=== alu_sequencer ===
Fig. 1: alu_sequencer, power grid
Drawn at 6 px/um. Pins as bars on the die edge. Tap cells in gray.
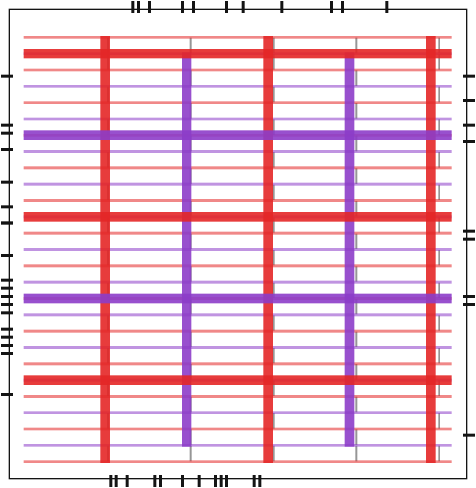
Fig. 2: alu_sequencer, placement by cell class
Drawn at 6 px/um. Fill, decap, tap and diode cells in gray.
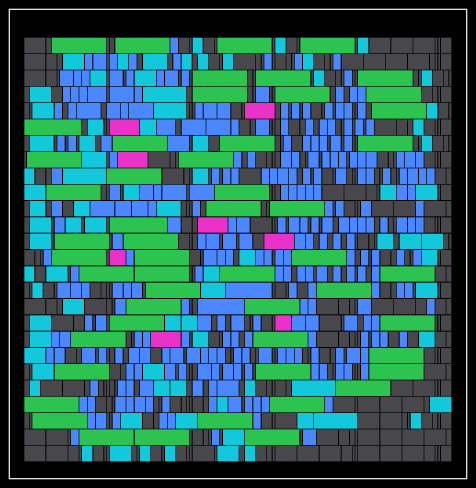
**config.mk**
```make
export PLATFORM = sky130hd
export DESIGN_NAME = alu_sequencer
export DESIGN_NICKNAME = d
export VERILOG_FILES = /design/src/rtl/alu_sequencer.sv
export SDC_FILE = /design/constraint.sdc
export NUM_CORES = 1
export LEC_CHECK = 0
export ABC_AREA = 1
export CORE_AREA = 2 2 74 76
export CTS_BUF_LIST = sky130_fd_sc_hd__clkbuf_4 sky130_fd_sc_hd__clkbuf_8 sky130_fd_sc_hd__clkbuf_16
export DETAILED_ROUTE_END_ITERATION = 8
export DIE_AREA = 0 0 76 78
export PLACE_DENSITY_LB_ADDON = 0.2
export SLEW_MARGIN = 0
export SYNTH_ARGS = -nofsm -noshare
export SYNTH_HDL_FRONTEND = slang
export SYNTH_SLANG_ARGS = --single-unit
```
**constraint.sdc**
```tcl
create_clock -name clk -period 1.2 [get_ports clk]
set_input_delay 0.24 -clock clk [delete_from_list [all_inputs] [get_ports clk]]
set_output_delay 0.24 -clock clk [all_outputs]
set_load 0.02 [all_outputs]
```
**src/rtl/alu_sequencer.sv**
```systemverilog
// Instruction-issue front end for the 4-bit ALU: accept, read operands, drive the
// ALU for one cycle, write back, then hold the response until it is taken.
module alu_sequencer #(
    parameter int unsigned W = 4
) (
    input  logic         clk,
    input  logic         rst_n,
    input  logic         instr_valid,
    output logic         instr_ready,
    input  logic [13:0]  instr,
    output logic [W-1:0] alu_a,
    output logic [W-1:0] alu_b,
    output logic [3:0]   alu_opcode,
    output logic         alu_enable,
    input  logic [W-1:0] alu_result,
    input  logic         alu_zero,
    input  logic         alu_negative,
    input  logic         alu_carry,
    input  logic         alu_overflow,
    output logic         res_valid,
    input  logic         res_ready,
    output logic [W-1:0] res_data,
    output logic [3:0]   res_flags,
    output logic         res_err
);

    typedef enum logic [1:0] {IDLE, EXEC, RESP} state_t;

    localparam logic [3:0] OP_LAST_ALU = 4'd10;
    localparam logic [3:0] OP_LDI      = 4'd11;
    localparam logic [3:0] OP_AND      = 4'd4;

    state_t       state_q, state_d;
    logic [3:0]   op_q, op_d;
    logic [1:0]   rd_q, rd_d;
    logic [W-1:0] imm_q, imm_d;
    logic [W-1:0] regs_q [4];
    logic [W-1:0] regs_d [4];
    logic [3:0]   flags_q, flags_d;
    logic         instr_ready_q, instr_ready_d;
    logic [W-1:0] alu_a_q, alu_a_d;
    logic [W-1:0] alu_b_q, alu_b_d;
    logic [3:0]   alu_opcode_q, alu_opcode_d;
    logic         alu_enable_q, alu_enable_d;
    logic         res_valid_q, res_valid_d;
    logic [W-1:0] res_data_q, res_data_d;
    logic [3:0]   res_flags_q, res_flags_d;
    logic         res_err_q, res_err_d;

    logic         accept_is_alu;
    logic [3:0]   alu_flags;

    assign accept_is_alu = (instr[13:10] <= OP_LAST_ALU);
    // Logic and shift ops never report overflow, whatever the ALU drives.
    assign alu_flags = {alu_zero, alu_negative, alu_carry,
                        alu_overflow & (op_q < OP_AND)};

    always_comb begin
        state_d       = state_q;
        op_d          = op_q;
        rd_d          = rd_q;
        imm_d         = imm_q;
        regs_d        = regs_q;
        flags_d       = flags_q;
        instr_ready_d = instr_ready_q;
        alu_a_d       = alu_a_q;
        alu_b_d       = alu_b_q;
        alu_opcode_d  = alu_opcode_q;
        alu_enable_d  = alu_enable_q;
        res_valid_d   = res_valid_q;
        res_data_d    = res_data_q;
        res_flags_d   = res_flags_q;
        res_err_d     = res_err_q;

        case (state_q)
            IDLE: begin
                if (instr_valid) begin
                    op_d          = instr[13:10];
                    rd_d          = instr[9:8];
                    imm_d         = instr[3:0];
                    // ALU outputs are registered here so they are valid for the whole EXEC cycle.
                    alu_enable_d  = accept_is_alu;
                    alu_opcode_d  = accept_is_alu ? instr[13:10] : '0;
                    alu_a_d       = accept_is_alu ? regs_q[instr[7:6]] : '0;
                    alu_b_d       = accept_is_alu ? regs_q[instr[5:4]] : '0;
                    instr_ready_d = 1'b0;
                    state_d       = EXEC;
                end
            end
            EXEC: begin
                alu_enable_d = 1'b0;
                alu_opcode_d = '0;
                alu_a_d      = '0;
                alu_b_d      = '0;
                res_valid_d  = 1'b1;
                state_d      = RESP;
                if (op_q <= OP_LAST_ALU) begin
                    regs_d[rd_q] = alu_result;
                    flags_d      = alu_flags;
                    res_data_d   = alu_result;
                    res_flags_d  = alu_flags;
                    res_err_d    = 1'b0;
                end else if (op_q == OP_LDI) begin
                    regs_d[rd_q] = imm_q;
                    res_data_d   = imm_q;
                    res_flags_d  = {imm_q == '0, imm_q[W-1], 2'b00};
                    res_err_d    = 1'b0;
                end else begin
                    res_data_d  = '0;
                    res_flags_d = '0;
                    res_err_d   = 1'b1;
                end
            end
            RESP: begin
                if (res_ready) begin
                    res_valid_d   = 1'b0;
                    instr_ready_d = 1'b1;
                    state_d       = IDLE;
                end
            end
            default: state_d = IDLE;
        endcase
    end

    always_ff @(posedge clk or negedge rst_n) begin
        if (!rst_n) begin
            state_q       <= IDLE;
            op_q          <= '0;
            rd_q          <= '0;
            imm_q         <= '0;
            for (int unsigned i = 0; i < 4; i++) regs_q[i] <= '0;
            flags_q       <= '0;
            instr_ready_q <= 1'b1;
            alu_a_q       <= '0;
            alu_b_q       <= '0;
            alu_opcode_q  <= '0;
            alu_enable_q  <= 1'b0;
            res_valid_q   <= 1'b0;
            res_data_q    <= '0;
            res_flags_q   <= '0;
            res_err_q     <= 1'b0;
        end else begin
            state_q       <= state_d;
            op_q          <= op_d;
            rd_q          <= rd_d;
            imm_q         <= imm_d;
            regs_q        <= regs_d;
            flags_q       <= flags_d;
            instr_ready_q <= instr_ready_d;
            alu_a_q       <= alu_a_d;
            alu_b_q       <= alu_b_d;
            alu_opcode_q  <= alu_opcode_d;
            alu_enable_q  <= alu_enable_d;
            res_valid_q   <= res_valid_d;
            res_data_q    <= res_data_d;
            res_flags_q   <= res_flags_d;
            res_err_q     <= res_err_d;
        end
    end

    assign instr_ready = instr_ready_q;
    assign alu_a       = alu_a_q;
    assign alu_b       = alu_b_q;
    assign alu_opcode  = alu_opcode_q;
    assign alu_enable  = alu_enable_q;
    assign res_valid   = res_valid_q;
    assign res_data    = res_data_q;
    assign res_flags   = res_flags_q;
    assign res_err     = res_err_q;

endmodule
```
==> qor.csv <==
stage,metric,value,unit
outcome,status,"finished, violations left",
outcome,failed_checks,setup timing,
clock_network,tritoncts,yes,
power,sequentialPowerShare,37.7,%
power,p_int,4.79,mW
final_timing,maxSlewHeadroom,74.7,%
detailed_routing,drt_pre_antenna_iters,4,
finish,layout.non_clock_buffers,81,
finish,non_clock_inverter_count,40,
synth,ys_sh_mux,0,%
global_route,grt_first_pass_wirelength,10600,um
global_route,grt_start_max_net_pins,24,
power,vdd_ir_drop_max,1.54,mV
synth,synth_largest_type_area_fraction,50.3,%
synth,yosys_cells,342,
die,num_tap_cells,70,
die,die.size.x,76,um
clock_network,postCtsHoldBufs,1,
placed_design,io_buffer_count,49,
global_route,via_count_of_the_first_global_routing_pass,2369,
detailed_routing,drt_wl_total,6410,um
synth,async_flop_share,100,%
global_route,grt_overflow,0,
synth,number_of_enable_type_register_cells_in_the_synthesized_netlist,0,
final_timing,finalClockSkew,0.00467,ns
die,floorplan.die.height,78,um
setup_path,critPathMostFrequentCell,sky130_fd_sc_hd__nand2_1,
die,core-area,0.00504,mm^2
final_timing,worstMarginPinSlew,0.379,ns
detailed_routing,vias_per_cell,4.87,
finish,areaGrowthSynthToFinish,37.5,%
clock_network,clock.latency.late_pin,0.30,ns
detailed_routing,wl_met1,2790,um
synth,synth.most_common_cell,sky130_fd_sc_hd__nand2_1,
final_timing,finalCriticalPeriod,1.26,ns
power,switching_power,3.64,mW
finish,fin_area,0.00349,mm^2
final_timing,grt_setup_unrepaired,true,
synth,synth_flops,52,
final_timing,setup_slack,-0.0606,ns
synth,netlist_logic_family_top,simple AND/OR/NAND/NOR gates,
final_timing,setup_viol,24,
finish,comb_area_share,33.1,%
run,warning_count,28,
final_timing,finalSetupTns,-0.765,ns
final_timing,timing_max_transition_violations_final,0,
clock_network,post_cts_buffers,6,
run,maxCapViolations,0,
clock_network,cts.sink_count,52,
setup_path,critical_path_buf_inv_count,1,
finish,layout-drive-gt1-share,26.5,%
power,power.clock.fraction,12.7,%
finish,design.final.nets,448,
detailed_routing,dr_total_vias,2403,
setup_path,timing.critical_path.cells,"nor2_2, nand2_4, buf_12, nor2_4, nand2_1, nand2_1",
placed_design,hpwlAfterDp,4510,um
clock_network,cts-root-to-sink-buffers,2,
detailed_routing,ant_nets,0,
clock_network,number_of_h_tree_levels,2,
synth,synthesized_area_divided_by_synthesized_cell_count,7.41,um^2
synth,synth-area-yosys,0.00253,mm^2
synth,yosysSeqAreaShare,51.4,%
clock_network,root_buffer,sky130_fd_sc_hd__clkbuf_8,
clock_network,cts.reportedPaths.clkPinSlew,0.09,ns
finish,nFlopsAndLatches,52,
## Picture notes: Fig. 1
legend:
  purple:
    net: VDD
  red:
    net: VSS
signal pins: 50
met5 straps: 5

## Picture notes: Fig. 2
legend:
  blue:
    class: combinational and other logic
    cells: 282
  green:
    class: flops
    cells: 52
  cyan:
    class: other buffers and delay cells
    cells: 81
  magenta:
    class: clock drivers and dummy loads
    cells: 8

## layer usage
metal  global-route usage (%)  vias to the layer above
li1                         -                     1205
met1                     27.4                     1129
met2                     39.6                       60
met3                     3.95                        9
met4                     6.18                        0
met5                        0                        -
## worst paths after layout
check                            startpoint     endpoint  slack (ns)  cells after the start
worst max-delay path             state_q[0]     alu_a[2]       -0.06                      6
worst min-delay path                  rst_n    regs_q[1]        0.36                      2
worst max register to register   state_q[0]     alu_a[2]       -0.06                      6
worst min register to register  instr_ready  instr_ready        0.48                      2
max in group asynchronous             rst_n  instr_ready        0.35                      3
min in group clk                instr_ready  instr_ready        0.48                      2
## sequential cells by signal (all words and copies together), names as in the netlist
register and cells:
rd_q 2, state_q 2, res_err 1, res_flags 4
res_data 4, instr_ready 1, alu_b 4, res_valid 1
imm_q 4, regs_q 16, alu_opcode 4, op_q 4
alu_enable 1, alu_a 4
## power by group through the flow
stage	Sequential [mW]	Clock [mW]	Combinational, mW
final	3.18	1.07	4.19
after floorplan	3.53	0	1.89
after detailed placement	3.13	0	3.94
after global placement	3.11	0	3.84
after CTS	3.12	1.09	4.06
after global routing	3.28	1.15	4.65

=== write_back_stage ===
`src/rtl/write_back_stage.sv`:
```
// write_back_stage: registered MEM/WB stage with load formatting, result select,
// x0 suppression, misaligned-load flag and retired-instruction counter.
module write_back_stage #(
  parameter int RA_W        = 5,
  parameter int CNT_W       = 64,
  parameter bit SUPPRESS_X0 = 1'b1
) (
  input  logic             clk,
  input  logic             rst_n,
  input  logic             stall_w,
  input  logic             flush_w,
  input  logic             valid_m,
  input  logic             reg_write_m,
  input  logic [1:0]       result_src_m,
  input  logic [2:0]       funct3_m,
  input  logic [31:0]      read_data_m,
  input  logic [31:0]      alu_out_m,
  input  logic [31:0]      pc_plus4_m,
  input  logic [31:0]      imm_m,
  input  logic [RA_W-1:0]  rd_m,
  output logic [31:0]      result_w,
  output logic             reg_write_w,
  output logic [RA_W-1:0]  rd_w,
  output logic             valid_w,
  output logic             misaligned_w,
  output logic [CNT_W-1:0] instret
);
  logic             valid_q, reg_write_q, mis_q, mis_m;
  logic [1:0]       src_q, off_m;
  logic [2:0]       f3_q;
  logic [31:0]      rdata_q, alu_q, pc_q, imm_q, shifted, load_data;
  logic [15:0]      half;
  logic [7:0]       byte_v;
  logic [RA_W-1:0]  rd_q;
  logic [CNT_W-1:0] cnt_q;
  logic             is_x0;
  assign off_m = alu_out_m[1:0];
  // halfword loads need an even offset, word loads a zero offset
  assign mis_m = valid_m & (result_src_m == 2'b01) &
                 (((funct3_m[1:0] == 2'b01) & off_m[0]) | ((funct3_m == 3'b010) & (|off_m)));
  always_ff @(posedge clk or negedge rst_n) begin
    if (!rst_n) begin
      valid_q     <= 1'b0;
      reg_write_q <= 1'b0;
      mis_q       <= 1'b0;
      src_q       <= '0;
      f3_q        <= '0;
      rdata_q     <= '0;
      alu_q       <= '0;
      pc_q        <= '0;
      imm_q       <= '0;
      rd_q        <= '0;
    end else if (flush_w) begin
      valid_q     <= 1'b0;
      reg_write_q <= 1'b0;
      mis_q       <= 1'b0;
    end else if (!stall_w) begin
      valid_q     <= valid_m;
      reg_write_q <= reg_write_m;
      mis_q       <= mis_m;
      src_q       <= result_src_m;
      f3_q        <= funct3_m;
      rdata_q     <= read_data_m;
      alu_q       <= alu_out_m;
      pc_q        <= pc_plus4_m;
      imm_q       <= imm_m;
      rd_q        <= rd_m;
    end
  end
  // an instruction retires on the edge it leaves WB, so a stalled one counts once
  always_ff @(posedge clk or negedge rst_n) begin
    if (!rst_n) cnt_q <= '0;
    else if (valid_q && !stall_w) cnt_q <= cnt_q + {{(CNT_W-1){1'b0}}, 1'b1};
  end
  always_comb begin
    shifted   = rdata_q >> {alu_q[1:0], 3'b000};
    byte_v    = shifted[7:0];
    half      = alu_q[1] ? rdata_q[31:16] : rdata_q[15:0];
    load_data = (f3_q == 3'b000) ? {{24{byte_v[7]}}, byte_v} :
                (f3_q == 3'b100) ? {24'b0, byte_v} :
                (f3_q == 3'b001) ? {{16{half[15]}}, half} :
                (f3_q == 3'b101) ? {16'b0, half} : rdata_q;
    result_w  = (src_q == 2'b00) ? alu_q :
                (src_q == 2'b01) ? load_data :
                (src_q == 2'b10) ? pc_q : imm_q;
  end
  assign is_x0        = SUPPRESS_X0 && (rd_q == '0);
  assign valid_w      = valid_q;
  assign misaligned_w = valid_q & mis_q;
  assign reg_write_w  = valid_q & reg_write_q & ~misaligned_w & ~is_x0;
  assign rd_w         = rd_q;
  assign instret      = cnt_q;
endmodule

```
`config.mk`:
```
export PLATFORM = sky130hd
export DESIGN_NAME = write_back_stage
export DESIGN_NICKNAME = d
export VERILOG_FILES = /design/src/rtl/write_back_stage.sv
export SDC_FILE = /design/constraint.sdc
export NUM_CORES = 1
export LEC_CHECK = 0
export CAP_MARGIN = 10
export CORE_ASPECT_RATIO = 0.9
export CORE_MARGIN = 2
export CORE_UTILIZATION = 30
export CTS_CLUSTER_DIAMETER = 120
export DETAILED_ROUTE_END_ITERATION = 7
export GPL_ROUTABILITY_DRIVEN = 0
export GPL_TIMING_DRIVEN = 0
export HOLD_SLACK_MARGIN = 0.12
export PLACE_DENSITY_LB_ADDON = 0.25
export SYNTH_ARGS = -nofsm -noshare
export SYNTH_HDL_FRONTEND = slang
export SYNTH_SLANG_ARGS = --single-unit
```
`constraint.sdc`:
```
create_clock -name clk -period 6.05 [get_ports clk]
set_input_delay 0.605 -clock clk [delete_from_list [all_inputs] [get_ports clk]]
set_output_delay 0.605 -clock clk [all_outputs]
set_load 0.03 [all_outputs]
```
==> qor.csv <==
stage,metric,value,unit
outcome,status,completed,
global_route,grt_util_met1,23.3,%
setup_path,critPathSlowestCell,sky130_fd_sc_hd__clkdlybuf4s50_1,
detailed_routing,drt_wl_total,30000,um
setup_path,timing.critical_path.cells,"clkbuf_1, inv_1, clkbuf_1, nand2_1, clkbuf_1, nor2_1, a221oi_1, clkdlybuf4s50_1",
synth,synth-compound-area-share,6.90,%
synth,yosys.area_share.adder,0.128,%
final_timing,worstMarginPinSlew,0.886,ns
run,warning_count,29,
placed_design,detailed_place.area,0.0128,mm^2
global_route,grt_first_pass_wirelength,46000,um
final_timing,timing_max_transition_violations_final,0,
die,io_pins,248,
synth,synth_cell_type_count,47,
synth,yosys-top-cells-area,"sky130_fd_sc_hd__dfrtp_1, sky130_fd_sc_hd__mux2_2, sky130_fd_sc_hd__mux2i_1, sky130_fd_sc_hd__xnor2_1, sky130_fd_sc_hd__xor2_1",
clock_network,number_of_h_tree_levels,1,
clock_network,postCtsHoldBufs,0,
global_route,grt_antenna_before_repair,7,
setup_path,crit_fanout,10,
clock_network,post_cts_buffers,0,
clock_network,cts_made_buffers,24,
detailed_routing,detailroute.wirelength.met2,13600,um
finish,design.final.nets,1192,
synth,async_flop_share,100,%
detailed_routing,wl_met1,13300,um
setup_path,critPathLaunchType,register,
run,maxCapViolations,0,
synth,postSynthCellCount,774,
detailed_routing,drt_pre_antenna_iters,4,
die,chip_area,0.0342,mm^2
global_route,grtUsageTotal,17.5,%
power,totalPowerFinal,4.05,mW
global_route,grt_use_met3,4.86,%
finish,layout_top_cell_excl_fill_tap,sky130_fd_sc_hd__clkdlybuf4s50_1,
synth,yosys_cells,774,
setup_path,cp_data_arrival_time,3.46,ns
clock_network,clock.latency.late_pin,0.52,ns
synth,ys_sh_mux,21.8,%
synth,ys_sh_xor,5.63,%
synth,biggest_area_consumer_among_synthesized_cells,sky130_fd_sc_hd__dfrtp_1,
synth,ys_top_cells_by_count,"sky130_fd_sc_hd__dfrtp_1, sky130_fd_sc_hd__mux2_2, sky130_fd_sc_hd__nor2_1",
die,std_cell_rows,62,
setup_path,required_time_at_the_endpoint_of_the_critical_path,5.44,ns
die,core-area,0.0320,mm^2
global_route,grt_start_max_net_pins,115,
die,floorplan.die.height,176,um
detailed_routing,ant_nets,0,
clock_network,cts_resized,0,
clock_network,cts-root-to-sink-buffers,3,
synth,post_synth_top_flop,sky130_fd_sc_hd__dfrtp_1,
synth,synth_flops,205,
setup_path,category_of_cells_accounting_for_the_largest_share_of_critical_path_delay,buffers and inverters,
setup_path,critPathMostFrequentCell,sky130_fd_sc_hd__clkbuf_1,
power,power.density,298,mW/mm^2
detailed_routing,highest_layer,met5,
setup_path,regToRegEndpoint,instret[49],
placed_design,dpl.cell_count,1437,
synth,synth-warning-count,0,
final_timing,finalClockSkew,0.0201,ns
final_timing,finalHoldViolations,0,
global_route,via_count_of_the_first_global_routing_pass,7634,
setup_path,critical_path_buf_inv_count,5,
## where the power goes
part	switching, mW	internal [mW]	total [mW]
Combinational	0.501	0.479	0.980
Clock	0.561	0.873	1.43
Sequential	0.116	1.52	1.64
## how the worst max path moves through the flow
stage | startpoint | end | slack (ns) | cells after the start
global route | src_q[1] | result_w[23] | 1.73 | 8
detailed placement | src_q[1] | result_w[23] | 2.48 | 8
CTS | src_q[1] | result_w[23] | 1.91 | 8
floorplan | alu_q[0] | result_w[16] | 3.17 | 5
finish | src_q[1] | result_w[23] | 1.99 | 8
global placement | rst_n | alu_q[26] | -4.80 | 1
## per-stage QoR
stage | setup slack [ns] | hold slack, ns | TNS, ns
4_1_cts | 1.91 | 0.145 | 0
2_1_floorplan | 3.17 | 0.309 | 0
3_3_place_gp | -4.80 | 0.459 | -981.02
3_5_place_dp | 2.48 | 0.455 | 0
6_report | 1.99 | 0.103 | 0
5_1_grt | 1.73 | 0.173 | 0
## final cells by class
class	count	area [um^2]
multi-input cells	517	4450
clock buffers	37	741
repair buffers	247	2490
inverters	17	63.8
well taps	416	520
plain buffers	35	158
clock inverters	2	35.0
flip-flops and latches	205	5130
fillers	3053	18400
diodes	4	10.0
Fig. 3: write_back_stage, power grid
Drawn at 2 px/um. Pins as bars on the die edge. Tap cells in gray.
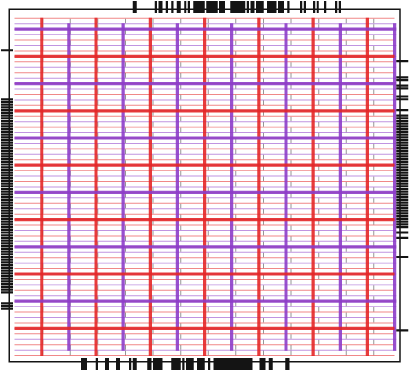
legend:
  red:
    net: VSS
  purple:
    net: VDD
tap cells: 416
signal pins: 248

Fig. 4: write_back_stage, placement by cell class
Drawn at 2 px/um. Fill, decap, tap and diode cells in gray.
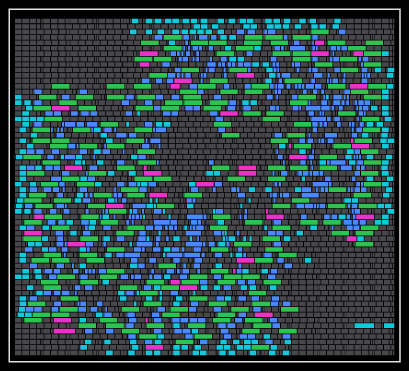
legend:
  cyan:
    class: other buffers and delay cells
    cells: 282
  green:
    class: flops
    cells: 205
  blue:
    class: combinational and other logic
    cells: 534
  magenta:
    class: clock drivers and dummy loads
    cells: 39


=== parallel_to_serial_rf ===
--- src/rtl/parallel_to_serial_rf.sv ---
// Register-file serializer: captures one packed word of N_ELEMS elements and
// emits it one element per accepted beat, element 0 (LSBs) first.
module parallel_to_serial_rf #(
  parameter int WIDTH   = 1,
  parameter int N_ELEMS = 4
) (
  input  logic                       clk,
  input  logic                       rst,
  input  logic                       in_valid,
  output logic                       in_ready,
  input  logic [WIDTH*N_ELEMS-1:0]   in,
  output logic                       out_valid,
  input  logic                       out_ready,
  output logic [WIDTH-1:0]           out,
  output logic [31:0]                out_idx,
  output logic                       out_last
);

  typedef enum logic {IDLE, SEND} state_t;

  state_t                     state;
  logic [WIDTH*N_ELEMS-1:0]   data;
  logic [31:0]                idx;
  logic                       load;
  logic                       send;

  assign out_valid = (state == SEND);
  assign out_idx   = idx;
  assign out_last  = out_valid & (idx == 32'(N_ELEMS - 1));
  assign out       = out_valid ? data[WIDTH*idx +: WIDTH] : '0;

  // Accepting a new word on the final beat of the current one avoids a bubble.
  assign in_ready  = (state == IDLE) | (send & out_last);
  assign load      = in_valid & in_ready;
  assign send      = out_valid & out_ready;

  always_ff @(posedge clk) begin
    if (rst) begin
      state <= IDLE;
      idx   <= '0;
      data  <= '0;
    end else begin
      case (state)
        IDLE: begin
          if (load) begin
            data  <= in;
            idx   <= '0;
            state <= SEND;
          end
        end
        SEND: begin
          if (send) begin
            if (!out_last) begin
              idx <= idx + 32'd1;
            end else if (load) begin
              data <= in;
              idx  <= '0;
            end else begin
              idx   <= '0;
              state <= IDLE;
            end
          end
        end
        default: begin
          state <= IDLE;
          idx   <= '0;
        end
      endcase
    end
  end

endmodule

--- config.mk ---
export PLATFORM = sky130hd
export DESIGN_NAME = parallel_to_serial_rf
export DESIGN_NICKNAME = d
export VERILOG_FILES = /design/src/rtl/parallel_to_serial_rf.sv
export SDC_FILE = /design/constraint.sdc
export NUM_CORES = 1
export LEC_CHECK = 0
export CORE_MARGIN = 1
export CORE_UTILIZATION = 50
export DETAILED_ROUTE_END_ITERATION = 7
export PLACE_DENSITY = 0.77
export SYNTH_ARGS = -nofsm -noshare
export SYNTH_HDL_FRONTEND = slang
export SYNTH_SLANG_ARGS = --single-unit
--- constraint.sdc ---
create_clock -name clk -period 3.7 [get_ports clk]
set_input_delay 0.74 -clock clk [delete_from_list [all_inputs] [get_ports clk]]
set_output_delay 0.74 -clock clk [all_outputs]
set_load 0.1 [all_outputs]
Fig. 5: parallel_to_serial_rf, power grid
Drawn at 8 px/um. Pins as bars on the die edge. Tap cells in gray.
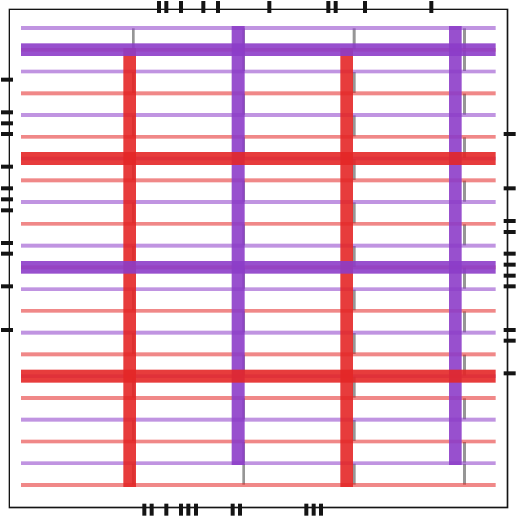
legend:
  red:
    net: VSS
  purple:
    net: VDD
tap cells: 46
rows: 21
met5 straps: 4

==> qor.csv <==
stage,metric,value,unit
finish,layout-drive-gt1-share,7.94,%
finish,layout_top_cell_excl_fill_tap,sky130_fd_sc_hd__nor2_1,
finish,fill_cells,262,
detailed_routing,initialDrtViolationCount,109,
power,total_leakage_power,0.742,nW
final_timing,fmaxAchievable,0.329,GHz
global_route,via_count_of_the_first_global_routing_pass,1288,
finish,layout.core_utilization,68.2,%
clock_network,clock.latency.late_pin,0.35,ns
final_timing,maxSlewHeadroom,33.9,%
final_timing,setup_viol,0,
outcome,status,completed,
die,floorplan.die.height,62.1,um
clock_network,cts_made_buffers,5,
synth,ys_top_cells_by_count,"sky130_fd_sc_hd__nor2_1, sky130_fd_sc_hd__dfxtp_1, sky130_fd_sc_hd__xnor2_1",
power,p_sw_share,28.0,%
finish,fin_area,0.00231,mm^2
setup_path,crit_fanout,8,
synth,yosys-top-cells-area,"sky130_fd_sc_hd__dfxtp_1, sky130_fd_sc_hd__xnor2_1, sky130_fd_sc_hd__nor2_1, sky130_fd_sc_hd__nor3_1, sky130_fd_sc_hd__mux2i_1",
[layer usage]
layer,wire (um),part of all wire (%)
met1,1810,47
met2,1810,47
met3,151,4.0
met4,40,1.1
met5,0,0
[critical path: stages, from the launching register on]
cell and delay, ns:
sky130_fd_sc_hd__dfxtp_1 0.53, sky130_fd_sc_hd__ha_1 0.28, sky130_fd_sc_hd__nor4b_1 0.27, sky130_fd_sc_hd__nand4_1 0.26, sky130_fd_sc_hd__nor2_1 0.17, sky130_fd_sc_hd__a21bo_2 0.15
sky130_fd_sc_hd__buf_4 0.28
[kinds of logic after synthesis]
logic type / after synthesis / synth area share, %
compound gates: 9 / 4.02
xor+xnor: 31 / 15.0
fa+ha+maj: 1 / 0.693
buf+inv: 15 / 3.81
flops: 37 / 41.0
mux: 7 / 3.95
simple gates: 108 / 31.5
[final cells by class]
cell class              count  area share (%)
flip-flops and latches     37            32.1
repair buffers             44            18.6
multi-input cells         156            43.3
well taps                  46            2.49
inverters                   7            1.14
clock inverters             3           0.758
clock buffers               5            1.62
[flip-flops by register name, summed over array words and instances, names as in the netlist]
register   count
data           4
out_valid      1
out_idx       32

=== pipe_stall_ctrl_flat ===
Fig. 6: pipe_stall_ctrl_flat, power grid
Drawn at 4 px/um. Pins as bars on the die edge. Tap cells in gray.
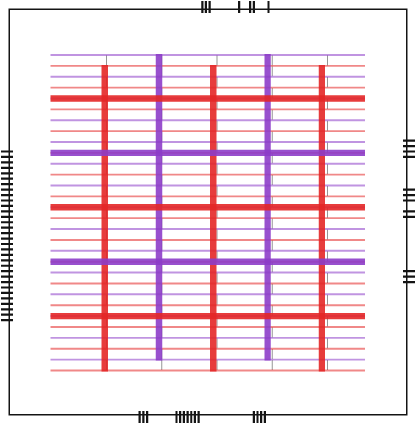
Fig. 7: pipe_stall_ctrl_flat, placement by cell class
Drawn at 4 px/um. Fill, decap, tap and diode cells in gray.
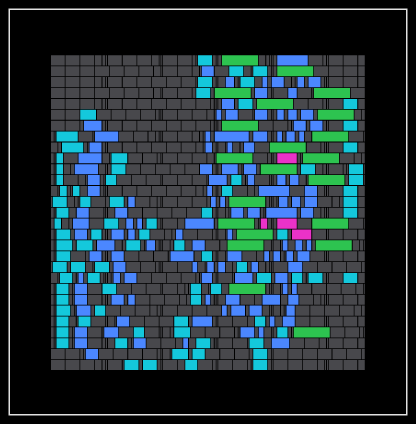
<file path="src/rtl/pipe_stall_ctrl_pkg.sv">
`default_nettype none
// ============================================================================
// Module   : pipe_stall_ctrl_pkg
// Purpose  : Shared definitions for the stall controller and its hazard
//            compare: FSM state encoding, architectural zero register,
//            default field widths.
// Ports    : (package - none)
// Revision : 1.0  initial release
// ============================================================================
package pipe_stall_ctrl_pkg;

  localparam int LAT_W_DEF  = 4;
  localparam int PERF_W_DEF = 16;

  // Integer register 0 is hard-wired to zero, so a load into it never
  // creates a real dependency.
  localparam logic [4:0] REG_ZERO = 5'd0;

  typedef enum logic [0:0] {
    ST_IDLE   = 1'b0,
    ST_MCBUSY = 1'b1
  } state_e;

endpackage : pipe_stall_ctrl_pkg
`default_nettype wire

</file>
<file path="src/rtl/pipe_stall_ctrl_if.sv">
`default_nettype none
// ============================================================================
// Module   : pipe_stall_ctrl_if
// Purpose  : Bundle between the pipeline datapath and the stall controller.
//            slave  : controller side (hazard inputs in, enables out)
//            master : pipeline side  (hazard inputs out, enables in)
// Signals  : id_* ID-stage source info, ex_* EX-stage destination/op info,
//            br_flush taken-branch squash, pcWrite/ifIdWrite/idExWrite/
//            exMemWrite enables, idExBubble NOP insert, busy, stallCnt.
// Revision : 1.0  initial release
// ============================================================================
interface pipe_stall_ctrl_if #(
  parameter int LAT_W  = 4,
  parameter int PERF_W = 16
);

  logic [4:0]        id_rs;
  logic [4:0]        id_rt;
  logic              id_usesRs;
  logic              id_usesRt;
  logic [4:0]        id_fp_rs;
  logic [4:0]        id_fp_rt;
  logic              id_usesFp;
  logic              ex_memRead;
  logic [4:0]        ex_rW;
  logic              ex_fp_load;
  logic [4:0]        ex_fp_rW;
  logic              ex_fp_mcStart;
  logic [LAT_W-1:0]  ex_fp_lat;
  logic              br_flush;

  logic              pcWrite;
  logic              ifIdWrite;
  logic              idExWrite;
  logic              idExBubble;
  logic              exMemWrite;
  logic              busy;
  logic [PERF_W-1:0] stallCnt;

  modport master (
    output id_rs, id_rt, id_usesRs, id_usesRt,
    output id_fp_rs, id_fp_rt, id_usesFp,
    output ex_memRead, ex_rW, ex_fp_load, ex_fp_rW,
    output ex_fp_mcStart, ex_fp_lat, br_flush,
    input  pcWrite, ifIdWrite, idExWrite, idExBubble, exMemWrite,
    input  busy, stallCnt
  );

  modport slave (
    input  id_rs, id_rt, id_usesRs, id_usesRt,
    input  id_fp_rs, id_fp_rt, id_usesFp,
    input  ex_memRead, ex_rW, ex_fp_load, ex_fp_rW,
    input  ex_fp_mcStart, ex_fp_lat, br_flush,
    output pcWrite, ifIdWrite, idExWrite, idExBubble, exMemWrite,
    output busy, stallCnt
  );

endinterface : pipe_stall_ctrl_if
`default_nettype wire

</file>
<file path="src/rtl/pipe_stall_ctrl_hazard_detect.sv">
`default_nettype none
// ============================================================================
// Module   : pipe_stall_ctrl_hazard_detect
// Purpose  : Purely combinational load-use compare between the instruction
//            in ID and a load sitting in EX. Shared with the forwarding unit.
// Ports    : i_id_*   ID source registers and their use flags
//            i_ex_*   EX load flags and destination registers
//            o_lu_int integer load-use hazard
//            o_lu_fp  FP load-use hazard
// Revision : 1.0  initial release
// ============================================================================
module pipe_stall_ctrl_hazard_detect
  import pipe_stall_ctrl_pkg::*;
(
  input  wire logic [4:0] i_id_rs,
  input  wire logic [4:0] i_id_rt,
  input  wire logic       i_id_usesRs,
  input  wire logic       i_id_usesRt,
  input  wire logic [4:0] i_id_fp_rs,
  input  wire logic [4:0] i_id_fp_rt,
  input  wire logic       i_id_usesFp,
  input  wire logic       i_ex_memRead,
  input  wire logic [4:0] i_ex_rW,
  input  wire logic       i_ex_fp_load,
  input  wire logic [4:0] i_ex_fp_rW,
  output logic            o_lu_int,
  output logic            o_lu_fp
);

  logic w_rs_hit;
  logic w_rt_hit;
  logic w_fp_hit;

  assign w_rs_hit = i_id_usesRs & (i_id_rs == i_ex_rW);
  assign w_rt_hit = i_id_usesRt & (i_id_rt == i_ex_rW);

  // FP register 0 is a real register, so no zero-register exclusion here.
  assign w_fp_hit = (i_id_fp_rs == i_ex_fp_rW) | (i_id_fp_rt == i_ex_fp_rW);

  assign o_lu_int = i_ex_memRead & (i_ex_rW != REG_ZERO) & (w_rs_hit | w_rt_hit);
  assign o_lu_fp  = i_ex_fp_load & i_id_usesFp & w_fp_hit;

endmodule : pipe_stall_ctrl_hazard_detect
`default_nettype wire

</file>
<file path="src/rtl/pipe_stall_ctrl.sv">
`default_nettype none
// ============================================================================
// Module   : pipe_stall_ctrl
// Purpose  : Hazard/stall controller. Produces the PC, IF/ID, ID/EX and
//            EX/MEM write enables plus the ID/EX bubble, freezes the pipe
//            while a multi-cycle FP op occupies EX, and counts stall cycles.
// Ports    : clk    rising-edge clock
//            rst_n  asynchronous active-low reset
//            bus    pipe_stall_ctrl_if.slave (hazard inputs, enables,
//                   busy flag, stall-cycle counter)
// Revision : 1.0  initial release
// ============================================================================
module pipe_stall_ctrl
  import pipe_stall_ctrl_pkg::*;
#(
  parameter int LAT_W  = LAT_W_DEF,
  parameter int PERF_W = PERF_W_DEF
) (
  input  wire logic        clk,
  input  wire logic        rst_n,
  pipe_stall_ctrl_if.slave bus
);

  state_e            r_state;
  state_e            w_state_nxt;
  logic [LAT_W-1:0]  r_cnt;
  logic [LAT_W-1:0]  w_cnt_nxt;
  logic [PERF_W-1:0] r_stall_cnt;

  logic w_lu_int;
  logic w_lu_fp;
  logic w_lu;
  logic w_mc;

  logic w_pc_wr;
  logic w_ifid_wr;
  logic w_idex_wr;
  logic w_idex_bub;
  logic w_exmem_wr;

  pipe_stall_ctrl_hazard_detect u_hazard_detect (
    .i_id_rs      (bus.id_rs),
    .i_id_rt      (bus.id_rt),
    .i_id_usesRs  (bus.id_usesRs),
    .i_id_usesRt  (bus.id_usesRt),
    .i_id_fp_rs   (bus.id_fp_rs),
    .i_id_fp_rt   (bus.id_fp_rt),
    .i_id_usesFp  (bus.id_usesFp),
    .i_ex_memRead (bus.ex_memRead),
    .i_ex_rW      (bus.ex_rW),
    .i_ex_fp_load (bus.ex_fp_load),
    .i_ex_fp_rW   (bus.ex_fp_rW),
    .o_lu_int     (w_lu_int),
    .o_lu_fp      (w_lu_fp)
  );

  assign w_lu = w_lu_int | w_lu_fp;

  // Latencies of 0 or 1 complete in a single EX cycle and need no freeze.
  assign w_mc = bus.ex_fp_mcStart & (bus.ex_fp_lat >= LAT_W'(2));

  // --------------------------------------------------------------------------
  // State register
  // --------------------------------------------------------------------------
  always_ff @(posedge clk or negedge rst_n) begin
    if (!rst_n) begin
      r_state <= ST_IDLE;
      r_cnt   <= '0;
    end else begin
      r_state <= w_state_nxt;
      r_cnt   <= w_cnt_nxt;
    end
  end

  // --------------------------------------------------------------------------
  // Next state and pipeline controls
  // --------------------------------------------------------------------------
  always_comb begin
    w_state_nxt = r_state;
    w_cnt_nxt   = r_cnt;
    w_pc_wr     = 1'b1;
    w_ifid_wr   = 1'b1;
    w_idex_wr   = 1'b1;
    w_idex_bub  = 1'b0;
    w_exmem_wr  = 1'b1;

    case (r_state)
      ST_IDLE: begin
        if (bus.br_flush) begin
          // The squashed ID instruction is replaced by a NOP; whatever hazard
          // it appeared to have is moot.
          w_idex_bub = 1'b1;
        end else if (w_mc) begin
          // The mcStart cycle is the first frozen cycle, so the remaining
          // frozen cycles after this one are lat-2.
          w_pc_wr    = 1'b0;
          w_ifid_wr  = 1'b0;
          w_idex_wr  = 1'b0;
          w_exmem_wr = 1'b0;
          w_cnt_nxt  = bus.ex_fp_lat - LAT_W'(2);
          if (bus.ex_fp_lat != LAT_W'(2)) begin
            w_state_nxt = ST_MCBUSY;
          end
        end else if (w_lu) begin
          w_pc_wr    = 1'b0;
          w_ifid_wr  = 1'b0;
          w_idex_bub = 1'b1;
        end
      end

      ST_MCBUSY: begin
        // ID/EX are frozen, so hazard and flush inputs are simply re-seen
        // once the freeze ends.
        w_pc_wr    = 1'b0;
        w_ifid_wr  = 1'b0;
        w_idex_wr  = 1'b0;
        w_exmem_wr = 1'b0;
        w_cnt_nxt  = r_cnt - LAT_W'(1);
        if (r_cnt == LAT_W'(1)) begin
          w_state_nxt = ST_IDLE;
        end
      end

      default: begin
        w_state_nxt = ST_IDLE;
      end
    endcase
  end

  // --------------------------------------------------------------------------
  // Stall-cycle counter, wraps silently
  // --------------------------------------------------------------------------
  always_ff @(posedge clk or negedge rst_n) begin
    if (!rst_n) begin
      r_stall_cnt <= '0;
    end else if (!w_pc_wr) begin
      r_stall_cnt <= r_stall_cnt + PERF_W'(1);
    end
  end

  // Enables are forced low while reset is held: the IDLE defaults would
  // otherwise let the pipe advance during reset.
  assign bus.pcWrite    = w_pc_wr    & rst_n;
  assign bus.ifIdWrite  = w_ifid_wr  & rst_n;
  assign bus.idExWrite  = w_idex_wr  & rst_n;
  assign bus.idExBubble = w_idex_bub & rst_n;
  assign bus.exMemWrite = w_exmem_wr & rst_n;
  assign bus.busy       = (r_state == ST_MCBUSY);
  assign bus.stallCnt   = r_stall_cnt;

endmodule : pipe_stall_ctrl
`default_nettype wire
</file>
<file path="src/flat_wrapper.sv">
// flat-port wrapper written by rule: the top's interface ports become plain ports
module pipe_stall_ctrl_flat import pipe_stall_ctrl_pkg::*;
#(
  parameter int LAT_W  = LAT_W_DEF,
  parameter int PERF_W = PERF_W_DEF
)
  (clk, rst_n, bus_id_rs, bus_id_rt, bus_id_usesRs, bus_id_usesRt, bus_id_fp_rs, bus_id_fp_rt, bus_id_usesFp, bus_ex_memRead, bus_ex_rW, bus_ex_fp_load, bus_ex_fp_rW, bus_ex_fp_mcStart, bus_ex_fp_lat, bus_br_flush, bus_pcWrite, bus_ifIdWrite, bus_idExWrite, bus_idExBubble, bus_exMemWrite, bus_busy, bus_stallCnt);
  pipe_stall_ctrl_if #(.LAT_W(LAT_W), .PERF_W(PERF_W)) bus_i ();
  input  wire logic clk;
  input  wire logic rst_n;
  input wire logic [$bits(bus_i.id_rs)-1:0] bus_id_rs;
  input wire logic [$bits(bus_i.id_rt)-1:0] bus_id_rt;
  input wire logic [$bits(bus_i.id_usesRs)-1:0] bus_id_usesRs;
  input wire logic [$bits(bus_i.id_usesRt)-1:0] bus_id_usesRt;
  input wire logic [$bits(bus_i.id_fp_rs)-1:0] bus_id_fp_rs;
  input wire logic [$bits(bus_i.id_fp_rt)-1:0] bus_id_fp_rt;
  input wire logic [$bits(bus_i.id_usesFp)-1:0] bus_id_usesFp;
  input wire logic [$bits(bus_i.ex_memRead)-1:0] bus_ex_memRead;
  input wire logic [$bits(bus_i.ex_rW)-1:0] bus_ex_rW;
  input wire logic [$bits(bus_i.ex_fp_load)-1:0] bus_ex_fp_load;
  input wire logic [$bits(bus_i.ex_fp_rW)-1:0] bus_ex_fp_rW;
  input wire logic [$bits(bus_i.ex_fp_mcStart)-1:0] bus_ex_fp_mcStart;
  input wire logic [$bits(bus_i.ex_fp_lat)-1:0] bus_ex_fp_lat;
  input wire logic [$bits(bus_i.br_flush)-1:0] bus_br_flush;
  output wire logic [$bits(bus_i.pcWrite)-1:0] bus_pcWrite;
  output wire logic [$bits(bus_i.ifIdWrite)-1:0] bus_ifIdWrite;
  output wire logic [$bits(bus_i.idExWrite)-1:0] bus_idExWrite;
  output wire logic [$bits(bus_i.idExBubble)-1:0] bus_idExBubble;
  output wire logic [$bits(bus_i.exMemWrite)-1:0] bus_exMemWrite;
  output wire logic [$bits(bus_i.busy)-1:0] bus_busy;
  output wire logic [$bits(bus_i.stallCnt)-1:0] bus_stallCnt;
  assign bus_i.id_rs = bus_id_rs;
  assign bus_i.id_rt = bus_id_rt;
  assign bus_i.id_usesRs = bus_id_usesRs;
  assign bus_i.id_usesRt = bus_id_usesRt;
  assign bus_i.id_fp_rs = bus_id_fp_rs;
  assign bus_i.id_fp_rt = bus_id_fp_rt;
  assign bus_i.id_usesFp = bus_id_usesFp;
  assign bus_i.ex_memRead = bus_ex_memRead;
  assign bus_i.ex_rW = bus_ex_rW;
  assign bus_i.ex_fp_load = bus_ex_fp_load;
  assign bus_i.ex_fp_rW = bus_ex_fp_rW;
  assign bus_i.ex_fp_mcStart = bus_ex_fp_mcStart;
  assign bus_i.ex_fp_lat = bus_ex_fp_lat;
  assign bus_i.br_flush = bus_br_flush;
  assign bus_pcWrite = bus_i.pcWrite;
  assign bus_ifIdWrite = bus_i.ifIdWrite;
  assign bus_idExWrite = bus_i.idExWrite;
  assign bus_idExBubble = bus_i.idExBubble;
  assign bus_exMemWrite = bus_i.exMemWrite;
  assign bus_busy = bus_i.busy;
  assign bus_stallCnt = bus_i.stallCnt;
  pipe_stall_ctrl #(.LAT_W(LAT_W), .PERF_W(PERF_W)) u_core (.clk(clk), .rst_n(rst_n), .bus(bus_i));
endmodule
</file>
<file path="config.mk">
export PLATFORM = sky130hd
export DESIGN_NAME = pipe_stall_ctrl_flat
export DESIGN_NICKNAME = d
export VERILOG_FILES = /design/src/rtl/pipe_stall_ctrl_pkg.sv /design/src/rtl/pipe_stall_ctrl_if.sv /design/src/rtl/pipe_stall_ctrl_hazard_detect.sv /design/src/rtl/pipe_stall_ctrl.sv /design/src/flat_wrapper.sv
export SDC_FILE = /design/constraint.sdc
export NUM_CORES = 1
export LEC_CHECK = 0
export CAP_MARGIN = 20
export CELL_PAD_IN_SITES_DETAIL_PLACEMENT = 1
export CELL_PAD_IN_SITES_GLOBAL_PLACEMENT = 2
export CORE_AREA = 10 10 89 91
export DETAILED_ROUTE_END_ITERATION = 6
export DIE_AREA = 0 0 99 101
export PLACE_DENSITY = 0.85
export SYNTH_ARGS = -nofsm -noshare
export SYNTH_HDL_FRONTEND = slang
export SYNTH_HIERARCHICAL = 1
export SYNTH_SLANG_ARGS = --single-unit
</file>
<file path="constraint.sdc">
create_clock -name clk -period 1.8 [get_ports clk]
set_input_delay 0.18 -clock clk [delete_from_list [all_inputs] [get_ports clk]]
set_output_delay 0.18 -clock clk [all_outputs]
set_load 0.02 [all_outputs]
</file>
==> qor.csv <==
stage,metric,value,unit
final_timing,grt_setup_unrepaired,true,
finish,layout-drive-gt1-share,26.3,%
detailed_routing,wl_met1,1890,um
die,chip_area,0.0100,mm^2
die,io_pins,65,
global_route,grt_first_pass_wirelength,7640,um
power,vdd_ir_drop_max,0.585,mV
synth,ys_sh_xor,24.1,%
power,p_int,1.39,mW
outcome,status,"finished, violations left",
synth,async_flop_share,100,%
clock_network,root_buffer,sky130_fd_sc_hd__clkbuf_8,
min_path,timing.hold.worst.class,input port to async pin,
die,std_cell_rows,29,
synth,synth-compound-area-share,6.42,%
finish,layout_top_cell_excl_fill_tap,sky130_fd_sc_hd__clkdlybuf4s50_1,
placed_design,hpwlAfterDp,3720,um
clock_network,cts-root-to-sink-buffers,2,
placed_design,gp_routability_congestion,0.711,
synth,yosys-top-cells-area,"sky130_fd_sc_hd__dfrtp_1, sky130_fd_sc_hd__xor2_1, sky130_fd_sc_hd__xnor2_1, sky130_fd_sc_hd__ha_1, sky130_fd_sc_hd__nand2_1",
final_timing,fmaxAchievable,0.548,GHz
synth,yosysSeqAreaShare,38.0,%
synth,synth_nets,189,
final_timing,finalClockSkew,0.00288,ns
clock_network,number_of_h_tree_levels,1,
power,power.clock.fraction,13.0,%
die,core-area,0.00620,mm^2
final_timing,finalSetupTns,-0.0233,ns
die,die.size.x,99,um
final_timing,setup_viol,1,
detailed_routing,drt_wl_total,4710,um
clock_network,clock.latency.late_pin,0.26,ns
setup_path,endpoint_kind,register,
power,total_leakage_power,1.02,nW
synth,number_of_enable_type_register_cells_in_the_synthesized_netlist,0,
detailed_routing,initialDrtViolationCount,28,
finish,register_area,526,um^2
detailed_routing,post-route-drc-count,0,
die,floorplan.die.height,101,um
synth,netlist_logic_family_top,XOR/XNOR gates,
power,sequentialPowerShare,34.3,%
power,switching_power,0.980,mW
setup_path,crit_fanout,5,
power,power.density,987,mW/mm^2
final_timing,finalCriticalPeriod,1.82,ns
detailed_routing,dr_total_vias,1392,
synth,synth_largest_type_area_fraction,38.0,%
setup_path,cp_data_arrival_time,2.01,ns
finish,final-instance-count-excl-fill,305,
global_route,grt_overflow,0,
synth,synth_cell_type_count,32,
outcome,failed_checks,setup timing,
final_timing,setup_slack,-0.0233,ns
global_route,grtUsageTotal,9.05,%
global_route,grt.busiest_layer,met2,
final_timing,hold_ws,0.339,ns
finish,design.final.nets,276,
global_route,grt_use_met3,3.36,%
global_route,grt_util_met1,10.1,%
synth,yosys_cells,142,
final_timing,worstMarginPinSlew,0.531,ns
finish,most_frequently_placed_logic_cells_in_the_final_layout,"sky130_fd_sc_hd__clkdlybuf4s50_1, sky130_fd_sc_hd__xor2_1, sky130_fd_sc_hd__dfrtp_1, sky130_fd_sc_hd__buf_4",
setup_path,r2r-start,u_core/bus.stallCnt[3],
synth,yosys.area_share.adder,3.62,%
detailed_routing,ant_nets,0,
synth,synthesized_area_divided_by_synthesized_cell_count,9.75,um^2
global_route,grt_start_max_net_pins,22,
clock_network,postCtsHoldBufs,0,
detailed_routing,highest_layer,met4,
About Fig. 6:
legend:
  red:
    net: VSS
  purple:
    net: VDD
met5 straps: 5
signal pins: 65

About Fig. 7:
legend:
  green:
    class: flops
    cells: 21
  blue:
    class: combinational and other logic
    cells: 119
  magenta:
    class: clock drivers and dummy loads
    cells: 4
  cyan:
    class: other buffers and delay cells
    cells: 84

## worst max-delay path, stage by stage
cell	delay, ns
sky130_fd_sc_hd__clkdlybuf4s50_1	0.47
sky130_fd_sc_hd__xnor2_1	0.12
sky130_fd_sc_hd__nand3_1	0.11
sky130_fd_sc_hd__a21oi_2	0.15
sky130_fd_sc_hd__nor2_1	0.06
sky130_fd_sc_hd__buf_4	0.15
sky130_fd_sc_hd__o221a_4	0.29
sky130_fd_sc_hd__nor4_4	0.29
sky130_fd_sc_hd__xor2_1	0.17
## registers in the layout, summed over array words and instances, names as in the netlist
signal / cells
u_core/bus.busy: 1
u_core/r_cnt: 4
u_core/bus.stallCnt: 16
## area by class of cell
type / count / share of cell area (%)
clock buffers: 3 / 1.72
multi-input cells: 112 / 39.3
repair buffers: 84 / 31.7
well taps: 77 / 4.00
inverters: 7 / 1.20
clock inverters: 1 / 0.208
flip-flops and latches: 21 / 21.8
## power by group through the flow
stage	clock, mW	sequential (mW)	combinational (mW)
2_1_floorplan	0	0.909	0.513
3_3_place_gp	0	0.819	1.14
3_5_place_dp	0	0.823	1.18
4_1_cts	0.320	0.819	1.25
5_1_grt	0.344	0.844	1.39
6_report	0.308	0.814	1.25

=== branch_resolve_unit_flat ===
<file path="config.mk">
export PLATFORM = sky130hd
export DESIGN_NAME = branch_resolve_unit_flat
export DESIGN_NICKNAME = d
export VERILOG_FILES = /design/src/rtl/branch_resolve_unit_if.sv /design/src/rtl/branch_resolve_unit.sv /design/src/flat_wrapper.sv
export SDC_FILE = /design/constraint.sdc
export NUM_CORES = 1
export LEC_CHECK = 0
export CAP_MARGIN = 20
export CORE_MARGIN = 8
export CORE_UTILIZATION = 50
export CTS_CLUSTER_SIZE = 16
export DETAILED_ROUTE_END_ITERATION = 8
export PLACE_DENSITY = 0.76
export SLEW_MARGIN = 0
export SYNTH_ARGS = -nofsm -noshare
export SYNTH_HDL_FRONTEND = slang
export SYNTH_SLANG_ARGS = --single-unit
export TNS_END_PERCENT = 30
</file>
<file path="constraint.sdc">
create_clock -name clk -period 8.21 [get_ports clk]
set_input_delay 1.642 -clock clk [delete_from_list [all_inputs] [get_ports clk]]
set_output_delay 1.642 -clock clk [all_outputs]
set_load 0.05 [all_outputs]
</file>
<file path="src/rtl/branch_resolve_unit_if.sv">
// ---------------------------------------------------------------------------
// branch_resolve_unit_if
//   Bundles the prediction push channel, the EX resolve channel and the
//   flush/statistics outputs of branch_resolve_unit.
//   master : drives push_* and resolve_*, observes everything else (IF/EX side)
//   slave  : the branch_resolve_unit itself
// ---------------------------------------------------------------------------
interface branch_resolve_unit_if #(
  parameter int XLEN  = 32,
  parameter int CNT_W = 32
);
  // prediction push channel (from IF)
  logic             push_valid;
  logic [XLEN-1:0]  push_pc;
  logic             push_pred_taken;
  logic [XLEN-1:0]  push_pred_target;
  logic             push_ready;
  // resolve channel (from EX)
  logic             resolve_valid;
  logic             resolve_taken;
  logic [XLEN-1:0]  resolve_target;
  // flush request back to the predictor, status and statistics
  logic             flush_flag;
  logic [XLEN-1:0]  flush_addr;
  logic             fifo_empty;
  logic [CNT_W-1:0] branch_cnt;
  logic [CNT_W-1:0] mispredict_cnt;
  logic             order_err;

  modport master (
    output push_valid, push_pc, push_pred_taken, push_pred_target,
    output resolve_valid, resolve_taken, resolve_target,
    input  push_ready, flush_flag, flush_addr, fifo_empty,
    input  branch_cnt, mispredict_cnt, order_err
  );

  modport slave (
    input  push_valid, push_pc, push_pred_taken, push_pred_target,
    input  resolve_valid, resolve_taken, resolve_target,
    output push_ready, flush_flag, flush_addr, fifo_empty,
    output branch_cnt, mispredict_cnt, order_err
  );
endinterface

</file>
<file path="src/rtl/branch_resolve_unit.sv">
// ---------------------------------------------------------------------------
// branch_resolve_unit
//   Execute-side checker for the fetch-stage static branch predictor.
//   Each prediction issued by IF is queued in an in-order FIFO. When EX
//   resolves the oldest control transfer, it is compared with the head entry;
//   a mismatch clears the FIFO (all younger entries are wrong-path) and raises
//   a one-cycle registered flush_flag with the correct refetch address.
//
// Ports:
//   clk  - system clock, rising edge
//   rst  - asynchronous active-high reset
//   bus  - branch_resolve_unit_if.slave:
//            push_valid/pc/pred_taken/pred_target, push_ready  (IF side)
//            resolve_valid/taken/target                        (EX side)
//            flush_flag, flush_addr                            (to predictor)
//            fifo_empty, branch_cnt, mispredict_cnt, order_err (status)
// ---------------------------------------------------------------------------
module branch_resolve_unit #(
  parameter int XLEN  = 32,
  parameter int DEPTH = 4,
  parameter int CNT_W = 32
) (
  input  logic                 clk,
  input  logic                 rst,
  branch_resolve_unit_if.slave bus
);

  localparam int PTR_W = $clog2(DEPTH);
  localparam logic [PTR_W:0]   FULL_CNT = (PTR_W + 1)'(DEPTH);
  localparam logic [PTR_W:0]   ONE_CNT  = (PTR_W + 1)'(1);
  localparam logic [PTR_W-1:0] ONE_PTR  = PTR_W'(1);
  localparam logic [CNT_W-1:0] CNT_MAX  = '1;
  localparam logic [CNT_W-1:0] CNT_ONE  = CNT_W'(1);
  localparam logic [XLEN-1:0]  INSN_SZ  = XLEN'(4);

  // FIFO storage (small, read combinationally so the head is compared in
  // the same cycle the resolve arrives)
  logic [XLEN-1:0] pc_mem     [DEPTH];
  logic            taken_mem  [DEPTH];
  logic [XLEN-1:0] target_mem [DEPTH];

  logic [PTR_W-1:0] wr_ptr_q, wr_ptr_d;
  logic [PTR_W-1:0] rd_ptr_q, rd_ptr_d;
  logic [PTR_W:0]   count_q, count_d;
  logic             flush_flag_q, flush_flag_d;
  logic [XLEN-1:0]  flush_addr_q, flush_addr_d;
  logic [CNT_W-1:0] branch_cnt_q, branch_cnt_d;
  logic [CNT_W-1:0] mispredict_cnt_q, mispredict_cnt_d;
  logic             order_err_q, order_err_d;

  logic            empty;
  logic            full;
  logic            do_pop;
  logic            do_push;
  logic            mispredict;
  logic            mem_wr_en;
  logic [XLEN-1:0] head_pc;
  logic            head_taken;
  logic [XLEN-1:0] head_target;
  logic [XLEN-1:0] correct_addr;

  assign empty       = (count_q == '0);
  assign full        = (count_q == FULL_CNT);
  assign head_pc     = pc_mem[rd_ptr_q];
  assign head_taken  = taken_mem[rd_ptr_q];
  assign head_target = target_mem[rd_ptr_q];

  always_comb begin
    do_pop       = bus.resolve_valid && !empty;
    mispredict   = do_pop &&
                   ((bus.resolve_taken != head_taken) ||
                    (bus.resolve_taken && (bus.resolve_target != head_target)));
    correct_addr = bus.resolve_taken ? bus.resolve_target : (head_pc + INSN_SZ);
    // A correct pop frees a slot in the same edge, so a push is still taken
    // while full. A push alongside a mispredict is wrong-path and dropped.
    do_push      = bus.push_valid && (!full || (do_pop && !mispredict)) && !mispredict;
    mem_wr_en    = do_push;

    wr_ptr_d         = wr_ptr_q;
    rd_ptr_d         = rd_ptr_q;
    count_d          = count_q;
    flush_flag_d     = mispredict;
    flush_addr_d     = flush_addr_q;
    branch_cnt_d     = branch_cnt_q;
    mispredict_cnt_d = mispredict_cnt_q;
    order_err_d      = order_err_q | (bus.resolve_valid && empty);

    if (do_pop && (branch_cnt_q != CNT_MAX)) begin
      branch_cnt_d = branch_cnt_q + CNT_ONE;
    end

    if (mispredict) begin
      wr_ptr_d     = '0;
      rd_ptr_d     = '0;
      count_d      = '0;
      flush_addr_d = correct_addr;
      if (mispredict_cnt_q != CNT_MAX) begin
        mispredict_cnt_d = mispredict_cnt_q + CNT_ONE;
      end
    end else begin
      if (do_push) begin
        wr_ptr_d = wr_ptr_q + ONE_PTR;
      end
      if (do_pop) begin
        rd_ptr_d = rd_ptr_q + ONE_PTR;
      end
      case ({do_push, do_pop})
        2'b10:   count_d = count_q + ONE_CNT;
        2'b01:   count_d = count_q - ONE_CNT;
        default: count_d = count_q;
      endcase
    end
  end

  always_ff @(posedge clk or posedge rst) begin
    if (rst) begin
      wr_ptr_q         <= '0;
      rd_ptr_q         <= '0;
      count_q          <= '0;
      flush_flag_q     <= 1'b0;
      flush_addr_q     <= '0;
      branch_cnt_q     <= '0;
      mispredict_cnt_q <= '0;
      order_err_q      <= 1'b0;
    end else begin
      wr_ptr_q         <= wr_ptr_d;
      rd_ptr_q         <= rd_ptr_d;
      count_q          <= count_d;
      flush_flag_q     <= flush_flag_d;
      flush_addr_q     <= flush_addr_d;
      branch_cnt_q     <= branch_cnt_d;
      mispredict_cnt_q <= mispredict_cnt_d;
      order_err_q      <= order_err_d;
    end
  end

  // Payload storage needs no reset: occupancy is tracked by count_q alone.
  always_ff @(posedge clk) begin
    if (mem_wr_en) begin
      pc_mem[wr_ptr_q]     <= bus.push_pc;
      taken_mem[wr_ptr_q]  <= bus.push_pred_taken;
      target_mem[wr_ptr_q] <= bus.push_pred_target;
    end
  end

  assign bus.push_ready     = (count_q != FULL_CNT);
  assign bus.fifo_empty     = empty;
  assign bus.flush_flag     = flush_flag_q;
  assign bus.flush_addr     = flush_addr_q;
  assign bus.branch_cnt     = branch_cnt_q;
  assign bus.mispredict_cnt = mispredict_cnt_q;
  assign bus.order_err      = order_err_q;

endmodule

</file>
<file path="src/flat_wrapper.sv">
// flat-port wrapper written by rule: the top's interface ports become plain ports
module branch_resolve_unit_flat 
#(
  parameter int XLEN  = 32,
  parameter int DEPTH = 4,
  parameter int CNT_W = 32
)
  (clk, rst, bus_push_valid, bus_push_pc, bus_push_pred_taken, bus_push_pred_target, bus_resolve_valid, bus_resolve_taken, bus_resolve_target, bus_push_ready, bus_flush_flag, bus_flush_addr, bus_fifo_empty, bus_branch_cnt, bus_mispredict_cnt, bus_order_err);
  branch_resolve_unit_if #(.XLEN(XLEN), .CNT_W(CNT_W)) bus_i ();
  input  logic clk;
  input  logic rst;
  input wire logic [$bits(bus_i.push_valid)-1:0] bus_push_valid;
  input wire logic [$bits(bus_i.push_pc)-1:0] bus_push_pc;
  input wire logic [$bits(bus_i.push_pred_taken)-1:0] bus_push_pred_taken;
  input wire logic [$bits(bus_i.push_pred_target)-1:0] bus_push_pred_target;
  input wire logic [$bits(bus_i.resolve_valid)-1:0] bus_resolve_valid;
  input wire logic [$bits(bus_i.resolve_taken)-1:0] bus_resolve_taken;
  input wire logic [$bits(bus_i.resolve_target)-1:0] bus_resolve_target;
  output wire logic [$bits(bus_i.push_ready)-1:0] bus_push_ready;
  output wire logic [$bits(bus_i.flush_flag)-1:0] bus_flush_flag;
  output wire logic [$bits(bus_i.flush_addr)-1:0] bus_flush_addr;
  output wire logic [$bits(bus_i.fifo_empty)-1:0] bus_fifo_empty;
  output wire logic [$bits(bus_i.branch_cnt)-1:0] bus_branch_cnt;
  output wire logic [$bits(bus_i.mispredict_cnt)-1:0] bus_mispredict_cnt;
  output wire logic [$bits(bus_i.order_err)-1:0] bus_order_err;
  assign bus_i.push_valid = bus_push_valid;
  assign bus_i.push_pc = bus_push_pc;
  assign bus_i.push_pred_taken = bus_push_pred_taken;
  assign bus_i.push_pred_target = bus_push_pred_target;
  assign bus_i.resolve_valid = bus_resolve_valid;
  assign bus_i.resolve_taken = bus_resolve_taken;
  assign bus_i.resolve_target = bus_resolve_target;
  assign bus_push_ready = bus_i.push_ready;
  assign bus_flush_flag = bus_i.flush_flag;
  assign bus_flush_addr = bus_i.flush_addr;
  assign bus_fifo_empty = bus_i.fifo_empty;
  assign bus_branch_cnt = bus_i.branch_cnt;
  assign bus_mispredict_cnt = bus_i.mispredict_cnt;
  assign bus_order_err = bus_i.order_err;
  branch_resolve_unit #(.XLEN(XLEN), .DEPTH(DEPTH), .CNT_W(CNT_W)) u_core (.clk(clk), .rst(rst), .bus(bus_i));
endmodule
</file>
==> qor.csv <==
stage,metric,value,unit
outcome,status,completed,
detailed_routing,initialDrtViolationCount,722,
min_path,hold_depth,1,
die,fp_util,50.9,%
setup_path,cp_data_arrival_time,5.45,ns
die,chip_area,0.0371,mm^2
synth,synth_largest_type_area_fraction,50.0,%
power,totalPowerFinal,6.23,mW
power,pg_seq,2.59,mW
power,top_power_group,registers,
synth,synth-area-yosys,0.0156,mm^2
setup_path,setup.worst_path.start,u_core.rd_ptr_q[0],
final_timing,fmaxAchievable,0.189,GHz
detailed_routing,wl_met3,3070,um
run,maxCapViolations,0,
placed_design,pre_cts_slack,2.63,ns
power,switching_power,2.14,mW
detailed_routing,wl_met1,15400,um
setup_path,worst-setup-path-type,register to register,
synth,synthesized_area_divided_by_synthesized_cell_count,15.9,um^2
power,pg_clk,1.55,mW
synth,synth_nets,1092,
global_route,grt_first_pass_wirelength,55700,um
synth,netlist_area,0.0156,mm^2
global_route,grt_overflow,0,
finish,layout_top_cell_excl_fill_tap,sky130_fd_sc_hd__edfxtp_1,
finish,layout.core_utilization,62.5,%
setup_path,endpoint_kind,register,
synth,post_synth_top_flop,sky130_fd_sc_hd__edfxtp_1,
global_route,grt_use_met2,31.4,%
final_timing,post-route-period-util,64.6,%
setup_path,critPathLaunchType,register,
power,pwr-share-comb,33.6,%
clock_network,cts-root-to-sink-buffers,3,
finish,fill_cells,2257,
clock_network,cts.reportedPaths.clkPinSlew,0.06,ns
## state kept, by name, indices dropped and copies added, names as in the netlist
signal and flops:
u_core.bus.mispredict_cnt 32, u_core.rd_ptr_q 2, u_core.bus.flush_flag 1, u_core.pc_mem 128, u_core.count_q 3, u_core.wr_ptr_q 2, u_core.bus.branch_cnt 32, u_core.bus.order_err 1
u_core.bus.flush_addr 32, u_core.target_mem 128, u_core.taken_mem 4
## logic make-up (layout without fill, tap and decap cells)
family | after synthesis | after routing | share of synthesized area [%]
AOI/OAI and AO/OA | 62 | 62 | 2.43
xor gates and xnor gates | 122 | 122 | 6.85
adders and majority gates | 9 | 9 | 0.770
buffers and inverters | 52 | 299 | 1.68
DFF | 365 | 365 | 66.8
muxes | 112 | 112 | 12.6
and+or+nand+nor | 259 | 259 | 8.79
## cell type report
type | instances | area, um^2 | share of cell area [%]
Inverter | 17 | 66.3 | 0.346
Sequential cell | 365 | 10400 | 54.5
Clock buffer | 53 | 1030 | 5.35
Tap cell | 396 | 495 | 2.58
Multi-Input combinational cell | 564 | 4940 | 25.7
Clock inverter | 13 | 88.8 | 0.463
Timing Repair Buffer | 216 | 2120 | 11.1
Fig. 8: branch_resolve_unit_flat, power grid
Drawn at 2 px/um. Pins as bars on the die edge. Tap cells in gray.
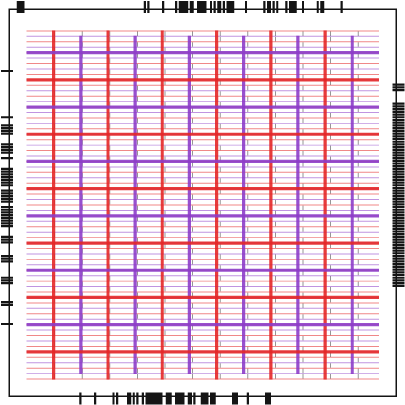
legend:
  red:
    net: VSS
  purple:
    net: VDD
met1 rails: 65
signal pins: 202
tap cells: 396

Fig. 9: branch_resolve_unit_flat, placement by cell class
Drawn at 2 px/um. Fill, decap, tap and diode cells in gray.
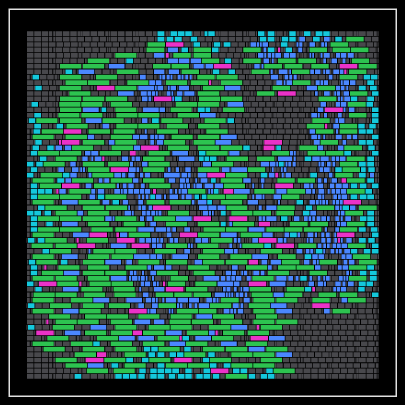
legend:
  blue:
    class: combinational and other logic
    cells: 581
  cyan:
    class: other buffers and delay cells
    cells: 216
  magenta:
    class: clock drivers and dummy loads
    cells: 66
  green:
    class: flops
    cells: 365


=== dmem_responder_flat ===
Fig. 10: dmem_responder_flat, clock wires, drivers and flops
Drawn at 1 px/um.
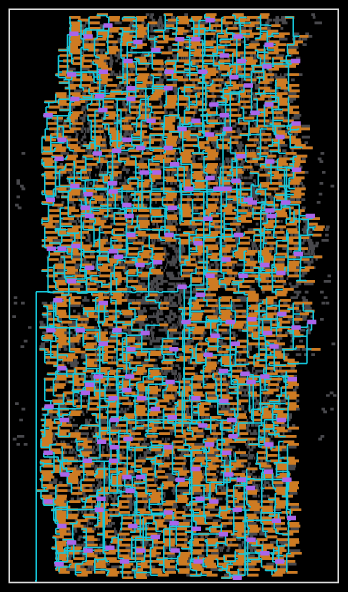
Fig. 11: dmem_responder_flat, power grid
Drawn at 1 px/um. Pins as bars on the die edge. Tap cells in gray.
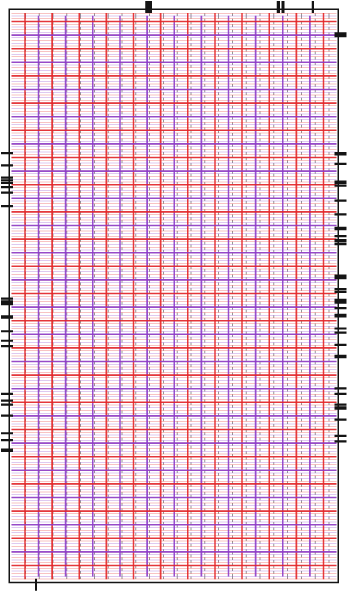
==> config.mk <==
export PLATFORM = sky130hd
export DESIGN_NAME = dmem_responder_flat
export DESIGN_NICKNAME = d
export VERILOG_FILES = /design/src/rtl/dmem_pkg.sv /design/src/rtl/dmem_if.sv /design/src/rtl/dmem_array.sv /design/src/rtl/dmem_responder.sv /design/src/flat_wrapper.sv
export SDC_FILE = /design/constraint.sdc
export NUM_CORES = 2
export LEC_CHECK = 0
export CORE_ASPECT_RATIO = 1.75
export CORE_UTILIZATION = 45
export DETAILED_ROUTE_END_ITERATION = 10
export SETUP_SLACK_MARGIN = 0.05
export SYNTH_ARGS = -nofsm -noshare
export SYNTH_HDL_FRONTEND = slang
export SYNTH_HIERARCHICAL = 1
export SYNTH_SLANG_ARGS = --single-unit
==> constraint.sdc <==
create_clock -name clk -period 4 [get_ports clk]
set_clock_uncertainty 0.05 [all_clocks]
set_input_delay 0.6 -clock clk [delete_from_list [all_inputs] [get_ports clk]]
set_output_delay 0.6 -clock clk [all_outputs]
set_load 0.05 [all_outputs]
==> src/rtl/dmem_pkg.sv <==
// Shared types and constants for the data-memory responder.
package dmem_pkg;

  typedef enum logic [1:0] {
    IDLE = 2'd0,
    BUSY = 2'd1,
    RESP = 2'd2
  } state_e;

  localparam int DMEM_DEPTH = 64;
  localparam int CNT_W      = 4;

  function automatic logic misaligned(input logic [1:0] lsb);
    return (lsb != 2'b00);
  endfunction

endpackage

==> src/rtl/dmem_if.sv <==
// Request/response bus between a requester and dmem_responder.
// The be lanes exist only when DMEM_BYTE_WRITE_EN is defined.
interface dmem_if;
  logic        req;
  logic        we;
  logic [7:0]  addr;
  logic [31:0] wdata;
`ifdef DMEM_BYTE_WRITE_EN
  logic [3:0]  be;
`endif
  logic [31:0] rdata;
  logic        ack;
  logic        err;

`ifdef DMEM_BYTE_WRITE_EN
  modport master (output req, we, addr, wdata, be, input rdata, ack, err);
  modport slave  (input req, we, addr, wdata, be, output rdata, ack, err);
`else
  modport master (output req, we, addr, wdata, input rdata, ack, err);
  modport slave  (input req, we, addr, wdata, output rdata, ack, err);
`endif
endinterface

==> src/rtl/dmem_array.sv <==
// Word storage with per-lane synchronous write and a registered read port.
// Memory contents are deliberately not reset; only the read register is.
module dmem_array #(
  parameter int DEPTH = 64,
  parameter int AW    = $clog2(DEPTH)
) (
  input  logic          clk,
  input  logic          rst_n,
  input  logic          wr_en,
  input  logic          rd_en,
  input  logic [AW-1:0] idx,
  input  logic [31:0]   wdata,
  input  logic [3:0]    lane_en,
  output logic [31:0]   rdata
);

  logic [31:0] mem_r [DEPTH];
  logic [31:0] rdata_r;

  // lane-masked write into the array
  always_ff @(posedge clk) begin
    if (wr_en) begin
      for (int i = 0; i < 4; i++) begin
        if (lane_en[i]) begin
          mem_r[idx][8*i +: 8] <= wdata[8*i +: 8];
        end
      end
    end
  end

  // read register, holds until the next enabled read
  always_ff @(posedge clk or negedge rst_n) begin
    if (!rst_n) begin
      rdata_r <= 32'h0000_0000;
    end else if (rd_en) begin
      rdata_r <= mem_r[idx];
    end
  end

  assign rdata = rdata_r;

endmodule

==> src/rtl/dmem_responder.sv <==
// Single-port data-memory responder: IDLE/BUSY/RESP FSM with programmable wait.
// Optional byte-lane writes are enabled by defining DMEM_BYTE_WRITE_EN.
module dmem_responder
  import dmem_pkg::*;
#(
  parameter int WAIT_CYCLES = 1,
  parameter int DEPTH       = DMEM_DEPTH
) (
  input  logic clk,
  input  logic rst_n,
  dmem_if.slave bus
);

  localparam int AW     = $clog2(DEPTH);
  localparam int LOAD_I = (WAIT_CYCLES > 0) ? (WAIT_CYCLES - 1) : 0;
  localparam logic [CNT_W-1:0] CNT_LOAD = LOAD_I[CNT_W-1:0];

  state_e           state_r, state_s;
  logic [CNT_W-1:0] cnt_r, cnt_s;
  logic             capture_s, commit_s;
  logic             cap_we_r;
  logic [7:0]       cap_addr_r;
  logic [31:0]      cap_wdata_r;
  logic             ack_r, err_r;
  logic             fld_we_s;
  logic [7:0]       fld_addr_s;
  logic [31:0]      fld_wdata_s;
  logic [3:0]       lane_s;
  logic             mis_s;

  // On a zero-wait hop IDLE->RESP the commit edge is also the capture edge,
  // so the live inputs (exactly what is being captured) feed the array.
  assign fld_we_s    = (state_r == IDLE) ? bus.we    : cap_we_r;
  assign fld_addr_s  = (state_r == IDLE) ? bus.addr  : cap_addr_r;
  assign fld_wdata_s = (state_r == IDLE) ? bus.wdata : cap_wdata_r;
  assign mis_s       = misaligned(fld_addr_s[1:0]);

`ifdef DMEM_BYTE_WRITE_EN
  logic [3:0] cap_be_r;

  // byte-enable capture
  always_ff @(posedge clk or negedge rst_n) begin
    if (!rst_n) begin
      cap_be_r <= 4'b0000;
    end else if (capture_s) begin
      cap_be_r <= bus.be;
    end
  end

  assign lane_s = (state_r == IDLE) ? bus.be : cap_be_r;
`else
  assign lane_s = 4'b1111;
`endif

  // next-state and counter logic
  always_comb begin
    state_s   = state_r;
    cnt_s     = cnt_r;
    capture_s = 1'b0;
    commit_s  = 1'b0;
    case (state_r)
      IDLE: begin
        if (bus.req) begin
          capture_s = 1'b1;
          if (mis_s || (WAIT_CYCLES == 0)) begin
            state_s  = RESP;
            commit_s = 1'b1;
          end else begin
            state_s = BUSY;
            cnt_s   = CNT_LOAD;
          end
        end else begin
          state_s = IDLE;
        end
      end
      BUSY: begin
        if (cnt_r == {CNT_W{1'b0}}) begin
          state_s  = RESP;
          commit_s = 1'b1;
        end else begin
          cnt_s = cnt_r - {{(CNT_W-1){1'b0}}, 1'b1};
        end
      end
      RESP: begin
        state_s = IDLE;
      end
      default: begin
        state_s = IDLE;
        cnt_s   = {CNT_W{1'b0}};
      end
    endcase
  end

  // state, counter, capture and response registers
  always_ff @(posedge clk or negedge rst_n) begin
    if (!rst_n) begin
      state_r     <= IDLE;
      cnt_r       <= {CNT_W{1'b0}};
      cap_we_r    <= 1'b0;
      cap_addr_r  <= 8'h00;
      cap_wdata_r <= 32'h0000_0000;
      ack_r       <= 1'b0;
      err_r       <= 1'b0;
    end else begin
      state_r <= state_s;
      cnt_r   <= cnt_s;
      if (capture_s) begin
        cap_we_r    <= bus.we;
        cap_addr_r  <= bus.addr;
        cap_wdata_r <= bus.wdata;
      end
      ack_r <= (state_r == RESP);
      err_r <= (state_r == RESP) && misaligned(cap_addr_r[1:0]);
    end
  end

  dmem_array #(.DEPTH(DEPTH), .AW(AW)) u_array (
    .clk    (clk),
    .rst_n  (rst_n),
    .wr_en  (commit_s && fld_we_s && !mis_s),
    .rd_en  (commit_s && !fld_we_s && !mis_s),
    .idx    (fld_addr_s[2 +: AW]),
    .wdata  (fld_wdata_s),
    .lane_en(lane_s),
    .rdata  (bus.rdata)
  );

  assign bus.ack = ack_r;
  assign bus.err = err_r;

endmodule

==> src/flat_wrapper.sv <==
// flat-port wrapper written by rule: the top's interface ports become plain ports
module dmem_responder_flat import dmem_pkg::*;
#(
  parameter int WAIT_CYCLES = 1,
  parameter int DEPTH       = DMEM_DEPTH
)
  (clk, rst_n, bus_req, bus_we, bus_addr, bus_wdata, bus_rdata, bus_ack, bus_err);
  dmem_if bus_i ();
  input  logic clk;
  input  logic rst_n;
  input wire logic [$bits(bus_i.req)-1:0] bus_req;
  input wire logic [$bits(bus_i.we)-1:0] bus_we;
  input wire logic [$bits(bus_i.addr)-1:0] bus_addr;
  input wire logic [$bits(bus_i.wdata)-1:0] bus_wdata;
  output wire logic [$bits(bus_i.rdata)-1:0] bus_rdata;
  output wire logic [$bits(bus_i.ack)-1:0] bus_ack;
  output wire logic [$bits(bus_i.err)-1:0] bus_err;
  assign bus_i.req = bus_req;
  assign bus_i.we = bus_we;
  assign bus_i.addr = bus_addr;
  assign bus_i.wdata = bus_wdata;
  assign bus_rdata = bus_i.rdata;
  assign bus_ack = bus_i.ack;
  assign bus_err = bus_i.err;
  dmem_responder #(.WAIT_CYCLES(WAIT_CYCLES), .DEPTH(DEPTH)) u_core (.clk(clk), .rst_n(rst_n), .bus(bus_i));
endmodule
==> qor.csv <==
stage,metric,value,unit
final_timing,fmaxAchievable,0.270,GHz
finish,nFlopsAndLatches,2129,
power,power.clock.fraction,26.4,%
outcome,status,completed,
min_path,timing.hold.worst.class,input port to async pin,
die,io_pins,78,
setup_path,critPathMaxStageDelay,0.73,ns
detailed_routing,drt_wl_total,264000,um
clock_network,cts_made_buffers,188,
die,num_tap_cells,2415,
finish,layout.buffer.nonclock.area_share,6.27,%
synth,synth.most_common_cell,sky130_fd_sc_hd__edfxtp_1,
die,chip_area,0.187,mm^2
synth,yosys-top-cells-area,"sky130_fd_sc_hd__edfxtp_1, sky130_fd_sc_hd__mux2i_1, sky130_fd_sc_hd__mux4_2, sky130_fd_sc_hd__dfrtp_1, sky130_fd_sc_hd__mux2_2",
setup_path,timing.critical_path.cells,"nor2_4, buf_12, mux2_2, or3b_2, nor2_1, buf_4, a22oi_1, o211a_1, a31oi_1",
run,warning_count,27,
detailed_routing,initialDrtViolationCount,5540,
setup_path,endpoint_kind,register,
setup_path,critPathSlowestCell,sky130_fd_sc_hd__or3b_2,
setup_path,r2r-start,u_core/state_r[0],
synth,netlist_logic_family_top,multiplexers,
finish,design.final.nets,5262,
finish,most_frequently_placed_logic_cells_in_the_final_layout,"sky130_fd_sc_hd__edfxtp_1, sky130_fd_sc_hd__buf_4, sky130_fd_sc_hd__mux2i_1, sky130_fd_sc_hd__nor2_1, sky130_fd_sc_hd__clkbuf_16",
placed_design,gp_routability_congestion,0.913,
clock_network,cts-root-to-sink-buffers,4,
setup_path,crit_path_to,u_core/u_array/rdata[2],
synth,synth-warning-count,6,
finish,non_clock_inverter_count,6,
finish,layout.area.top_class,flip-flops and latches,
final_timing,grt_setup_unrepaired,false,
setup_path,setup.worst_path.start,u_core/state_r[0],
finish,final-instance-count-excl-fill,7783,
final_timing,finalHoldViolations,0,
synth,synth_cell_type_count,77,
clock_network,number_of_h_tree_levels,4,
setup_path,worstSetupPathDepth,9,
finish,seq_area_share,65.5,%
global_route,grt_antenna_before_repair,5,
finish,layout.core_utilization,52.7,%
power,combinationalPower,22.3,mW
detailed_routing,post-route-drc-count,0,
die,std_cell_rows,208,
setup_path,worst-setup-path-type,register to register,
synth,post_synth_top_flop,sky130_fd_sc_hd__edfxtp_1,
global_route,grt_first_pass_wirelength,370000,um
finish,multiInputGateArea,0.0184,mm^2
setup_path,crit_fanout,15,
finish,layout.non_clock_buffers,657,
finish,fill_cells,14500,
synth,ys_sh_simple,3.23,%
finish,comb_area_share,18.9,%
final_timing,setup_viol,0,
die,die.size.x,328,um
synth,biggest_area_consumer_among_synthesized_cells,sky130_fd_sc_hd__edfxtp_1,
power,p_int,44.5,mW
finish,n_antenna_cell,4,
synth,ys_sh_xor,0,%
Notes on Fig. 10 above:
legend:
  purple:
    item: clock drivers
    count: 188
  orange:
    item: flip-flops
    count: 2129
  cyan:
    item: clock wires
    length: 23.3 mm
flops lie: widely spread
routed clock nets: 189

Notes on Fig. 11 above:
legend:
  purple:
    net: VDD
  red:
    net: VSS
met5 straps: 41
met1 rails: 209

-- metal layers --
| layer | track usage, % | part of all wire [%] |
|---|---|---|
| met3 | 4.32 | 7.7 |
| met5 | 0 | 0.014 |
| met2 | 47.5 | 50 |
| met4 | 16.4 | 6.6 |
| met1 | 33.7 | 36 |
-- per-stage QoR --
stage / total power, mW / setup slack (ns) / cell area [um^2]
floorplan: 39.8 / 0.648 / 83500
detailed placement: 50.2 / 0.0322 / 91000
CTS: 68.0 / 0.173 / 96900
finish: 68.0 / 0.297 / 97000
global route: 69.6 / 0.268 / 97000
global placement: 50.0 / 0.000670 / 91000
-- what timing repair did --
action	CTS	global route
buffers inserted	0	2
hold buffers	1	0
gates resized	0	0
setup endpoints to repair	0	6
endpoints found under the hold margin	81	0
-- registers in the layout, indices dropped and copies added, names as in the netlist --
register,count
u_core/u_array/mem_r,2048
u_core/bus.err,1
u_core/bus.ack,1
u_core/cap_we_r,1
u_core/state_r,2
u_core/u_array/rdata,32
u_core/cnt_r,4
u_core/cap_wdata_r,32
u_core/cap_addr_r,8

=== stopwatch_display ===
--- src/rtl/stopwatch_display.sv ---
// stopwatch_display: MM:SS BCD stopwatch with run/pause control and multiplexed seven-segment drive
module stopwatch_display #(
   parameter bit SEG_ACTIVE_LOW = 1'b1
) (
   input  logic        CLK,
   input  logic        RESET,
   input  logic        TICK,
   input  logic        PAUSE,
   input  logic        SCAN_TICK,
   output logic [15:0] DIGITS,
   output logic        RUNNING,
   output logic        ROLLOVER,
   output logic [6:0]  SEG,
   output logic [3:0]  AN
);
   typedef enum logic {PAUSED, RUN} state_t;
   state_t state;
   logic [1:0] scan;
   logic [1:0] scan_nxt;
   logic [15:0] digits_nxt;
   logic c0;
   logic c1;
   logic c2;
   logic c3;
   logic inc;
   logic [3:0] sel;
   logic [6:0] pat;
   always_comb begin
      inc = TICK && state == RUN;
      c0 = DIGITS[3:0] == 4'd9;
      c1 = c0 && DIGITS[7:4] == 4'd5;
      c2 = c1 && DIGITS[11:8] == 4'd9;
      c3 = c2 && DIGITS[15:12] == 4'd5;
      digits_nxt[3:0] = c0 ? 4'd0 : DIGITS[3:0] + 4'd1;
      digits_nxt[7:4] = c1 ? 4'd0 : c0 ? DIGITS[7:4] + 4'd1 : DIGITS[7:4];
      digits_nxt[11:8] = c2 ? 4'd0 : c1 ? DIGITS[11:8] + 4'd1 : DIGITS[11:8];
      digits_nxt[15:12] = c3 ? 4'd0 : c2 ? DIGITS[15:12] + 4'd1 : DIGITS[15:12];
      scan_nxt = scan + {1'b0, SCAN_TICK};
      sel = DIGITS[{scan_nxt, 2'b00} +: 4];
      pat = 7'b0111111;
      case (sel)
         4'd1: pat = 7'b0000110;
         4'd2: pat = 7'b1011011;
         4'd3: pat = 7'b1001111;
         4'd4: pat = 7'b1100110;
         4'd5: pat = 7'b1101101;
         4'd6: pat = 7'b1111101;
         4'd7: pat = 7'b0000111;
         4'd8: pat = 7'b1111111;
         4'd9: pat = 7'b1101111;
         default: pat = 7'b0111111;
      endcase
   end
   always_ff @(posedge CLK or posedge RESET)
      if (RESET) begin
         state <= PAUSED;
         DIGITS <= '0;
         ROLLOVER <= 1'b0;
         scan <= 2'd0;
         SEG <= SEG_ACTIVE_LOW ? 7'b1000000 : 7'b0111111;
         AN <= SEG_ACTIVE_LOW ? 4'b1110 : 4'b0001;
      end else begin
         if (PAUSE)
            state <= state == RUN ? PAUSED : RUN;
         if (inc)
            DIGITS <= digits_nxt;
         ROLLOVER <= inc && c3;
         scan <= scan_nxt;
         SEG <= SEG_ACTIVE_LOW ? ~pat : pat;
         AN <= SEG_ACTIVE_LOW ? ~(4'b0001 << scan_nxt) : 4'b0001 << scan_nxt;
      end
   assign RUNNING = state == RUN;
endmodule

--- config.mk ---
export PLATFORM = sky130hd
export DESIGN_NAME = stopwatch_display
export DESIGN_NICKNAME = d
export VERILOG_FILES = /design/src/rtl/stopwatch_display.sv
export SDC_FILE = /design/constraint.sdc
export NUM_CORES = 1
export LEC_CHECK = 0
export CORE_ASPECT_RATIO = 0.9
export CORE_UTILIZATION = 35
export DETAILED_ROUTE_END_ITERATION = 10
export HOLD_SLACK_MARGIN = 0.12
export PLACE_DENSITY = 0.66
export SETUP_SLACK_MARGIN = 0.4
export SYNTH_ARGS = -nofsm -noshare
export SYNTH_HDL_FRONTEND = slang
export SYNTH_SLANG_ARGS = --single-unit
--- constraint.sdc ---
create_clock -name CLK -period 2.9 [get_ports CLK]
set_clock_uncertainty 0.05 [all_clocks]
set_input_delay 0.58 -clock CLK [delete_from_list [all_inputs] [get_ports CLK]]
set_output_delay 0.58 -clock CLK [all_outputs]
set_load 0.01 [all_outputs]
==> qor.csv <==
stage,metric,value,unit
finish,design.final.nets,195,
synth,postSynthCellCount,141,
finish,areaGrowthSynthToFinish,31.8,%
run,maxCapViolations,0,
synth,yosys-top-cells-area,"sky130_fd_sc_hd__dfrtp_1, sky130_fd_sc_hd__ha_1, sky130_fd_sc_hd__dfstp_2, sky130_fd_sc_hd__nand2_1, sky130_fd_sc_hd__mux4_1",
die,std_cell_rows,22,
die,io_pins,34,
final_timing,grt_setup_unrepaired,false,
setup_path,worst-setup-path-type,input port to register,
clock_network,root_buffer,sky130_fd_sc_hd__clkbuf_8,
clock_network,cts_resized,7,
outcome,status,completed,
synth,synth-warning-count,0,
clock_network,cts-root-to-sink-buffers,2,
power,combinationalPower,0.930,mW
die,chip_area,0.00480,mm^2
setup_path,cp_data_arrival_time,2.46,ns
finish,layout.non_clock_buffers,35,
die,fp_util,37.6,%
power,total_leakage_power,0.929,nW
final_timing,hold_ws,0.502,ns
finish,register_area,781,um^2
final_timing,finalHoldViolations,0,
detailed_routing,vias_per_cell,4.88,
global_route,grt_start_max_net_pins,20,
synth,async_flop_share,100,%
placed_design,pre_cts_slack,-0.120,ns
synth,synth_flops,31,
detailed_routing,drt_pre_antenna_iters,4,
clock_network,tritoncts,yes,
global_route,grt_antenna_before_repair,0,
synth,yosys_cells,141,
global_route,grt_first_pass_wirelength,5360,um
finish,clk_share,4.37,%
clock_network,number_of_h_tree_levels,2,
finish,layout.buffer.nonclock.area_share,16.5,%
setup_path,crit_fanout,6,
clock_network,postCtsHoldBufs,0,
synth,post_synth_top_flop,sky130_fd_sc_hd__dfrtp_1,
power,power.clock.fraction,17.5,%
[final timing paths]
| check | to | cells past startpoint | from | slack, ns |
|---|---|---|---|---|
| max | SEG[4] | 9 | SCAN_TICK | 0.60 |
| min | RUNNING | 1 | RUNNING | 0.50 |
| max reg2reg | SEG[4] | 8 | scan[0] | 0.75 |
| min reg2reg | RUNNING | 1 | RUNNING | 0.50 |
| max in group asynchronous | AN[2] | 3 | RESET | 1.55 |
| min in group asynchronous | SEG[2] | 2 | RESET | 0.56 |
[routing by layer]
| layer | wire, um | global-route usage, % | up-vias |
|---|---|---|---|
| met1 | 1340 | 18.7 | 567 |
| met4 | 63 | 7.60 | 0 |
| met5 | 0 | 0 | - |
| met3 | 141 | 3.81 | 9 |
| li1 | - | - | 560 |
| met2 | 1540 | 24.6 | 35 |
[sequential cells by signal (all words and copies together) (netlist names)]
signal / cells
AN: 4
SEG: 7
ROLLOVER: 1
scan: 2
RUNNING: 1
DIGITS: 16
[cell families after synthesis]
logic type | share of synthesized area [%]
muxes | 9.79
adders and majority gates | 8.68
xor gates and xnor gates | 3.79
buffers and inverters | 3.79
AOI/OAI and AO/OA | 6.31
and+or+nand+nor | 18.4
DFF | 49.3
Fig. 12: stopwatch_display, power grid
Drawn at 6 px/um. Pins as bars on the die edge. Tap cells in gray.
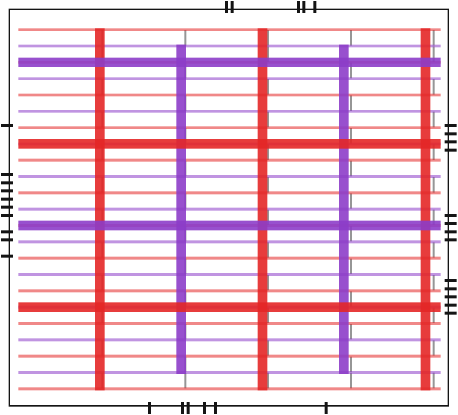
legend:
  red:
    net: VSS
  purple:
    net: VDD
met4 straps: 5
met5 straps: 4

Fig. 13: stopwatch_display, placement by cell class
Drawn at 6 px/um. Fill, decap, tap and diode cells in gray.
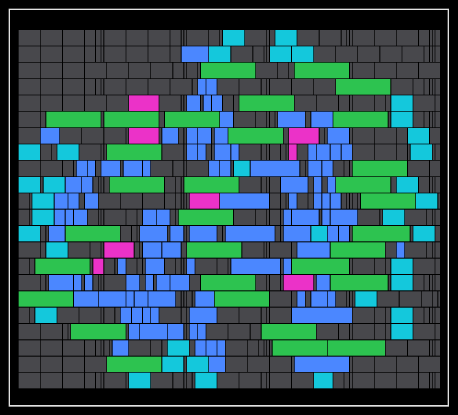
legend:
  green:
    class: flops
    cells: 31
  magenta:
    class: clock drivers and dummy loads
    cells: 8
  blue:
    class: combinational and other logic
    cells: 106
  cyan:
    class: other buffers and delay cells
    cells: 35


=== udp_tx_framer ===
Fig. 14: udp_tx_framer, power grid
Drawn at 1 px/um. Pins as bars on the die edge. Tap cells in gray.
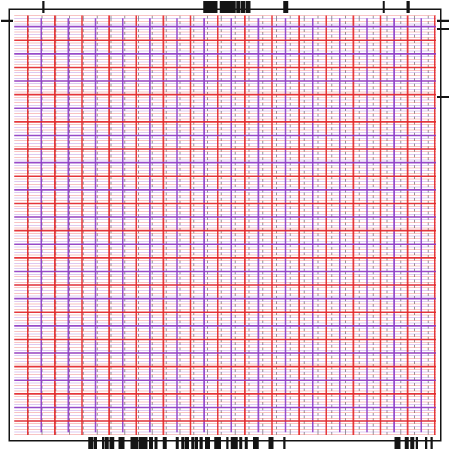
Fig. 15: udp_tx_framer, placement by cell class
Drawn at 1 px/um. Fill, decap, tap and diode cells in gray.
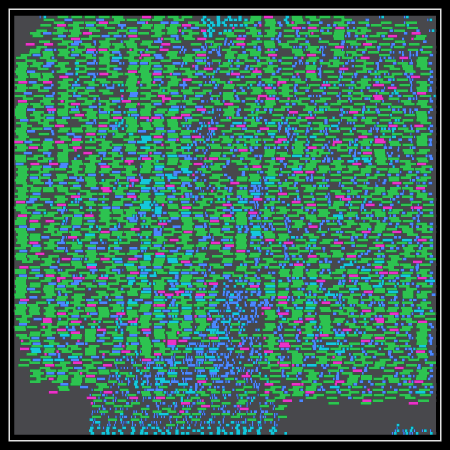
Fig. 16: udp_tx_framer, clock wires, drivers and flops
Drawn at 1 px/um.
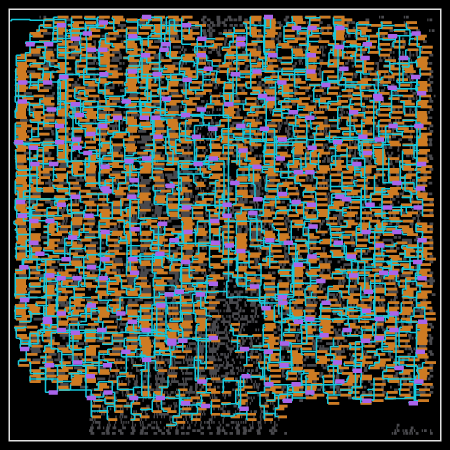
**src/rtl/udp_tx_framer.sv**
```systemverilog
// UDP transmit framer: packs application bytes plus a 3-word header into a word buffer, then hands it to the core.
// Optional macro UDP_TX_FRAMER_CNT_EN adds the released-datagram counter on tx_frame_count.
module udp_tx_framer #(
  parameter int AWIDTH = 6
) (
  input  logic              clk_int,
  input  logic              rst_n,
  input  logic              app_valid,
  output logic              app_ready,
  input  logic [7:0]        app_data,
  input  logic              app_last,
  input  logic [31:0]       app_dst_ip,
  input  logic [15:0]       app_src_port,
  input  logic [15:0]       app_dst_port,
  output logic              tx_trunc,
  output logic              udp_txbuf_rel,
  input  logic              udp_txbuf_grant,
  input  logic [AWIDTH-1:0] udp_txbuf_addr,
  input  logic              udp_txbuf_ce,
  output logic [31:0]       udp_txbuf_rdata,
  output logic [15:0]       tx_frame_count
);
  localparam int DEPTH = 1 << AWIDTH;
  localparam logic [15:0] MAXB = 16'(4 * (DEPTH - 3));

  typedef enum logic [2:0] {IDLE, FILL, HDR, REL, BUSY} state_t;

  state_t            r_state;
  state_t            w_next;
  logic              r_live;
  logic [15:0]       r_cnt;
  logic [1:0]        r_hidx;
  logic [31:0]       r_ip;
  logic [15:0]       r_sport;
  logic [15:0]       r_dport;
  logic [31:0]       r_acc;
  logic              r_trunc;
  logic [31:0]       r_rdata;
  logic [31:0]       r_mem [DEPTH];

  logic              w_rdy;
  logic              w_accept;
  logic              w_first;
  logic              w_store;
  logic [15:0]       w_bidx;
  logic [1:0]        w_lane;
  logic              w_we;
  logic [AWIDTH-1:0] w_waddr;
  logic [31:0]       w_wdata;

  // r_live holds app_ready low for the reset cycle even though the FSM already sits in IDLE
  assign w_rdy     = r_live && ((r_state == IDLE) || (r_state == FILL));
  assign app_ready = w_rdy;
  assign w_accept  = app_valid && w_rdy;
  assign w_first   = (r_state == IDLE);
  assign w_store   = w_accept && (w_first || (r_cnt < MAXB));
  assign w_bidx    = w_first ? 16'd0 : r_cnt;
  assign w_lane    = w_bidx[1:0];

  assign tx_trunc        = r_trunc;
  assign udp_txbuf_rdata = r_rdata;

  always_ff @(posedge clk_int or negedge rst_n) begin
    if (!rst_n) r_state <= IDLE;
    else        r_state <= w_next;
  end

  always_comb begin
    w_next        = r_state;
    udp_txbuf_rel = 1'b0;
    case (r_state)
      IDLE: if (w_accept) w_next = app_last ? HDR : FILL;
      FILL: if (w_accept && app_last) w_next = HDR;
      HDR:  if (r_hidx == 2'd2) w_next = REL;
      REL: begin
        udp_txbuf_rel = 1'b1;
        w_next        = BUSY;
      end
      BUSY: if (udp_txbuf_grant) w_next = IDLE;
      default: w_next = IDLE;
    endcase
  end

  // Single write port: header words in HDR, otherwise payload bytes merged into the current word
  always_comb begin
    w_we    = 1'b0;
    w_waddr = '0;
    w_wdata = r_acc;
    if (r_state == HDR) begin
      w_we    = 1'b1;
      w_waddr = AWIDTH'(r_hidx);
      case (r_hidx)
        2'd0:    w_wdata = {r_ip[7:0], r_ip[15:8], r_ip[23:16], r_ip[31:24]};
        2'd1:    w_wdata = {r_sport, r_dport};
        default: w_wdata = {16'h0, r_cnt};
      endcase
    end else if (w_store) begin
      w_we    = 1'b1;
      w_waddr = AWIDTH'(w_bidx >> 2) + AWIDTH'(3);
      case (w_lane)
        2'd0:    w_wdata = {24'h0, app_data};
        2'd1:    w_wdata[15:8] = app_data;
        2'd2:    w_wdata[23:16] = app_data;
        default: w_wdata[31:24] = app_data;
      endcase
    end
  end

  always_ff @(posedge clk_int or negedge rst_n) begin
    if (!rst_n) begin
      r_live  <= 1'b0;
      r_cnt   <= '0;
      r_trunc <= 1'b0;
      r_hidx  <= '0;
      r_ip    <= '0;
      r_sport <= '0;
      r_dport <= '0;
      r_acc   <= '0;
    end else begin
      r_live <= 1'b1;
      r_hidx <= (r_state == HDR) ? r_hidx + 2'd1 : 2'd0;
      if (w_store) r_acc <= w_wdata;
      if (w_accept) begin
        if (w_first) begin
          r_ip    <= app_dst_ip;
          r_sport <= app_src_port;
          r_dport <= app_dst_port;
          r_cnt   <= 16'd1;
          r_trunc <= 1'b0;
        end else if (r_cnt < MAXB) begin
          r_cnt <= r_cnt + 16'd1;
        end else begin
          r_trunc <= 1'b1;
        end
      end
    end
  end

  always_ff @(posedge clk_int) begin
    if (w_we) r_mem[w_waddr] <= w_wdata;
  end

  always_ff @(posedge clk_int or negedge rst_n) begin
    if (!rst_n)            r_rdata <= '0;
    else if (udp_txbuf_ce) r_rdata <= r_mem[udp_txbuf_addr];
  end

`ifdef UDP_TX_FRAMER_CNT_EN
  logic [15:0] r_frame_cnt;
  always_ff @(posedge clk_int or negedge rst_n) begin
    if (!rst_n)              r_frame_cnt <= '0;
    else if (r_state == REL) r_frame_cnt <= r_frame_cnt + 16'd1;
  end
  assign tx_frame_count = r_frame_cnt;
`else
  assign tx_frame_count = 16'h0;
`endif

endmodule

```
**config.mk**
```make
export PLATFORM = sky130hd
export DESIGN_NAME = udp_tx_framer
export DESIGN_NICKNAME = d
export VERILOG_FILES = /design/src/rtl/udp_tx_framer.sv
export SDC_FILE = /design/constraint.sdc
export NUM_CORES = 2
export LEC_CHECK = 0
export CELL_PAD_IN_SITES_DETAIL_PLACEMENT = 1
export CELL_PAD_IN_SITES_GLOBAL_PLACEMENT = 2
export CORE_MARGIN = 4
export CORE_UTILIZATION = 48
export CTS_CLUSTER_SIZE = 10
export DETAILED_ROUTE_END_ITERATION = 7
export GPL_TIMING_DRIVEN = 0
export PLACE_DENSITY_LB_ADDON = 0.1
export SLEW_MARGIN = 20
export SYNTH_ARGS = -nofsm -noshare
export SYNTH_HDL_FRONTEND = slang
export SYNTH_SLANG_ARGS = --single-unit
```
**constraint.sdc**
```tcl
create_clock -name clk_int -period 5.78 [get_ports clk_int]
set_input_delay 1.734 -clock clk_int [delete_from_list [all_inputs] [get_ports clk_int]]
set_output_delay 1.734 -clock clk_int [all_outputs]
set_load 0.1 [all_outputs]
```
==> qor.csv <==
stage,metric,value,unit
outcome,status,completed,
final_timing,fmaxAchievable,0.188,GHz
global_route,grt_antenna_before_repair,10,
clock_network,postCtsHoldBufs,0,
detailed_routing,wl_met3,15300,um
final_timing,timing_max_transition_violations_final,0,
placed_design,pre_cts_slack,0.0453,ns
finish,register_area,0.0653,mm^2
die,num_tap_cells,2340,
setup_path,critPathSlowestCell,sky130_fd_sc_hd__clkdlybuf4s50_1,
power,p_sw_share,29.9,%
placed_design,gp_routability_congestion,0.846,
power,sequentialPowerShare,46.8,%
global_route,grt_first_pass_wirelength,363000,um
final_timing,finalCriticalPeriod,5.31,ns
final_timing,grt_setup_unrepaired,false,
detailed_routing,drt_pre_antenna_iters,5,
final_timing,setup_viol,0,
synth,postSynthCellCount,4612,
clock_network,tritoncts,yes,
detailed_routing,drt_wl_total,256000,um
run,warning_count,32,
die,fp_util,48.4,%
synth,synth_cell_type_count,68,
final_timing,finalSetupTns,0,ns
synth,synth-area-yosys,0.0855,mm^2
min_path,hold_depth,2,
setup_path,worst-setup-path-type,register to output pin,
finish,nFlopsAndLatches,2199,
final_timing,hold_ws,0.466,ns
finish,fin_area,0.101,mm^2
detailed_routing,dr_total_vias,46700,
power,vdd_ir_drop_max,0.413,mV
global_route,grt_overflow,0,
finish,clkbuf_count,320,
detailed_routing,route.detailed.wl_per_inst,33.5,um
final_timing,finalClockSkew,0.0414,ns
synth,synthesized_area_divided_by_synthesized_cell_count,18.5,um^2
power,top_power_group,registers,
power,pg_seq,21.4,mW
clock_network,clock.latency.late_pin,0.88,ns
finish,layout_top_cell_excl_fill_tap,sky130_fd_sc_hd__edfxtp_1,
synth,synth_largest_type_area_fraction,71.9,%
synth,biggest_area_consumer_among_synthesized_cells,sky130_fd_sc_hd__edfxtp_1,
placed_design,detailed_place.area,0.0947,mm^2
final_timing,post-route-period-util,92.0,%
finish,areaGrowthSynthToFinish,18.7,%
placed_design,hpwlAfterDp,183000,um
finish,fill_cells,15300,
synth,netlist_area,0.0855,mm^2
global_route,grtUsageTotal,27.7,%
global_route,via_count_of_the_first_global_routing_pass,48400,
die,core-area,0.177,mm^2
final_timing,maxSlewHeadroom,25.4,%
synth,post_synth_top_flop,sky130_fd_sc_hd__edfxtp_1,
finish,layout.buffer.nonclock.area_share,6.74,%
finish,comb_area_share,19.4,%
clock_network,cts.sink_count,2199,
global_route,grt.busiest_layer,met2,
setup_path,endpoint_kind,output pin,
finish,layout.core_utilization,57.4,%
synth,number_of_enable_type_register_cells_in_the_synthesized_netlist,2048,
die,chip_area,0.185,mm^2
global_route,grt_use_met2,45.2,%
finish,layout.non_clock_buffers,622,
synth,ys_top_cells_by_count,"sky130_fd_sc_hd__edfxtp_1, sky130_fd_sc_hd__mux2i_1, sky130_fd_sc_hd__nand2_1",
About Fig. 14:
legend:
  purple:
    net: VDD
  red:
    net: VSS
met5 straps: 30
signal pins: 135
tap cells: 2340
rows: 154

About Fig. 15:
legend:
  magenta:
    class: clock drivers and dummy loads
    cells: 341
  green:
    class: flops
    cells: 2199
  cyan:
    class: other buffers and delay cells
    cells: 622
  blue:
    class: combinational and other logic
    cells: 2134

About Fig. 16:
legend:
  cyan:
    item: clock wires
    length: 26.2 mm
  purple:
    item: clock drivers
    count: 241
  orange:
    item: flip-flops
    count: 2199
routed clock nets: 242
flops lie: widely spread

-- registers in the layout, indices dropped and copies added (netlist names), 2 cells and up --
signal / cells
r_acc: 32
r_cnt: 16
r_dport: 16
r_hidx: 2
r_ip: 32
r_mem: 2048
r_sport: 16
r_state: 3
udp_txbuf_rdata: 32
-- worst paths after layout --
check                                endpoint  slack (ns)       start
setup reg to reg                 r_mem[2][28]        1.35  r_state[0]
hold reg to reg                     r_acc[24]        0.47   r_acc[24]
setup / recovery                udp_txbuf_rel        0.47  r_state[0]
max in group asynchronous  udp_txbuf_rdata[9]        4.02       rst_n
min in group asynchronous           r_acc[27]        0.82       rst_n
hold / removal                      r_acc[24]        0.47   r_acc[24]
-- cells by family after synthesis --
kind of cell | count (synthesis) | synth area share (%)
DFF | 2199 | 76.3
other | 2 | 0.00878
buffers and inverters | 301 | 1.81
adders and majority gates | 9 | 0.132
xor gates and xnor gates | 4 | 0.0410
muxes | 770 | 12.8
and+or+nand+nor | 738 | 3.81
AOI/OAI and AO/OA | 589 | 5.11

=== lc3_decode_stage ===
$ cat src/rtl/lc3_decode_pkg.sv
// lc3_decode_pkg
//   Shared types and constants for the LC3 Decode stage.
//   - opcode_t      : 4-bit LC3 opcode field (IR[15:12])
//   - W_ALU/W_MEM/W_PC : writeback source select encodings
//   - PCSEL1_*      : pcselect1 encodings (offset9, offset6, zero)
//   - ALU_*         : alu_control encodings
//   - e_ctrl_t      : Execute control word, packed MSB-first as
//                     {alu_control[1:0], pcselect1[1:0], pcselect2, op2select}
package lc3_decode_pkg;

  typedef enum logic [3:0] {
    OP_BR   = 4'b0000,
    OP_ADD  = 4'b0001,
    OP_LD   = 4'b0010,
    OP_ST   = 4'b0011,
    OP_JSR  = 4'b0100,
    OP_AND  = 4'b0101,
    OP_LDR  = 4'b0110,
    OP_STR  = 4'b0111,
    OP_RTI  = 4'b1000,
    OP_NOT  = 4'b1001,
    OP_LDI  = 4'b1010,
    OP_STI  = 4'b1011,
    OP_JMP  = 4'b1100,
    OP_RES  = 4'b1101,
    OP_LEA  = 4'b1110,
    OP_TRAP = 4'b1111
  } opcode_t;

  localparam logic [1:0] W_ALU = 2'd0;
  localparam logic [1:0] W_MEM = 2'd1;
  localparam logic [1:0] W_PC  = 2'd2;

  localparam logic [1:0] PCSEL1_OFF9 = 2'b01;
  localparam logic [1:0] PCSEL1_OFF6 = 2'b10;
  localparam logic [1:0] PCSEL1_ZERO = 2'b11;

  localparam logic [1:0] ALU_ADD = 2'b00;
  localparam logic [1:0] ALU_AND = 2'b01;
  localparam logic [1:0] ALU_NOT = 2'b10;

  typedef struct packed {
    logic [1:0] alu_control;
    logic [1:0] pcselect1;
    logic       pcselect2;
    logic       op2select;
  } e_ctrl_t;

endpackage

$ cat src/rtl/lc3_decode_ctrl_lut.sv
// lc3_decode_ctrl_lut
//   Purely combinational instruction -> control lookup for the Decode stage.
//   Ports:
//     instr        in  16  instruction word (only [15:12] and [5] matter)
//     e_control    out 6   Execute control word (e_ctrl_t)
//     w_control    out 2   writeback source select
//     mem_control  out 1   1 = indirect memory access (LDI/STI)
//     illegal      out 1   1 = opcode not supported by this pipeline
//   Unsupported opcodes (JSR, RTI, 1101, TRAP) produce all-zero controls.
module lc3_decode_ctrl_lut
  import lc3_decode_pkg::*;
(
  input  logic [15:0] instr,
  output e_ctrl_t     e_control,
  output logic [1:0]  w_control,
  output logic        mem_control,
  output logic        illegal
);

  opcode_t opcode;
  assign opcode = opcode_t'(instr[15:12]);

  // Operand fields are decoded downstream from IR; they do not affect controls.
  logic unused_fields;
  assign unused_fields = ^{instr[11:6], instr[4:0]};

  always_comb begin
    e_control   = '0;
    w_control   = W_ALU;
    mem_control = 1'b0;
    illegal     = 1'b0;
    case (opcode)
      OP_ADD: begin
        e_control.alu_control = ALU_ADD;
        // instr[5]=1 is immediate mode, so register operand is selected when 0
        e_control.op2select   = ~instr[5];
      end
      OP_AND: begin
        e_control.alu_control = ALU_AND;
        e_control.op2select   = ~instr[5];
      end
      OP_NOT: e_control.alu_control = ALU_NOT;
      OP_BR, OP_ST: begin
        e_control.pcselect1 = PCSEL1_OFF9;
        e_control.pcselect2 = 1'b1;
      end
      OP_LD: begin
        e_control.pcselect1 = PCSEL1_OFF9;
        e_control.pcselect2 = 1'b1;
        w_control           = W_MEM;
      end
      OP_LDI: begin
        e_control.pcselect1 = PCSEL1_OFF9;
        e_control.pcselect2 = 1'b1;
        w_control           = W_MEM;
        mem_control         = 1'b1;
      end
      OP_STI: begin
        e_control.pcselect1 = PCSEL1_OFF9;
        e_control.pcselect2 = 1'b1;
        mem_control         = 1'b1;
      end
      OP_LEA: begin
        e_control.pcselect1 = PCSEL1_OFF9;
        e_control.pcselect2 = 1'b1;
        w_control           = W_PC;
      end
      OP_LDR: begin
        e_control.pcselect1 = PCSEL1_OFF6;
        w_control           = W_MEM;
      end
      OP_STR: e_control.pcselect1 = PCSEL1_OFF6;
      OP_JMP: e_control.pcselect1 = PCSEL1_ZERO;
      default: illegal = 1'b1;  // JSR, RTI, reserved, TRAP
    endcase
  end

endmodule

$ cat src/rtl/lc3_decode_stage.sv
// lc3_decode_stage
//   LC3 Decode pipeline stage: captures the fetched instruction and its
//   next-PC and registers the Execute/Writeback/MemAccess control words.
//   Ports:
//     clock, reset   single clock, synchronous active-high reset
//     enable_decode  capture strobe from Fetch
//     dout, npc_in   instruction word and its PC+1
//     psr            carried on the bus, not used here
//     IR, npc_out    registered instruction / next PC
//     E_Control      {alu_control, pcselect1, pcselect2, op2select}
//     W_Control      0=ALU, 1=memory, 2=PC (LEA)
//     Mem_Control    1 = indirect access (LDI/STI)
//     illegal_op     unsupported-opcode flag
//   Handshake: enable_decode is a one-sided strobe with no ready/back-pressure;
//   on any edge where it is high (and reset is low) all outputs load together,
//   otherwise every output holds. dout is ignored while enable_decode is low.
//   Build option: LC3_DECODE_ILLEGAL_DETECT_EN registers illegal_op; without it
//   illegal_op is constant 0.
module lc3_decode_stage
  import lc3_decode_pkg::*;
#(
  parameter int INSTR_W = 16,
  parameter int PC_W    = 16
) (
  input  logic               clock,
  input  logic               reset,
  input  logic               enable_decode,
  input  logic [INSTR_W-1:0] dout,
  input  logic [PC_W-1:0]    npc_in,
  input  logic [3:0]         psr,
  output logic [INSTR_W-1:0] IR,
  output logic [PC_W-1:0]    npc_out,
  output logic [5:0]         E_Control,
  output logic [1:0]         W_Control,
  output logic               Mem_Control,
  output logic               illegal_op
);

  e_ctrl_t    e_next;
  logic [1:0] w_next;
  logic       mem_next;
  logic       illegal_next;

  lc3_decode_ctrl_lut u_lut (
    .instr       (dout[15:0]),
    .e_control   (e_next),
    .w_control   (w_next),
    .mem_control (mem_next),
    .illegal     (illegal_next)
  );

  logic unused_psr;
  assign unused_psr = ^psr;

  always_ff @(posedge clock) begin
    if (reset) begin
      IR          <= '0;
      npc_out     <= '0;
      E_Control   <= '0;
      W_Control   <= '0;
      Mem_Control <= 1'b0;
    end else if (enable_decode) begin
      IR          <= dout;
      npc_out     <= npc_in;
      E_Control   <= e_next;
      W_Control   <= w_next;
      Mem_Control <= mem_next;
    end
  end

`ifdef LC3_DECODE_ILLEGAL_DETECT_EN
  always_ff @(posedge clock) begin
    if (reset) begin
      illegal_op <= 1'b0;
    end else if (enable_decode) begin
      illegal_op <= illegal_next;
    end
  end
`else
  logic unused_illegal;
  assign unused_illegal = illegal_next;
  assign illegal_op     = 1'b0;
`endif

endmodule

$ cat config.mk
export PLATFORM = sky130hd
export DESIGN_NAME = lc3_decode_stage
export DESIGN_NICKNAME = d
export VERILOG_FILES = /design/src/rtl/lc3_decode_pkg.sv /design/src/rtl/lc3_decode_ctrl_lut.sv /design/src/rtl/lc3_decode_stage.sv
export SDC_FILE = /design/constraint.sdc
export NUM_CORES = 1
export LEC_CHECK = 0
export ABC_AREA = 1
export CORE_MARGIN = 2
export CORE_UTILIZATION = 41
export CTS_BUF_LIST = sky130_fd_sc_hd__clkbuf_16
export DETAILED_ROUTE_END_ITERATION = 8
export PLACE_DENSITY = 0.92
export SETUP_SLACK_MARGIN = 0.15
export SYNTH_ARGS = -nofsm -noshare
export SYNTH_HDL_FRONTEND = slang
export SYNTH_SLANG_ARGS = --single-unit
$ cat constraint.sdc
create_clock -name clock -period 1.75 [get_ports clock]
set_clock_uncertainty 0.1 [all_clocks]
set_input_delay 0.525 -clock clock [delete_from_list [all_inputs] [get_ports clock]]
set_output_delay 0.525 -clock clock [all_outputs]
set_load 0.01 [all_outputs]
Fig. 17: lc3_decode_stage, congestion heat map
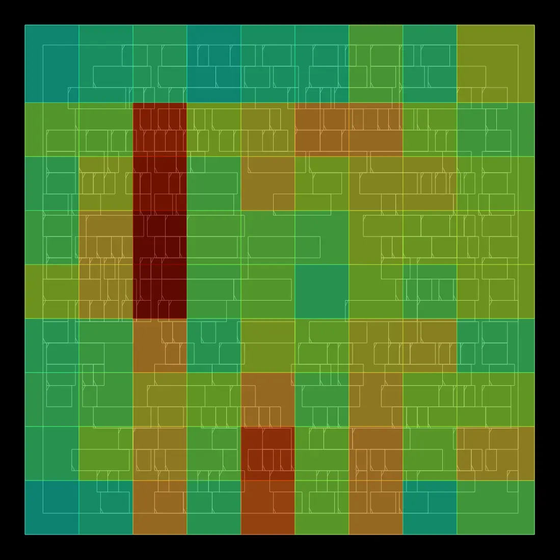
post-detailed-route wirelength per cell: 11.6 um
met3 capacity usage during global routing: 4.62%
global routing usage on met1: 20.0%
met2 routing resource usage after global routing: 35.4%
gr busiest metal: met2

Fig. 18: lc3_decode_stage, power grid
Drawn at 8 px/um. Pins as bars on the die edge. Tap cells in gray.
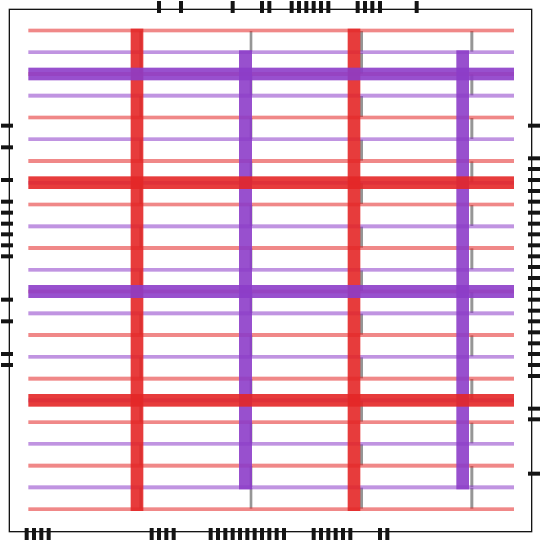
legend:
  purple:
    net: VDD
  red:
    net: VSS
signal pins: 81
met1 rails: 23
tap cells: 48
rows: 22
met4 straps: 4

==> qor.csv <==
stage,metric,value,unit
finish,layout.core_utilization,67.8,%
synth,synth_flops,41,
detailed_routing,vias_per_cell,4.63,
final_timing,fmaxAchievable,0.655,GHz
final_timing,finalCriticalPeriod,1.53,ns
finish,fin_area,0.00246,mm^2
global_route,via_count_of_the_first_global_routing_pass,1439,
finish,most_frequently_placed_logic_cells_in_the_final_layout,"sky130_fd_sc_hd__nor2_1, sky130_fd_sc_hd__dfxtp_1, sky130_fd_sc_hd__dlygate4sd2_1, sky130_fd_sc_hd__o21ai_0, sky130_fd_sc_hd__clkdlybuf4s50_1",
clock_network,number_of_h_tree_levels,2,
detailed_routing,initialDrtViolationCount,76,
setup_path,r2r-start,IR[1],
clock_network,post_cts_buffers,0,
die,chip_area,0.00424,mm^2
synth,synth-area-yosys,0.00153,mm^2
power,power.clock.fraction,46.1,%
synth,yosys-top-cells-area,"sky130_fd_sc_hd__dfxtp_1, sky130_fd_sc_hd__nor2_1, sky130_fd_sc_hd__o21ai_0, sky130_fd_sc_hd__nand2_1, sky130_fd_sc_hd__a21oi_1",
die,fp_util,42.1,%
synth,postSynthCellCount,197,
finish,n_antenna_cell,0,
synth,synth_nets,236,
clock_network,cts-root-to-sink-buffers,2,
die,std_cell_rows,22,
global_route,grt_start_max_net_pins,36,
synth,yosysSeqAreaShare,53.6,%
synth,synth_largest_type_area_fraction,53.6,%
final_timing,setup_slack,0.223,ns
power,sequentialPowerShare,40.7,%
outcome,status,completed,
final_timing,hold_ws,0.366,ns
Fig. 19: lc3_decode_stage, clock wires, drivers and flops
Drawn at 6 px/um.
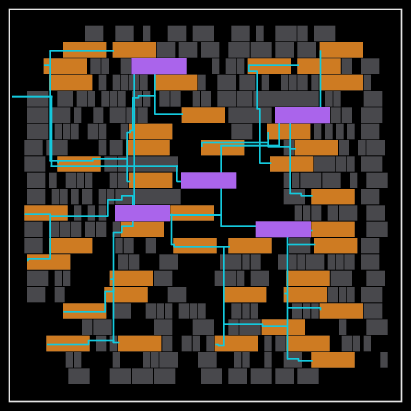
legend:
  orange:
    item: flip-flops
    count: 41
  purple:
    item: clock drivers
    count: 5
  cyan:
    item: clock wires
    length: 446 um
flops lie: widely spread

## worst paths after layout
kind | slack (ns) | depth (start not counted) | endpoint
worst max-delay path | 0.22 | 1 | npc_out[10]
worst min-delay path | 0.37 | 2 | Mem_Control
worst max register to register | 1.01 | 2 | IR[1]
worst min register to register | 0.37 | 2 | Mem_Control
## logic make-up after synthesis
kind of cell / share of synthesized area [%]
buffers and inverters: 8.91
other: 0.245
AND/OR/NAND/NOR: 21.6
AND-OR/OR-AND: 15.7
flip-flops: 53.6
## worst register-to-register path, delay by kind of cell, from the launching register on
kind               cells  cell delay [ns]
and+or+nand+nor        1             0.06
AOI/OAI and AO/OA      1             0.16
DFF                    1             0.31
## area by class of cell
type | instances | share of cell area [%]
sequential | 41 | 33.3
tap | 48 | 2.44
clock inverter | 3 | 2.64
clock buffer | 5 | 5.08
multi-input combinational | 135 | 23.3
inverter | 8 | 1.63
timing repair buffer | 82 | 31.6
## per-layer routing
| layer | part of all wire [%] | GRT usage, % |
|---|---|---|
| met1 | 40 | 20.0 |
| met2 | 51 | 35.4 |
| met4 | 0.97 | 6.51 |
| met5 | 0 | 0 |
| met3 | 7.9 | 4.62 |

=== extend_unit ===
## src/rtl/extend_pkg.sv

```systemverilog
// ============================================================================
// extend_pkg : extension-select encodings shared by decode and extend_unit
// Rev 1.0    : initial release
// ============================================================================
`timescale 1ns/1ps
`default_nettype none

package extend_pkg;

  typedef enum logic [1:0] {
    EXT_OP_ZE = 2'b00,
    EXT_OP_SE = 2'b01,
    EXT_OP_LS = 2'b10,
    EXT_OP_BR = 2'b11
  } ext_op_t;

endpackage

`default_nettype wire

```

## src/rtl/extend_core.sv

```systemverilog
// ============================================================================
// extend_core : combinational immediate widening (ZE / SE / LS / BR)
// Build macro : EXTEND_BRANCH_EN enables the branch-offset form on EXT_OP_BR
// Rev 1.0     : initial release
// ============================================================================
`timescale 1ns/1ps
`default_nettype none

module extend_core
  import extend_pkg::*;
#(
  parameter int IMM_W  = 16,
  parameter int DATA_W = 32
) (
  input  logic [1:0]        ext_op,
  input  logic [IMM_W-1:0]  im,
  output logic [DATA_W-1:0] out,
  output logic              op_err
);

  logic [DATA_W-1:0] w_ze;
  logic [DATA_W-1:0] w_se;
  logic [DATA_W-1:0] w_ls;

  assign w_ze = {{(DATA_W-IMM_W){1'b0}}, im};
  assign w_se = {{(DATA_W-IMM_W){im[IMM_W-1]}}, im};
  assign w_ls = {im, {(DATA_W-IMM_W){1'b0}}};

  always_comb begin
    out    = '0;
    op_err = 1'b0;
    case (ext_op_t'(ext_op))
      EXT_OP_ZE: out = w_ze;
      EXT_OP_SE: out = w_se;
      EXT_OP_LS: out = w_ls;
`ifdef EXTEND_BRANCH_EN
      EXT_OP_BR: out = {w_se[DATA_W-3:0], 2'b00};
`else
      EXT_OP_BR: op_err = 1'b1;
`endif
      default: begin
        out    = '0;
        op_err = 1'b0;
      end
    endcase
  end

endmodule

`default_nettype wire

```

## src/rtl/extend_unit.sv

```systemverilog
// ============================================================================
// extend_unit : immediate extender with optional registered, valid-qualified
//               output stage (REG_OUT). Build macro: EXTEND_BRANCH_EN.
// Rev 1.0     : initial release
// ============================================================================
`timescale 1ns/1ps
`default_nettype none

module extend_unit
  import extend_pkg::*;
#(
  parameter int IMM_W   = 16,
  parameter int DATA_W  = 32,
  parameter bit REG_OUT = 1'b1
) (
  input  logic              clk,
  input  logic              rst_n,
  input  logic              in_valid,
  input  logic [1:0]        ext_op,
  input  logic [IMM_W-1:0]  im,
  output logic              out_valid,
  output logic [DATA_W-1:0] out,
  output logic              op_err
);

  logic [DATA_W-1:0] w_out;
  logic              w_op_err;

  extend_core #(
    .IMM_W  (IMM_W),
    .DATA_W (DATA_W)
  ) u_core (
    .ext_op (ext_op),
    .im     (im),
    .out    (w_out),
    .op_err (w_op_err)
  );

  generate
    if (REG_OUT) begin : g_reg
      logic              r_valid;
      logic [DATA_W-1:0] r_out;
      logic              r_op_err;

      // Data and error only move on accepted inputs; valid is a one-cycle echo.
      always_ff @(posedge clk or negedge rst_n) begin
        if (!rst_n) begin
          r_valid  <= 1'b0;
          r_out    <= '0;
          r_op_err <= 1'b0;
        end else begin
          r_valid <= in_valid;
          if (in_valid) begin
            r_out    <= w_out;
            r_op_err <= w_op_err;
          end
        end
      end

      assign out_valid = r_valid;
      assign out       = r_out;
      assign op_err    = r_op_err;
    end else begin : g_comb
      assign out_valid = in_valid;
      assign out       = w_out;
      assign op_err    = w_op_err;
    end
  endgenerate

endmodule

`default_nettype wire

```

## config.mk

```make
export PLATFORM = sky130hd
export DESIGN_NAME = extend_unit
export DESIGN_NICKNAME = d
export VERILOG_FILES = /design/src/rtl/extend_pkg.sv /design/src/rtl/extend_core.sv /design/src/rtl/extend_unit.sv
export SDC_FILE = /design/constraint.sdc
export NUM_CORES = 1
export LEC_CHECK = 0
export CAP_MARGIN = 30
export CELL_PAD_IN_SITES_DETAIL_PLACEMENT = 1
export CELL_PAD_IN_SITES_GLOBAL_PLACEMENT = 1
export CORE_ASPECT_RATIO = 0.6
export CORE_UTILIZATION = 37
export CTS_CLUSTER_DIAMETER = 100
export DETAILED_ROUTE_END_ITERATION = 16
export GPL_TIMING_DRIVEN = 0
export PLACE_DENSITY_LB_ADDON = 0.1
export SKIP_LAST_GASP = 1
export SLEW_MARGIN = 15
export SYNTH_ARGS = -nofsm -noshare
export SYNTH_HDL_FRONTEND = slang
export SYNTH_HIERARCHICAL = 1
export SYNTH_SLANG_ARGS = --single-unit
```

## constraint.sdc

```tcl
create_clock -name clk -period 1 [get_ports clk]
set_clock_uncertainty 0.05 [all_clocks]
set_input_delay 0.1 -clock clk [delete_from_list [all_inputs] [get_ports clk]]
set_output_delay 0.1 -clock clk [all_outputs]
set_load 0.02 [all_outputs]
```

==> qor.csv <==
stage,metric,value,unit
synth,synth-area-yosys,0.00172,mm^2
detailed_routing,vias_per_cell,4.65,
power,vdd_ir_drop_max,0.767,mV
final_timing,hold_ws,-0.165,ns
finish,layout.area.top_class,flip-flops and latches,
synth,synth-compound-area-share,7.06,%
die,io_pins,55,
power,power.density,1430,mW/mm^2
clock_network,post_cts_buffers,9,
power,total_leakage_power,1.44,nW
run,maxCapViolations,0,
finish,multiInputGateArea,754,um^2
setup_path,critical_path_buf_inv_count,1,
clock_network,tritoncts,yes,
die,core-area,0.00428,mm^2
finish,comb_cells,69,
finish,layout_top_cell_excl_fill_tap,sky130_fd_sc_hd__dfrtp_1,
outcome,status,"finished, violations left",
die,std_cell_rows,18,
synth,yosys.area_share.adder,0,%
die,fp_util,40.1,%
setup_path,required_time_at_the_endpoint_of_the_critical_path,0.85,ns
finish,fin_area,0.00259,mm^2
clock_network,cts.reportedPaths.clkPinSlew,0.08,ns
finish,non_clock_inverter_count,0,
final_timing,finalCriticalPeriod,0.997,ns
power,totalPowerFinal,3.70,mW
outcome,failed_checks,hold timing,
setup_path,endpoint_kind,output pin,
final_timing,finalHoldViolations,34,
detailed_routing,wl_met1,2120,um
synth,number_of_enable_type_register_cells_in_the_synthesized_netlist,0,
synth,ys_top_cells_by_count,"sky130_fd_sc_hd__dfrtp_1, sky130_fd_sc_hd__mux2_4, sky130_fd_sc_hd__a21o_1",
[worst paths after layout]
| check | start | end | slack [ns] | cells past startpoint |
|---|---|---|---|---|
| worst max-delay path | out[28] | out[28] | 0.003 | 1 |
| worst min-delay path | rst_n | out[28] | -0.17 | 1 |
| worst max register to register | out[7] | out[7] | 0.03 | 2 |
| worst min register to register | out[6] | out[6] | 0.46 | 1 |
| max in group asynchronous | rst_n | out[1] | 0.55 | 1 |
| min in group clk | in_valid | out_valid | 0.03 | 1 |
[where the power goes]
group          internal, mW  switching, mW  total, mW
combinational         0.616          0.441       1.06
clock                 0.556          0.499       1.05
sequential             1.50         0.0831       1.59
[metrics by stage]
| step | util, % | hold WS, ns |
|---|---|---|
| 3_5_place_dp | 54.6 | 0.172 |
| 2_1_floorplan | - | -0.246 |
| 3_3_place_gp | 54.8 | 0.444 |
| 5_1_grt | 60.6 | -0.100 |
| 6_report | 60.6 | -0.165 |
| 4_1_cts | 55.8 | -0.133 |
[flip-flops by register name (all words and copies together) (netlist names)]
register and flops:
out_valid 1, op_err 1, out 32
Fig. 20: extend_unit, power grid
Drawn at 6 px/um. Pins as bars on the die edge. Tap cells in gray.
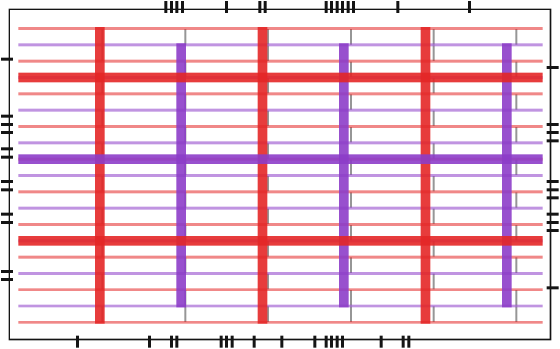
legend:
  red:
    net: VSS
  purple:
    net: VDD
tap cells: 60
met1 rails: 19


=== bunny_hit_gen ===
`src/rtl/bunny_hit_gen.sv`:
```
// Collision-to-hit generator: turns bunny/obstacle overlap into single-cycle hit
// pulses, then runs a blinking invulnerability window before re-arming.
module bunny_hit_gen #(
  parameter int INVULN_CYCLES = 50_000_000,
  parameter int BLINK_CYCLES  = 6_250_000
) (
  input  logic       clk,
  input  logic       rst,
  input  logic [1:0] bunny_lane,
  input  logic       bunny_air,
  input  logic       obs_valid,
  input  logic [1:0] obs_lane,
  input  logic       obs_at_bunny,
  input  logic       die,
  output logic       hit,
  output logic       invuln,
  output logic       blink
);

  localparam int WW = $clog2(INVULN_CYCLES);
  // A single-cycle blink period still needs a one-bit counter to compare against.
  localparam int BW = (BLINK_CYCLES > 1) ? $clog2(BLINK_CYCLES) : 1;

  localparam logic [WW-1:0] WIN_LAST = WW'(INVULN_CYCLES - 1);
  localparam logic [WW-1:0] WIN_ONE  = WW'(1);
  localparam logic [WW-1:0] WIN_ZERO = WW'(0);
  localparam logic [BW-1:0] BLK_LAST = BW'(BLINK_CYCLES - 1);
  localparam logic [BW-1:0] BLK_ONE  = BW'(1);
  localparam logic [BW-1:0] BLK_ZERO = BW'(0);

  typedef enum logic [1:0] {
    ARMED      = 2'd0,
    INVULN     = 2'd1,
    WAIT_CLEAR = 2'd2,
    DEAD       = 2'd3
  } state_t;

  state_t        state_r;
  logic [WW-1:0] win_cnt_r;
  logic [BW-1:0] blink_cnt_r;
  logic          ov_s;

  // Ground-level bunny sharing lane and column with a live obstacle.
  always_comb begin
    ov_s = obs_valid & obs_at_bunny & (obs_lane == bunny_lane) & ~bunny_air;
  end

  // Hit/invulnerability state machine with registered outputs and window counters.
  always_ff @(posedge clk) begin
    if (rst) begin
      state_r     <= ARMED;
      hit         <= 1'b0;
      invuln      <= 1'b0;
      blink       <= 1'b1;
      win_cnt_r   <= WIN_ZERO;
      blink_cnt_r <= BLK_ZERO;
    end else if (die) begin
      state_r     <= DEAD;
      hit         <= 1'b0;
      invuln      <= 1'b0;
      blink       <= 1'b1;
      win_cnt_r   <= WIN_ZERO;
      blink_cnt_r <= BLK_ZERO;
    end else begin
      case (state_r)
        ARMED: begin
          win_cnt_r   <= WIN_ZERO;
          blink_cnt_r <= BLK_ZERO;
          if (ov_s) begin
            state_r <= INVULN;
            hit     <= 1'b1;
            invuln  <= 1'b1;
            blink   <= 1'b0;
          end else begin
            state_r <= ARMED;
            hit     <= 1'b0;
            invuln  <= 1'b0;
            blink   <= 1'b1;
          end
        end
        INVULN: begin
          hit <= 1'b0;
          if (win_cnt_r == WIN_LAST) begin
            // Overlap still present at window end must clear before re-arming.
            state_r     <= ov_s ? WAIT_CLEAR : ARMED;
            invuln      <= 1'b0;
            blink       <= 1'b1;
            win_cnt_r   <= WIN_ZERO;
            blink_cnt_r <= BLK_ZERO;
          end else begin
            state_r   <= INVULN;
            invuln    <= 1'b1;
            win_cnt_r <= win_cnt_r + WIN_ONE;
            if (blink_cnt_r == BLK_LAST) begin
              blink_cnt_r <= BLK_ZERO;
              blink       <= ~blink;
            end else begin
              blink_cnt_r <= blink_cnt_r + BLK_ONE;
              blink       <= blink;
            end
          end
        end
        WAIT_CLEAR: begin
          hit         <= 1'b0;
          invuln      <= 1'b0;
          blink       <= 1'b1;
          win_cnt_r   <= WIN_ZERO;
          blink_cnt_r <= BLK_ZERO;
          if (!ov_s) begin
            state_r <= ARMED;
          end else begin
            state_r <= WAIT_CLEAR;
          end
        end
        DEAD: begin
          state_r     <= DEAD;
          hit         <= 1'b0;
          invuln      <= 1'b0;
          blink       <= 1'b1;
          win_cnt_r   <= WIN_ZERO;
          blink_cnt_r <= BLK_ZERO;
        end
        default: begin
          state_r     <= ARMED;
          hit         <= 1'b0;
          invuln      <= 1'b0;
          blink       <= 1'b1;
          win_cnt_r   <= WIN_ZERO;
          blink_cnt_r <= BLK_ZERO;
        end
      endcase
    end
  end

endmodule

```
`config.mk`:
```
export PLATFORM = sky130hd
export DESIGN_NAME = bunny_hit_gen
export DESIGN_NICKNAME = d
export VERILOG_FILES = /design/src/rtl/bunny_hit_gen.sv
export SDC_FILE = /design/constraint.sdc
export NUM_CORES = 1
export LEC_CHECK = 0
export CAP_MARGIN = 5
export CORE_ASPECT_RATIO = 1.4
export CORE_MARGIN = 1
export CORE_UTILIZATION = 53
export CTS_BUF_LIST = sky130_fd_sc_hd__clkbuf_16
export CTS_CLUSTER_SIZE = 20
export DETAILED_ROUTE_END_ITERATION = 10
export PLACE_DENSITY = 0.86
export REMOVE_ABC_BUFFERS = 1
export SYNTH_ARGS = -nofsm -noshare
export SYNTH_HDL_FRONTEND = slang
export SYNTH_SLANG_ARGS = --single-unit
export TNS_END_PERCENT = 1
```
`constraint.sdc`:
```
create_clock -name clk -period 1.86 [get_ports clk]
set_clock_uncertainty 0.1 [all_clocks]
set_input_delay 0.558 -clock clk [delete_from_list [all_inputs] [get_ports clk]]
set_output_delay 0.558 -clock clk [all_outputs]
set_load 0.05 [all_outputs]
```
Fig. 21: bunny_hit_gen, power grid
Drawn at 6 px/um. Pins as bars on the die edge. Tap cells in gray.
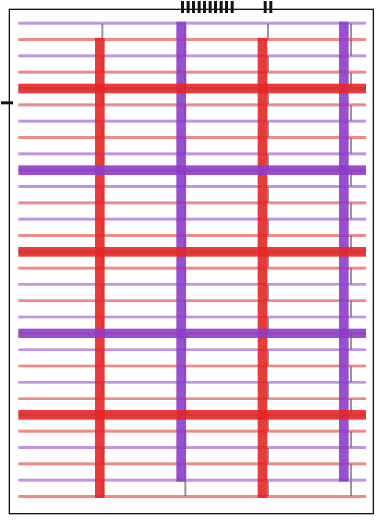
legend:
  purple:
    net: VDD
  red:
    net: VSS
met4 straps: 4
met1 rails: 30

-- critical path, stage by stage (launching register included) --
cell and delay [ns]:
sky130_fd_sc_hd__dfxtp_2 0.33, sky130_fd_sc_hd__nor4_4 0.29, sky130_fd_sc_hd__nand3_1 0.15, sky130_fd_sc_hd__or4_4 0.62
sky130_fd_sc_hd__nand4_2 0.15, sky130_fd_sc_hd__buf_12 0.16, sky130_fd_sc_hd__nor2_1 0.07
-- final timing paths --
check,end,cells after the start,start
hold reg to reg,blink_cnt_r[0],2,blink_cnt_r[0]
hold / removal,blink_cnt_r[0],2,blink_cnt_r[0]
setup / recovery,blink_cnt_r[5],6,win_cnt_r[8]
setup reg to reg,blink_cnt_r[5],6,win_cnt_r[8]
-- cell families after synthesis --
logic type / count (synthesis)
AND-OR/OR-AND: 9
flip-flops: 54
buffers and inverters: 14
adder cells (fa/ha/maj): 7
XOR/XNOR: 47
AND/OR/NAND/NOR: 155
-- state kept, by name (all words and copies together) (netlist names) --
name / flops
blink_cnt_r: 23
invuln: 1
blink: 1
hit: 1
win_cnt_r: 26
state_r: 2
==> qor.csv <==
stage,metric,value,unit
outcome,status,"finished, violations left",
outcome,failed_checks,setup timing,
clock_network,cts-root-to-sink-buffers,2,
power,sequentialPowerShare,53.4,%
synth,number_of_enable_type_register_cells_in_the_synthesized_netlist,0,
detailed_routing,drt_pre_antenna_iters,4,
power,power.density,644,mW/mm^2
final_timing,post-route-period-util,108,%
finish,layout.buffer.nonclock.area_share,17.9,%
final_timing,hold_ws,0.429,ns
power,top_power_group,registers,
placed_design,detailed_place.area,0.00316,mm^2
final_timing,setup_slack,-0.144,ns
detailed_routing,ant_nets,0,
final_timing,finalCriticalPeriod,2.00,ns
placed_design,io_buffer_count,12,
finish,areaGrowthSynthToFinish,34.5,%
final_timing,setup_viol,53,
die,core-area,0.00457,mm^2
detailed_routing,route.detailed.wl_per_inst,15.6,um
clock_network,number_of_h_tree_levels,2,

=== vga_timing_gen ===
===== config.mk =====
export PLATFORM = sky130hd
export DESIGN_NAME = vga_timing_gen
export DESIGN_NICKNAME = d
export VERILOG_FILES = /design/src/rtl/vga_timing_gen.sv
export SDC_FILE = /design/constraint.sdc
export NUM_CORES = 1
export LEC_CHECK = 0
export ABC_AREA = 0
export CAP_MARGIN = 5
export CORE_MARGIN = 2
export CORE_UTILIZATION = 40
export CTS_BUF_LIST = sky130_fd_sc_hd__clkbuf_16
export DETAILED_ROUTE_END_ITERATION = 8
export SYNTH_ARGS = -nofsm -noshare
export SYNTH_HDL_FRONTEND = slang
export SYNTH_SLANG_ARGS = --single-unit

===== constraint.sdc =====
create_clock -name clk -period 2.5 [get_ports clk]
set_input_delay 0.25 -clock clk [delete_from_list [all_inputs] [get_ports clk]]
set_output_delay 0.25 -clock clk [all_outputs]
set_load 0.1 [all_outputs]

===== src/rtl/vga_timing_gen.sv =====
// rtl/vga_timing_gen.sv - 640x480@60 raster timing generator: 25 MHz pixel enable from 50 MHz clk, counters, syncs, active flag.
// Optional frame counter output is built only when VGA_FRAME_CNT_EN is defined.
module vga_timing_gen #(
    parameter int unsigned H_DISPLAY = 640,
    parameter int unsigned H_FRONT   = 16,
    parameter int unsigned H_SYNC    = 96,
    parameter int unsigned H_BACK    = 48,
    parameter int unsigned V_DISPLAY = 480,
    parameter int unsigned V_FRONT   = 10,
    parameter int unsigned V_SYNC    = 2,
    parameter int unsigned V_BACK    = 33
) (
    input  logic       clk,
    input  logic       reset,
    output logic       pixel_tick,
    output logic [9:0] h_count,
    output logic [9:0] v_count,
    output logic       horizontal_sync,
    output logic       vertical_sync,
    output logic       display_en,
    output logic       frame_start
`ifdef VGA_FRAME_CNT_EN
    ,
    output logic [7:0] frame_count
`endif
);

    localparam int unsigned H_TOTAL = H_DISPLAY + H_FRONT + H_SYNC + H_BACK;
    localparam int unsigned V_TOTAL = V_DISPLAY + V_FRONT + V_SYNC + V_BACK;

    localparam logic [9:0] H_LAST   = 10'(H_TOTAL - 1);
    localparam logic [9:0] V_LAST   = 10'(V_TOTAL - 1);
    localparam logic [9:0] H_ACT    = 10'(H_DISPLAY);
    localparam logic [9:0] V_ACT    = 10'(V_DISPLAY);
    localparam logic [9:0] HS_START = 10'(H_DISPLAY + H_FRONT);
    localparam logic [9:0] HS_END   = 10'(H_DISPLAY + H_FRONT + H_SYNC);
    localparam logic [9:0] VS_START = 10'(V_DISPLAY + V_FRONT);
    localparam logic [9:0] VS_END   = 10'(V_DISPLAY + V_FRONT + V_SYNC);

    logic [9:0] h_next;
    logic [9:0] v_next;
    logic       h_wrap;
    logic       v_wrap;
    logic       frame_wrap;

    always_comb begin
        h_wrap     = (h_count == H_LAST);
        v_wrap     = (v_count == V_LAST);
        frame_wrap = h_wrap && v_wrap;
        h_next     = h_wrap ? 10'd0 : h_count + 10'd1;
        v_next     = v_count;
        if (h_wrap) begin
            v_next = v_wrap ? 10'd0 : v_count + 10'd1;
        end
    end

    // Flags decode from the next-count values so they land on the same edge as the counters.
    always_ff @(posedge clk or negedge reset) begin
        if (!reset) begin
            pixel_tick      <= 1'b0;
            h_count         <= H_LAST;
            v_count         <= V_LAST;
            horizontal_sync <= 1'b1;
            vertical_sync   <= 1'b1;
            display_en      <= 1'b0;
            frame_start     <= 1'b0;
        end else begin
            pixel_tick  <= ~pixel_tick;
            frame_start <= 1'b0;
            if (pixel_tick) begin
                h_count         <= h_next;
                v_count         <= v_next;
                horizontal_sync <= !((h_next >= HS_START) && (h_next < HS_END));
                vertical_sync   <= !((v_next >= VS_START) && (v_next < VS_END));
                display_en      <= (h_next < H_ACT) && (v_next < V_ACT);
                frame_start     <= frame_wrap;
            end
        end
    end

`ifdef VGA_FRAME_CNT_EN
    always_ff @(posedge clk or negedge reset) begin
        if (!reset) begin
            frame_count <= 8'd0;
        end else if (pixel_tick && frame_wrap) begin
            frame_count <= frame_count + 8'd1;
        end
    end
`endif

endmodule

Fig. 22: vga_timing_gen, power grid
Drawn at 6 px/um. Pins as bars on the die edge. Tap cells in gray.
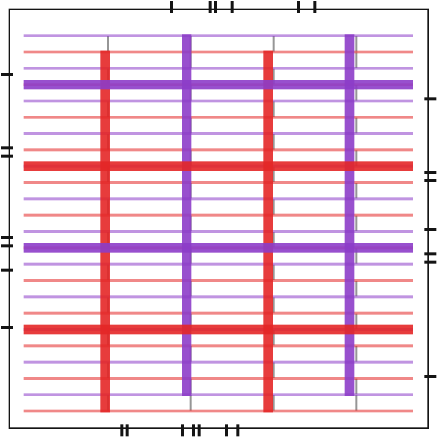
legend:
  red:
    net: VSS
  purple:
    net: VDD
signal pins: 27
rows: 23

==> qor.csv <==
stage,metric,value,unit
finish,final-instance-count-excl-fill,263,
finish,most_frequently_placed_logic_cells_in_the_final_layout,"sky130_fd_sc_hd__buf_4, sky130_fd_sc_hd__nand2_1, sky130_fd_sc_hd__o21ai_0, sky130_fd_sc_hd__nand3_1, sky130_fd_sc_hd__dfstp_2",
power,p_int,0.623,mW
detailed_routing,post-route-drc-count,0,
synth,yosys-top-cells-area,"sky130_fd_sc_hd__dfrtp_1, sky130_fd_sc_hd__dfstp_2, sky130_fd_sc_hd__o21ai_0, sky130_fd_sc_hd__nand2_1, sky130_fd_sc_hd__nand3_1",
final_timing,finalCriticalPeriod,2.24,ns
clock_network,postCtsHoldBufs,0,
power,combinationalPower,0.0116,mW
detailed_routing,detailroute.wirelength.met2,1870,um
synth,synth_largest_type_area_fraction,18.9,%
synth,number_of_enable_type_register_cells_in_the_synthesized_netlist,0,
setup_path,required_time_at_the_endpoint_of_the_critical_path,2.67,ns
power,totalPowerFinal,0.775,mW
finish,fill_cells,363,
finish,register_area,643,um^2
die,io_pins,27,
global_route,grt_util_met1,25.9,%
finish,multiInputGateArea,986,um^2
final_timing,worstMarginPinSlew,0.498,ns
finish,layout-drive-gt1-share,29.6,%
power,p_sw_share,19.6,%
finish,n_antenna_cell,0,
global_route,grt_use_met2,26.5,%
finish,layout_top_cell_excl_fill_tap,sky130_fd_sc_hd__buf_4,
power,vdd_ir_drop_max,0.204,mV
setup_path,cp_data_arrival_time,2.41,ns
global_route,grt_use_met3,2.62,%
clock_network,cts.reportedPaths.clkPinSlew,0.06,ns
outcome,status,completed,
final_timing,fmaxAchievable,0.446,GHz
detailed_routing,wl_met1,2030,um
detailed_routing,highest_layer,met4,
finish,fin_area,0.00204,mm^2
finish,layout.core_utilization,50.2,%
setup_path,critPathMaxStageDelay,0.57,ns
setup_path,category_of_cells_accounting_for_the_largest_share_of_critical_path_delay,simple AND/OR/NAND/NOR gates,
global_route,grt_start_max_net_pins,23,
synth,synth_nets,196,
synth,post_synth_top_flop,sky130_fd_sc_hd__dfrtp_1,
power,power.density,381,mW/mm^2
min_path,timing.hold.worst.class,input port to async pin,
die,std_cell_rows,23,
synth,synth.most_common_cell,sky130_fd_sc_hd__nand2_1,
detailed_routing,dr_total_vias,1503,
final_timing,finalClockSkew,0.00157,ns
setup_path,crit_path_to,display_en,
detailed_routing,route.detailed.wl_per_inst,15.6,um
final cells by class:
type,instances,share of cell area [%]
repair buffers,32,11.9
multi-input cells,146,48.4
flip-flops and latches,25,31.6
clock buffers,3,3.69
well taps,50,3.07
clock inverters,1,0.184
inverters,6,1.11
worst reg2reg max path: cells and delay by family (launching register included):
family                   cells  cell delay [ns]
AND/OR/NAND/NOR              3             0.80
flip-flops                   1             0.57
AND-OR/OR-AND                3             0.54
adder cells (fa/ha/maj)      1             0.24
logic make-up after synthesis:
kind of cell    after synthesis  share of synthesized area (%)
simple gates                 84                           29.0
buf+inv                      19                           5.39
flops                        25                           37.3
compound gates               45                           18.5
xor+xnor                     10                           5.09
fa+ha+maj                     4                           2.91
mux                           3                           1.89
sequential cells by signal, summed over array words and instances, names as in the netlist:
| signal | flops |
|---|---|
| frame_start | 1 |
| display_en | 1 |
| horizontal_sync | 1 |
| h_count | 10 |
| vertical_sync | 1 |
| pixel_tick | 1 |
| v_count | 10 |

=== key_entry_ctrl ===
Fig. 23: key_entry_ctrl, power grid
Drawn at 6 px/um. Pins as bars on the die edge. Tap cells in gray.
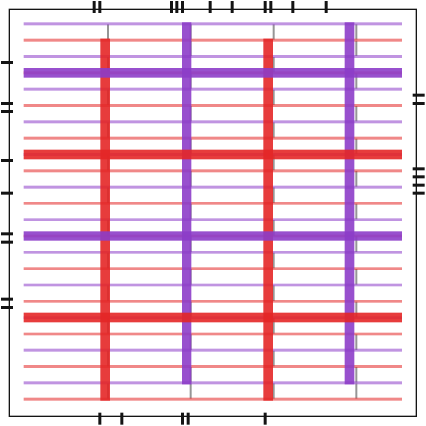
**src/rtl/key_entry_ctrl.sv**
```systemverilog
// key_entry_ctrl: debounces scanner key presses/releases, turns each press into one
// event, accumulates BCD digits into an operand and hands operand + operator to the
// calculator core over a valid/ready handshake.
// Optional feature: define KEY_BACKSPACE_EN to make key F delete the last digit.
module key_entry_ctrl #(
  parameter int unsigned DIGITS          = 4,
  parameter int unsigned DEBOUNCE_CYCLES = 16
) (
  input  logic                         CLK,
  input  logic                         RESET,
  input  logic                         KeyRead,
  input  logic [3:0]                   BCDKey,
  output logic [4*DIGITS-1:0]          Operand,
  output logic [$clog2(DIGITS+1)-1:0]  DigitCount,
  output logic [1:0]                   OpCode,
  output logic                         CmdValid,
  input  logic                         CmdReady,
  output logic                         Overflow
);

  localparam int unsigned CW   = $clog2(DIGITS + 1);
  localparam int unsigned CntW = $clog2(DEBOUNCE_CYCLES);

  localparam logic [CW-1:0]   DigitsMax = CW'(DIGITS);
  localparam logic [CntW-1:0] CntLast   = CntW'(DEBOUNCE_CYCLES - 1);

  localparam logic [2:0] StIdle        = 3'd0;
  localparam logic [2:0] StDebounce    = 3'd1;
  localparam logic [2:0] StAccept      = 3'd2;
  localparam logic [2:0] StPresent     = 3'd3;
  localparam logic [2:0] StWaitRelease = 3'd4;

  logic [2:0]          state_q, state_d;
  logic [3:0]          key_q, key_d;
  logic [CntW-1:0]     cnt_q, cnt_d;
  logic [4*DIGITS-1:0] operand_q, operand_d;
  logic [CW-1:0]       count_q, count_d;
  logic                ovf_q, ovf_d;
  logic [1:0]          opcode_q, opcode_d;
  logic [4*DIGITS-1:0] digit_ext;

  // Next-state logic: debounce, key decode and command handshake.
  always_comb begin
    state_d   = state_q;
    key_d     = key_q;
    cnt_d     = cnt_q;
    operand_d = operand_q;
    count_d   = count_q;
    ovf_d     = ovf_q;
    opcode_d  = opcode_q;
    digit_ext = '0;
    digit_ext[3:0] = key_q;

    case (state_q)
      StIdle: begin
        if (KeyRead) begin
          key_d   = BCDKey;
          cnt_d   = '0;
          state_d = StDebounce;
        end
      end

      StDebounce: begin
        if (KeyRead && (BCDKey == key_q)) begin
          if (cnt_q == CntLast) begin
            state_d = StAccept;
          end else begin
            cnt_d = cnt_q + 1'b1;
          end
        end else begin
          // Glitch or code change: drop the press silently.
          state_d = StIdle;
        end
      end

      StAccept: begin
        state_d = StWaitRelease;
        cnt_d   = '0;
        if (key_q <= 4'd9) begin
          if (count_q == DigitsMax) begin
            ovf_d = 1'b1;
          end else if (!((key_q == 4'd0) && (count_q == '0))) begin
            // Leading zeros are not stored.
            operand_d = (operand_q << 4) | digit_ext;
            count_d   = count_q + 1'b1;
          end
        end else if (key_q <= 4'hD) begin
          opcode_d = 2'(key_q - 4'hA);
          state_d  = StPresent;
        end else if (key_q == 4'hE) begin
          operand_d = '0;
          count_d   = '0;
          ovf_d     = 1'b0;
        end else begin
`ifdef KEY_BACKSPACE_EN
          if (count_q != '0) begin
            operand_d = operand_q >> 4;
            count_d   = count_q - 1'b1;
            ovf_d     = 1'b0;
          end
`endif
        end
      end

      StPresent: begin
        if (CmdReady) begin
          operand_d = '0;
          count_d   = '0;
          ovf_d     = 1'b0;
          cnt_d     = '0;
          state_d   = StWaitRelease;
        end
      end

      StWaitRelease: begin
        if (KeyRead) begin
          cnt_d = '0;
        end else if (cnt_q == CntLast) begin
          state_d = StIdle;
        end else begin
          cnt_d = cnt_q + 1'b1;
        end
      end

      default: state_d = StIdle;
    endcase
  end

  // State registers with synchronous reset.
  always_ff @(posedge CLK) begin
    if (RESET) begin
      state_q   <= StIdle;
      key_q     <= '0;
      cnt_q     <= '0;
      operand_q <= '0;
      count_q   <= '0;
      ovf_q     <= 1'b0;
      opcode_q  <= '0;
    end else begin
      state_q   <= state_d;
      key_q     <= key_d;
      cnt_q     <= cnt_d;
      operand_q <= operand_d;
      count_q   <= count_d;
      ovf_q     <= ovf_d;
      opcode_q  <= opcode_d;
    end
  end

  assign Operand    = operand_q;
  assign DigitCount = count_q;
  assign OpCode     = opcode_q;
  assign Overflow   = ovf_q;
  assign CmdValid   = (state_q == StPresent);

endmodule

```
**config.mk**
```make
export PLATFORM = sky130hd
export DESIGN_NAME = key_entry_ctrl
export DESIGN_NICKNAME = d
export VERILOG_FILES = /design/src/rtl/key_entry_ctrl.sv
export SDC_FILE = /design/constraint.sdc
export NUM_CORES = 1
export LEC_CHECK = 0
export ABC_AREA = 0
export CELL_PAD_IN_SITES_DETAIL_PLACEMENT = 1
export CELL_PAD_IN_SITES_GLOBAL_PLACEMENT = 1
export CORE_MARGIN = 2
export CORE_UTILIZATION = 41
export CTS_CLUSTER_DIAMETER = 200
export CTS_CLUSTER_SIZE = 14
export DETAILED_ROUTE_END_ITERATION = 8
export GPL_TIMING_DRIVEN = 1
export MAX_ROUTING_LAYER = met4
export PLACE_DENSITY_LB_ADDON = 0.1
export SLEW_MARGIN = 20
export SYNTH_ARGS = -nofsm -noshare
export SYNTH_HDL_FRONTEND = slang
export SYNTH_SLANG_ARGS = --single-unit
```
**constraint.sdc**
```tcl
create_clock -name CLK -period 3.25 [get_ports CLK]
set_input_delay 0.65 -clock CLK [delete_from_list [all_inputs] [get_ports CLK]]
set_output_delay 0.65 -clock CLK [all_outputs]
set_load 0.01 [all_outputs]
```
==> qor.csv <==
stage,metric,value,unit
outcome,status,completed,
die,std_cell_rows,23,
power,power.clock.fraction,47.3,%
synth,synth_nets,208,
setup_path,endpoint_kind,register,
detailed_routing,drt_wl_total,4100,um
final_timing,finalHoldViolations,0,
die,fp_util,42.1,%
setup_path,cp_data_arrival_time,2.62,ns
finish,layout-drive-gt1-share,9.82,%
power,total_leakage_power,0.729,nW
synth,synth_cell_type_count,50,
detailed_routing,drt_pre_antenna_iters,4,
finish,design.final.nets,234,
run,maxCapViolations,0,
setup_path,r2r_cells,5,
clock_network,cts.reportedPaths.clkPinSlew,0.07,ns
die,core-area,0.00394,mm^2
final_timing,finalSetupTns,0,ns
finish,layout.core_utilization,53.2,%
synth,synth_flops,33,
About Fig. 23:
legend:
  red:
    net: VSS
  purple:
    net: VDD
tap cells: 50
met5 straps: 4
met1 rails: 24
met4 straps: 4

-- area by class of cell --
type,count,area (um^2)
Timing Repair Buffer,32,315
Clock inverter,3,65.1
Clock buffer,5,68.8
Sequential cell,33,661
Inverter,4,15.0
Fill cell,482,1840
Tap cell,50,62.6
Multi-Input combinational cell,147,911
-- per-layer routing --
metal | part of all wire [%] | routed length, um | track usage [%] | vias to the layer above
li1 | - | - | - | 748
met1 | 48 | 1980 | 26.1 | 728
met2 | 48 | 1980 | 32.1 | 21
met3 | 2.7 | 110 | 4.67 | 4
met4 | 0.90 | 37 | 6.63 | 0
met5 | 0 | 0 | - | -
-- logic make-up after synthesis --
logic type / Yosys count / share of synthesized area [%]
simple gates: 88 / 27.8
compound gates: 45 / 18.6
fa+ha+maj: 3 / 2.26
buf+inv: 17 / 5.21
flops: 33 / 39.8
xor+xnor: 5 / 2.64
mux: 6 / 3.62
-- sequential cells by signal (all words and copies together), names as in the netlist --
register	flops
DigitCount	3
OpCode	2
Operand	16
Overflow	1
cnt_q	4
key_q	4
state_q	3

=== uart_rx_mmio ===
### config.mk
export PLATFORM = sky130hd
export DESIGN_NAME = uart_rx_mmio
export DESIGN_NICKNAME = d
export VERILOG_FILES = /design/src/rtl/uart_pkg.sv /design/src/rtl/uart_rx_deser.sv /design/src/rtl/uart_rx_mmio.sv
export SDC_FILE = /design/constraint.sdc
export NUM_CORES = 1
export LEC_CHECK = 0
export CAP_MARGIN = 30
export CORE_UTILIZATION = 47
export CTS_BUF_LIST = sky130_fd_sc_hd__clkbuf_16
export CTS_CLUSTER_SIZE = 40
export DETAILED_ROUTE_END_ITERATION = 8
export MAX_ROUTING_LAYER = met4
export PLACE_DENSITY = 0.77
export SLEW_MARGIN = 10
export SYNTH_ARGS = -nofsm -noshare
export SYNTH_HDL_FRONTEND = slang
export SYNTH_HIERARCHICAL = 1
export SYNTH_SLANG_ARGS = --single-unit
### constraint.sdc
create_clock -name clk -period 2.7 [get_ports clk]
set_input_delay 0.54 -clock clk [delete_from_list [all_inputs] [get_ports clk]]
set_output_delay 0.54 -clock clk [all_outputs]
set_load 0.05 [all_outputs]
### src/rtl/uart_pkg.sv
// Shared definitions for the UART receive path: FSM encoding, status bit layout
// and the default MMIO locations of the UART registers.
package uart_pkg;

    typedef enum logic [1:0] {
        RX_IDLE  = 2'd0,
        RX_START = 2'd1,
        RX_DATA  = 2'd2,
        RX_STOP  = 2'd3
    } rx_state_e;

    localparam int ST_NOT_EMPTY = 0;
    localparam int ST_OVERRUN   = 1;
    localparam int ST_FRAME_ERR = 2;

    localparam logic [31:0] UART_IO_MM_LOC  = 32'h0000_0054;
    localparam logic [31:0] DEF_RX_DATA_LOC = 32'h0000_0058;
    localparam logic [31:0] DEF_STATUS_LOC  = 32'h0000_005C;

    function automatic logic [31:0] status_word(input logic frame_err,
                                                input logic overrun,
                                                input logic not_empty);
        logic [31:0] w;
        w               = '0;
        w[ST_NOT_EMPTY] = not_empty;
        w[ST_OVERRUN]   = overrun;
        w[ST_FRAME_ERR] = frame_err;
        return w;
    endfunction

endpackage

### src/rtl/uart_rx_deser.sv
// 8N1 serial deserializer: two-flop input synchronizer plus an
// IDLE/START/DATA/STOP sampling FSM; state is exported for observation.
module uart_rx_deser
    import uart_pkg::*;
#(
    parameter int CLKS_PER_BIT = 868
) (
    input  logic       clk,
    input  logic       reset,
    input  logic       rx,
    output logic [7:0] rx_byte,
    output logic       byte_valid,
    output logic       frame_err_pulse,
    output rx_state_e  state
);

    localparam int CW = $clog2(CLKS_PER_BIT);
    typedef logic [CW-1:0] cnt_t;
    localparam cnt_t HALF = cnt_t'(CLKS_PER_BIT / 2 - 1);
    localparam cnt_t LAST = cnt_t'(CLKS_PER_BIT - 1);

    logic       rx_meta;
    logic       rx_s;
    cnt_t       cnt;
    logic [2:0] bit_idx;
    logic [7:0] shift;
    logic       stop_edge;

    always_ff @(posedge clk) begin
        if (reset) begin
            rx_meta <= 1'b1;
            rx_s    <= 1'b1;
            state   <= RX_IDLE;
            cnt     <= '0;
            bit_idx <= '0;
            shift   <= '0;
        end else begin
            rx_meta <= rx;
            rx_s    <= rx_meta;
            case (state)
                RX_IDLE: begin
                    if (!rx_s) begin
                        state <= RX_START;
                        cnt   <= '0;
                    end
                end
                RX_START: begin
                    // Mid start bit: a high line here means the low pulse was a glitch.
                    if (cnt == HALF) begin
                        cnt     <= '0;
                        bit_idx <= '0;
                        state   <= rx_s ? RX_IDLE : RX_DATA;
                    end else begin
                        cnt <= cnt + cnt_t'(1);
                    end
                end
                RX_DATA: begin
                    if (cnt == LAST) begin
                        shift[bit_idx] <= rx_s;
                        cnt            <= '0;
                        if (bit_idx == 3'd7) begin
                            state <= RX_STOP;
                        end else begin
                            bit_idx <= bit_idx + 3'd1;
                        end
                    end else begin
                        cnt <= cnt + cnt_t'(1);
                    end
                end
                RX_STOP: begin
                    if (cnt == LAST) begin
                        state <= RX_IDLE;
                        cnt   <= '0;
                    end else begin
                        cnt <= cnt + cnt_t'(1);
                    end
                end
                default: state <= RX_IDLE;
            endcase
        end
    end

    // Pulses are decoded from the registered FSM so the FIFO captures the byte
    // on the stop-bit sample edge itself, making it visible one cycle later.
    assign stop_edge       = (state == RX_STOP) && (cnt == LAST);
    assign byte_valid      = stop_edge && rx_s;
    assign frame_err_pulse = stop_edge && !rx_s;
    assign rx_byte         = shift;

endmodule

### src/rtl/uart_rx_mmio.sv
// UART receive block: deserializer, receive FIFO with sticky overrun/frame
// flags, and the memory-mapped RX data / status read port.
module uart_rx_mmio
    import uart_pkg::*;
#(
    parameter int          CLKS_PER_BIT = 868,
    parameter int          FIFO_DEPTH   = 4,
    parameter logic [31:0] RX_DATA_LOC  = DEF_RX_DATA_LOC,
    parameter logic [31:0] STATUS_LOC   = DEF_STATUS_LOC
) (
    input  logic        clk,
    input  logic        reset,
    input  logic        ip_uart_rx,
    input  logic [31:0] ip_data_addr,
    input  logic        ip_data_rd,
    input  logic        ip_data_wr,
    output logic        op_data_valid,
    output logic [31:0] op_data_from_dev,
    output logic        op_rx_irq
);

    localparam int AW = $clog2(FIFO_DEPTH);

    logic [7:0]    rx_byte;
    logic          rx_push;
    logic          fe_pulse;
    rx_state_e     rx_state;

    logic [7:0]    mem [FIFO_DEPTH];
    logic [AW-1:0] wr_ptr;
    logic [AW-1:0] rd_ptr;
    logic [AW:0]   count;
    logic          overrun;
    logic          frame_err;

    logic          rx_sel;
    logic          st_sel;
    logic          not_empty;
    logic          full;
    logic          do_pop;
    logic          do_push;
    logic          drop;
    logic          clr_flags;

    uart_rx_deser #(
        .CLKS_PER_BIT(CLKS_PER_BIT)
    ) u_deser (
        .clk            (clk),
        .reset          (reset),
        .rx             (ip_uart_rx),
        .rx_byte        (rx_byte),
        .byte_valid     (rx_push),
        .frame_err_pulse(fe_pulse),
        .state          (rx_state)
    );

    assign rx_sel    = (ip_data_addr == RX_DATA_LOC);
    assign st_sel    = (ip_data_addr == STATUS_LOC);
    assign not_empty = (count != '0);
    assign full      = (count == (AW + 1)'(FIFO_DEPTH));
    assign do_pop    = ip_data_rd && rx_sel && not_empty;
    // A pop on the same edge frees the slot, so a full FIFO still accepts the push.
    assign do_push   = rx_push && (!full || do_pop);
    assign drop      = rx_push && !do_push;
    assign clr_flags = ip_data_wr && st_sel;

    always_ff @(posedge clk) begin
        if (do_push) begin
            mem[wr_ptr] <= rx_byte;
        end
    end

    always_ff @(posedge clk) begin
        if (reset) begin
            wr_ptr    <= '0;
            rd_ptr    <= '0;
            count     <= '0;
            overrun   <= 1'b0;
            frame_err <= 1'b0;
        end else begin
            if (do_push) begin
                wr_ptr <= wr_ptr + AW'(1);
            end
            if (do_pop) begin
                rd_ptr <= rd_ptr + AW'(1);
            end
            case ({do_push, do_pop})
                2'b10:   count <= count + (AW + 1)'(1);
                2'b01:   count <= count - (AW + 1)'(1);
                default: count <= count;
            endcase
            // Set events take priority over a software clear in the same cycle.
            if (drop) begin
                overrun <= 1'b1;
            end else if (clr_flags) begin
                overrun <= 1'b0;
            end
            if (fe_pulse) begin
                frame_err <= 1'b1;
            end else if (clr_flags) begin
                frame_err <= 1'b0;
            end
        end
    end

    always_comb begin
        op_data_valid    = 1'b0;
        op_data_from_dev = '0;
        if (rx_sel) begin
            op_data_valid    = 1'b1;
            op_data_from_dev = not_empty ? {24'b0, mem[rd_ptr]} : 32'h0;
        end else if (st_sel) begin
            op_data_valid    = 1'b1;
            op_data_from_dev = status_word(frame_err, overrun, not_empty);
        end
    end

    assign op_rx_irq = not_empty;

endmodule

==> qor.csv <==
stage,metric,value,unit
finish,n_antenna_cell,0,
clock_network,cts.sink_count,68,
power,pg_seq,1.08,mW
finish,most_frequently_placed_logic_cells_in_the_final_layout,"sky130_fd_sc_hd__dfxtp_1, sky130_fd_sc_hd__edfxtp_1, sky130_fd_sc_hd__conb_1, sky130_fd_sc_hd__nor2_1, sky130_fd_sc_hd__buf_4",
power,switching_power,0.564,mW
synth,synth_cell_type_count,59,
synth,synth-compound-area-share,8.19,%
min_path,timing.hold.worst.class,register to register,
placed_design,pre_cts_slack,-0.268,ns
power,power.density,513,mW/mm^2
global_route,grt_antenna_before_repair,0,
synth,number_of_enable_type_register_cells_in_the_synthesized_netlist,32,
finish,layout.core_utilization,64.9,%
synth,synthesized_area_divided_by_synthesized_cell_count,11.2,um^2
finish,design.final.nets,429,
clock_network,cts_made_buffers,9,
detailed_routing,route.detailed.wl_per_inst,14.9,um
clock_network,cts.reportedPaths.clkPinSlew,0.05,ns
run,maxCapViolations,0,
synth,synth_flops,68,
setup_path,crit_fanout,6,
final_timing,timing_max_transition_violations_final,0,
synth,synth-warning-count,6,
detailed_routing,drt_wl_total,7260,um
synth,post_synth_top_flop,sky130_fd_sc_hd__dfxtp_1,
synth,postSynthCellCount,314,
outcome,status,completed,
clock_network,root_buffer,sky130_fd_sc_hd__clkbuf_16,
synth,biggest_area_consumer_among_synthesized_cells,sky130_fd_sc_hd__edfxtp_1,
synth,async_flop_share,0,%
final_timing,finalCriticalPeriod,2.58,ns
synth,yosys_cells,314,
setup_path,endpoint_kind,output pin,
finish,layout-drive-gt1-share,23.5,%
final_timing,grt_setup_unrepaired,false,
final_timing,finalHoldViolations,0,
placed_design,io_buffer_count,46,
clock_network,clock.latency.late_pin,0.33,ns
power,total_leakage_power,1.91,nW
final_timing,hold_ws,0.408,ns
power,vdd_ir_drop_max,0.390,mV
setup_path,critPathMaxStageDelay,0.41,ns
setup_path,critPathSlowestCell,sky130_fd_sc_hd__clkdlybuf4s50_1,
power,p_int,1.85,mW
setup_path,critPathLaunchType,input port,
die,chip_area,0.00786,mm^2
power,combinationalPower,0.175,mW
synth,netlist_logic_family_top,simple AND/OR/NAND/NOR gates,
synth,synth-area-yosys,0.00353,mm^2
setup_path,critical_path_buf_inv_count,3,
synth,yosys.area_share.adder,3.40,%
finish,fin_area,0.00471,mm^2
finish,areaGrowthSynthToFinish,33.4,%
final_timing,setup_viol,0,
final_timing,post-route-period-util,95.6,%
detailed_routing,post-route-drc-count,0,
detailed_routing,dr_total_vias,2532,
setup_path,timing.critical_path.cells,"clkdlybuf4s50_1, nor4_2, nand4_1, nor4_4, buf_6, and2_4, buf_12",
setup_path,category_of_cells_accounting_for_the_largest_share_of_critical_path_delay,simple AND/OR/NAND/NOR gates,
die,fp_util,48.7,%
synth,netlist_area,0.00353,mm^2
die,io_pins,71,
global_route,grt_start_max_net_pins,20,
global_route,via_count_of_the_first_global_routing_pass,2336,
global_route,grtUsageTotal,19.8,%
synth,ys_top_cells_by_count,"sky130_fd_sc_hd__dfxtp_1, sky130_fd_sc_hd__edfxtp_1, sky130_fd_sc_hd__buf_4",
die,die.size.x,88.7,um
detailed_routing,ant_nets,0,
clock_network,cts-root-to-sink-buffers,2,
path summary, 6_finish.rpt:
kind                     from             endpoint  slack (ns)  cells after the start
max          ip_data_addr[17]  op_data_from_dev[4]        0.12                      7
min           u_deser/rx_meta         u_deser/rx_s        0.41                      1
max reg2reg    u_deser/cnt[8]             count[2]        0.22                     10
min reg2reg   u_deser/rx_meta         u_deser/rx_s        0.41                      1
what timing repair did:
action                                  4_1_cts  5_1_grt
hold endpoints to repair                      0        0
gates resized                                22       23
setup buffers                                 3        0
pin swaps                                     9        9
endpoints found under the setup margin        9       10
gates cloned                                  0        0
hold buffers                                  0        0
through the flow:
stage          cells  total power [mW]
6_report         487              2.41
5_1_grt          487              2.49
4_1_cts          487              2.43
3_5_place_dp     468              1.27
3_3_place_gp     468              1.27
2_1_floorplan    337              1.23
routing by layer:
layer	share of wire, %	GRT usage [%]	vias up
met5	0	-	-
met4	1.2	7.04	0
met3	5.9	4.76	8
met2	48	32.9	77
met1	45	23.4	1212
li1	-	-	1235
layout make-up:
class,instances,area share [%]
Clock buffer,9,4.78
Clock inverter,7,1.62
Inverter,10,0.797
Multi-Input combinational cell,224,37.1
Sequential cell,68,35.7
Tap cell,99,2.63
Timing Repair Buffer,70,17.3
Fig. 24: uart_rx_mmio, power grid
Drawn at 6 px/um. Pins as bars on the die edge. Tap cells in gray.
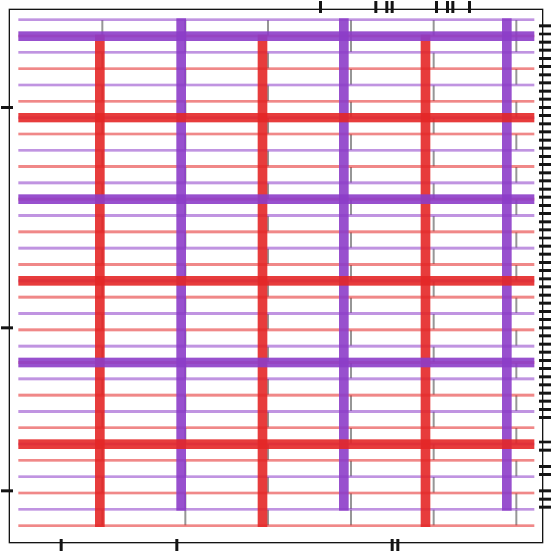
legend:
  purple:
    net: VDD
  red:
    net: VSS
met5 straps: 6
signal pins: 71
met4 straps: 6
rows: 31
tap cells: 99


=== fetch_stage_flat ===
[config.mk]
export PLATFORM = sky130hd
export DESIGN_NAME = fetch_stage_flat
export DESIGN_NICKNAME = d
export VERILOG_FILES = /design/src/rtl/fetch_stage_if.sv /design/src/rtl/fetch_stage.sv /design/src/flat_wrapper.sv
export SDC_FILE = /design/constraint.sdc
export NUM_CORES = 1
export LEC_CHECK = 0
export ABC_AREA = 0
export CAP_MARGIN = 20
export CORE_MARGIN = 4
export CORE_UTILIZATION = 48
export DETAILED_ROUTE_END_ITERATION = 8
export GPL_TIMING_DRIVEN = 1
export HOLD_SLACK_MARGIN = 0.15
export PLACE_DENSITY = 0.87
export SLEW_MARGIN = 0
export SYNTH_ARGS = -nofsm -noshare
export SYNTH_HDL_FRONTEND = slang
export SYNTH_SLANG_ARGS = --single-unit
[constraint.sdc]
create_clock -name clk -period 7 [get_ports clk]
set_clock_uncertainty 0.1 [all_clocks]
set_input_delay 0.7 -clock clk [delete_from_list [all_inputs] [get_ports clk]]
set_output_delay 0.7 -clock clk [all_outputs]
set_load 0.05 [all_outputs]
[src/rtl/fetch_stage_if.sv]
// Instruction-memory port of the fetch stage.
// Handshake: a request transfers in a cycle where imem_req_valid and
// imem_req_ready are both high; the memory returns exactly one
// imem_resp_valid pulse (with imem_resp_data) per transferred request, at
// the earliest in the following cycle. imem_req_addr is meaningful only
// while imem_req_valid is high. Reset drops any request in flight.
interface fetch_stage_if;
    logic [31:0] imem_req_addr;
    logic        imem_req_valid;
    logic        imem_req_ready;
    logic [31:0] imem_resp_data;
    logic        imem_resp_valid;

    modport master (
        output imem_req_addr,
        output imem_req_valid,
        input  imem_req_ready,
        input  imem_resp_data,
        input  imem_resp_valid
    );

    modport slave (
        input  imem_req_addr,
        input  imem_req_valid,
        output imem_req_ready,
        output imem_resp_data,
        output imem_resp_valid
    );
endinterface

[src/rtl/fetch_stage.sv]
// First pipeline stage: owns the PC, keeps at most one instruction-memory
// read in flight and hands {pc, instruction} to decode. Decode takes the
// held instruction in a cycle where done_next is high and next_stall is low.
// A redirect (control_flow_affected && jump_target_valid) reloads the PC,
// empties the output register and discards any wrong-path response.
module fetch_stage #(
    parameter logic [31:0] RESET_VECTOR = 32'h0000_0000,
    localparam int ADDR_WIDTH        = 32,
    localparam int INSTRUCTION_WIDTH = 32
) (
    input  logic                         clk,
    input  logic                         rst,
    input  logic                         next_stall,
    output logic                         done_next,
    input  logic                         control_flow_affected,
    input  logic [ADDR_WIDTH-1:0]        jump_target,
    input  logic                         jump_target_valid,
    fetch_stage_if.master                imem,
    output logic [ADDR_WIDTH-1:0]        program_count_out,
    output logic                         program_count_valid_out,
    output logic [INSTRUCTION_WIDTH-1:0] instruction_data_out,
    output logic                         instruction_data_valid_out,
    output logic [1:0]                   state_dbg
);

    typedef enum logic [1:0] {
        S_REQ    = 2'd0,
        S_WAIT   = 2'd1,
        S_SQUASH = 2'd2,
        S_HOLD   = 2'd3
    } state_t;

    state_t                       state, state_nx;
    logic [ADDR_WIDTH-1:0]        pc, pc_nx;
    logic                         done_nx;
    logic [ADDR_WIDTH-1:0]        pc_out_nx;
    logic                         pc_valid_nx;
    logic [INSTRUCTION_WIDTH-1:0] instr_nx;
    logic                         instr_valid_nx;
    logic                         req_valid;

    logic redirect;
    logic transfer;
    logic misaligned;

    assign redirect   = control_flow_affected && jump_target_valid;
    assign transfer   = done_next && !next_stall;
    assign misaligned = (pc[1:0] != 2'b00);
    assign state_dbg  = state;

    // Next-state, next-PC, next output register and memory request.
    always_comb begin
        state_nx       = state;
        pc_nx          = pc;
        done_nx        = done_next;
        pc_out_nx      = program_count_out;
        pc_valid_nx    = program_count_valid_out;
        instr_nx       = instruction_data_out;
        instr_valid_nx = instruction_data_valid_out;
        req_valid      = 1'b0;

        case (state)
            S_REQ: begin
                if (misaligned) begin
                    // Misaligned PC: no read, deliver a marker carrying the PC only.
                    // The PC stays put; decode is expected to redirect.
                    state_nx       = S_HOLD;
                    done_nx        = 1'b1;
                    pc_out_nx      = pc;
                    pc_valid_nx    = 1'b1;
                    instr_nx       = '0;
                    instr_valid_nx = 1'b0;
                end else begin
                    req_valid = 1'b1;
                    if (imem.imem_req_ready) begin
                        state_nx = S_WAIT;
                    end
                end
            end
            S_WAIT: begin
                if (imem.imem_resp_valid) begin
                    state_nx       = S_HOLD;
                    done_nx        = 1'b1;
                    pc_out_nx      = pc;
                    pc_valid_nx    = 1'b1;
                    instr_nx       = imem.imem_resp_data;
                    instr_valid_nx = 1'b1;
                    pc_nx          = pc + ADDR_WIDTH'(4);
                end
            end
            S_SQUASH: begin
                if (imem.imem_resp_valid) begin
                    state_nx = S_REQ;
                end
            end
            S_HOLD: begin
                if (transfer) begin
                    state_nx       = S_REQ;
                    done_nx        = 1'b0;
                    pc_out_nx      = '0;
                    pc_valid_nx    = 1'b0;
                    instr_nx       = '0;
                    instr_valid_nx = 1'b0;
                end
            end
            default: begin
                state_nx = S_REQ;
            end
        endcase

        // Redirect overrides everything above; the only question is whether a
        // wrong-path response is still owed by the memory.
        if (redirect) begin
            pc_nx          = jump_target;
            done_nx        = 1'b0;
            pc_out_nx      = '0;
            pc_valid_nx    = 1'b0;
            instr_nx       = '0;
            instr_valid_nx = 1'b0;
            case (state)
                S_REQ:    state_nx = (req_valid && imem.imem_req_ready) ? S_SQUASH : S_REQ;
                S_WAIT:   state_nx = imem.imem_resp_valid ? S_REQ : S_SQUASH;
                // A response landing in the redirect cycle settles the debt;
                // waiting for another one would never end.
                S_SQUASH: state_nx = imem.imem_resp_valid ? S_REQ : S_SQUASH;
                default:  state_nx = S_REQ;
            endcase
        end

        imem.imem_req_valid = req_valid && !rst;
        imem.imem_req_addr  = pc;
    end

    // State, PC and output register.
    always_ff @(posedge clk) begin
        if (rst) begin
            state                      <= S_REQ;
            pc                         <= RESET_VECTOR;
            done_next                  <= 1'b0;
            program_count_out          <= '0;
            program_count_valid_out    <= 1'b0;
            instruction_data_out       <= '0;
            instruction_data_valid_out <= 1'b0;
        end else begin
            state                      <= state_nx;
            pc                         <= pc_nx;
            done_next                  <= done_nx;
            program_count_out          <= pc_out_nx;
            program_count_valid_out    <= pc_valid_nx;
            instruction_data_out       <= instr_nx;
            instruction_data_valid_out <= instr_valid_nx;
        end
    end

    // A response is only legal while one is owed.
    a_no_stray_resp: assert property (@(posedge clk) disable iff (rst)
        !(imem.imem_resp_valid && (state == S_REQ || state == S_HOLD)));

endmodule

[src/flat_wrapper.sv]
// flat-port wrapper written by rule: the top's interface ports become plain ports
module fetch_stage_flat 
#(
    parameter logic [31:0] RESET_VECTOR = 32'h0000_0000,
    localparam int ADDR_WIDTH        = 32,
    localparam int INSTRUCTION_WIDTH = 32
)
  (clk, rst, next_stall, done_next, control_flow_affected, jump_target, jump_target_valid, program_count_out, program_count_valid_out, instruction_data_out, instruction_data_valid_out, state_dbg, imem_imem_req_addr, imem_imem_req_valid, imem_imem_req_ready, imem_imem_resp_data, imem_imem_resp_valid);
  fetch_stage_if imem_i ();
  input  logic clk;
  input  logic rst;
  input  logic next_stall;
  output logic done_next;
  input  logic control_flow_affected;
  input  logic [ADDR_WIDTH-1:0] jump_target;
  input  logic jump_target_valid;
  output logic [ADDR_WIDTH-1:0] program_count_out;
  output logic program_count_valid_out;
  output logic [INSTRUCTION_WIDTH-1:0] instruction_data_out;
  output logic instruction_data_valid_out;
  output logic [1:0] state_dbg;
  output wire logic [$bits(imem_i.imem_req_addr)-1:0] imem_imem_req_addr;
  output wire logic [$bits(imem_i.imem_req_valid)-1:0] imem_imem_req_valid;
  input wire logic [$bits(imem_i.imem_req_ready)-1:0] imem_imem_req_ready;
  input wire logic [$bits(imem_i.imem_resp_data)-1:0] imem_imem_resp_data;
  input wire logic [$bits(imem_i.imem_resp_valid)-1:0] imem_imem_resp_valid;
  assign imem_imem_req_addr = imem_i.imem_req_addr;
  assign imem_imem_req_valid = imem_i.imem_req_valid;
  assign imem_i.imem_req_ready = imem_imem_req_ready;
  assign imem_i.imem_resp_data = imem_imem_resp_data;
  assign imem_i.imem_resp_valid = imem_imem_resp_valid;
  fetch_stage #(.RESET_VECTOR(RESET_VECTOR)) u_core (.clk(clk), .rst(rst), .next_stall(next_stall), .done_next(done_next), .control_flow_affected(control_flow_affected), .jump_target(jump_target), .jump_target_valid(jump_target_valid), .imem(imem_i), .program_count_out(program_count_out), .program_count_valid_out(program_count_valid_out), .instruction_data_out(instruction_data_out), .instruction_data_valid_out(instruction_data_valid_out), .state_dbg(state_dbg));
endmodule
Fig. 25: fetch_stage_flat, power grid
Drawn at 4 px/um. Pins as bars on the die edge. Tap cells in gray.
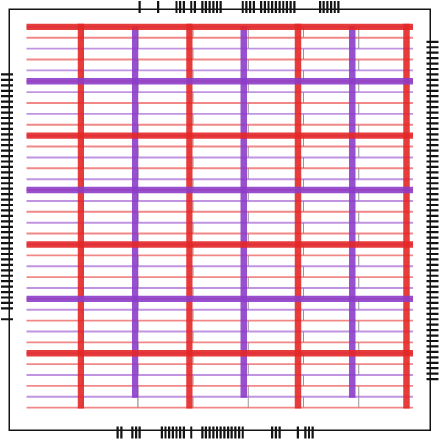
legend:
  purple:
    net: VDD
  red:
    net: VSS
met1 rails: 36
met4 straps: 7
tap cells: 111

Fig. 26: fetch_stage_flat, placement by cell class
Drawn at 4 px/um. Fill, decap, tap and diode cells in gray.
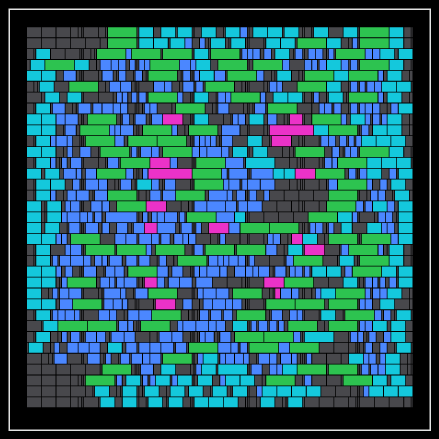
legend:
  blue:
    class: combinational and other logic
    cells: 403
  magenta:
    class: clock drivers and dummy loads
    cells: 16
  cyan:
    class: other buffers and delay cells
    cells: 179
  green:
    class: flops
    cells: 100

==> qor.csv <==
stage,metric,value,unit
setup_path,r2r-start,u_core.state_dbg[1],
global_route,grtUsageTotal,25.2,%
clock_network,tritoncts,yes,
final_timing,setup_viol,0,
synth,yosysSeqAreaShare,44.5,%
detailed_routing,route.detailed.wl_per_inst,17.4,um
detailed_routing,vias_per_cell,5.81,
die,die.size.x,105,um
finish,layout.area.top_class,combinational gates,
global_route,grt_antenna_before_repair,0,
clock_network,post_cts_buffers,0,
detailed_routing,drt_pre_antenna_iters,6,
power,power.density,249,mW/mm^2
synth,yosys_cells,549,
finish,areaGrowthSynthToFinish,44.3,%
clock_network,cts_resized,0,
synth,synth_flops,100,
synth,yosys-top-cells-area,"sky130_fd_sc_hd__dfxtp_1, sky130_fd_sc_hd__a21oi_1, sky130_fd_sc_hd__nand2_1, sky130_fd_sc_hd__nand3b_1, sky130_fd_sc_hd__nand3_1",
final_timing,timing_max_transition_violations_final,0,
power,total_leakage_power,2.09,nW
synth,synth_cell_type_count,41,
final_timing,fmaxAchievable,0.287,GHz
finish,layout.buffer.nonclock.area_share,27.9,%
finish,comb_area_share,35.4,%
synth,synth_nets,626,
final_timing,grt_setup_unrepaired,false,
clock_network,cts.sink_count,100,
die,io_pins,173,
finish,seq_area_share,30.8,%
finish,design.final.nets,770,
synth,async_flop_share,0,%
final_timing,worstMarginPinSlew,1.01,ns
final_timing,post-route-period-util,49.7,%
global_route,via_count_of_the_first_global_routing_pass,4560,
power,totalPowerFinal,1.62,mW
outcome,status,completed,
synth,ys_sh_xor,2.14,%
setup_path,rrSetupSlack,4.15,ns
placed_design,io_buffer_count,172,
final_timing,maxSlewHeadroom,32.9,%
clock_network,cts.reportedPaths.clkPinSlew,0.10,ns
clock_network,cts_made_buffers,9,
detailed_routing,dr_total_vias,4699,
setup_path,cp_data_arrival_time,2.68,ns
synth,synth_largest_type_area_fraction,44.5,%
synth,biggest_area_consumer_among_synthesized_cells,sky130_fd_sc_hd__dfxtp_1,
finish,nFlopsAndLatches,100,
setup_path,required_time_at_the_endpoint_of_the_critical_path,6.20,ns
clock_network,postCtsHoldBufs,0,
setup_path,worst-setup-path-type,register to output pin,
min_path,whs_endpoint,u_core.program_count_out[28],
die,std_cell_rows,35,
layer usage:
layer | track usage (%) | vias to the layer above | wire (um)
li1 | - | 2264 | -
met1 | 33.4 | 2169 | 6040
met2 | 40.2 | 234 | 6640
met3 | 5.87 | 32 | 1080
met4 | 8.53 | 0 | 306
met5 | 0 | - | 0
worst max-delay path: cells and delay by family, from the launching register on:
family                     cells  cell delay [ns]
adders and majority gates      1             0.20
buffers and inverters          2             0.94
DFF                            1             0.37
and+or+nand+nor                2             0.82
metrics by stage:
step	area [um^2]	instances	hold WS, ns	util, %	setup slack (ns)
after floorplan	4500	549	0.571	-	4.17
after global placement	6210	790	0.337	67.6	3.86
after detailed placement	6210	790	0.345	67.6	3.82
after CTS	6440	806	0.358	70.0	3.50
after global routing	6500	809	0.371	70.6	3.31
final	6500	809	0.356	70.6	3.52
flip-flops by register name, summed over array words and instances, names as in the netlist:
register                           cells
u_core.instruction_data_valid_out      1
u_core.imem.imem_req_addr             32
u_core.instruction_data_out           32
u_core.state_dbg                       2
u_core.program_count_out              32
u_core.done_next                       1
power breakdown:
group	switching, mW	internal (mW)
Clock	0.199	0.205
Sequential	0.0457	0.608
Combinational	0.372	0.187

=== masked_and_driver_flat ===
Fig. 27: masked_and_driver_flat, power grid
Drawn at 6 px/um. Pins as bars on the die edge. Tap cells in gray.
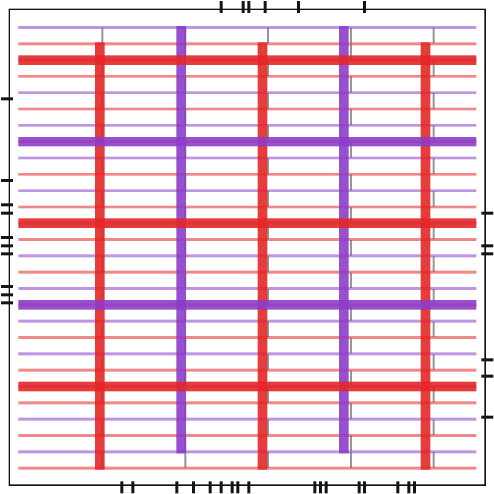
<file path="src/rtl/masked_and_driver_pkg.sv">
// Shared constants, state encoding and LFSR step for the masked AND driver.
// The mask LFSR is a right-shifting Fibonacci register for x^16+x^14+x^13+x^11+1.
package masked_and_driver_pkg;

   localparam int D           = 2;
   localparam int AND_LATENCY = 3;
   localparam int LFSR_W      = 16;
   localparam logic [LFSR_W-1:0] LFSR_TAPS = 16'h002D;
   localparam int FLUSH_TRIES = 4;

   typedef enum logic [2:0] {
      FLUSH   = 3'd0,
      IDLE    = 3'd1,
      LOAD    = 3'd2,
      RUN     = 3'd3,
      CAPTURE = 3'd4,
      DONE    = 3'd5
   } state_t;

   // Tap polynomial bits 16/14/13/11 map to state bits 0/2/3/5 after the right shift.
   function automatic logic [LFSR_W-1:0] lfsr_step(input logic [LFSR_W-1:0] s);
      return {^(s & LFSR_TAPS), s[LFSR_W-1:1]};
   endfunction

endpackage

</file>
<file path="src/rtl/masked_and_driver_if.sv">
// Host request/result signals plus the 2-share gadget handshake.
interface masked_and_driver_if
   import masked_and_driver_pkg::*;
#(
   parameter int N = 8
);
   logic           start;
   logic [N-1:0]   a;
   logic [N-1:0]   b;
   logic [N-1:0]   y;
   logic           busy;
   logic           done;
   logic           err;
   logic [0:D-1]   and_ina;
   logic [0:D-1]   and_inb;
   logic [0:0]     and_rin;
   logic           and_enable;
   logic           and_done;
   logic [0:D-1]   and_out;

   modport master (
      input  start, a, b, and_done, and_out,
      output y, busy, done, err, and_ina, and_inb, and_rin, and_enable
   );

   modport slave (
      output start, a, b, and_done, and_out,
      input  y, busy, done, err, and_ina, and_inb, and_rin, and_enable
   );
endinterface

</file>
<file path="src/rtl/masked_and_driver_lfsr.sv">
// Free-running 16-bit mask source; shifts every cycle regardless of driver state.
module mask_lfsr16
   import masked_and_driver_pkg::*;
#(
   parameter logic [LFSR_W-1:0] SEED = 16'hACE1
) (
   input  logic              clk,
   input  logic              rst,
   output logic [LFSR_W-1:0] lfsr
);

   always_ff @(posedge clk or posedge rst) begin
      if (rst) lfsr <= SEED;
      else     lfsr <= lfsr_step(lfsr);
   end

endmodule

</file>
<file path="src/rtl/masked_and_driver.sv">
// Serial bit-by-bit driver for the 2-share masked AND gadget: masks operands,
// sequences the gadget handshake, recombines shares and realigns the gadget counter.
//
// state   | meaning
// FLUSH   | gadget counter unknown; enable until AndDone (ignoring the first cycle)
// IDLE    | waiting for start
// LOAD    | shares of the current bit held on the gadget inputs, enable low
// RUN     | enable high for the gadget latency
// CAPTURE | enable low, recombine output shares or flag a handshake error
// DONE    | one-cycle completion pulse
module masked_and_driver
   import masked_and_driver_pkg::*;
#(
   parameter int                N         = 8,
   parameter logic [LFSR_W-1:0] LFSR_SEED = 16'hACE1
) (
   input logic                 clk,
   input logic                 rst,
   masked_and_driver_if.master bus
);

   localparam int              IW           = (N > 1) ? $clog2(N) : 1;
   localparam logic [IW-1:0]   IDX_LAST     = IW'(N - 1);
   localparam logic [1:0]      RUN_LAST     = 2'(AND_LATENCY - 1);
   localparam logic [1:0]      FLUSH_RELOAD = 2'(FLUSH_TRIES - 1);

   state_t            state, state_nxt;
   logic [IW-1:0]     idx, load_idx;
   logic [1:0]        cyc;
   logic [1:0]        flush_cnt;
   logic              retry;
   logic [N-1:0]      a_q, b_q, y_q;
   logic [N-1:0]      a_src, b_src;
   logic              load_a, load_b;
   logic              err_q;
   logic              enable_q;
   logic [0:D-1]      ina_q, inb_q;
   logic [0:0]        rin_q;
   logic [LFSR_W-1:0] lfsr;
   logic              lfsr_unused;

   mask_lfsr16 #(.SEED(LFSR_SEED)) u_lfsr (
      .clk  (clk),
      .rst  (rst),
      .lfsr (lfsr)
   );

   assign lfsr_unused = ^lfsr[LFSR_W-1:3];

   always_ff @(posedge clk or posedge rst) begin
      if (rst) state <= FLUSH;
      else     state <= state_nxt;
   end

   always_comb begin
      state_nxt = state;
      load_idx  = idx;
      a_src     = a_q;
      b_src     = b_q;
      case (state)
         FLUSH: begin
            // first enabled cycle may still show a stale AndDone level
            if (enable_q && (flush_cnt != FLUSH_RELOAD) && bus.and_done)
               state_nxt = retry ? LOAD : IDLE;
         end
         IDLE: begin
            a_src    = bus.a;
            b_src    = bus.b;
            load_idx = '0;
            if (bus.start) state_nxt = LOAD;
         end
         LOAD:    state_nxt = RUN;
         RUN:     if (cyc == RUN_LAST) state_nxt = CAPTURE;
         CAPTURE: begin
            load_idx = idx + 1'b1;
            if (!bus.and_done)        state_nxt = FLUSH;
            else if (idx == IDX_LAST) state_nxt = DONE;
            else                      state_nxt = LOAD;
         end
         DONE:    state_nxt = IDLE;
         default: state_nxt = FLUSH;
      endcase
      load_a = a_src[load_idx];
      load_b = b_src[load_idx];
   end

   always_ff @(posedge clk or posedge rst) begin
      if (rst) begin
         idx       <= '0;
         cyc       <= '0;
         flush_cnt <= FLUSH_RELOAD;
         retry     <= 1'b0;
         a_q       <= '0;
         b_q       <= '0;
         y_q       <= '0;
         err_q     <= 1'b0;
         enable_q  <= 1'b0;
         ina_q     <= '0;
         inb_q     <= '0;
         rin_q     <= '0;
      end else begin
         enable_q <= (state_nxt == FLUSH) || (state_nxt == RUN);
         // shares are registered on entry to LOAD and held through CAPTURE
         if (state_nxt == LOAD) begin
            ina_q <= {load_a ^ lfsr[0], lfsr[0]};
            inb_q <= {load_b ^ lfsr[1], lfsr[1]};
            rin_q <= lfsr[2];
            idx   <= load_idx;
            cyc   <= '0;
         end
         case (state)
            FLUSH: begin
               if (enable_q) begin
                  if (state_nxt != FLUSH) begin
                     retry     <= 1'b0;
                     flush_cnt <= FLUSH_RELOAD;
                  end else if (flush_cnt == '0) begin
                     err_q     <= 1'b1;
                     flush_cnt <= FLUSH_RELOAD;
                  end else begin
                     flush_cnt <= flush_cnt - 1'b1;
                  end
               end
            end
            IDLE: begin
               if (bus.start) begin
                  a_q <= bus.a;
                  b_q <= bus.b;
               end
            end
            RUN: cyc <= cyc + 1'b1;
            CAPTURE: begin
               if (bus.and_done) begin
                  y_q[idx] <= bus.and_out[0] ^ bus.and_out[1];
               end else begin
                  err_q <= 1'b1;
                  retry <= 1'b1;
                  ina_q <= '0;
                  inb_q <= '0;
                  rin_q <= '0;
               end
            end
            default: ;
         endcase
      end
   end

   assign bus.y          = y_q;
   assign bus.busy       = (state != IDLE);
   assign bus.done       = (state == DONE);
   assign bus.err        = err_q;
   assign bus.and_enable = enable_q;
   assign bus.and_ina    = ina_q;
   assign bus.and_inb    = inb_q;
   assign bus.and_rin    = rin_q;

endmodule

</file>
<file path="src/flat_wrapper.sv">
// flat-port wrapper written by rule: the top's interface ports become plain ports
module masked_and_driver_flat import masked_and_driver_pkg::*;
#(
   parameter int                N         = 8,
   parameter logic [LFSR_W-1:0] LFSR_SEED = 16'hACE1
)
  (clk, rst, bus_start, bus_a, bus_b, bus_and_done, bus_and_out, bus_y, bus_busy, bus_done, bus_err, bus_and_ina, bus_and_inb, bus_and_rin, bus_and_enable);
  masked_and_driver_if #(.N(N)) bus_i ();
  input logic clk;
  input logic rst;
  input wire logic [$bits(bus_i.start)-1:0] bus_start;
  input wire logic [$bits(bus_i.a)-1:0] bus_a;
  input wire logic [$bits(bus_i.b)-1:0] bus_b;
  input wire logic [$bits(bus_i.and_done)-1:0] bus_and_done;
  input wire logic [$bits(bus_i.and_out)-1:0] bus_and_out;
  output wire logic [$bits(bus_i.y)-1:0] bus_y;
  output wire logic [$bits(bus_i.busy)-1:0] bus_busy;
  output wire logic [$bits(bus_i.done)-1:0] bus_done;
  output wire logic [$bits(bus_i.err)-1:0] bus_err;
  output wire logic [$bits(bus_i.and_ina)-1:0] bus_and_ina;
  output wire logic [$bits(bus_i.and_inb)-1:0] bus_and_inb;
  output wire logic [$bits(bus_i.and_rin)-1:0] bus_and_rin;
  output wire logic [$bits(bus_i.and_enable)-1:0] bus_and_enable;
  assign bus_i.start = bus_start;
  assign bus_i.a = bus_a;
  assign bus_i.b = bus_b;
  assign bus_i.and_done = bus_and_done;
  assign bus_i.and_out = bus_and_out;
  assign bus_y = bus_i.y;
  assign bus_busy = bus_i.busy;
  assign bus_done = bus_i.done;
  assign bus_err = bus_i.err;
  assign bus_and_ina = bus_i.and_ina;
  assign bus_and_inb = bus_i.and_inb;
  assign bus_and_rin = bus_i.and_rin;
  assign bus_and_enable = bus_i.and_enable;
  masked_and_driver #(.N(N), .LFSR_SEED(LFSR_SEED)) u_core (.clk(clk), .rst(rst), .bus(bus_i));
endmodule
</file>
<file path="config.mk">
export PLATFORM = sky130hd
export DESIGN_NAME = masked_and_driver_flat
export DESIGN_NICKNAME = d
export VERILOG_FILES = /design/src/rtl/masked_and_driver_pkg.sv /design/src/rtl/masked_and_driver_if.sv /design/src/rtl/masked_and_driver_lfsr.sv /design/src/rtl/masked_and_driver.sv /design/src/flat_wrapper.sv
export SDC_FILE = /design/constraint.sdc
export NUM_CORES = 1
export LEC_CHECK = 0
export CAP_MARGIN = 20
export CORE_UTILIZATION = 49
export CTS_CLUSTER_SIZE = 24
export DETAILED_ROUTE_END_ITERATION = 10
export PLACE_DENSITY = 0.84
export SLEW_MARGIN = 10
export SYNTH_ARGS = -nofsm -noshare
export SYNTH_HDL_FRONTEND = slang
export SYNTH_SLANG_ARGS = --single-unit
</file>
<file path="constraint.sdc">
create_clock -name clk -period 2.3 [get_ports clk]
set_input_delay 0.46 -clock clk [delete_from_list [all_inputs] [get_ports clk]]
set_output_delay 0.46 -clock clk [all_outputs]
set_load 0.02 [all_outputs]
</file>
==> qor.csv <==
stage,metric,value,unit
finish,regMostFlops,u_core.u_lfsr.lfsr,
synth,yosysSeqAreaShare,50.3,%
power,pg_clk,1.03,mW
finish,layout-drive-gt1-share,30.8,%
synth,netlist_area,0.00291,mm^2
clock_network,tritoncts,yes,
die,chip_area,0.00625,mm^2
synth,number_of_enable_type_register_cells_in_the_synthesized_netlist,0,
synth,synth_nets,276,
power,p_int,3.10,mW
die,std_cell_rows,27,
global_route,grt_use_met2,37.8,%
power,pg_seq,1.55,mW
power,p_sw_share,36.4,%
die,core-area,0.00561,mm^2
detailed_routing,dr_total_vias,2276,
synth,yosys_cells,249,
global_route,grt_util_met1,29.2,%
synth,biggest_area_consumer_among_synthesized_cells,sky130_fd_sc_hd__dfrtp_1,
detailed_routing,ant_nets,0,
detailed_routing,highest_layer,met4,
outcome,status,completed,
finish,n_antenna_cell,0,
Notes on Fig. 27 above:
legend:
  red:
    net: VSS
  purple:
    net: VDD
rows: 27
signal pins: 39
met1 rails: 28
met4 straps: 5

-- critical path: stages (launching register included) --
cell and delay, ns:
sky130_fd_sc_hd__dfrtp_1 0.44, sky130_fd_sc_hd__buf_4 0.22, sky130_fd_sc_hd__or2b_1 0.37, sky130_fd_sc_hd__o221a_2 0.32, sky130_fd_sc_hd__o311a_1 0.36, sky130_fd_sc_hd__o211a_1 0.23
sky130_fd_sc_hd__nor3_1 0.19
-- cell type report --
class,instances,share of cell area (%)
repair buffers,66,16.0
inverters,8,0.801
clock buffers,11,3.77
multi-input cells,167,35.8
clock inverters,5,2.10
well taps,72,2.40
flip-flops and latches,58,39.1
-- kinds of logic (layout without fill, tap and decap cells) --
logic type | after synthesis | after routing | share of synthesized area (%)
muxes | 32 | 32 | 12.7
buffers and inverters | 24 | 90 | 4.30
xor gates and xnor gates | 4 | 4 | 1.20
adders and majority gates | 5 | 5 | 2.15
AOI/OAI and AO/OA | 57 | 57 | 14.6
and+or+nand+nor | 69 | 69 | 14.8
DFF | 58 | 58 | 50.3

=== ixu_issue ===
Fig. 28: ixu_issue, power grid
Drawn at 4 px/um. Pins as bars on the die edge. Tap cells in gray.
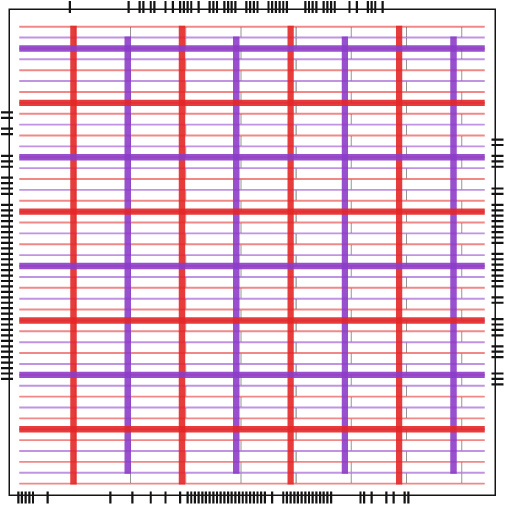
[config.mk]
export PLATFORM = sky130hd
export DESIGN_NAME = ixu_issue
export DESIGN_NICKNAME = d
export VERILOG_FILES = /design/src/rtl/ixu_pkg.sv /design/src/rtl/ixu_issue_decode.sv /design/src/rtl/ixu_issue.sv
export SDC_FILE = /design/constraint.sdc
export NUM_CORES = 1
export LEC_CHECK = 0
export CORE_MARGIN = 2
export CORE_UTILIZATION = 49
export CTS_BUF_LIST = sky130_fd_sc_hd__clkbuf_16
export CTS_CLUSTER_DIAMETER = 150
export DETAILED_ROUTE_END_ITERATION = 12
export HOLD_SLACK_MARGIN = 0.12
export PLACE_DENSITY = 0.8
export RECOVER_POWER = 50
export SLEW_MARGIN = 20
export SYNTH_ARGS = -nofsm -noshare
export SYNTH_HDL_FRONTEND = slang
export SYNTH_SLANG_ARGS = --single-unit
[constraint.sdc]
create_clock -name clk -period 6.5 [get_ports clk]
set_clock_uncertainty 0.15 [all_clocks]
set_input_delay 0.975 -clock clk [delete_from_list [all_inputs] [get_ports clk]]
set_output_delay 0.975 -clock clk [all_outputs]
set_load 0.05 [all_outputs]
[src/rtl/ixu_pkg.sv]
// Shared types and constants for the IXU issue path: ALU op encoding,
// RV32I opcode/funct7 constants and the decoded packet handed to the ALU slot.
package ixu_pkg;

    localparam int PKT_XLEN = 32;
    localparam int PKT_RD_W = 5;

    typedef enum logic [3:0] {
        ALU_ADD  = 4'd0,
        ALU_SUB  = 4'd1,
        ALU_XOR  = 4'd2,
        ALU_OR   = 4'd3,
        ALU_AND  = 4'd4,
        ALU_SLL  = 4'd5,
        ALU_SRL  = 4'd6,
        ALU_SRA  = 4'd7,
        ALU_SLT  = 4'd8,
        ALU_SLTU = 4'd9,
        ALU_BAD  = 4'hF
    } alu_op_t;

    localparam logic [6:0] OPC_OP    = 7'b0110011;
    localparam logic [6:0] OPC_OPIMM = 7'b0010011;
    localparam logic [6:0] F7_BASE   = 7'h00;
    localparam logic [6:0] F7_ALT    = 7'h20;

    typedef struct packed {
        alu_op_t               op;
        logic [PKT_XLEN-1:0]   x;
        logic [PKT_XLEN-1:0]   y;
        logic [PKT_RD_W-1:0]   rd;
    } issue_pkt_t;

    // funct3 to op for the base (funct7 = 0) encodings shared by OP and OP-IMM
    function automatic alu_op_t f3_to_op(input logic [2:0] f3);
        alu_op_t op;
        case (f3)
            3'b000:  op = ALU_ADD;
            3'b001:  op = ALU_SLL;
            3'b010:  op = ALU_SLT;
            3'b011:  op = ALU_SLTU;
            3'b100:  op = ALU_XOR;
            3'b101:  op = ALU_SRL;
            3'b110:  op = ALU_OR;
            default: op = ALU_AND;
        endcase
        return op;
    endfunction

endpackage

[src/rtl/ixu_issue_decode.sv]
// Purely combinational RV32I OP / OP-IMM decoder producing the ALU packet.
// Anything unsupported yields is_illegal=1 and a packet of {ALU_BAD,0,0,0}.
module ixu_issue_decode
    import ixu_pkg::*;
(
    input  logic [31:0] instr,
    input  logic [31:0] rs1_val,
    input  logic [31:0] rs2_val,
    output issue_pkt_t  pkt,
    output logic        is_illegal
);

    logic [6:0] opc;
    logic [2:0] f3;
    logic [6:0] f7;
    logic       is_shift;
    logic       unused_rs_idx;

    assign opc      = instr[6:0];
    assign f3       = instr[14:12];
    assign f7       = instr[31:25];
    assign is_shift = (f3 == 3'b001) || (f3 == 3'b101);
    // Register indices were already consumed by regread; only values matter here.
    assign unused_rs_idx = ^instr[19:15];

    // Decode opcode/funct fields into op and operand selection
    always_comb begin
        pkt        = '0;
        is_illegal = 1'b0;
        case (opc)
            OPC_OP: begin
                pkt.x = rs1_val;
                pkt.y = is_shift ? {27'b0, rs2_val[4:0]} : rs2_val;
                if (f7 == F7_BASE)                        pkt.op = f3_to_op(f3);
                else if (f7 == F7_ALT && f3 == 3'b000)    pkt.op = ALU_SUB;
                else if (f7 == F7_ALT && f3 == 3'b101)    pkt.op = ALU_SRA;
                else                                      is_illegal = 1'b1;
            end
            OPC_OPIMM: begin
                pkt.x = rs1_val;
                if (is_shift) begin
                    pkt.y = {27'b0, instr[24:20]};
                    if (f7 == F7_BASE)                     pkt.op = f3_to_op(f3);
                    else if (f7 == F7_ALT && f3 == 3'b101) pkt.op = ALU_SRA;
                    else                                   is_illegal = 1'b1;
                end else begin
                    // SLTIU also uses the sign-extended immediate; the ALU compares unsigned
                    pkt.y  = {{20{instr[31]}}, instr[31:20]};
                    pkt.op = f3_to_op(f3);
                end
            end
            default: is_illegal = 1'b1;
        endcase
        if (is_illegal) begin
            pkt.op = ALU_BAD;
            pkt.x  = '0;
            pkt.y  = '0;
            pkt.rd = '0;
        end else begin
            pkt.rd = instr[11:7];
        end
    end

endmodule

[src/rtl/ixu_issue.sv]
// IXU issue stage: decodes RV32I integer ops into a 2-entry skid buffer and
// presents the head entry to the ALU slot.
// Handshake: a transfer occurs at the rising edge when valid and ready are both
// high; valid never waits for ready, and in_ready is a pure register output.
// Optional macro IXU_ILLEGAL_TRAP_EN: illegal instructions are consumed without
// being enqueued and pulse `illegal`; otherwise they flow through as ALU_BAD.
module ixu_issue
    import ixu_pkg::*;
#(
    parameter int RD_W = 5,
    parameter int XLEN = 32
) (
    input  logic            clk,
    input  logic            rst,
    input  logic            flush,
    input  logic            in_valid,
    output logic            in_ready,
    input  logic [31:0]     in_instr,
    input  logic [XLEN-1:0] in_rs1_val,
    input  logic [XLEN-1:0] in_rs2_val,
    output logic            out_valid,
    input  logic            out_ready,
    output logic [3:0]      out_op,
    output logic [XLEN-1:0] out_x,
    output logic [XLEN-1:0] out_y,
    output logic [RD_W-1:0] out_rd,
    output logic            illegal
);

    typedef enum logic [1:0] {
        ST_EMPTY = 2'd0,
        ST_ONE   = 2'd1,
        ST_FULL  = 2'd2
    } occ_t;

    occ_t       state_q, state_nxt;
    issue_pkt_t head_q, tail_q;
    issue_pkt_t dec_pkt;
    logic       dec_illegal;
    logic       in_fire, acc, drn, ill_fire;

    ixu_issue_decode u_decode (
        .instr      (in_instr),
        .rs1_val    (in_rs1_val),
        .rs2_val    (in_rs2_val),
        .pkt        (dec_pkt),
        .is_illegal (dec_illegal)
    );

    assign in_fire = in_valid && in_ready && !flush;
    assign drn     = out_valid && out_ready;

`ifdef IXU_ILLEGAL_TRAP_EN
    assign acc      = in_fire && !dec_illegal;
    assign ill_fire = in_fire && dec_illegal;
`else
    logic unused_dec_illegal;
    assign unused_dec_illegal = dec_illegal;
    assign acc      = in_fire;
    assign ill_fire = 1'b0;
`endif

    // Occupancy next-state; flush empties the buffer regardless of traffic
    always_comb begin
        state_nxt = state_q;
        if (flush) begin
            state_nxt = ST_EMPTY;
        end else begin
            case (state_q)
                ST_EMPTY: if (acc) state_nxt = ST_ONE;
                ST_ONE: begin
                    if (acc && !drn)      state_nxt = ST_FULL;
                    else if (drn && !acc) state_nxt = ST_EMPTY;
                end
                ST_FULL:  if (drn) state_nxt = ST_ONE;
                default:  state_nxt = ST_EMPTY;
            endcase
        end
    end

    // State register plus registered in_ready and illegal pulse
    always_ff @(posedge clk or posedge rst) begin
        if (rst) begin
            state_q  <= ST_EMPTY;
            in_ready <= 1'b0;
            illegal  <= 1'b0;
        end else begin
            state_q  <= state_nxt;
            in_ready <= (state_nxt != ST_FULL);
            illegal  <= ill_fire;
        end
    end

    // Entry storage: head feeds the outputs, tail only holds the skid entry
    always_ff @(posedge clk or posedge rst) begin
        if (rst) begin
            head_q <= '0;
            tail_q <= '0;
        end else if (!flush) begin
            case (state_q)
                ST_EMPTY: if (acc) head_q <= dec_pkt;
                ST_ONE: begin
                    if (acc && drn) head_q <= dec_pkt;
                    else if (acc)   tail_q <= dec_pkt;
                end
                ST_FULL:  if (drn) head_q <= tail_q;
                default: ;
            endcase
        end
    end

    assign out_valid = (state_q != ST_EMPTY);
    assign out_op    = head_q.op;
    assign out_x     = head_q.x;
    assign out_y     = head_q.y;
    assign out_rd    = head_q.rd;

endmodule

==> qor.csv <==
stage,metric,value,unit
global_route,via_count_of_the_first_global_routing_pass,5882,
final_timing,setup_slack,2.11,ns
die,floorplan.die.height,121,um
min_path,whs_endpoint,tail_q[47],
finish,areaGrowthSynthToFinish,34.5,%
setup_path,setup.worst_path.start,rst,
run,maxCapViolations,1,
detailed_routing,initialDrtViolationCount,639,
setup_path,cp_data_arrival_time,4.72,ns
synth,yosysSeqAreaShare,55.5,%
finish,most_frequently_placed_logic_cells_in_the_final_layout,"sky130_fd_sc_hd__dfrtp_1, sky130_fd_sc_hd__a21oi_1, sky130_fd_sc_hd__nand2_1, sky130_fd_sc_hd__clkdlybuf4s50_1, sky130_fd_sc_hd__nand3_1",
power,combinationalPower,0.692,mW
synth,synth_nets,861,
synth,synth-compound-area-share,17.8,%
power,power.density,296,mW/mm^2
final_timing,maxSlewHeadroom,-173,%
finish,comb_area_share,30.5,%
synth,synth-warning-count,0,
synth,ys_sh_mux,2.33,%
power,pwr-share-comb,25.8,%
final_timing,finalCriticalPeriod,4.39,ns
power,switching_power,0.880,mW
setup_path,critPathSlowestCell,sky130_fd_sc_hd__clkinvlp_2,
setup_path,endpoint_kind,async pin,
setup_path,critPathMaxStageDelay,2.27,ns
finish,layout.buffer.nonclock.area_share,19.6,%
finish,n_antenna_cell,0,
setup_path,worst-setup-path-type,input port to async pin,
outcome,status,"finished, violations left",
global_route,grt_first_pass_wirelength,29500,um
finish,layout.core_utilization,68.0,%
global_route,grt_antenna_before_repair,0,
finish,nFlopsAndLatches,149,
die,std_cell_rows,42,
synth,synth-area-yosys,0.00672,mm^2
finish,seq_area_share,41.2,%
clock_network,cts.reportedPaths.clkPinSlew,0.06,ns
synth,async_flop_share,100,%
finish,design.final.nets,995,
finish,clk_share,6.08,%
final_timing,timing_max_transition_violations_final,95,
power,total_leakage_power,4.00,nW
synth,synth_cell_type_count,44,
setup_path,regToRegEndpoint,out_y[9],
min_path,timing.hold.worst.class,register to register,
placed_design,gp_routability_congestion,0.860,
detailed_routing,ant_nets,0,
clock_network,cts-root-to-sink-buffers,2,
synth,yosys_cells,760,
outcome,failed_checks,"capacitance limit, slew limit",
synth,ys_top_cells_by_count,"sky130_fd_sc_hd__dfrtp_1, sky130_fd_sc_hd__a21oi_1, sky130_fd_sc_hd__nand2_1",
clock_network,cts_resized,0,
About Fig. 28:
legend:
  purple:
    net: VDD
  red:
    net: VSS
met5 straps: 8
met4 straps: 8
rows: 42

-- cells by family after synthesis --
| group | count (synthesis) |
|---|---|
| AOI/OAI and AO/OA | 215 |
| adders and majority gates | 1 |
| and+or+nand+nor | 309 |
| DFF | 149 |
| other | 1 |
| buffers and inverters | 69 |
| xor gates and xnor gates | 1 |
| muxes | 15 |
-- worst max-delay path by stage --
stage	end	depth (start not counted)
2_1_floorplan	in_ready	1
3_3_place_gp	out_op[0]	7
3_5_place_dp	out_y[19]	6
4_1_cts	out_y[19]	6
5_1_grt	out_x[11]	3
6_report	out_x[21]	3
-- state kept, by name (all words and copies together) (netlist names) --
name and flops:
tail_q 73, out_x 32, out_y 32, out_rd 5, out_op 4, state_q 2
in_ready 1
-- worst reg2reg max path, delay by kind of cell, from the launching register on --
family / cells / cell delay [ns]
compound gates: 3 / 0.93
buf+inv: 1 / 0.53
flops: 1 / 0.44
simple gates: 2 / 0.55
-- layer usage --
metal  global-route usage (%)  up-vias  wire, um
met3                     5.92       35      1090
met2                     39.7      229      8470
met4                     9.20        0       469
met5                        0        -         0
met1                     35.1     2920      7840
li1                         -     2901         -

=== alu_req_fifo ===
Fig. 29: alu_req_fifo, power grid
Drawn at 3 px/um. Pins as bars on the die edge. Tap cells in gray.
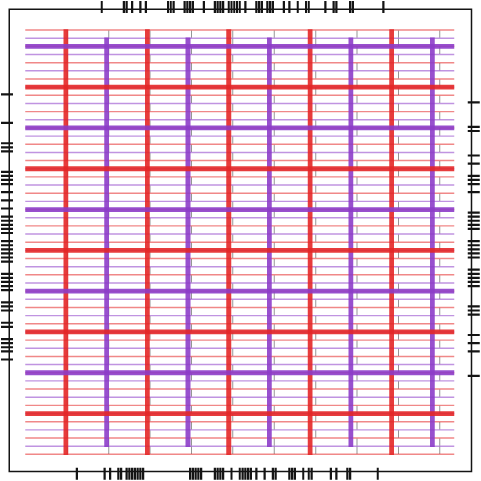
Fig. 30: alu_req_fifo, placement by cell class
Drawn at 3 px/um. Fill, decap, tap and diode cells in gray.
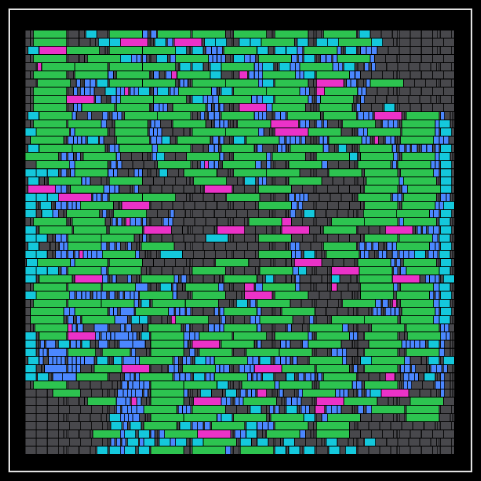
File: config.mk
export PLATFORM = sky130hd
export DESIGN_NAME = alu_req_fifo
export DESIGN_NICKNAME = d
export VERILOG_FILES = /design/src/rtl/alu_req_fifo_pkg.sv /design/src/rtl/alu_op_decode.sv /design/src/rtl/alu_req_fifo.sv
export SDC_FILE = /design/constraint.sdc
export NUM_CORES = 1
export LEC_CHECK = 0
export ABC_AREA = 1
export CAP_MARGIN = 15
export CORE_MARGIN = 5
export CORE_UTILIZATION = 55
export DETAILED_ROUTE_END_ITERATION = 8
export PLACE_DENSITY = 0.92
export SLEW_MARGIN = 20
export SYNTH_ARGS = -nofsm -noshare
export SYNTH_HDL_FRONTEND = slang
export SYNTH_SLANG_ARGS = --single-unit
File: constraint.sdc
create_clock -name clk -period 4.9 [get_ports clk]
set_input_delay 0.735 -clock clk [delete_from_list [all_inputs] [get_ports clk]]
set_output_delay 0.735 -clock clk [all_outputs]
set_load 0.05 [all_outputs]
File: src/rtl/alu_req_fifo_pkg.sv
// Shared ALU op codes, op-class and funct constants.
// Used by the request FIFO and the single-cycle datapath decoder.
package alu_req_fifo_pkg;

  typedef logic [3:0] alu_op_t;

  localparam alu_op_t OP_AND     = 4'b0000;
  localparam alu_op_t OP_OR      = 4'b0001;
  localparam alu_op_t OP_ADD     = 4'b0010;
  localparam alu_op_t OP_SUB     = 4'b0110;
  localparam alu_op_t OP_SLT     = 4'b0111;
  localparam alu_op_t OP_NOR     = 4'b1100;
  localparam alu_op_t OP_ILLEGAL = 4'b1111;

  localparam logic [1:0] CLS_MEM    = 2'b00;
  localparam logic [1:0] CLS_BRANCH = 2'b01;
  localparam logic [1:0] CLS_RTYPE  = 2'b10;
  localparam logic [1:0] CLS_RSVD   = 2'b11;

  localparam logic [5:0] FN_ADD = 6'b100000;
  localparam logic [5:0] FN_SUB = 6'b100010;
  localparam logic [5:0] FN_AND = 6'b100100;
  localparam logic [5:0] FN_OR  = 6'b100101;
  localparam logic [5:0] FN_NOR = 6'b100111;
  localparam logic [5:0] FN_SLT = 6'b101010;

endpackage

File: src/rtl/alu_op_decode.sv
// Op-class/funct to 4-bit ALU op translation (combinational).
// Ports: alu_op, funct in; op, illegal out.
module alu_op_decode
  import alu_req_fifo_pkg::*;
(
  input  logic [1:0] alu_op,
  input  logic [5:0] funct,
  output alu_op_t    op,
  output logic       illegal
);

  always_comb begin
    op      = OP_ILLEGAL;
    illegal = 1'b1;
    unique case (alu_op)
      CLS_MEM: begin
        op      = OP_ADD;
        illegal = 1'b0;
      end
      CLS_BRANCH: begin
        op      = OP_SUB;
        illegal = 1'b0;
      end
      CLS_RTYPE: begin
        illegal = 1'b0;
        unique case (funct)
          FN_ADD:  op = OP_ADD;
          FN_SUB:  op = OP_SUB;
          FN_AND:  op = OP_AND;
          FN_OR:   op = OP_OR;
          FN_NOR:  op = OP_NOR;
          FN_SLT:  op = OP_SLT;
          default: begin
            op      = OP_ILLEGAL;
            illegal = 1'b1;
          end
        endcase
      end
      CLS_RSVD: begin
        op      = OP_ILLEGAL;
        illegal = 1'b1;
      end
    endcase
  end

endmodule

File: src/rtl/alu_req_fifo.sv
// Decode-to-ALU request FIFO: translates op class/funct at push,
// queues {op, illegal, rs1, rs2}, presents head under valid/ready.
// Ports: clk, rst; in_valid/in_ready/in_alu_op/in_funct/in_rs1/in_rs2;
// out_valid/out_ready/out_op/out_rs1/out_rs2/out_illegal;
// count, illegal_seen, clr_illegal.
module alu_req_fifo
  import alu_req_fifo_pkg::*;
#(
  parameter int DWIDTH = 32,
  parameter int DEPTH  = 4
) (
  input  logic                     clk,
  input  logic                     rst,
  input  logic                     in_valid,
  output logic                     in_ready,
  input  logic [1:0]               in_alu_op,
  input  logic [5:0]               in_funct,
  input  logic [DWIDTH-1:0]        in_rs1,
  input  logic [DWIDTH-1:0]        in_rs2,
  output logic                     out_valid,
  input  logic                     out_ready,
  output logic [3:0]               out_op,
  output logic [DWIDTH-1:0]        out_rs1,
  output logic [DWIDTH-1:0]        out_rs2,
  output logic                     out_illegal,
  output logic [$clog2(DEPTH):0]   count,
  output logic                     illegal_seen,
  input  logic                     clr_illegal
);

  localparam int PW = $clog2(DEPTH);
  localparam int CW = PW + 1;

  alu_op_t           mem_op  [DEPTH];
  logic              mem_ill [DEPTH];
  logic [DWIDTH-1:0] mem_rs1 [DEPTH];
  logic [DWIDTH-1:0] mem_rs2 [DEPTH];

  logic [PW-1:0] wr_ptr;
  logic [PW-1:0] rd_ptr;
  alu_op_t       dec_op;
  logic          dec_ill;
  logic          push;
  logic          pop;

  alu_op_decode u_dec (
    .alu_op  (in_alu_op),
    .funct   (in_funct),
    .op      (dec_op),
    .illegal (dec_ill)
  );

  // in_ready depends only on registered count, so a pop
  // never frees a slot for a push in the same cycle.
  assign in_ready  = (count != CW'(DEPTH));
  assign out_valid = (count != '0);
  assign push      = in_valid && in_ready;
  assign pop       = out_valid && out_ready;

  assign out_op      = out_valid ? mem_op[rd_ptr]  : '0;
  assign out_illegal = out_valid ? mem_ill[rd_ptr] : 1'b0;
  assign out_rs1     = out_valid ? mem_rs1[rd_ptr] : '0;
  assign out_rs2     = out_valid ? mem_rs2[rd_ptr] : '0;

  always_ff @(posedge clk) begin
    if (push) begin
      mem_op[wr_ptr]  <= dec_op;
      mem_ill[wr_ptr] <= dec_ill;
      mem_rs1[wr_ptr] <= in_rs1;
      mem_rs2[wr_ptr] <= in_rs2;
    end
  end

  always_ff @(posedge clk or posedge rst) begin
    if (rst) begin
      wr_ptr       <= '0;
      rd_ptr       <= '0;
      count        <= '0;
      illegal_seen <= 1'b0;
    end else begin
      if (push) wr_ptr <= wr_ptr + 1'b1;
      if (pop)  rd_ptr <= rd_ptr + 1'b1;
      if (push && !pop)
        count <= count + 1'b1;
      else if (pop && !push)
        count <= count - 1'b1;
      if (push && dec_ill)
        illegal_seen <= 1'b1;
      else if (clr_illegal)
        illegal_seen <= 1'b0;
    end
  end

endmodule

==> qor.csv <==
stage,metric,value,unit
detailed_routing,post-route-drc-count,0,
synth,post_synth_top_flop,sky130_fd_sc_hd__edfxtp_1,
finish,fill_cells,1348,
detailed_routing,ant_nets,0,
synth,ys_top_cells_by_count,"sky130_fd_sc_hd__nor2_1, sky130_fd_sc_hd__edfxtp_1, sky130_fd_sc_hd__o21ai_0",
setup_path,critPathLaunchType,register,
finish,seq_area_share,61.2,%
clock_network,root_buffer,sky130_fd_sc_hd__clkbuf_16,
die,num_tap_cells,270,
final_timing,finalHoldViolations,0,
finish,non_clock_inverter_count,23,
finish,comb_area_share,17.5,%
setup_path,category_of_cells_accounting_for_the_largest_share_of_critical_path_delay,buffers and inverters,
synth,synth-warning-count,0,
outcome,status,completed,
finish,layout.buffer.nonclock.area_share,12.0,%
finish,most_frequently_placed_logic_cells_in_the_final_layout,"sky130_fd_sc_hd__nor2_1, sky130_fd_sc_hd__edfxtp_1, sky130_fd_sc_hd__clkdlybuf4s50_1, sky130_fd_sc_hd__o21ai_0, sky130_fd_sc_hd__a21oi_1",
final_timing,setup_viol,0,
setup_path,timing.critical_path.cells,"inv_4, buf_4, o21ai_0, a21oi_1, clkdlybuf4s50_1",
global_route,grtUsageTotal,20.6,%
die,floorplan.die.height,154,um
global_route,via_count_of_the_first_global_routing_pass,7654,
clock_network,postCtsHoldBufs,0,
final_timing,finalSetupTns,0,ns
placed_design,pre_cts_slack,1.05,ns
synth,ys_sh_mux,0,%
finish,layout.non_clock_buffers,168,
finish,final-instance-count-excl-fill,1332,
synth,yosys.area_share.adder,0.729,%
setup_path,regToRegEndpoint,count[2],
finish,layout-drive-gt1-share,6.31,%
placed_design,detailed_place.area,0.0130,mm^2
global_route,grt_util_met1,24.7,%
final_timing,finalClockSkew,0.0134,ns
placed_design,hpwlAfterDp,14900,um
setup_path,worstSetupPathDepth,5,
finish,clk_share,6.29,%
placed_design,io_buffer_count,151,
placed_design,dpl.cell_count,1283,
finish,nFlopsAndLatches,284,
final_timing,hold_ws,0.471,ns
detailed_routing,dr_total_vias,7374,
setup_path,r2r_cells,11,
setup_path,required_time_at_the_endpoint_of_the_critical_path,4.16,ns
global_route,grt_first_pass_wirelength,39100,um
setup_path,critical_path_buf_inv_count,3,
clock_network,cts.sink_count,284,
global_route,grt_overflow,0,
synth,synth-area-yosys,0.0113,mm^2
## Picture notes: Fig. 29
legend:
  purple:
    net: VDD
  red:
    net: VSS
met5 straps: 10
met4 straps: 10
rows: 52
met1 rails: 53
signal pins: 152

## Picture notes: Fig. 30
legend:
  blue:
    class: combinational and other logic
    cells: 561
  cyan:
    class: other buffers and delay cells
    cells: 168
  green:
    class: flops
    cells: 284
  magenta:
    class: clock drivers and dummy loads
    cells: 49

-- kinds of logic after synthesis --
| kind of cell | after synthesis |
|---|---|
| AOI/OAI and AO/OA | 213 |
| xor gates and xnor gates | 4 |
| adders and majority gates | 6 |
| buffers and inverters | 76 |
| DFF | 284 |
| and+or+nand+nor | 315 |
-- flip-flops by register name (all words and copies together), names as in the netlist --
signal / cells
wr_ptr: 2
mem_ill: 4
illegal_seen: 1
mem_rs2: 128
rd_ptr: 2
count: 3
mem_rs1: 128
mem_op: 16
-- worst reg2reg max path: stages (launching register included) --
cell	delay (ns)
sky130_fd_sc_hd__dfrtp_1	0.47
sky130_fd_sc_hd__nor3_4	0.19
sky130_fd_sc_hd__buf_4	0.72
sky130_fd_sc_hd__inv_2	0.13
sky130_fd_sc_hd__nand2_1	0.13
sky130_fd_sc_hd__ha_1	0.15
sky130_fd_sc_hd__inv_1	0.06
sky130_fd_sc_hd__fa_1	0.38
sky130_fd_sc_hd__nor2_1	0.11
sky130_fd_sc_hd__nor2_1	0.04
sky130_fd_sc_hd__nand2_1	0.07
sky130_fd_sc_hd__xor2_1	0.14

=== mm_seq_mac_controller_flat ===
$ cat src/rtl/mm_seq_mac_controller_pkg.sv
// Shared definitions for the sequential 3x3 by 3x1 MAC controller:
// default widths, loop dimensions, FSM state encodings and index helper.
package mm_seq_mac_controller_pkg;

    localparam int FACTOR_WIDTH_DEFAULT  = 8;
    localparam int PRODUCT_WIDTH_DEFAULT = 2 * FACTOR_WIDTH_DEFAULT;
    localparam int RESULT_WIDTH_DEFAULT  = PRODUCT_WIDTH_DEFAULT + 2;

    localparam int MM_DIM     = 3;
    localparam int MM_NUM_MAC = MM_DIM * MM_DIM;

    typedef enum logic [1:0] {
        MM_ST_IDLE = 2'd0,
        MM_ST_MAC  = 2'd1,
        MM_ST_DONE = 2'd2
    } mm_state_t;

    // Row-major flat index of A[i][j].
    function automatic logic [3:0] mm_flat_idx(input logic [1:0] i,
                                               input logic [1:0] j);
        return 4'(i) * 4'(MM_DIM) + 4'(j);
    endfunction

endpackage

$ cat src/rtl/mm_seq_mac_controller_if.sv
// Operand/result valid-ready bundle of the sequential MAC controller.
// Ports: in_valid/in_ready/a_flat/b_flat upstream; out_valid/out_ready/c_flat downstream.
interface mm_seq_mac_controller_if #(
    parameter int NBITS        = 8,
    parameter int RESULT_WIDTH = 18
);
    logic                      in_valid;
    logic                      in_ready;
    logic [9*NBITS-1:0]        a_flat;
    logic [3*NBITS-1:0]        b_flat;
    logic                      out_valid;
    logic                      out_ready;
    logic [3*RESULT_WIDTH-1:0] c_flat;

    modport master (
        output in_valid, a_flat, b_flat, out_ready,
        input  in_ready, out_valid, c_flat
    );

    modport slave (
        input  in_valid, a_flat, b_flat, out_ready,
        output in_ready, out_valid, c_flat
    );
endinterface

$ cat src/rtl/mm_seq_mac_controller_mac_unit.sv
// mm_mac_unit: combinational signed multiply, sign-extend and accumulate.
// Ports: i_a, i_b factors; i_acc running sum; i_clr starts a new row;
// o_sum result; o_ovf saturation flag (only with MM_SATURATE_EN).
module mm_mac_unit #(
    parameter int NBITS        = 8,
    parameter int RESULT_WIDTH = 18
) (
    input  logic signed [NBITS-1:0]        i_a,
    input  logic signed [NBITS-1:0]        i_b,
    input  logic signed [RESULT_WIDTH-1:0] i_acc,
    input  logic                           i_clr,
`ifdef MM_SATURATE_EN
    output logic                           o_ovf,
`endif
    output logic signed [RESULT_WIDTH-1:0] o_sum
);
    localparam int PW = 2 * NBITS;

    logic signed [PW-1:0]         w_prod;
    logic signed [RESULT_WIDTH:0] w_pext;
    logic signed [RESULT_WIDTH:0] w_base;
    logic signed [RESULT_WIDTH:0] w_wide;

    assign w_prod = i_a * i_b;
    assign w_pext = (RESULT_WIDTH+1)'(w_prod);
    assign w_base = i_clr ? '0 : (RESULT_WIDTH+1)'(i_acc);
    // One guard bit: the top two bits differ only on overflow.
    assign w_wide = w_base + w_pext;

`ifdef MM_SATURATE_EN
    logic w_ovf;
    assign w_ovf = w_wide[RESULT_WIDTH] ^ w_wide[RESULT_WIDTH-1];
    assign o_ovf = w_ovf;
    always_comb begin
        o_sum = w_wide[RESULT_WIDTH-1:0];
        if (w_ovf) begin
            o_sum = w_wide[RESULT_WIDTH]
                  ? {1'b1, {(RESULT_WIDTH-1){1'b0}}}
                  : {1'b0, {(RESULT_WIDTH-1){1'b1}}};
        end
    end
`else
    assign o_sum = w_wide[RESULT_WIDTH-1:0];
`endif
endmodule

$ cat src/rtl/mm_seq_mac_controller.sv
// Sequential C = A x B (3x3 by 3x1, signed) on one MAC unit, 9 steps per job.
// Ports: clk, rst_n, abort, busy, bus (slave: operands in, results out);
// ovf sticky overflow only when MM_SATURATE_EN is defined.
module mm_seq_mac_controller
    import mm_seq_mac_controller_pkg::*;
#(
    parameter int NBITS        = FACTOR_WIDTH_DEFAULT,
    parameter int RESULT_WIDTH = RESULT_WIDTH_DEFAULT
) (
    input  logic clk,
    input  logic rst_n,
    input  logic abort,
    output logic busy,
`ifdef MM_SATURATE_EN
    output logic ovf,
`endif
    mm_seq_mac_controller_if.slave bus
);
    mm_state_t                     r_state;
    logic [8:0][NBITS-1:0]         r_a;
    logic [2:0][NBITS-1:0]         r_b;
    logic [2:0][RESULT_WIDTH-1:0]  r_c;
    logic signed [RESULT_WIDTH-1:0] r_acc;
    logic [1:0]                    r_i;
    logic [1:0]                    r_j;
    logic                          r_in_ready;
    logic                          r_out_valid;
    logic                          r_busy;

    logic [3:0]                     w_idx;
    logic signed [RESULT_WIDTH-1:0] w_sum;
    logic                           w_last_j;
    logic                           w_last_i;

    assign w_idx    = mm_flat_idx(r_i, r_j);
    assign w_last_j = (r_j == 2'(MM_DIM - 1));
    assign w_last_i = (r_i == 2'(MM_DIM - 1));

`ifdef MM_SATURATE_EN
    logic w_ovf;
    logic r_ovf;
    assign ovf = r_ovf;
`endif

    mm_mac_unit #(
        .NBITS        (NBITS),
        .RESULT_WIDTH (RESULT_WIDTH)
    ) u_mac (
        .i_a   (r_a[w_idx]),
        .i_b   (r_b[r_j]),
        .i_acc (r_acc),
        .i_clr (r_j == 2'd0),
`ifdef MM_SATURATE_EN
        .o_ovf (w_ovf),
`endif
        .o_sum (w_sum)
    );

    assign bus.in_ready  = r_in_ready;
    assign bus.out_valid = r_out_valid;
    assign bus.c_flat    = r_c;
    assign busy          = r_busy;

    always_ff @(posedge clk or negedge rst_n) begin
        if (!rst_n) begin
            r_state     <= MM_ST_IDLE;
            r_a         <= '0;
            r_b         <= '0;
            r_c         <= '0;
            r_acc       <= '0;
            r_i         <= '0;
            r_j         <= '0;
            r_in_ready  <= 1'b1;
            r_out_valid <= 1'b0;
            r_busy      <= 1'b0;
`ifdef MM_SATURATE_EN
            r_ovf       <= 1'b0;
`endif
        end else begin
            unique case (r_state)
                MM_ST_IDLE: begin
                    if (bus.in_valid) begin
                        r_a        <= bus.a_flat;
                        r_b        <= bus.b_flat;
                        r_acc      <= '0;
                        r_i        <= '0;
                        r_j        <= '0;
                        r_in_ready <= 1'b0;
                        r_busy     <= 1'b1;
                        r_state    <= MM_ST_MAC;
`ifdef MM_SATURATE_EN
                        r_ovf      <= 1'b0;
`endif
                    end
                end
                MM_ST_MAC: begin
                    if (abort) begin
                        // Dropped job: rows already written stay in r_c.
                        r_in_ready <= 1'b1;
                        r_busy     <= 1'b0;
                        r_state    <= MM_ST_IDLE;
                    end else begin
                        r_acc <= w_sum;
`ifdef MM_SATURATE_EN
                        r_ovf <= r_ovf | w_ovf;
`endif
                        if (w_last_j) begin
                            r_c[r_i] <= w_sum;
                            r_j      <= '0;
                            if (w_last_i) begin
                                r_i         <= '0;
                                r_busy      <= 1'b0;
                                r_out_valid <= 1'b1;
                                r_state     <= MM_ST_DONE;
                            end else begin
                                r_i <= r_i + 2'd1;
                            end
                        end else begin
                            r_j <= r_j + 2'd1;
                        end
                    end
                end
                MM_ST_DONE: begin
                    if (bus.out_ready) begin
                        r_out_valid <= 1'b0;
                        r_in_ready  <= 1'b1;
                        r_state     <= MM_ST_IDLE;
                    end
                end
                default: begin
                    r_state <= MM_ST_IDLE;
                end
            endcase
        end
    end
endmodule

$ cat src/flat_wrapper.sv
// flat-port wrapper written by rule: the top's interface ports become plain ports
module mm_seq_mac_controller_flat import mm_seq_mac_controller_pkg::*;
#(
    parameter int NBITS        = FACTOR_WIDTH_DEFAULT,
    parameter int RESULT_WIDTH = RESULT_WIDTH_DEFAULT
)
  (clk, rst_n, abort, busy, bus_in_valid, bus_a_flat, bus_b_flat, bus_out_ready, bus_in_ready, bus_out_valid, bus_c_flat);
  mm_seq_mac_controller_if #(.NBITS(NBITS), .RESULT_WIDTH(RESULT_WIDTH)) bus_i ();
  input  logic clk;
  input  logic rst_n;
  input  logic abort;
  output logic busy;
  input wire logic [$bits(bus_i.in_valid)-1:0] bus_in_valid;
  input wire logic [$bits(bus_i.a_flat)-1:0] bus_a_flat;
  input wire logic [$bits(bus_i.b_flat)-1:0] bus_b_flat;
  input wire logic [$bits(bus_i.out_ready)-1:0] bus_out_ready;
  output wire logic [$bits(bus_i.in_ready)-1:0] bus_in_ready;
  output wire logic [$bits(bus_i.out_valid)-1:0] bus_out_valid;
  output wire logic [$bits(bus_i.c_flat)-1:0] bus_c_flat;
  assign bus_i.in_valid = bus_in_valid;
  assign bus_i.a_flat = bus_a_flat;
  assign bus_i.b_flat = bus_b_flat;
  assign bus_i.out_ready = bus_out_ready;
  assign bus_in_ready = bus_i.in_ready;
  assign bus_out_valid = bus_i.out_valid;
  assign bus_c_flat = bus_i.c_flat;
  mm_seq_mac_controller #(.NBITS(NBITS), .RESULT_WIDTH(RESULT_WIDTH)) u_core (.clk(clk), .rst_n(rst_n), .abort(abort), .busy(busy), .bus(bus_i));
endmodule
$ cat config.mk
export PLATFORM = sky130hd
export DESIGN_NAME = mm_seq_mac_controller_flat
export DESIGN_NICKNAME = d
export VERILOG_FILES = /design/src/rtl/mm_seq_mac_controller_pkg.sv /design/src/rtl/mm_seq_mac_controller_if.sv /design/src/rtl/mm_seq_mac_controller_mac_unit.sv /design/src/rtl/mm_seq_mac_controller.sv /design/src/flat_wrapper.sv
export SDC_FILE = /design/constraint.sdc
export NUM_CORES = 1
export LEC_CHECK = 0
export ABC_CLOCK_PERIOD_IN_PS = 18200
export CELL_PAD_IN_SITES_DETAIL_PLACEMENT = 1
export CELL_PAD_IN_SITES_GLOBAL_PLACEMENT = 1
export CORE_ASPECT_RATIO = 1.4
export CORE_MARGIN = 2
export CORE_UTILIZATION = 48
export CTS_BUF_LIST = sky130_fd_sc_hd__clkbuf_8 sky130_fd_sc_hd__clkbuf_16
export CTS_CLUSTER_DIAMETER = 30
export CTS_CLUSTER_SIZE = 16
export DETAILED_ROUTE_END_ITERATION = 8
export PLACE_DENSITY = 0.93
export SYNTH_ARGS = -nofsm -noshare
export SYNTH_HDL_FRONTEND = slang
export SYNTH_SLANG_ARGS = --single-unit
$ cat constraint.sdc
create_clock -name clk -period 18.2 [get_ports clk]
set_input_delay 5.46 -clock clk [delete_from_list [all_inputs] [get_ports clk]]
set_output_delay 5.46 -clock clk [all_outputs]
set_load 0.02 [all_outputs]
Fig. 31: mm_seq_mac_controller_flat, power grid
Drawn at 2 px/um. Pins as bars on the die edge. Tap cells in gray.
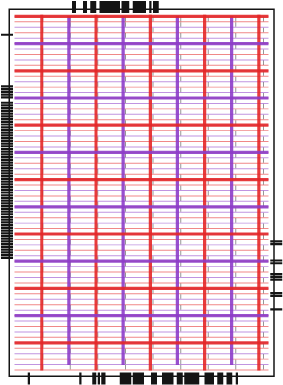
legend:
  purple:
    net: VDD
  red:
    net: VSS
met1 rails: 66
signal pins: 158
met5 straps: 13
tap cells: 301

Fig. 32: mm_seq_mac_controller_flat, placement by cell class
Drawn at 2 px/um. Fill, decap, tap and diode cells in gray.
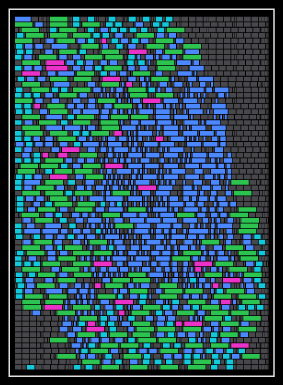
legend:
  cyan:
    class: other buffers and delay cells
    cells: 165
  blue:
    class: combinational and other logic
    cells: 667
  green:
    class: flops
    cells: 177
  magenta:
    class: clock drivers and dummy loads
    cells: 32

==> qor.csv <==
stage,metric,value,unit
placed_design,io_buffer_count,157,
finish,final-instance-count-excl-fill,1342,
synth,synth_largest_type_area_fraction,40.2,%
clock_network,cts_made_buffers,17,
clock_network,root_buffer,sky130_fd_sc_hd__clkbuf_16,
setup_path,cp_data_arrival_time,9.39,ns
clock_network,post_cts_buffers,0,
global_route,grt_overflow,0,
finish,layout-drive-gt1-share,20.8,%
detailed_routing,dr_total_vias,7670,
clock_network,tritoncts,yes,
placed_design,gp_routability_congestion,0.862,
synth,synth-warning-count,0,
die,die.size.x,132,um
clock_network,clock.latency.late_pin,0.46,ns
setup_path,category_of_cells_accounting_for_the_largest_share_of_critical_path_delay,adder cells,
synth,netlist_area,0.0110,mm^2
final_timing,finalClockSkew,0.00951,ns
finish,areaGrowthSynthToFinish,22.6,%
final_timing,grt_setup_unrepaired,false,
outcome,status,completed,
global_route,via_count_of_the_first_global_routing_pass,9060,
finish,nFlopsAndLatches,177,
finish,regMostFlops,u_core.r_a,
setup_path,endpoint_kind,register,
global_route,grt_antenna_before_repair,0,
finish,comb_cells,583,
setup_path,critPathLaunchType,register,
finish,fin_area,0.0134,mm^2
synth,synth_flops,177,
clock_network,cts_resized,0,
finish,most_frequently_placed_logic_cells_in_the_final_layout,"sky130_fd_sc_hd__dfrtp_1, sky130_fd_sc_hd__clkdlybuf4s50_1, sky130_fd_sc_hd__mux2_2, sky130_fd_sc_hd__inv_1, sky130_fd_sc_hd__fa_1",
setup_path,critical_path_buf_inv_count,2,
final_timing,finalSetupTns,0,ns
finish,layout.core_utilization,59.8,%
die,core-area,0.0224,mm^2
finish,multiInputGateArea,0.00608,mm^2
finish,layout_top_cell_excl_fill_tap,sky130_fd_sc_hd__dfrtp_1,
synth,synth_cell_type_count,53,
final_timing,post-route-period-util,49.7,%
setup_path,critPathMostFrequentCell,sky130_fd_sc_hd__fa_1,
detailed_routing,ant_nets,0,
synth,number_of_enable_type_register_cells_in_the_synthesized_netlist,0,
detailed_routing,post-route-drc-count,0,
die,chip_area,0.0241,mm^2
final_timing,finalHoldViolations,0,
final_timing,finalCriticalPeriod,9.05,ns
finish,non_clock_inverter_count,84,
finish,clk_share,4.43,%
finish,design.final.nets,1263,
final_timing,maxSlewHeadroom,26.7,%
finish,layout.non_clock_buffers,165,
Fig. 33: mm_seq_mac_controller_flat, clock wires, drivers and flops
Drawn at 2 px/um.
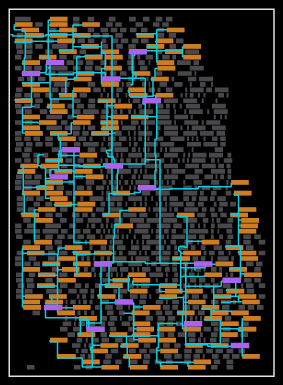
legend:
  orange:
    item: flip-flops
    count: 177
  purple:
    item: clock drivers
    count: 17
  cyan:
    item: clock wires
    length: 2450 um
routed clock nets: 18

## logic make-up (layout without fill, tap and decap cells)
logic type | after synthesis | in the layout | synth area share, %
compound gates | 103 | 103 | 6.81
xor+xnor | 17 | 17 | 1.43
fa+ha+maj | 134 | 134 | 20.9
buf+inv | 116 | 281 | 4.15
flops | 177 | 177 | 40.5
mux | 182 | 182 | 19.9
simple gates | 147 | 147 | 6.31
## final timing paths
path	start	endpoint	slack, ns	depth (start not counted)
worst max-delay path	u_core.r_j[1]	u_core.bus.c_flat[34]	9.15	21
worst min-delay path	u_core.bus.c_flat[3]	u_core.bus.c_flat[3]	0.51	1
worst max register to register	u_core.r_j[1]	u_core.bus.c_flat[34]	9.15	21
worst min register to register	u_core.bus.c_flat[3]	u_core.bus.c_flat[3]	0.51	1
max in group asynchronous	rst_n	u_core.r_b[4]	11.54	2
min in group asynchronous	rst_n	u_core.bus.c_flat[36]	5.12	1
## layer usage
layer  global-route usage, %  vias up  routed length [um]
met5                       0        -                   0
met1                    29.8     4020               11300
li1                        -     3261                   -
met4                    15.0        0                1670
met2                    54.6      277               19100
met3                    6.75      112                1520

=== muldiv_unit ===
--- src/rtl/muldiv_unit_pkg.sv ---
// muldiv_unit_pkg
// Shared definitions for the HI/LO multiply/divide unit: R-type function
// codes of the HI/LO instruction group, the group match mask and the FSM
// state encoding.
package muldiv_unit_pkg;

    localparam logic [5:0] FN_MFHI  = 6'b010000;
    localparam logic [5:0] FN_MTHI  = 6'b010001;
    localparam logic [5:0] FN_MFLO  = 6'b010010;
    localparam logic [5:0] FN_MTLO  = 6'b010011;
    localparam logic [5:0] FN_MULT  = 6'b011000;
    localparam logic [5:0] FN_MULTU = 6'b011001;
    localparam logic [5:0] FN_DIV   = 6'b011010;
    localparam logic [5:0] FN_DIVU  = 6'b011011;

    // (func & HILO_MASK) == HILO_MATCH selects exactly the eight codes above:
    // bits [5:4] = 01 and bit 2 = 0, bits 3/1/0 free.
    localparam logic [5:0] HILO_MASK  = 6'b110100;
    localparam logic [5:0] HILO_MATCH = 6'b010000;

    typedef enum logic [1:0] {
        ST_IDLE = 2'd0,
        ST_CALC = 2'd1,
        ST_FIX  = 2'd2
    } state_t;

endpackage

--- src/rtl/muldiv_unit_step.sv ---
// muldiv_step
// One combinational iteration of the iterative multiply/divide datapath.
//   acc      : 2*DATA_WIDTH accumulator. Multiply: {partial product, multiplier}.
//              Divide: {partial remainder, dividend/quotient bits}.
//   operand  : multiplicand (multiply) or divisor (divide), unsigned magnitude.
//   is_div   : 1 = restoring compare-subtract-shift, 0 = radix-2 add-shift.
//   acc_next : accumulator after one iteration.
module muldiv_step
    import muldiv_unit_pkg::*;
#(
    parameter int DATA_WIDTH = 32
) (
    input  logic [2*DATA_WIDTH-1:0] acc,
    input  logic [DATA_WIDTH-1:0]   operand,
    input  logic                    is_div,
    output logic [2*DATA_WIDTH-1:0] acc_next
);

    localparam int W = DATA_WIDTH;

    logic [W:0]   mul_sum;
    logic [W:0]   rem_shift;
    logic [W-1:0] rem_diff;
    logic         rem_ge;

    // Add the multiplicand into the upper half when the current multiplier
    // bit is set; the carry becomes the new MSB after the right shift.
    assign mul_sum = {1'b0, acc[2*W-1:W]} + (acc[0] ? {1'b0, operand} : '0);

    // Remainder shifted left by one with the next dividend bit brought in.
    // The remainder is always below the divisor, so the difference fits in W bits.
    assign rem_shift = {acc[2*W-1:W], acc[W-1]};
    assign rem_ge    = rem_shift >= {1'b0, operand};
    assign rem_diff  = rem_shift[W-1:0] - operand;

    always_comb begin
        acc_next = {mul_sum, acc[W-1:1]};
        if (is_div) begin
            if (rem_ge) begin
                acc_next = {rem_diff, acc[W-2:0], 1'b1};
            end else begin
                acc_next = {rem_shift[W-1:0], acc[W-2:0], 1'b0};
            end
        end
    end

endmodule

--- src/rtl/muldiv_unit.sv ---
// muldiv_unit
// Iterative multiply/divide unit owning the architectural HI/LO registers.
// Handles MULT, MULTU, DIV, DIVU (multi-cycle) and MTHI, MTLO, MFHI, MFLO.
//   i_clk, i_rst   : clock, synchronous active-high reset
//   i_start        : HI/LO-group instruction valid
//   i_function     : R-type function field
//   i_op_a, i_op_b : rs / rt operand values
//   o_busy         : operation in progress (pipeline stall)
//   o_done         : one-cycle pulse when a MULT*/DIV* result is committed
//   o_hi, o_lo     : HI / LO registers
//   o_wrong_instr  : i_start with an unrecognised function (combinational)
//
// state   | meaning
// IDLE    | accepts MT*/MF* and starts MULT*/DIV*
// CALC    | DATA_WIDTH iterations of shift-add / shift-subtract
// FIX     | sign correction, HI/LO write, raises o_done
module muldiv_unit
    import muldiv_unit_pkg::*;
#(
    parameter int DATA_WIDTH     = 32,
    parameter int FUNCTION_WIDTH = 6,
    parameter int CNT_WIDTH      = 6
) (
    input  logic                      i_clk,
    input  logic                      i_rst,
    input  logic                      i_start,
    input  logic [FUNCTION_WIDTH-1:0] i_function,
    input  logic [DATA_WIDTH-1:0]     i_op_a,
    input  logic [DATA_WIDTH-1:0]     i_op_b,
    output logic                      o_busy,
    output logic                      o_done,
    output logic [DATA_WIDTH-1:0]     o_hi,
    output logic [DATA_WIDTH-1:0]     o_lo,
    output logic                      o_wrong_instr
);

    localparam int W = DATA_WIDTH;
    localparam logic [CNT_WIDTH-1:0] CNT_LAST = CNT_WIDTH'(DATA_WIDTH - 1);

    state_t state, state_nx;

    logic [CNT_WIDTH-1:0] cnt;
    logic [2*W-1:0]       acc;
    logic [2*W-1:0]       acc_nx;
    logic [W-1:0]         operand;
    logic [W-1:0]         orig_a;
    logic                 op_div;
    logic                 neg_res;
    logic                 neg_rem;
    logic                 div_zero;
    logic [W-1:0]         hi_q, lo_q;
    logic                 done_q;

    // Function decode
    logic fn_group;
    logic is_mthi, is_mtlo, is_mult, is_multu, is_div, is_divu;
    logic is_muldiv, cap_div, cap_signed;
    logic start_ok;

    assign fn_group = (i_function & FUNCTION_WIDTH'(HILO_MASK)) == FUNCTION_WIDTH'(HILO_MATCH);
    assign is_mthi  = i_function == FUNCTION_WIDTH'(FN_MTHI);
    assign is_mtlo  = i_function == FUNCTION_WIDTH'(FN_MTLO);
    assign is_mult  = i_function == FUNCTION_WIDTH'(FN_MULT);
    assign is_multu = i_function == FUNCTION_WIDTH'(FN_MULTU);
    assign is_div   = i_function == FUNCTION_WIDTH'(FN_DIV);
    assign is_divu  = i_function == FUNCTION_WIDTH'(FN_DIVU);

    assign is_muldiv  = is_mult | is_multu | is_div | is_divu;
    assign cap_div    = is_div | is_divu;
    assign cap_signed = is_mult | is_div;

    assign o_wrong_instr = i_start && !fn_group;
    assign start_ok      = i_start && fn_group && (state == ST_IDLE);

    // Operand magnitudes; for unsigned ops the sign flags stay clear.
    logic         a_neg, b_neg;
    logic [W-1:0] abs_a, abs_b;

    assign a_neg = cap_signed & i_op_a[W-1];
    assign b_neg = cap_signed & i_op_b[W-1];
    assign abs_a = a_neg ? -i_op_a : i_op_a;
    assign abs_b = b_neg ? -i_op_b : i_op_b;

    muldiv_step #(
        .DATA_WIDTH(DATA_WIDTH)
    ) u_step (
        .acc      (acc),
        .operand  (operand),
        .is_div   (op_div),
        .acc_next (acc_nx)
    );

    // Sign correction applied in FIX
    logic [2*W-1:0] prod_fix;
    logic [W-1:0]   quot_fix, rem_fix;
    logic [W-1:0]   fix_hi, fix_lo;

    always_comb begin
        prod_fix = neg_res ? -acc : acc;
        quot_fix = neg_res ? -acc[W-1:0] : acc[W-1:0];
        rem_fix  = neg_rem ? -acc[2*W-1:W] : acc[2*W-1:W];
        fix_hi   = prod_fix[2*W-1:W];
        fix_lo   = prod_fix[W-1:0];
        if (op_div) begin
            if (div_zero) begin
                fix_hi = orig_a;
                fix_lo = '1;
            end else begin
                fix_hi = rem_fix;
                fix_lo = quot_fix;
            end
        end
    end

    // FSM
    always_ff @(posedge i_clk) begin
        if (i_rst) begin
            state <= ST_IDLE;
        end else begin
            state <= state_nx;
        end
    end

    always_comb begin
        state_nx = state;
        case (state)
            ST_IDLE: if (start_ok && is_muldiv) state_nx = ST_CALC;
            ST_CALC: if (cnt == CNT_LAST)       state_nx = ST_FIX;
            ST_FIX:                             state_nx = ST_IDLE;
            default:                            state_nx = ST_IDLE;
        endcase
    end

    // Datapath and HI/LO registers
    always_ff @(posedge i_clk) begin
        if (i_rst) begin
            cnt      <= '0;
            acc      <= '0;
            operand  <= '0;
            orig_a   <= '0;
            op_div   <= 1'b0;
            neg_res  <= 1'b0;
            neg_rem  <= 1'b0;
            div_zero <= 1'b0;
            hi_q     <= '0;
            lo_q     <= '0;
            done_q   <= 1'b0;
        end else begin
            done_q <= 1'b0;
            case (state)
                ST_IDLE: begin
                    if (start_ok) begin
                        if (is_mthi) hi_q <= i_op_a;
                        if (is_mtlo) lo_q <= i_op_a;
                        if (is_muldiv) begin
                            cnt      <= '0;
                            op_div   <= cap_div;
                            neg_res  <= a_neg ^ b_neg;
                            neg_rem  <= a_neg;
                            div_zero <= cap_div && (i_op_b == '0);
                            orig_a   <= i_op_a;
                            if (cap_div) begin
                                acc     <= {{W{1'b0}}, abs_a};
                                operand <= abs_b;
                            end else begin
                                acc     <= {{W{1'b0}}, abs_b};
                                operand <= abs_a;
                            end
                        end
                    end
                end
                ST_CALC: begin
                    acc <= acc_nx;
                    cnt <= cnt + 1'b1;
                end
                ST_FIX: begin
                    hi_q   <= fix_hi;
                    lo_q   <= fix_lo;
                    done_q <= 1'b1;
                    cnt    <= '0;
                end
                default: ;
            endcase
        end
    end

    assign o_busy = (state != ST_IDLE);
    assign o_done = done_q;
    assign o_hi   = hi_q;
    assign o_lo   = lo_q;

endmodule

--- config.mk ---
export PLATFORM = sky130hd
export DESIGN_NAME = muldiv_unit
export DESIGN_NICKNAME = d
export VERILOG_FILES = /design/src/rtl/muldiv_unit_pkg.sv /design/src/rtl/muldiv_unit_step.sv /design/src/rtl/muldiv_unit.sv
export SDC_FILE = /design/constraint.sdc
export NUM_CORES = 1
export LEC_CHECK = 0
export ABC_CLOCK_PERIOD_IN_PS = 3240
export CAP_MARGIN = 30
export CORE_ASPECT_RATIO = 2
export CORE_UTILIZATION = 54
export DETAILED_ROUTE_END_ITERATION = 8
export PLACE_DENSITY = 0.75
export SLEW_MARGIN = 40
export SYNTH_ARGS = -nofsm -noshare
export SYNTH_HDL_FRONTEND = slang
export SYNTH_SLANG_ARGS = --single-unit
--- constraint.sdc ---
create_clock -name i_clk -period 3.24 [get_ports i_clk]
set_clock_uncertainty 0.1 [all_clocks]
set_input_delay 0.486 -clock i_clk [delete_from_list [all_inputs] [get_ports i_clk]]
set_output_delay 0.486 -clock i_clk [all_outputs]
set_load 0.05 [all_outputs]
Fig. 34: muldiv_unit, power grid
Drawn at 2 px/um. Pins as bars on the die edge. Tap cells in gray.
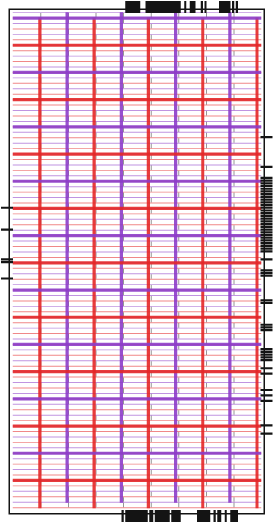
legend:
  purple:
    net: VDD
  red:
    net: VSS
tap cells: 372
rows: 91
met1 rails: 92
met5 straps: 18

==> qor.csv <==
stage,metric,value,unit
finish,final-instance-count-excl-fill,3049,
die,chip_area,0.0319,mm^2
clock_network,postCtsHoldBufs,0,
die,floorplan.die.height,252,um
finish,fin_area,0.0218,mm^2
global_route,grt_use_met3,6.00,%
die,fp_util,54.7,%
power,pg_seq,2.60,mW
synth,synth-area-yosys,0.0168,mm^2
synth,netlist_area,0.0168,mm^2
setup_path,endpoint_kind,register,
clock_network,cts-root-to-sink-buffers,3,
clock_network,root_buffer,sky130_fd_sc_hd__clkbuf_16,
setup_path,critPathLaunchType,register,
synth,synth_nets,2470,
finish,non_clock_inverter_count,63,
synth,synth-warning-count,0,
setup_path,worst-setup-path-type,register to register,
detailed_routing,wl_met1,24300,um
finish,fill_cells,2587,
final_timing,hold_ws,0.288,ns
synth,biggest_area_consumer_among_synthesized_cells,sky130_fd_sc_hd__dfxtp_1,
power,p_sw_share,31.2,%
detailed_routing,highest_layer,met5,
clock_network,cts.sink_count,205,
setup_path,setup.worst_path.start,acc[32],
synth,synth_flops,205,
final_timing,post-route-period-util,98.7,%
power,combinationalPower,1.74,mW
finish,comb_area_share,55.1,%
setup_path,r2r_cells,12,
global_route,grtUsageTotal,43.8,%
final_timing,setup_viol,0,
placed_design,dpl.cell_count,3003,
finish,n_antenna_cell,0,
setup_path,cp_data_arrival_time,3.56,ns
finish,seq_area_share,18.9,%
clock_network,clock.latency.late_pin,0.54,ns
detailed_routing,drt_wl_total,71600,um
global_route,grt_util_met1,44.6,%
power,vdd_ir_drop_max,0.386,mV
final_timing,finalHoldViolations,0,
synth,synth.most_common_cell,sky130_fd_sc_hd__nand2_1,
finish,nFlopsAndLatches,205,
detailed_routing,post-route-drc-count,0,
outcome,status,completed,
setup_path,r2r-start,acc[32],
detailed_routing,detailroute.wirelength.met2,35300,um
die,std_cell_rows,91,
final_timing,finalCriticalPeriod,3.20,ns
min_path,whs_endpoint,acc[26],
final_timing,timing_max_transition_violations_final,0,
finish,layout_top_cell_excl_fill_tap,sky130_fd_sc_hd__buf_4,
min_path,worst_hold_startpoint,i_rst,
setup_path,crit_path_to,o_hi[29],
die,io_pins,140,
power,switching_power,2.26,mW
global_route,via_count_of_the_first_global_routing_pass,19200,
finish,layout.area.top_class,combinational gates,
final_timing,fmaxAchievable,0.313,GHz
finish,comb_cells,1870,
placed_design,pre_cts_slack,-0.337,ns
detailed_routing,ant_nets,0,
die,core-area,0.0307,mm^2
finish,clk_share,3.71,%
clock_network,cts.reportedPaths.clkPinSlew,0.07,ns
finish,most_frequently_placed_logic_cells_in_the_final_layout,"sky130_fd_sc_hd__buf_4, sky130_fd_sc_hd__nand2_1, sky130_fd_sc_hd__nor2_1, sky130_fd_sc_hd__dfxtp_1, sky130_fd_sc_hd__a21oi_1",
placed_design,hpwlAfterDp,54700,um
Fig. 35: muldiv_unit, placement by cell class
Drawn at 2 px/um. Fill, decap, tap and diode cells in gray.
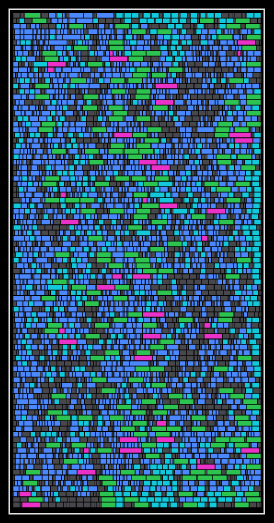
legend:
  cyan:
    class: other buffers and delay cells
    cells: 499
  green:
    class: flops
    cells: 205
  magenta:
    class: clock drivers and dummy loads
    cells: 40
  blue:
    class: combinational and other logic
    cells: 1933

worst max-delay path: stages (launching register included):
cell and delay, ns:
sky130_fd_sc_hd__dfxtp_2 0.38, sky130_fd_sc_hd__buf_4 0.17, sky130_fd_sc_hd__nor4_2 0.37, sky130_fd_sc_hd__buf_4 0.19, sky130_fd_sc_hd__nand3_1 0.12, sky130_fd_sc_hd__nor3_1 0.21, sky130_fd_sc_hd__buf_4 0.18, sky130_fd_sc_hd__nand3_1 0.09
sky130_fd_sc_hd__or4_1 0.51, sky130_fd_sc_hd__o21ai_0 0.26, sky130_fd_sc_hd__xor2_1 0.11, sky130_fd_sc_hd__a221o_1 0.32, sky130_fd_sc_hd__a21oi_1 0.13
cells by family after synthesis:
| kind of cell | synth area share, % |
|---|---|
| AND/OR/NAND/NOR | 22.1 |
| flip-flops | 24.4 |
| buffers and inverters | 5.72 |
| XOR/XNOR | 10.5 |
| AND-OR/OR-AND | 26.1 |
| adder cells (fa/ha/maj) | 5.37 |
| multiplexers | 5.72 |
per-stage QoR:
stage,util [%],setup TNS (ns)
floorplan,-,0
global route,71.0,-0.433
detailed placement,67.4,-4.96
CTS,70.2,0
finish,71.0,0
global placement,67.4,-5.97

=== digit_write_arbiter ===
==> src/rtl/digit_write_arbiter.sv <==
// Round-robin arbiter that serialises one 16-bit word per grant onto the 4-slot nibble demux.
// Each slot (select + nibble) is held with WrEn for HOLD cycles, then the owner gets a one-cycle Ack.
module digit_write_arbiter #(
    parameter int NREQ = 2,
    parameter int HOLD = 1
) (
    input  logic                 Clock,
    input  logic                 Reset,
    input  logic [NREQ-1:0]      Req,
    input  logic [16*NREQ-1:0]   Data,
    output logic [NREQ-1:0]      Ack,
    output logic                 Busy,
    output logic [1:0]           Sel,
    output logic [3:0]           Nib,
    output logic                 WrEn
);

    typedef enum logic [1:0] {
        ST_IDLE  = 2'd0,
        ST_WRITE = 2'd1,
        ST_ACK   = 2'd2
    } state_t;

    localparam logic [3:0] HOLD_LAST = 4'(HOLD - 1);
    localparam logic [1:0] LAST_IDX  = 2'(NREQ - 1);

    state_t            state_r, state_s;
    logic [1:0]        grant_r, grant_s;
    logic [1:0]        rr_r, rr_s;
    logic [15:0]       holding_r, holding_s;
    logic [1:0]        slot_r, slot_s;
    logic [3:0]        hold_cnt_r, hold_cnt_s;
    logic              arb_found_s;
    logic [1:0]        arb_idx_s;

    logic [NREQ-1:0]   ack_r, ack_s;
    logic              busy_r, busy_s;
    logic [1:0]        sel_r, sel_s;
    logic [3:0]        nib_r, nib_s;
    logic              wr_en_r, wr_en_s;

    // Lowest set request at or above ptr wins; otherwise lowest set request below ptr.
    function automatic logic [2:0] rr_pick(input logic [NREQ-1:0] req, input logic [1:0] ptr);
        logic       hi_found;
        logic [1:0] hi_idx;
        logic       lo_found;
        logic [1:0] lo_idx;
        hi_found = 1'b0;
        hi_idx   = 2'd0;
        lo_found = 1'b0;
        lo_idx   = 2'd0;
        for (int i = NREQ - 1; i >= 0; i--) begin
            if (req[i]) begin
                lo_found = 1'b1;
                lo_idx   = i[1:0];
                if (i >= int'(ptr)) begin
                    hi_found = 1'b1;
                    hi_idx   = i[1:0];
                end else begin
                    hi_found = hi_found;
                end
            end else begin
                lo_found = lo_found;
            end
        end
        if (hi_found) begin
            return {1'b1, hi_idx};
        end else begin
            return {lo_found, lo_idx};
        end
    endfunction

    assign {arb_found_s, arb_idx_s} = rr_pick(Req, rr_r);

    // Control and datapath state register.
    always_ff @(posedge Clock) begin
        if (Reset) begin
            state_r    <= ST_IDLE;
            grant_r    <= 2'd0;
            rr_r       <= 2'd0;
            holding_r  <= 16'h0000;
            slot_r     <= 2'd0;
            hold_cnt_r <= 4'd0;
        end else begin
            state_r    <= state_s;
            grant_r    <= grant_s;
            rr_r       <= rr_s;
            holding_r  <= holding_s;
            slot_r     <= slot_s;
            hold_cnt_r <= hold_cnt_s;
        end
    end

    // Next-state logic; the ACK cycle also arbitrates so a pending requester follows back-to-back.
    always_comb begin
        state_s    = state_r;
        grant_s    = grant_r;
        rr_s       = rr_r;
        holding_s  = holding_r;
        slot_s     = slot_r;
        hold_cnt_s = hold_cnt_r;
        case (state_r)
            ST_IDLE, ST_ACK: begin
                if (arb_found_s) begin
                    state_s    = ST_WRITE;
                    grant_s    = arb_idx_s;
                    slot_s     = 2'd0;
                    hold_cnt_s = 4'd0;
                    if (arb_idx_s == LAST_IDX) begin
                        rr_s = 2'd0;
                    end else begin
                        rr_s = arb_idx_s + 2'd1;
                    end
                    for (int i = 0; i < NREQ; i++) begin
                        if (arb_idx_s == i[1:0]) begin
                            holding_s = Data[16*i +: 16];
                        end else begin
                            holding_s = holding_s;
                        end
                    end
                end else begin
                    state_s = ST_IDLE;
                end
            end
            ST_WRITE: begin
                if (hold_cnt_r == HOLD_LAST) begin
                    hold_cnt_s = 4'd0;
                    if (slot_r == 2'd3) begin
                        state_s = ST_ACK;
                    end else begin
                        slot_s = slot_r + 2'd1;
                    end
                end else begin
                    hold_cnt_s = hold_cnt_r + 4'd1;
                end
            end
            default: begin
                state_s = ST_IDLE;
            end
        endcase
    end

    // Output values for the coming cycle, derived from the next state so outputs can be registered.
    always_comb begin
        ack_s   = {NREQ{1'b0}};
        busy_s  = 1'b0;
        sel_s   = sel_r;
        nib_s   = nib_r;
        wr_en_s = 1'b0;
        case (state_s)
            ST_WRITE: begin
                busy_s  = 1'b1;
                wr_en_s = 1'b1;
                sel_s   = slot_s;
                nib_s   = holding_s[{slot_s, 2'b00} +: 4];
            end
            ST_ACK: begin
                busy_s = 1'b1;
                for (int i = 0; i < NREQ; i++) begin
                    ack_s[i] = (grant_s == i[1:0]);
                end
            end
            default: begin
                busy_s = 1'b0;
            end
        endcase
    end

    // Output register.
    always_ff @(posedge Clock) begin
        if (Reset) begin
            ack_r   <= {NREQ{1'b0}};
            busy_r  <= 1'b0;
            sel_r   <= 2'd0;
            nib_r   <= 4'd0;
            wr_en_r <= 1'b0;
        end else begin
            ack_r   <= ack_s;
            busy_r  <= busy_s;
            sel_r   <= sel_s;
            nib_r   <= nib_s;
            wr_en_r <= wr_en_s;
        end
    end

    assign Ack  = ack_r;
    assign Busy = busy_r;
    assign Sel  = sel_r;
    assign Nib  = nib_r;
    assign WrEn = wr_en_r;

endmodule

==> config.mk <==
export PLATFORM = sky130hd
export DESIGN_NAME = digit_write_arbiter
export DESIGN_NICKNAME = d
export VERILOG_FILES = /design/src/rtl/digit_write_arbiter.sv
export SDC_FILE = /design/constraint.sdc
export NUM_CORES = 1
export LEC_CHECK = 0
export ABC_AREA = 1
export CAP_MARGIN = 15
export CELL_PAD_IN_SITES_DETAIL_PLACEMENT = 1
export CELL_PAD_IN_SITES_GLOBAL_PLACEMENT = 2
export CORE_MARGIN = 4
export CORE_UTILIZATION = 28
export CTS_CLUSTER_DIAMETER = 200
export DETAILED_ROUTE_END_ITERATION = 8
export PLACE_DENSITY_LB_ADDON = 0.1
export SLEW_MARGIN = 25
export SYNTH_ARGS = -nofsm -noshare
export SYNTH_HDL_FRONTEND = slang
export SYNTH_SLANG_ARGS = --single-unit
==> constraint.sdc <==
create_clock -name Clock -period 2.63 [get_ports Clock]
set_input_delay 0.263 -clock Clock [delete_from_list [all_inputs] [get_ports Clock]]
set_output_delay 0.263 -clock Clock [all_outputs]
set_load 0.01 [all_outputs]
Fig. 36: digit_write_arbiter, power grid
Drawn at 6 px/um. Pins as bars on the die edge. Tap cells in gray.
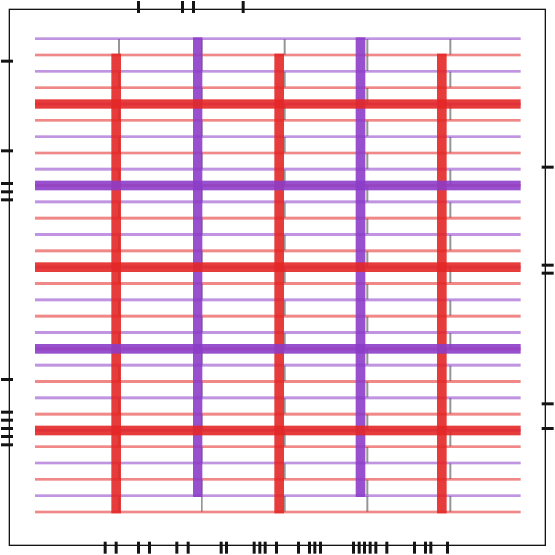
legend:
  red:
    net: VSS
  purple:
    net: VDD
signal pins: 46
rows: 29
tap cells: 77
met4 straps: 5

Fig. 37: digit_write_arbiter, placement by cell class
Drawn at 6 px/um. Fill, decap, tap and diode cells in gray.
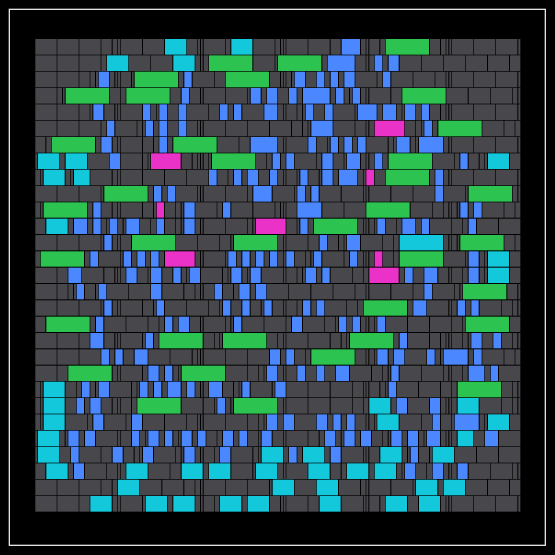
legend:
  cyan:
    class: other buffers and delay cells
    cells: 48
  blue:
    class: combinational and other logic
    cells: 213
  green:
    class: flops
    cells: 37
  magenta:
    class: clock drivers and dummy loads
    cells: 8

==> qor.csv <==
stage,metric,value,unit
setup_path,cp_data_arrival_time,2.01,ns
min_path,worst_hold_startpoint,grant_r[1],
synth,synth-area-yosys,0.00184,mm^2
power,p_int,0.960,mW
synth,yosys_cells,262,
final_timing,fmaxAchievable,0.546,GHz
final_timing,finalCriticalPeriod,1.83,ns
setup_path,critPathMostFrequentCell,sky130_fd_sc_hd__nand2_1,
detailed_routing,drt_wl_total,5070,um
final_timing,worstMarginPinSlew,0.351,ns
finish,most_frequently_placed_logic_cells_in_the_final_layout,"sky130_fd_sc_hd__nand2_1, sky130_fd_sc_hd__nand3_1, sky130_fd_sc_hd__clkdlybuf4s50_1, sky130_fd_sc_hd__dfxtp_1, sky130_fd_sc_hd__nor2_1",
global_route,via_count_of_the_first_global_routing_pass,1675,
finish,clk_share,3.32,%
min_path,whs_endpoint,grant_r[1],
finish,register_area,741,um^2
setup_path,critPathSlowestCell,sky130_fd_sc_hd__clkdlybuf4s50_1,
synth,number_of_enable_type_register_cells_in_the_synthesized_netlist,0,
placed_design,hpwlAfterDp,3850,um
detailed_routing,initialDrtViolationCount,79,
synth,synthesized_area_divided_by_synthesized_cell_count,7.03,um^2
finish,layout.non_clock_buffers,48,
setup_path,r2r-start,rr_r[0],
die,std_cell_rows,29,
global_route,grt_antenna_before_repair,0,
power,total_leakage_power,1.06,nW
finish,largest_reg_flops,16,
final_timing,grt_setup_unrepaired,false,
setup_path,critical_path_buf_inv_count,2,
clock_network,clock.latency.late_pin,0.28,ns
power,pg_seq,0.628,mW
outcome,status,completed,
finish,layout_top_cell_excl_fill_tap,sky130_fd_sc_hd__nand2_1,
finish,clkbuf_count,8,
setup_path,timing.critical_path.cells,"clkdlybuf4s50_1, nand2_2, nand2_2, nand2_1, nand3_1, nand2_1, nand2_1, nand3_1, nand3_1, nand2_1, inv_1",
global_route,grt_use_met2,22.2,%
setup_path,rrSetupSlack,0.92,ns
finish,n_antenna_cell,0,
global_route,grt_overflow,0,
final_timing,post-route-period-util,69.6,%
finish,regMostFlops,holding_r,
power,vdd_ir_drop_max,0.246,mV
synth,post_synth_top_flop,sky130_fd_sc_hd__dfxtp_1,
clock_network,number_of_h_tree_levels,2,
power,top_power_group,registers,
-- cells by family (layout without fill, tap and decap cells) --
| kind of cell | Yosys count | after routing | share of synthesized area, % |
|---|---|---|---|
| flip-flops | 37 | 37 | 40.2 |
| XOR/XNOR | 2 | 2 | 0.951 |
| AND-OR/OR-AND | 17 | 17 | 5.16 |
| adder cells (fa/ha/maj) | 2 | 2 | 1.36 |
| buffers and inverters | 34 | 78 | 9.37 |
| AND/OR/NAND/NOR | 170 | 170 | 42.9 |
-- stage by stage --
| step | instance area, um^2 | power (mW) |
|---|---|---|
| 5_1_grt | 2410 | 1.48 |
| 4_1_cts | 2410 | 1.40 |
| 2_1_floorplan | 1840 | 0.865 |
| 6_report | 2410 | 1.37 |
| 3_5_place_dp | 2330 | 1.01 |
| 3_3_place_gp | 2330 | 1.01 |
-- worst max-delay path by stage --
stage	end	start	slack [ns]	cells after the start
after global placement	Nib[0]	Req[0]	0.50	11
after floorplan	Nib[1]	hold_cnt_r[0]	1.28	12
after detailed placement	Nib[0]	Req[0]	0.47	11
after CTS	Nib[0]	Req[0]	0.78	11
final	Nib[3]	Req[0]	0.80	11
after global routing	Nib[3]	Req[0]	0.59	11


==> notes/layouts.md <==
Pictures saved along the way, in no particular order.

Placement by cell class.
panel A
Drawn at 8 px/um. Fill, decap, tap and diode cells in gray.
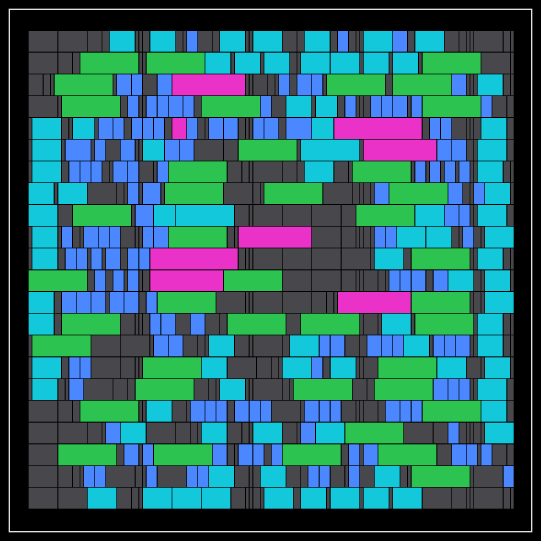
panel B
Drawn at 6 px/um. Fill, decap, tap and diode cells in gray.
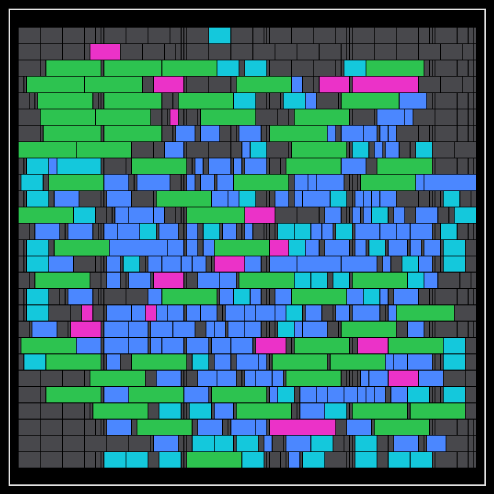
panel C
Drawn at 8 px/um. Fill, decap, tap and diode cells in gray.
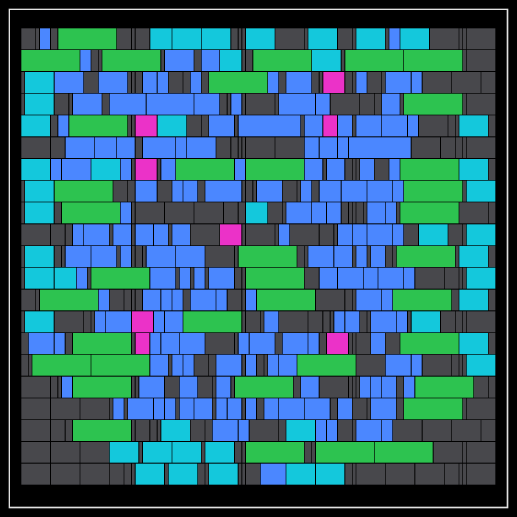
panel D
Drawn at 6 px/um. Fill, decap, tap and diode cells in gray.
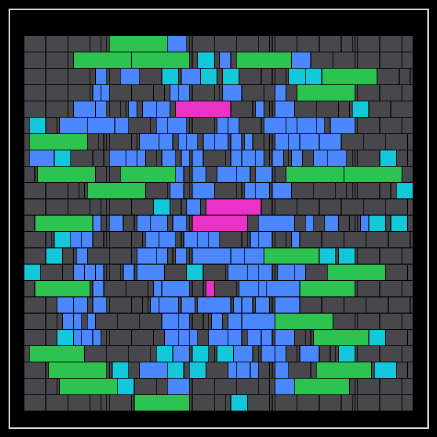
panel E
Drawn at 6 px/um. Fill, decap, tap and diode cells in gray.
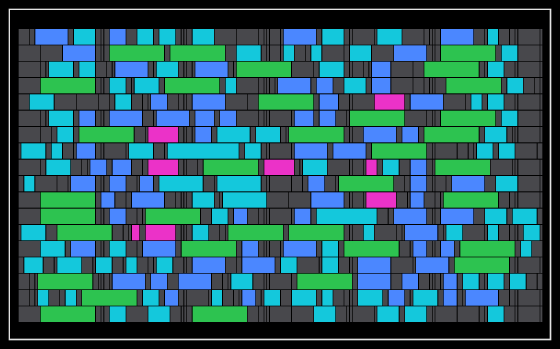
panel F
Drawn at 4 px/um. Fill, decap, tap and diode cells in gray.
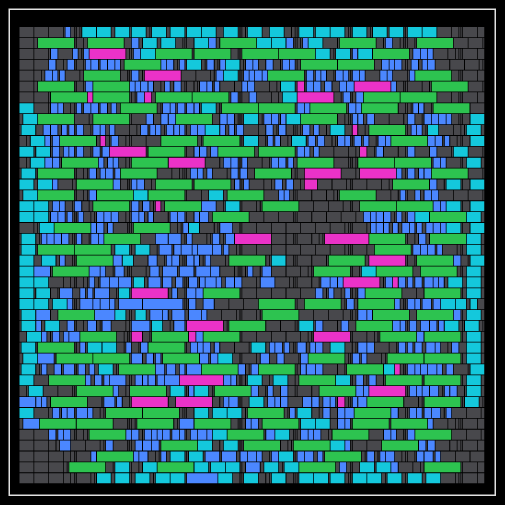
The one with the largest die is panel F.
The one with the lowest utilization is panel D.
ixu_issue is panel F.
vga_timing_gen is panel D.
parallel_to_serial_rf is panel C.
lc3_decode_stage is panel A.
extend_unit is panel E.
masked_and_driver_flat is panel B.

Key to panel A:
legend:
  blue:
    class: combinational and other logic
    cells: 143
  cyan:
    class: other buffers and delay cells
    cells: 82
  green:
    class: flops
    cells: 41
  magenta:
    class: clock drivers and dummy loads
    cells: 8


==> layout pictures side by side <==
Placement by cell class.
(a)
Drawn at 6 px/um. Fill, decap, tap and diode cells in gray.
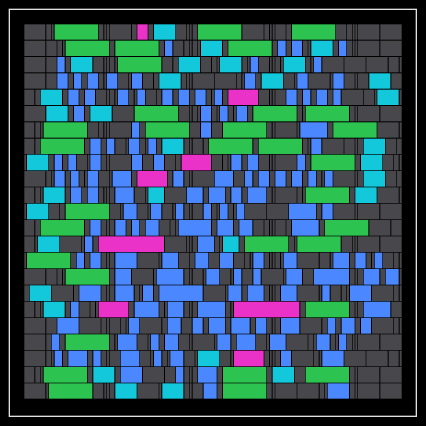
(b)
Drawn at 6 px/um. Fill, decap, tap and diode cells in gray.
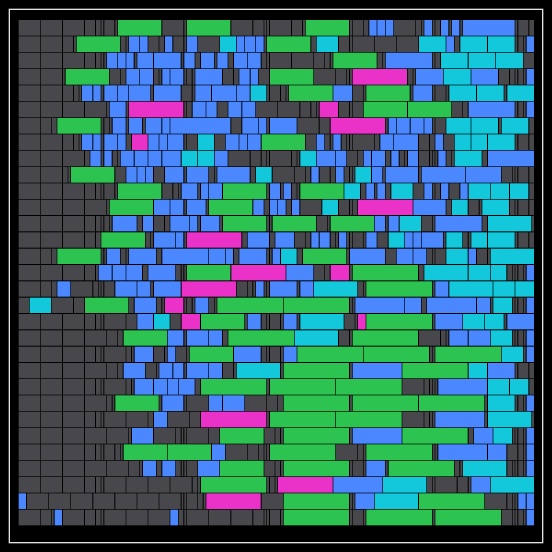
(c)
Drawn at 6 px/um. Fill, decap, tap and diode cells in gray.
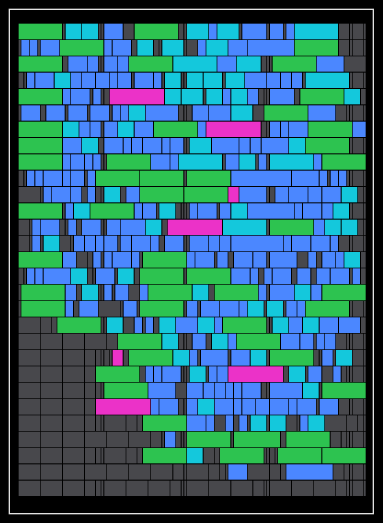
(d)
Drawn at 1 px/um. Fill, decap, tap and diode cells in gray.
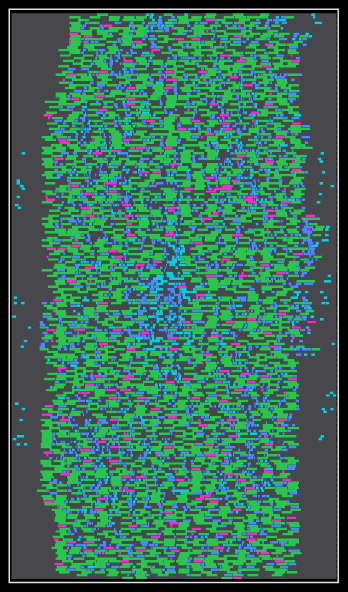
(c) is bunny_hit_gen.
(d) is dmem_responder_flat.
(a) is key_entry_ctrl.
(b) is uart_rx_mmio.
- fewest cells: (a)

Power and IR drop assume default switching activity.
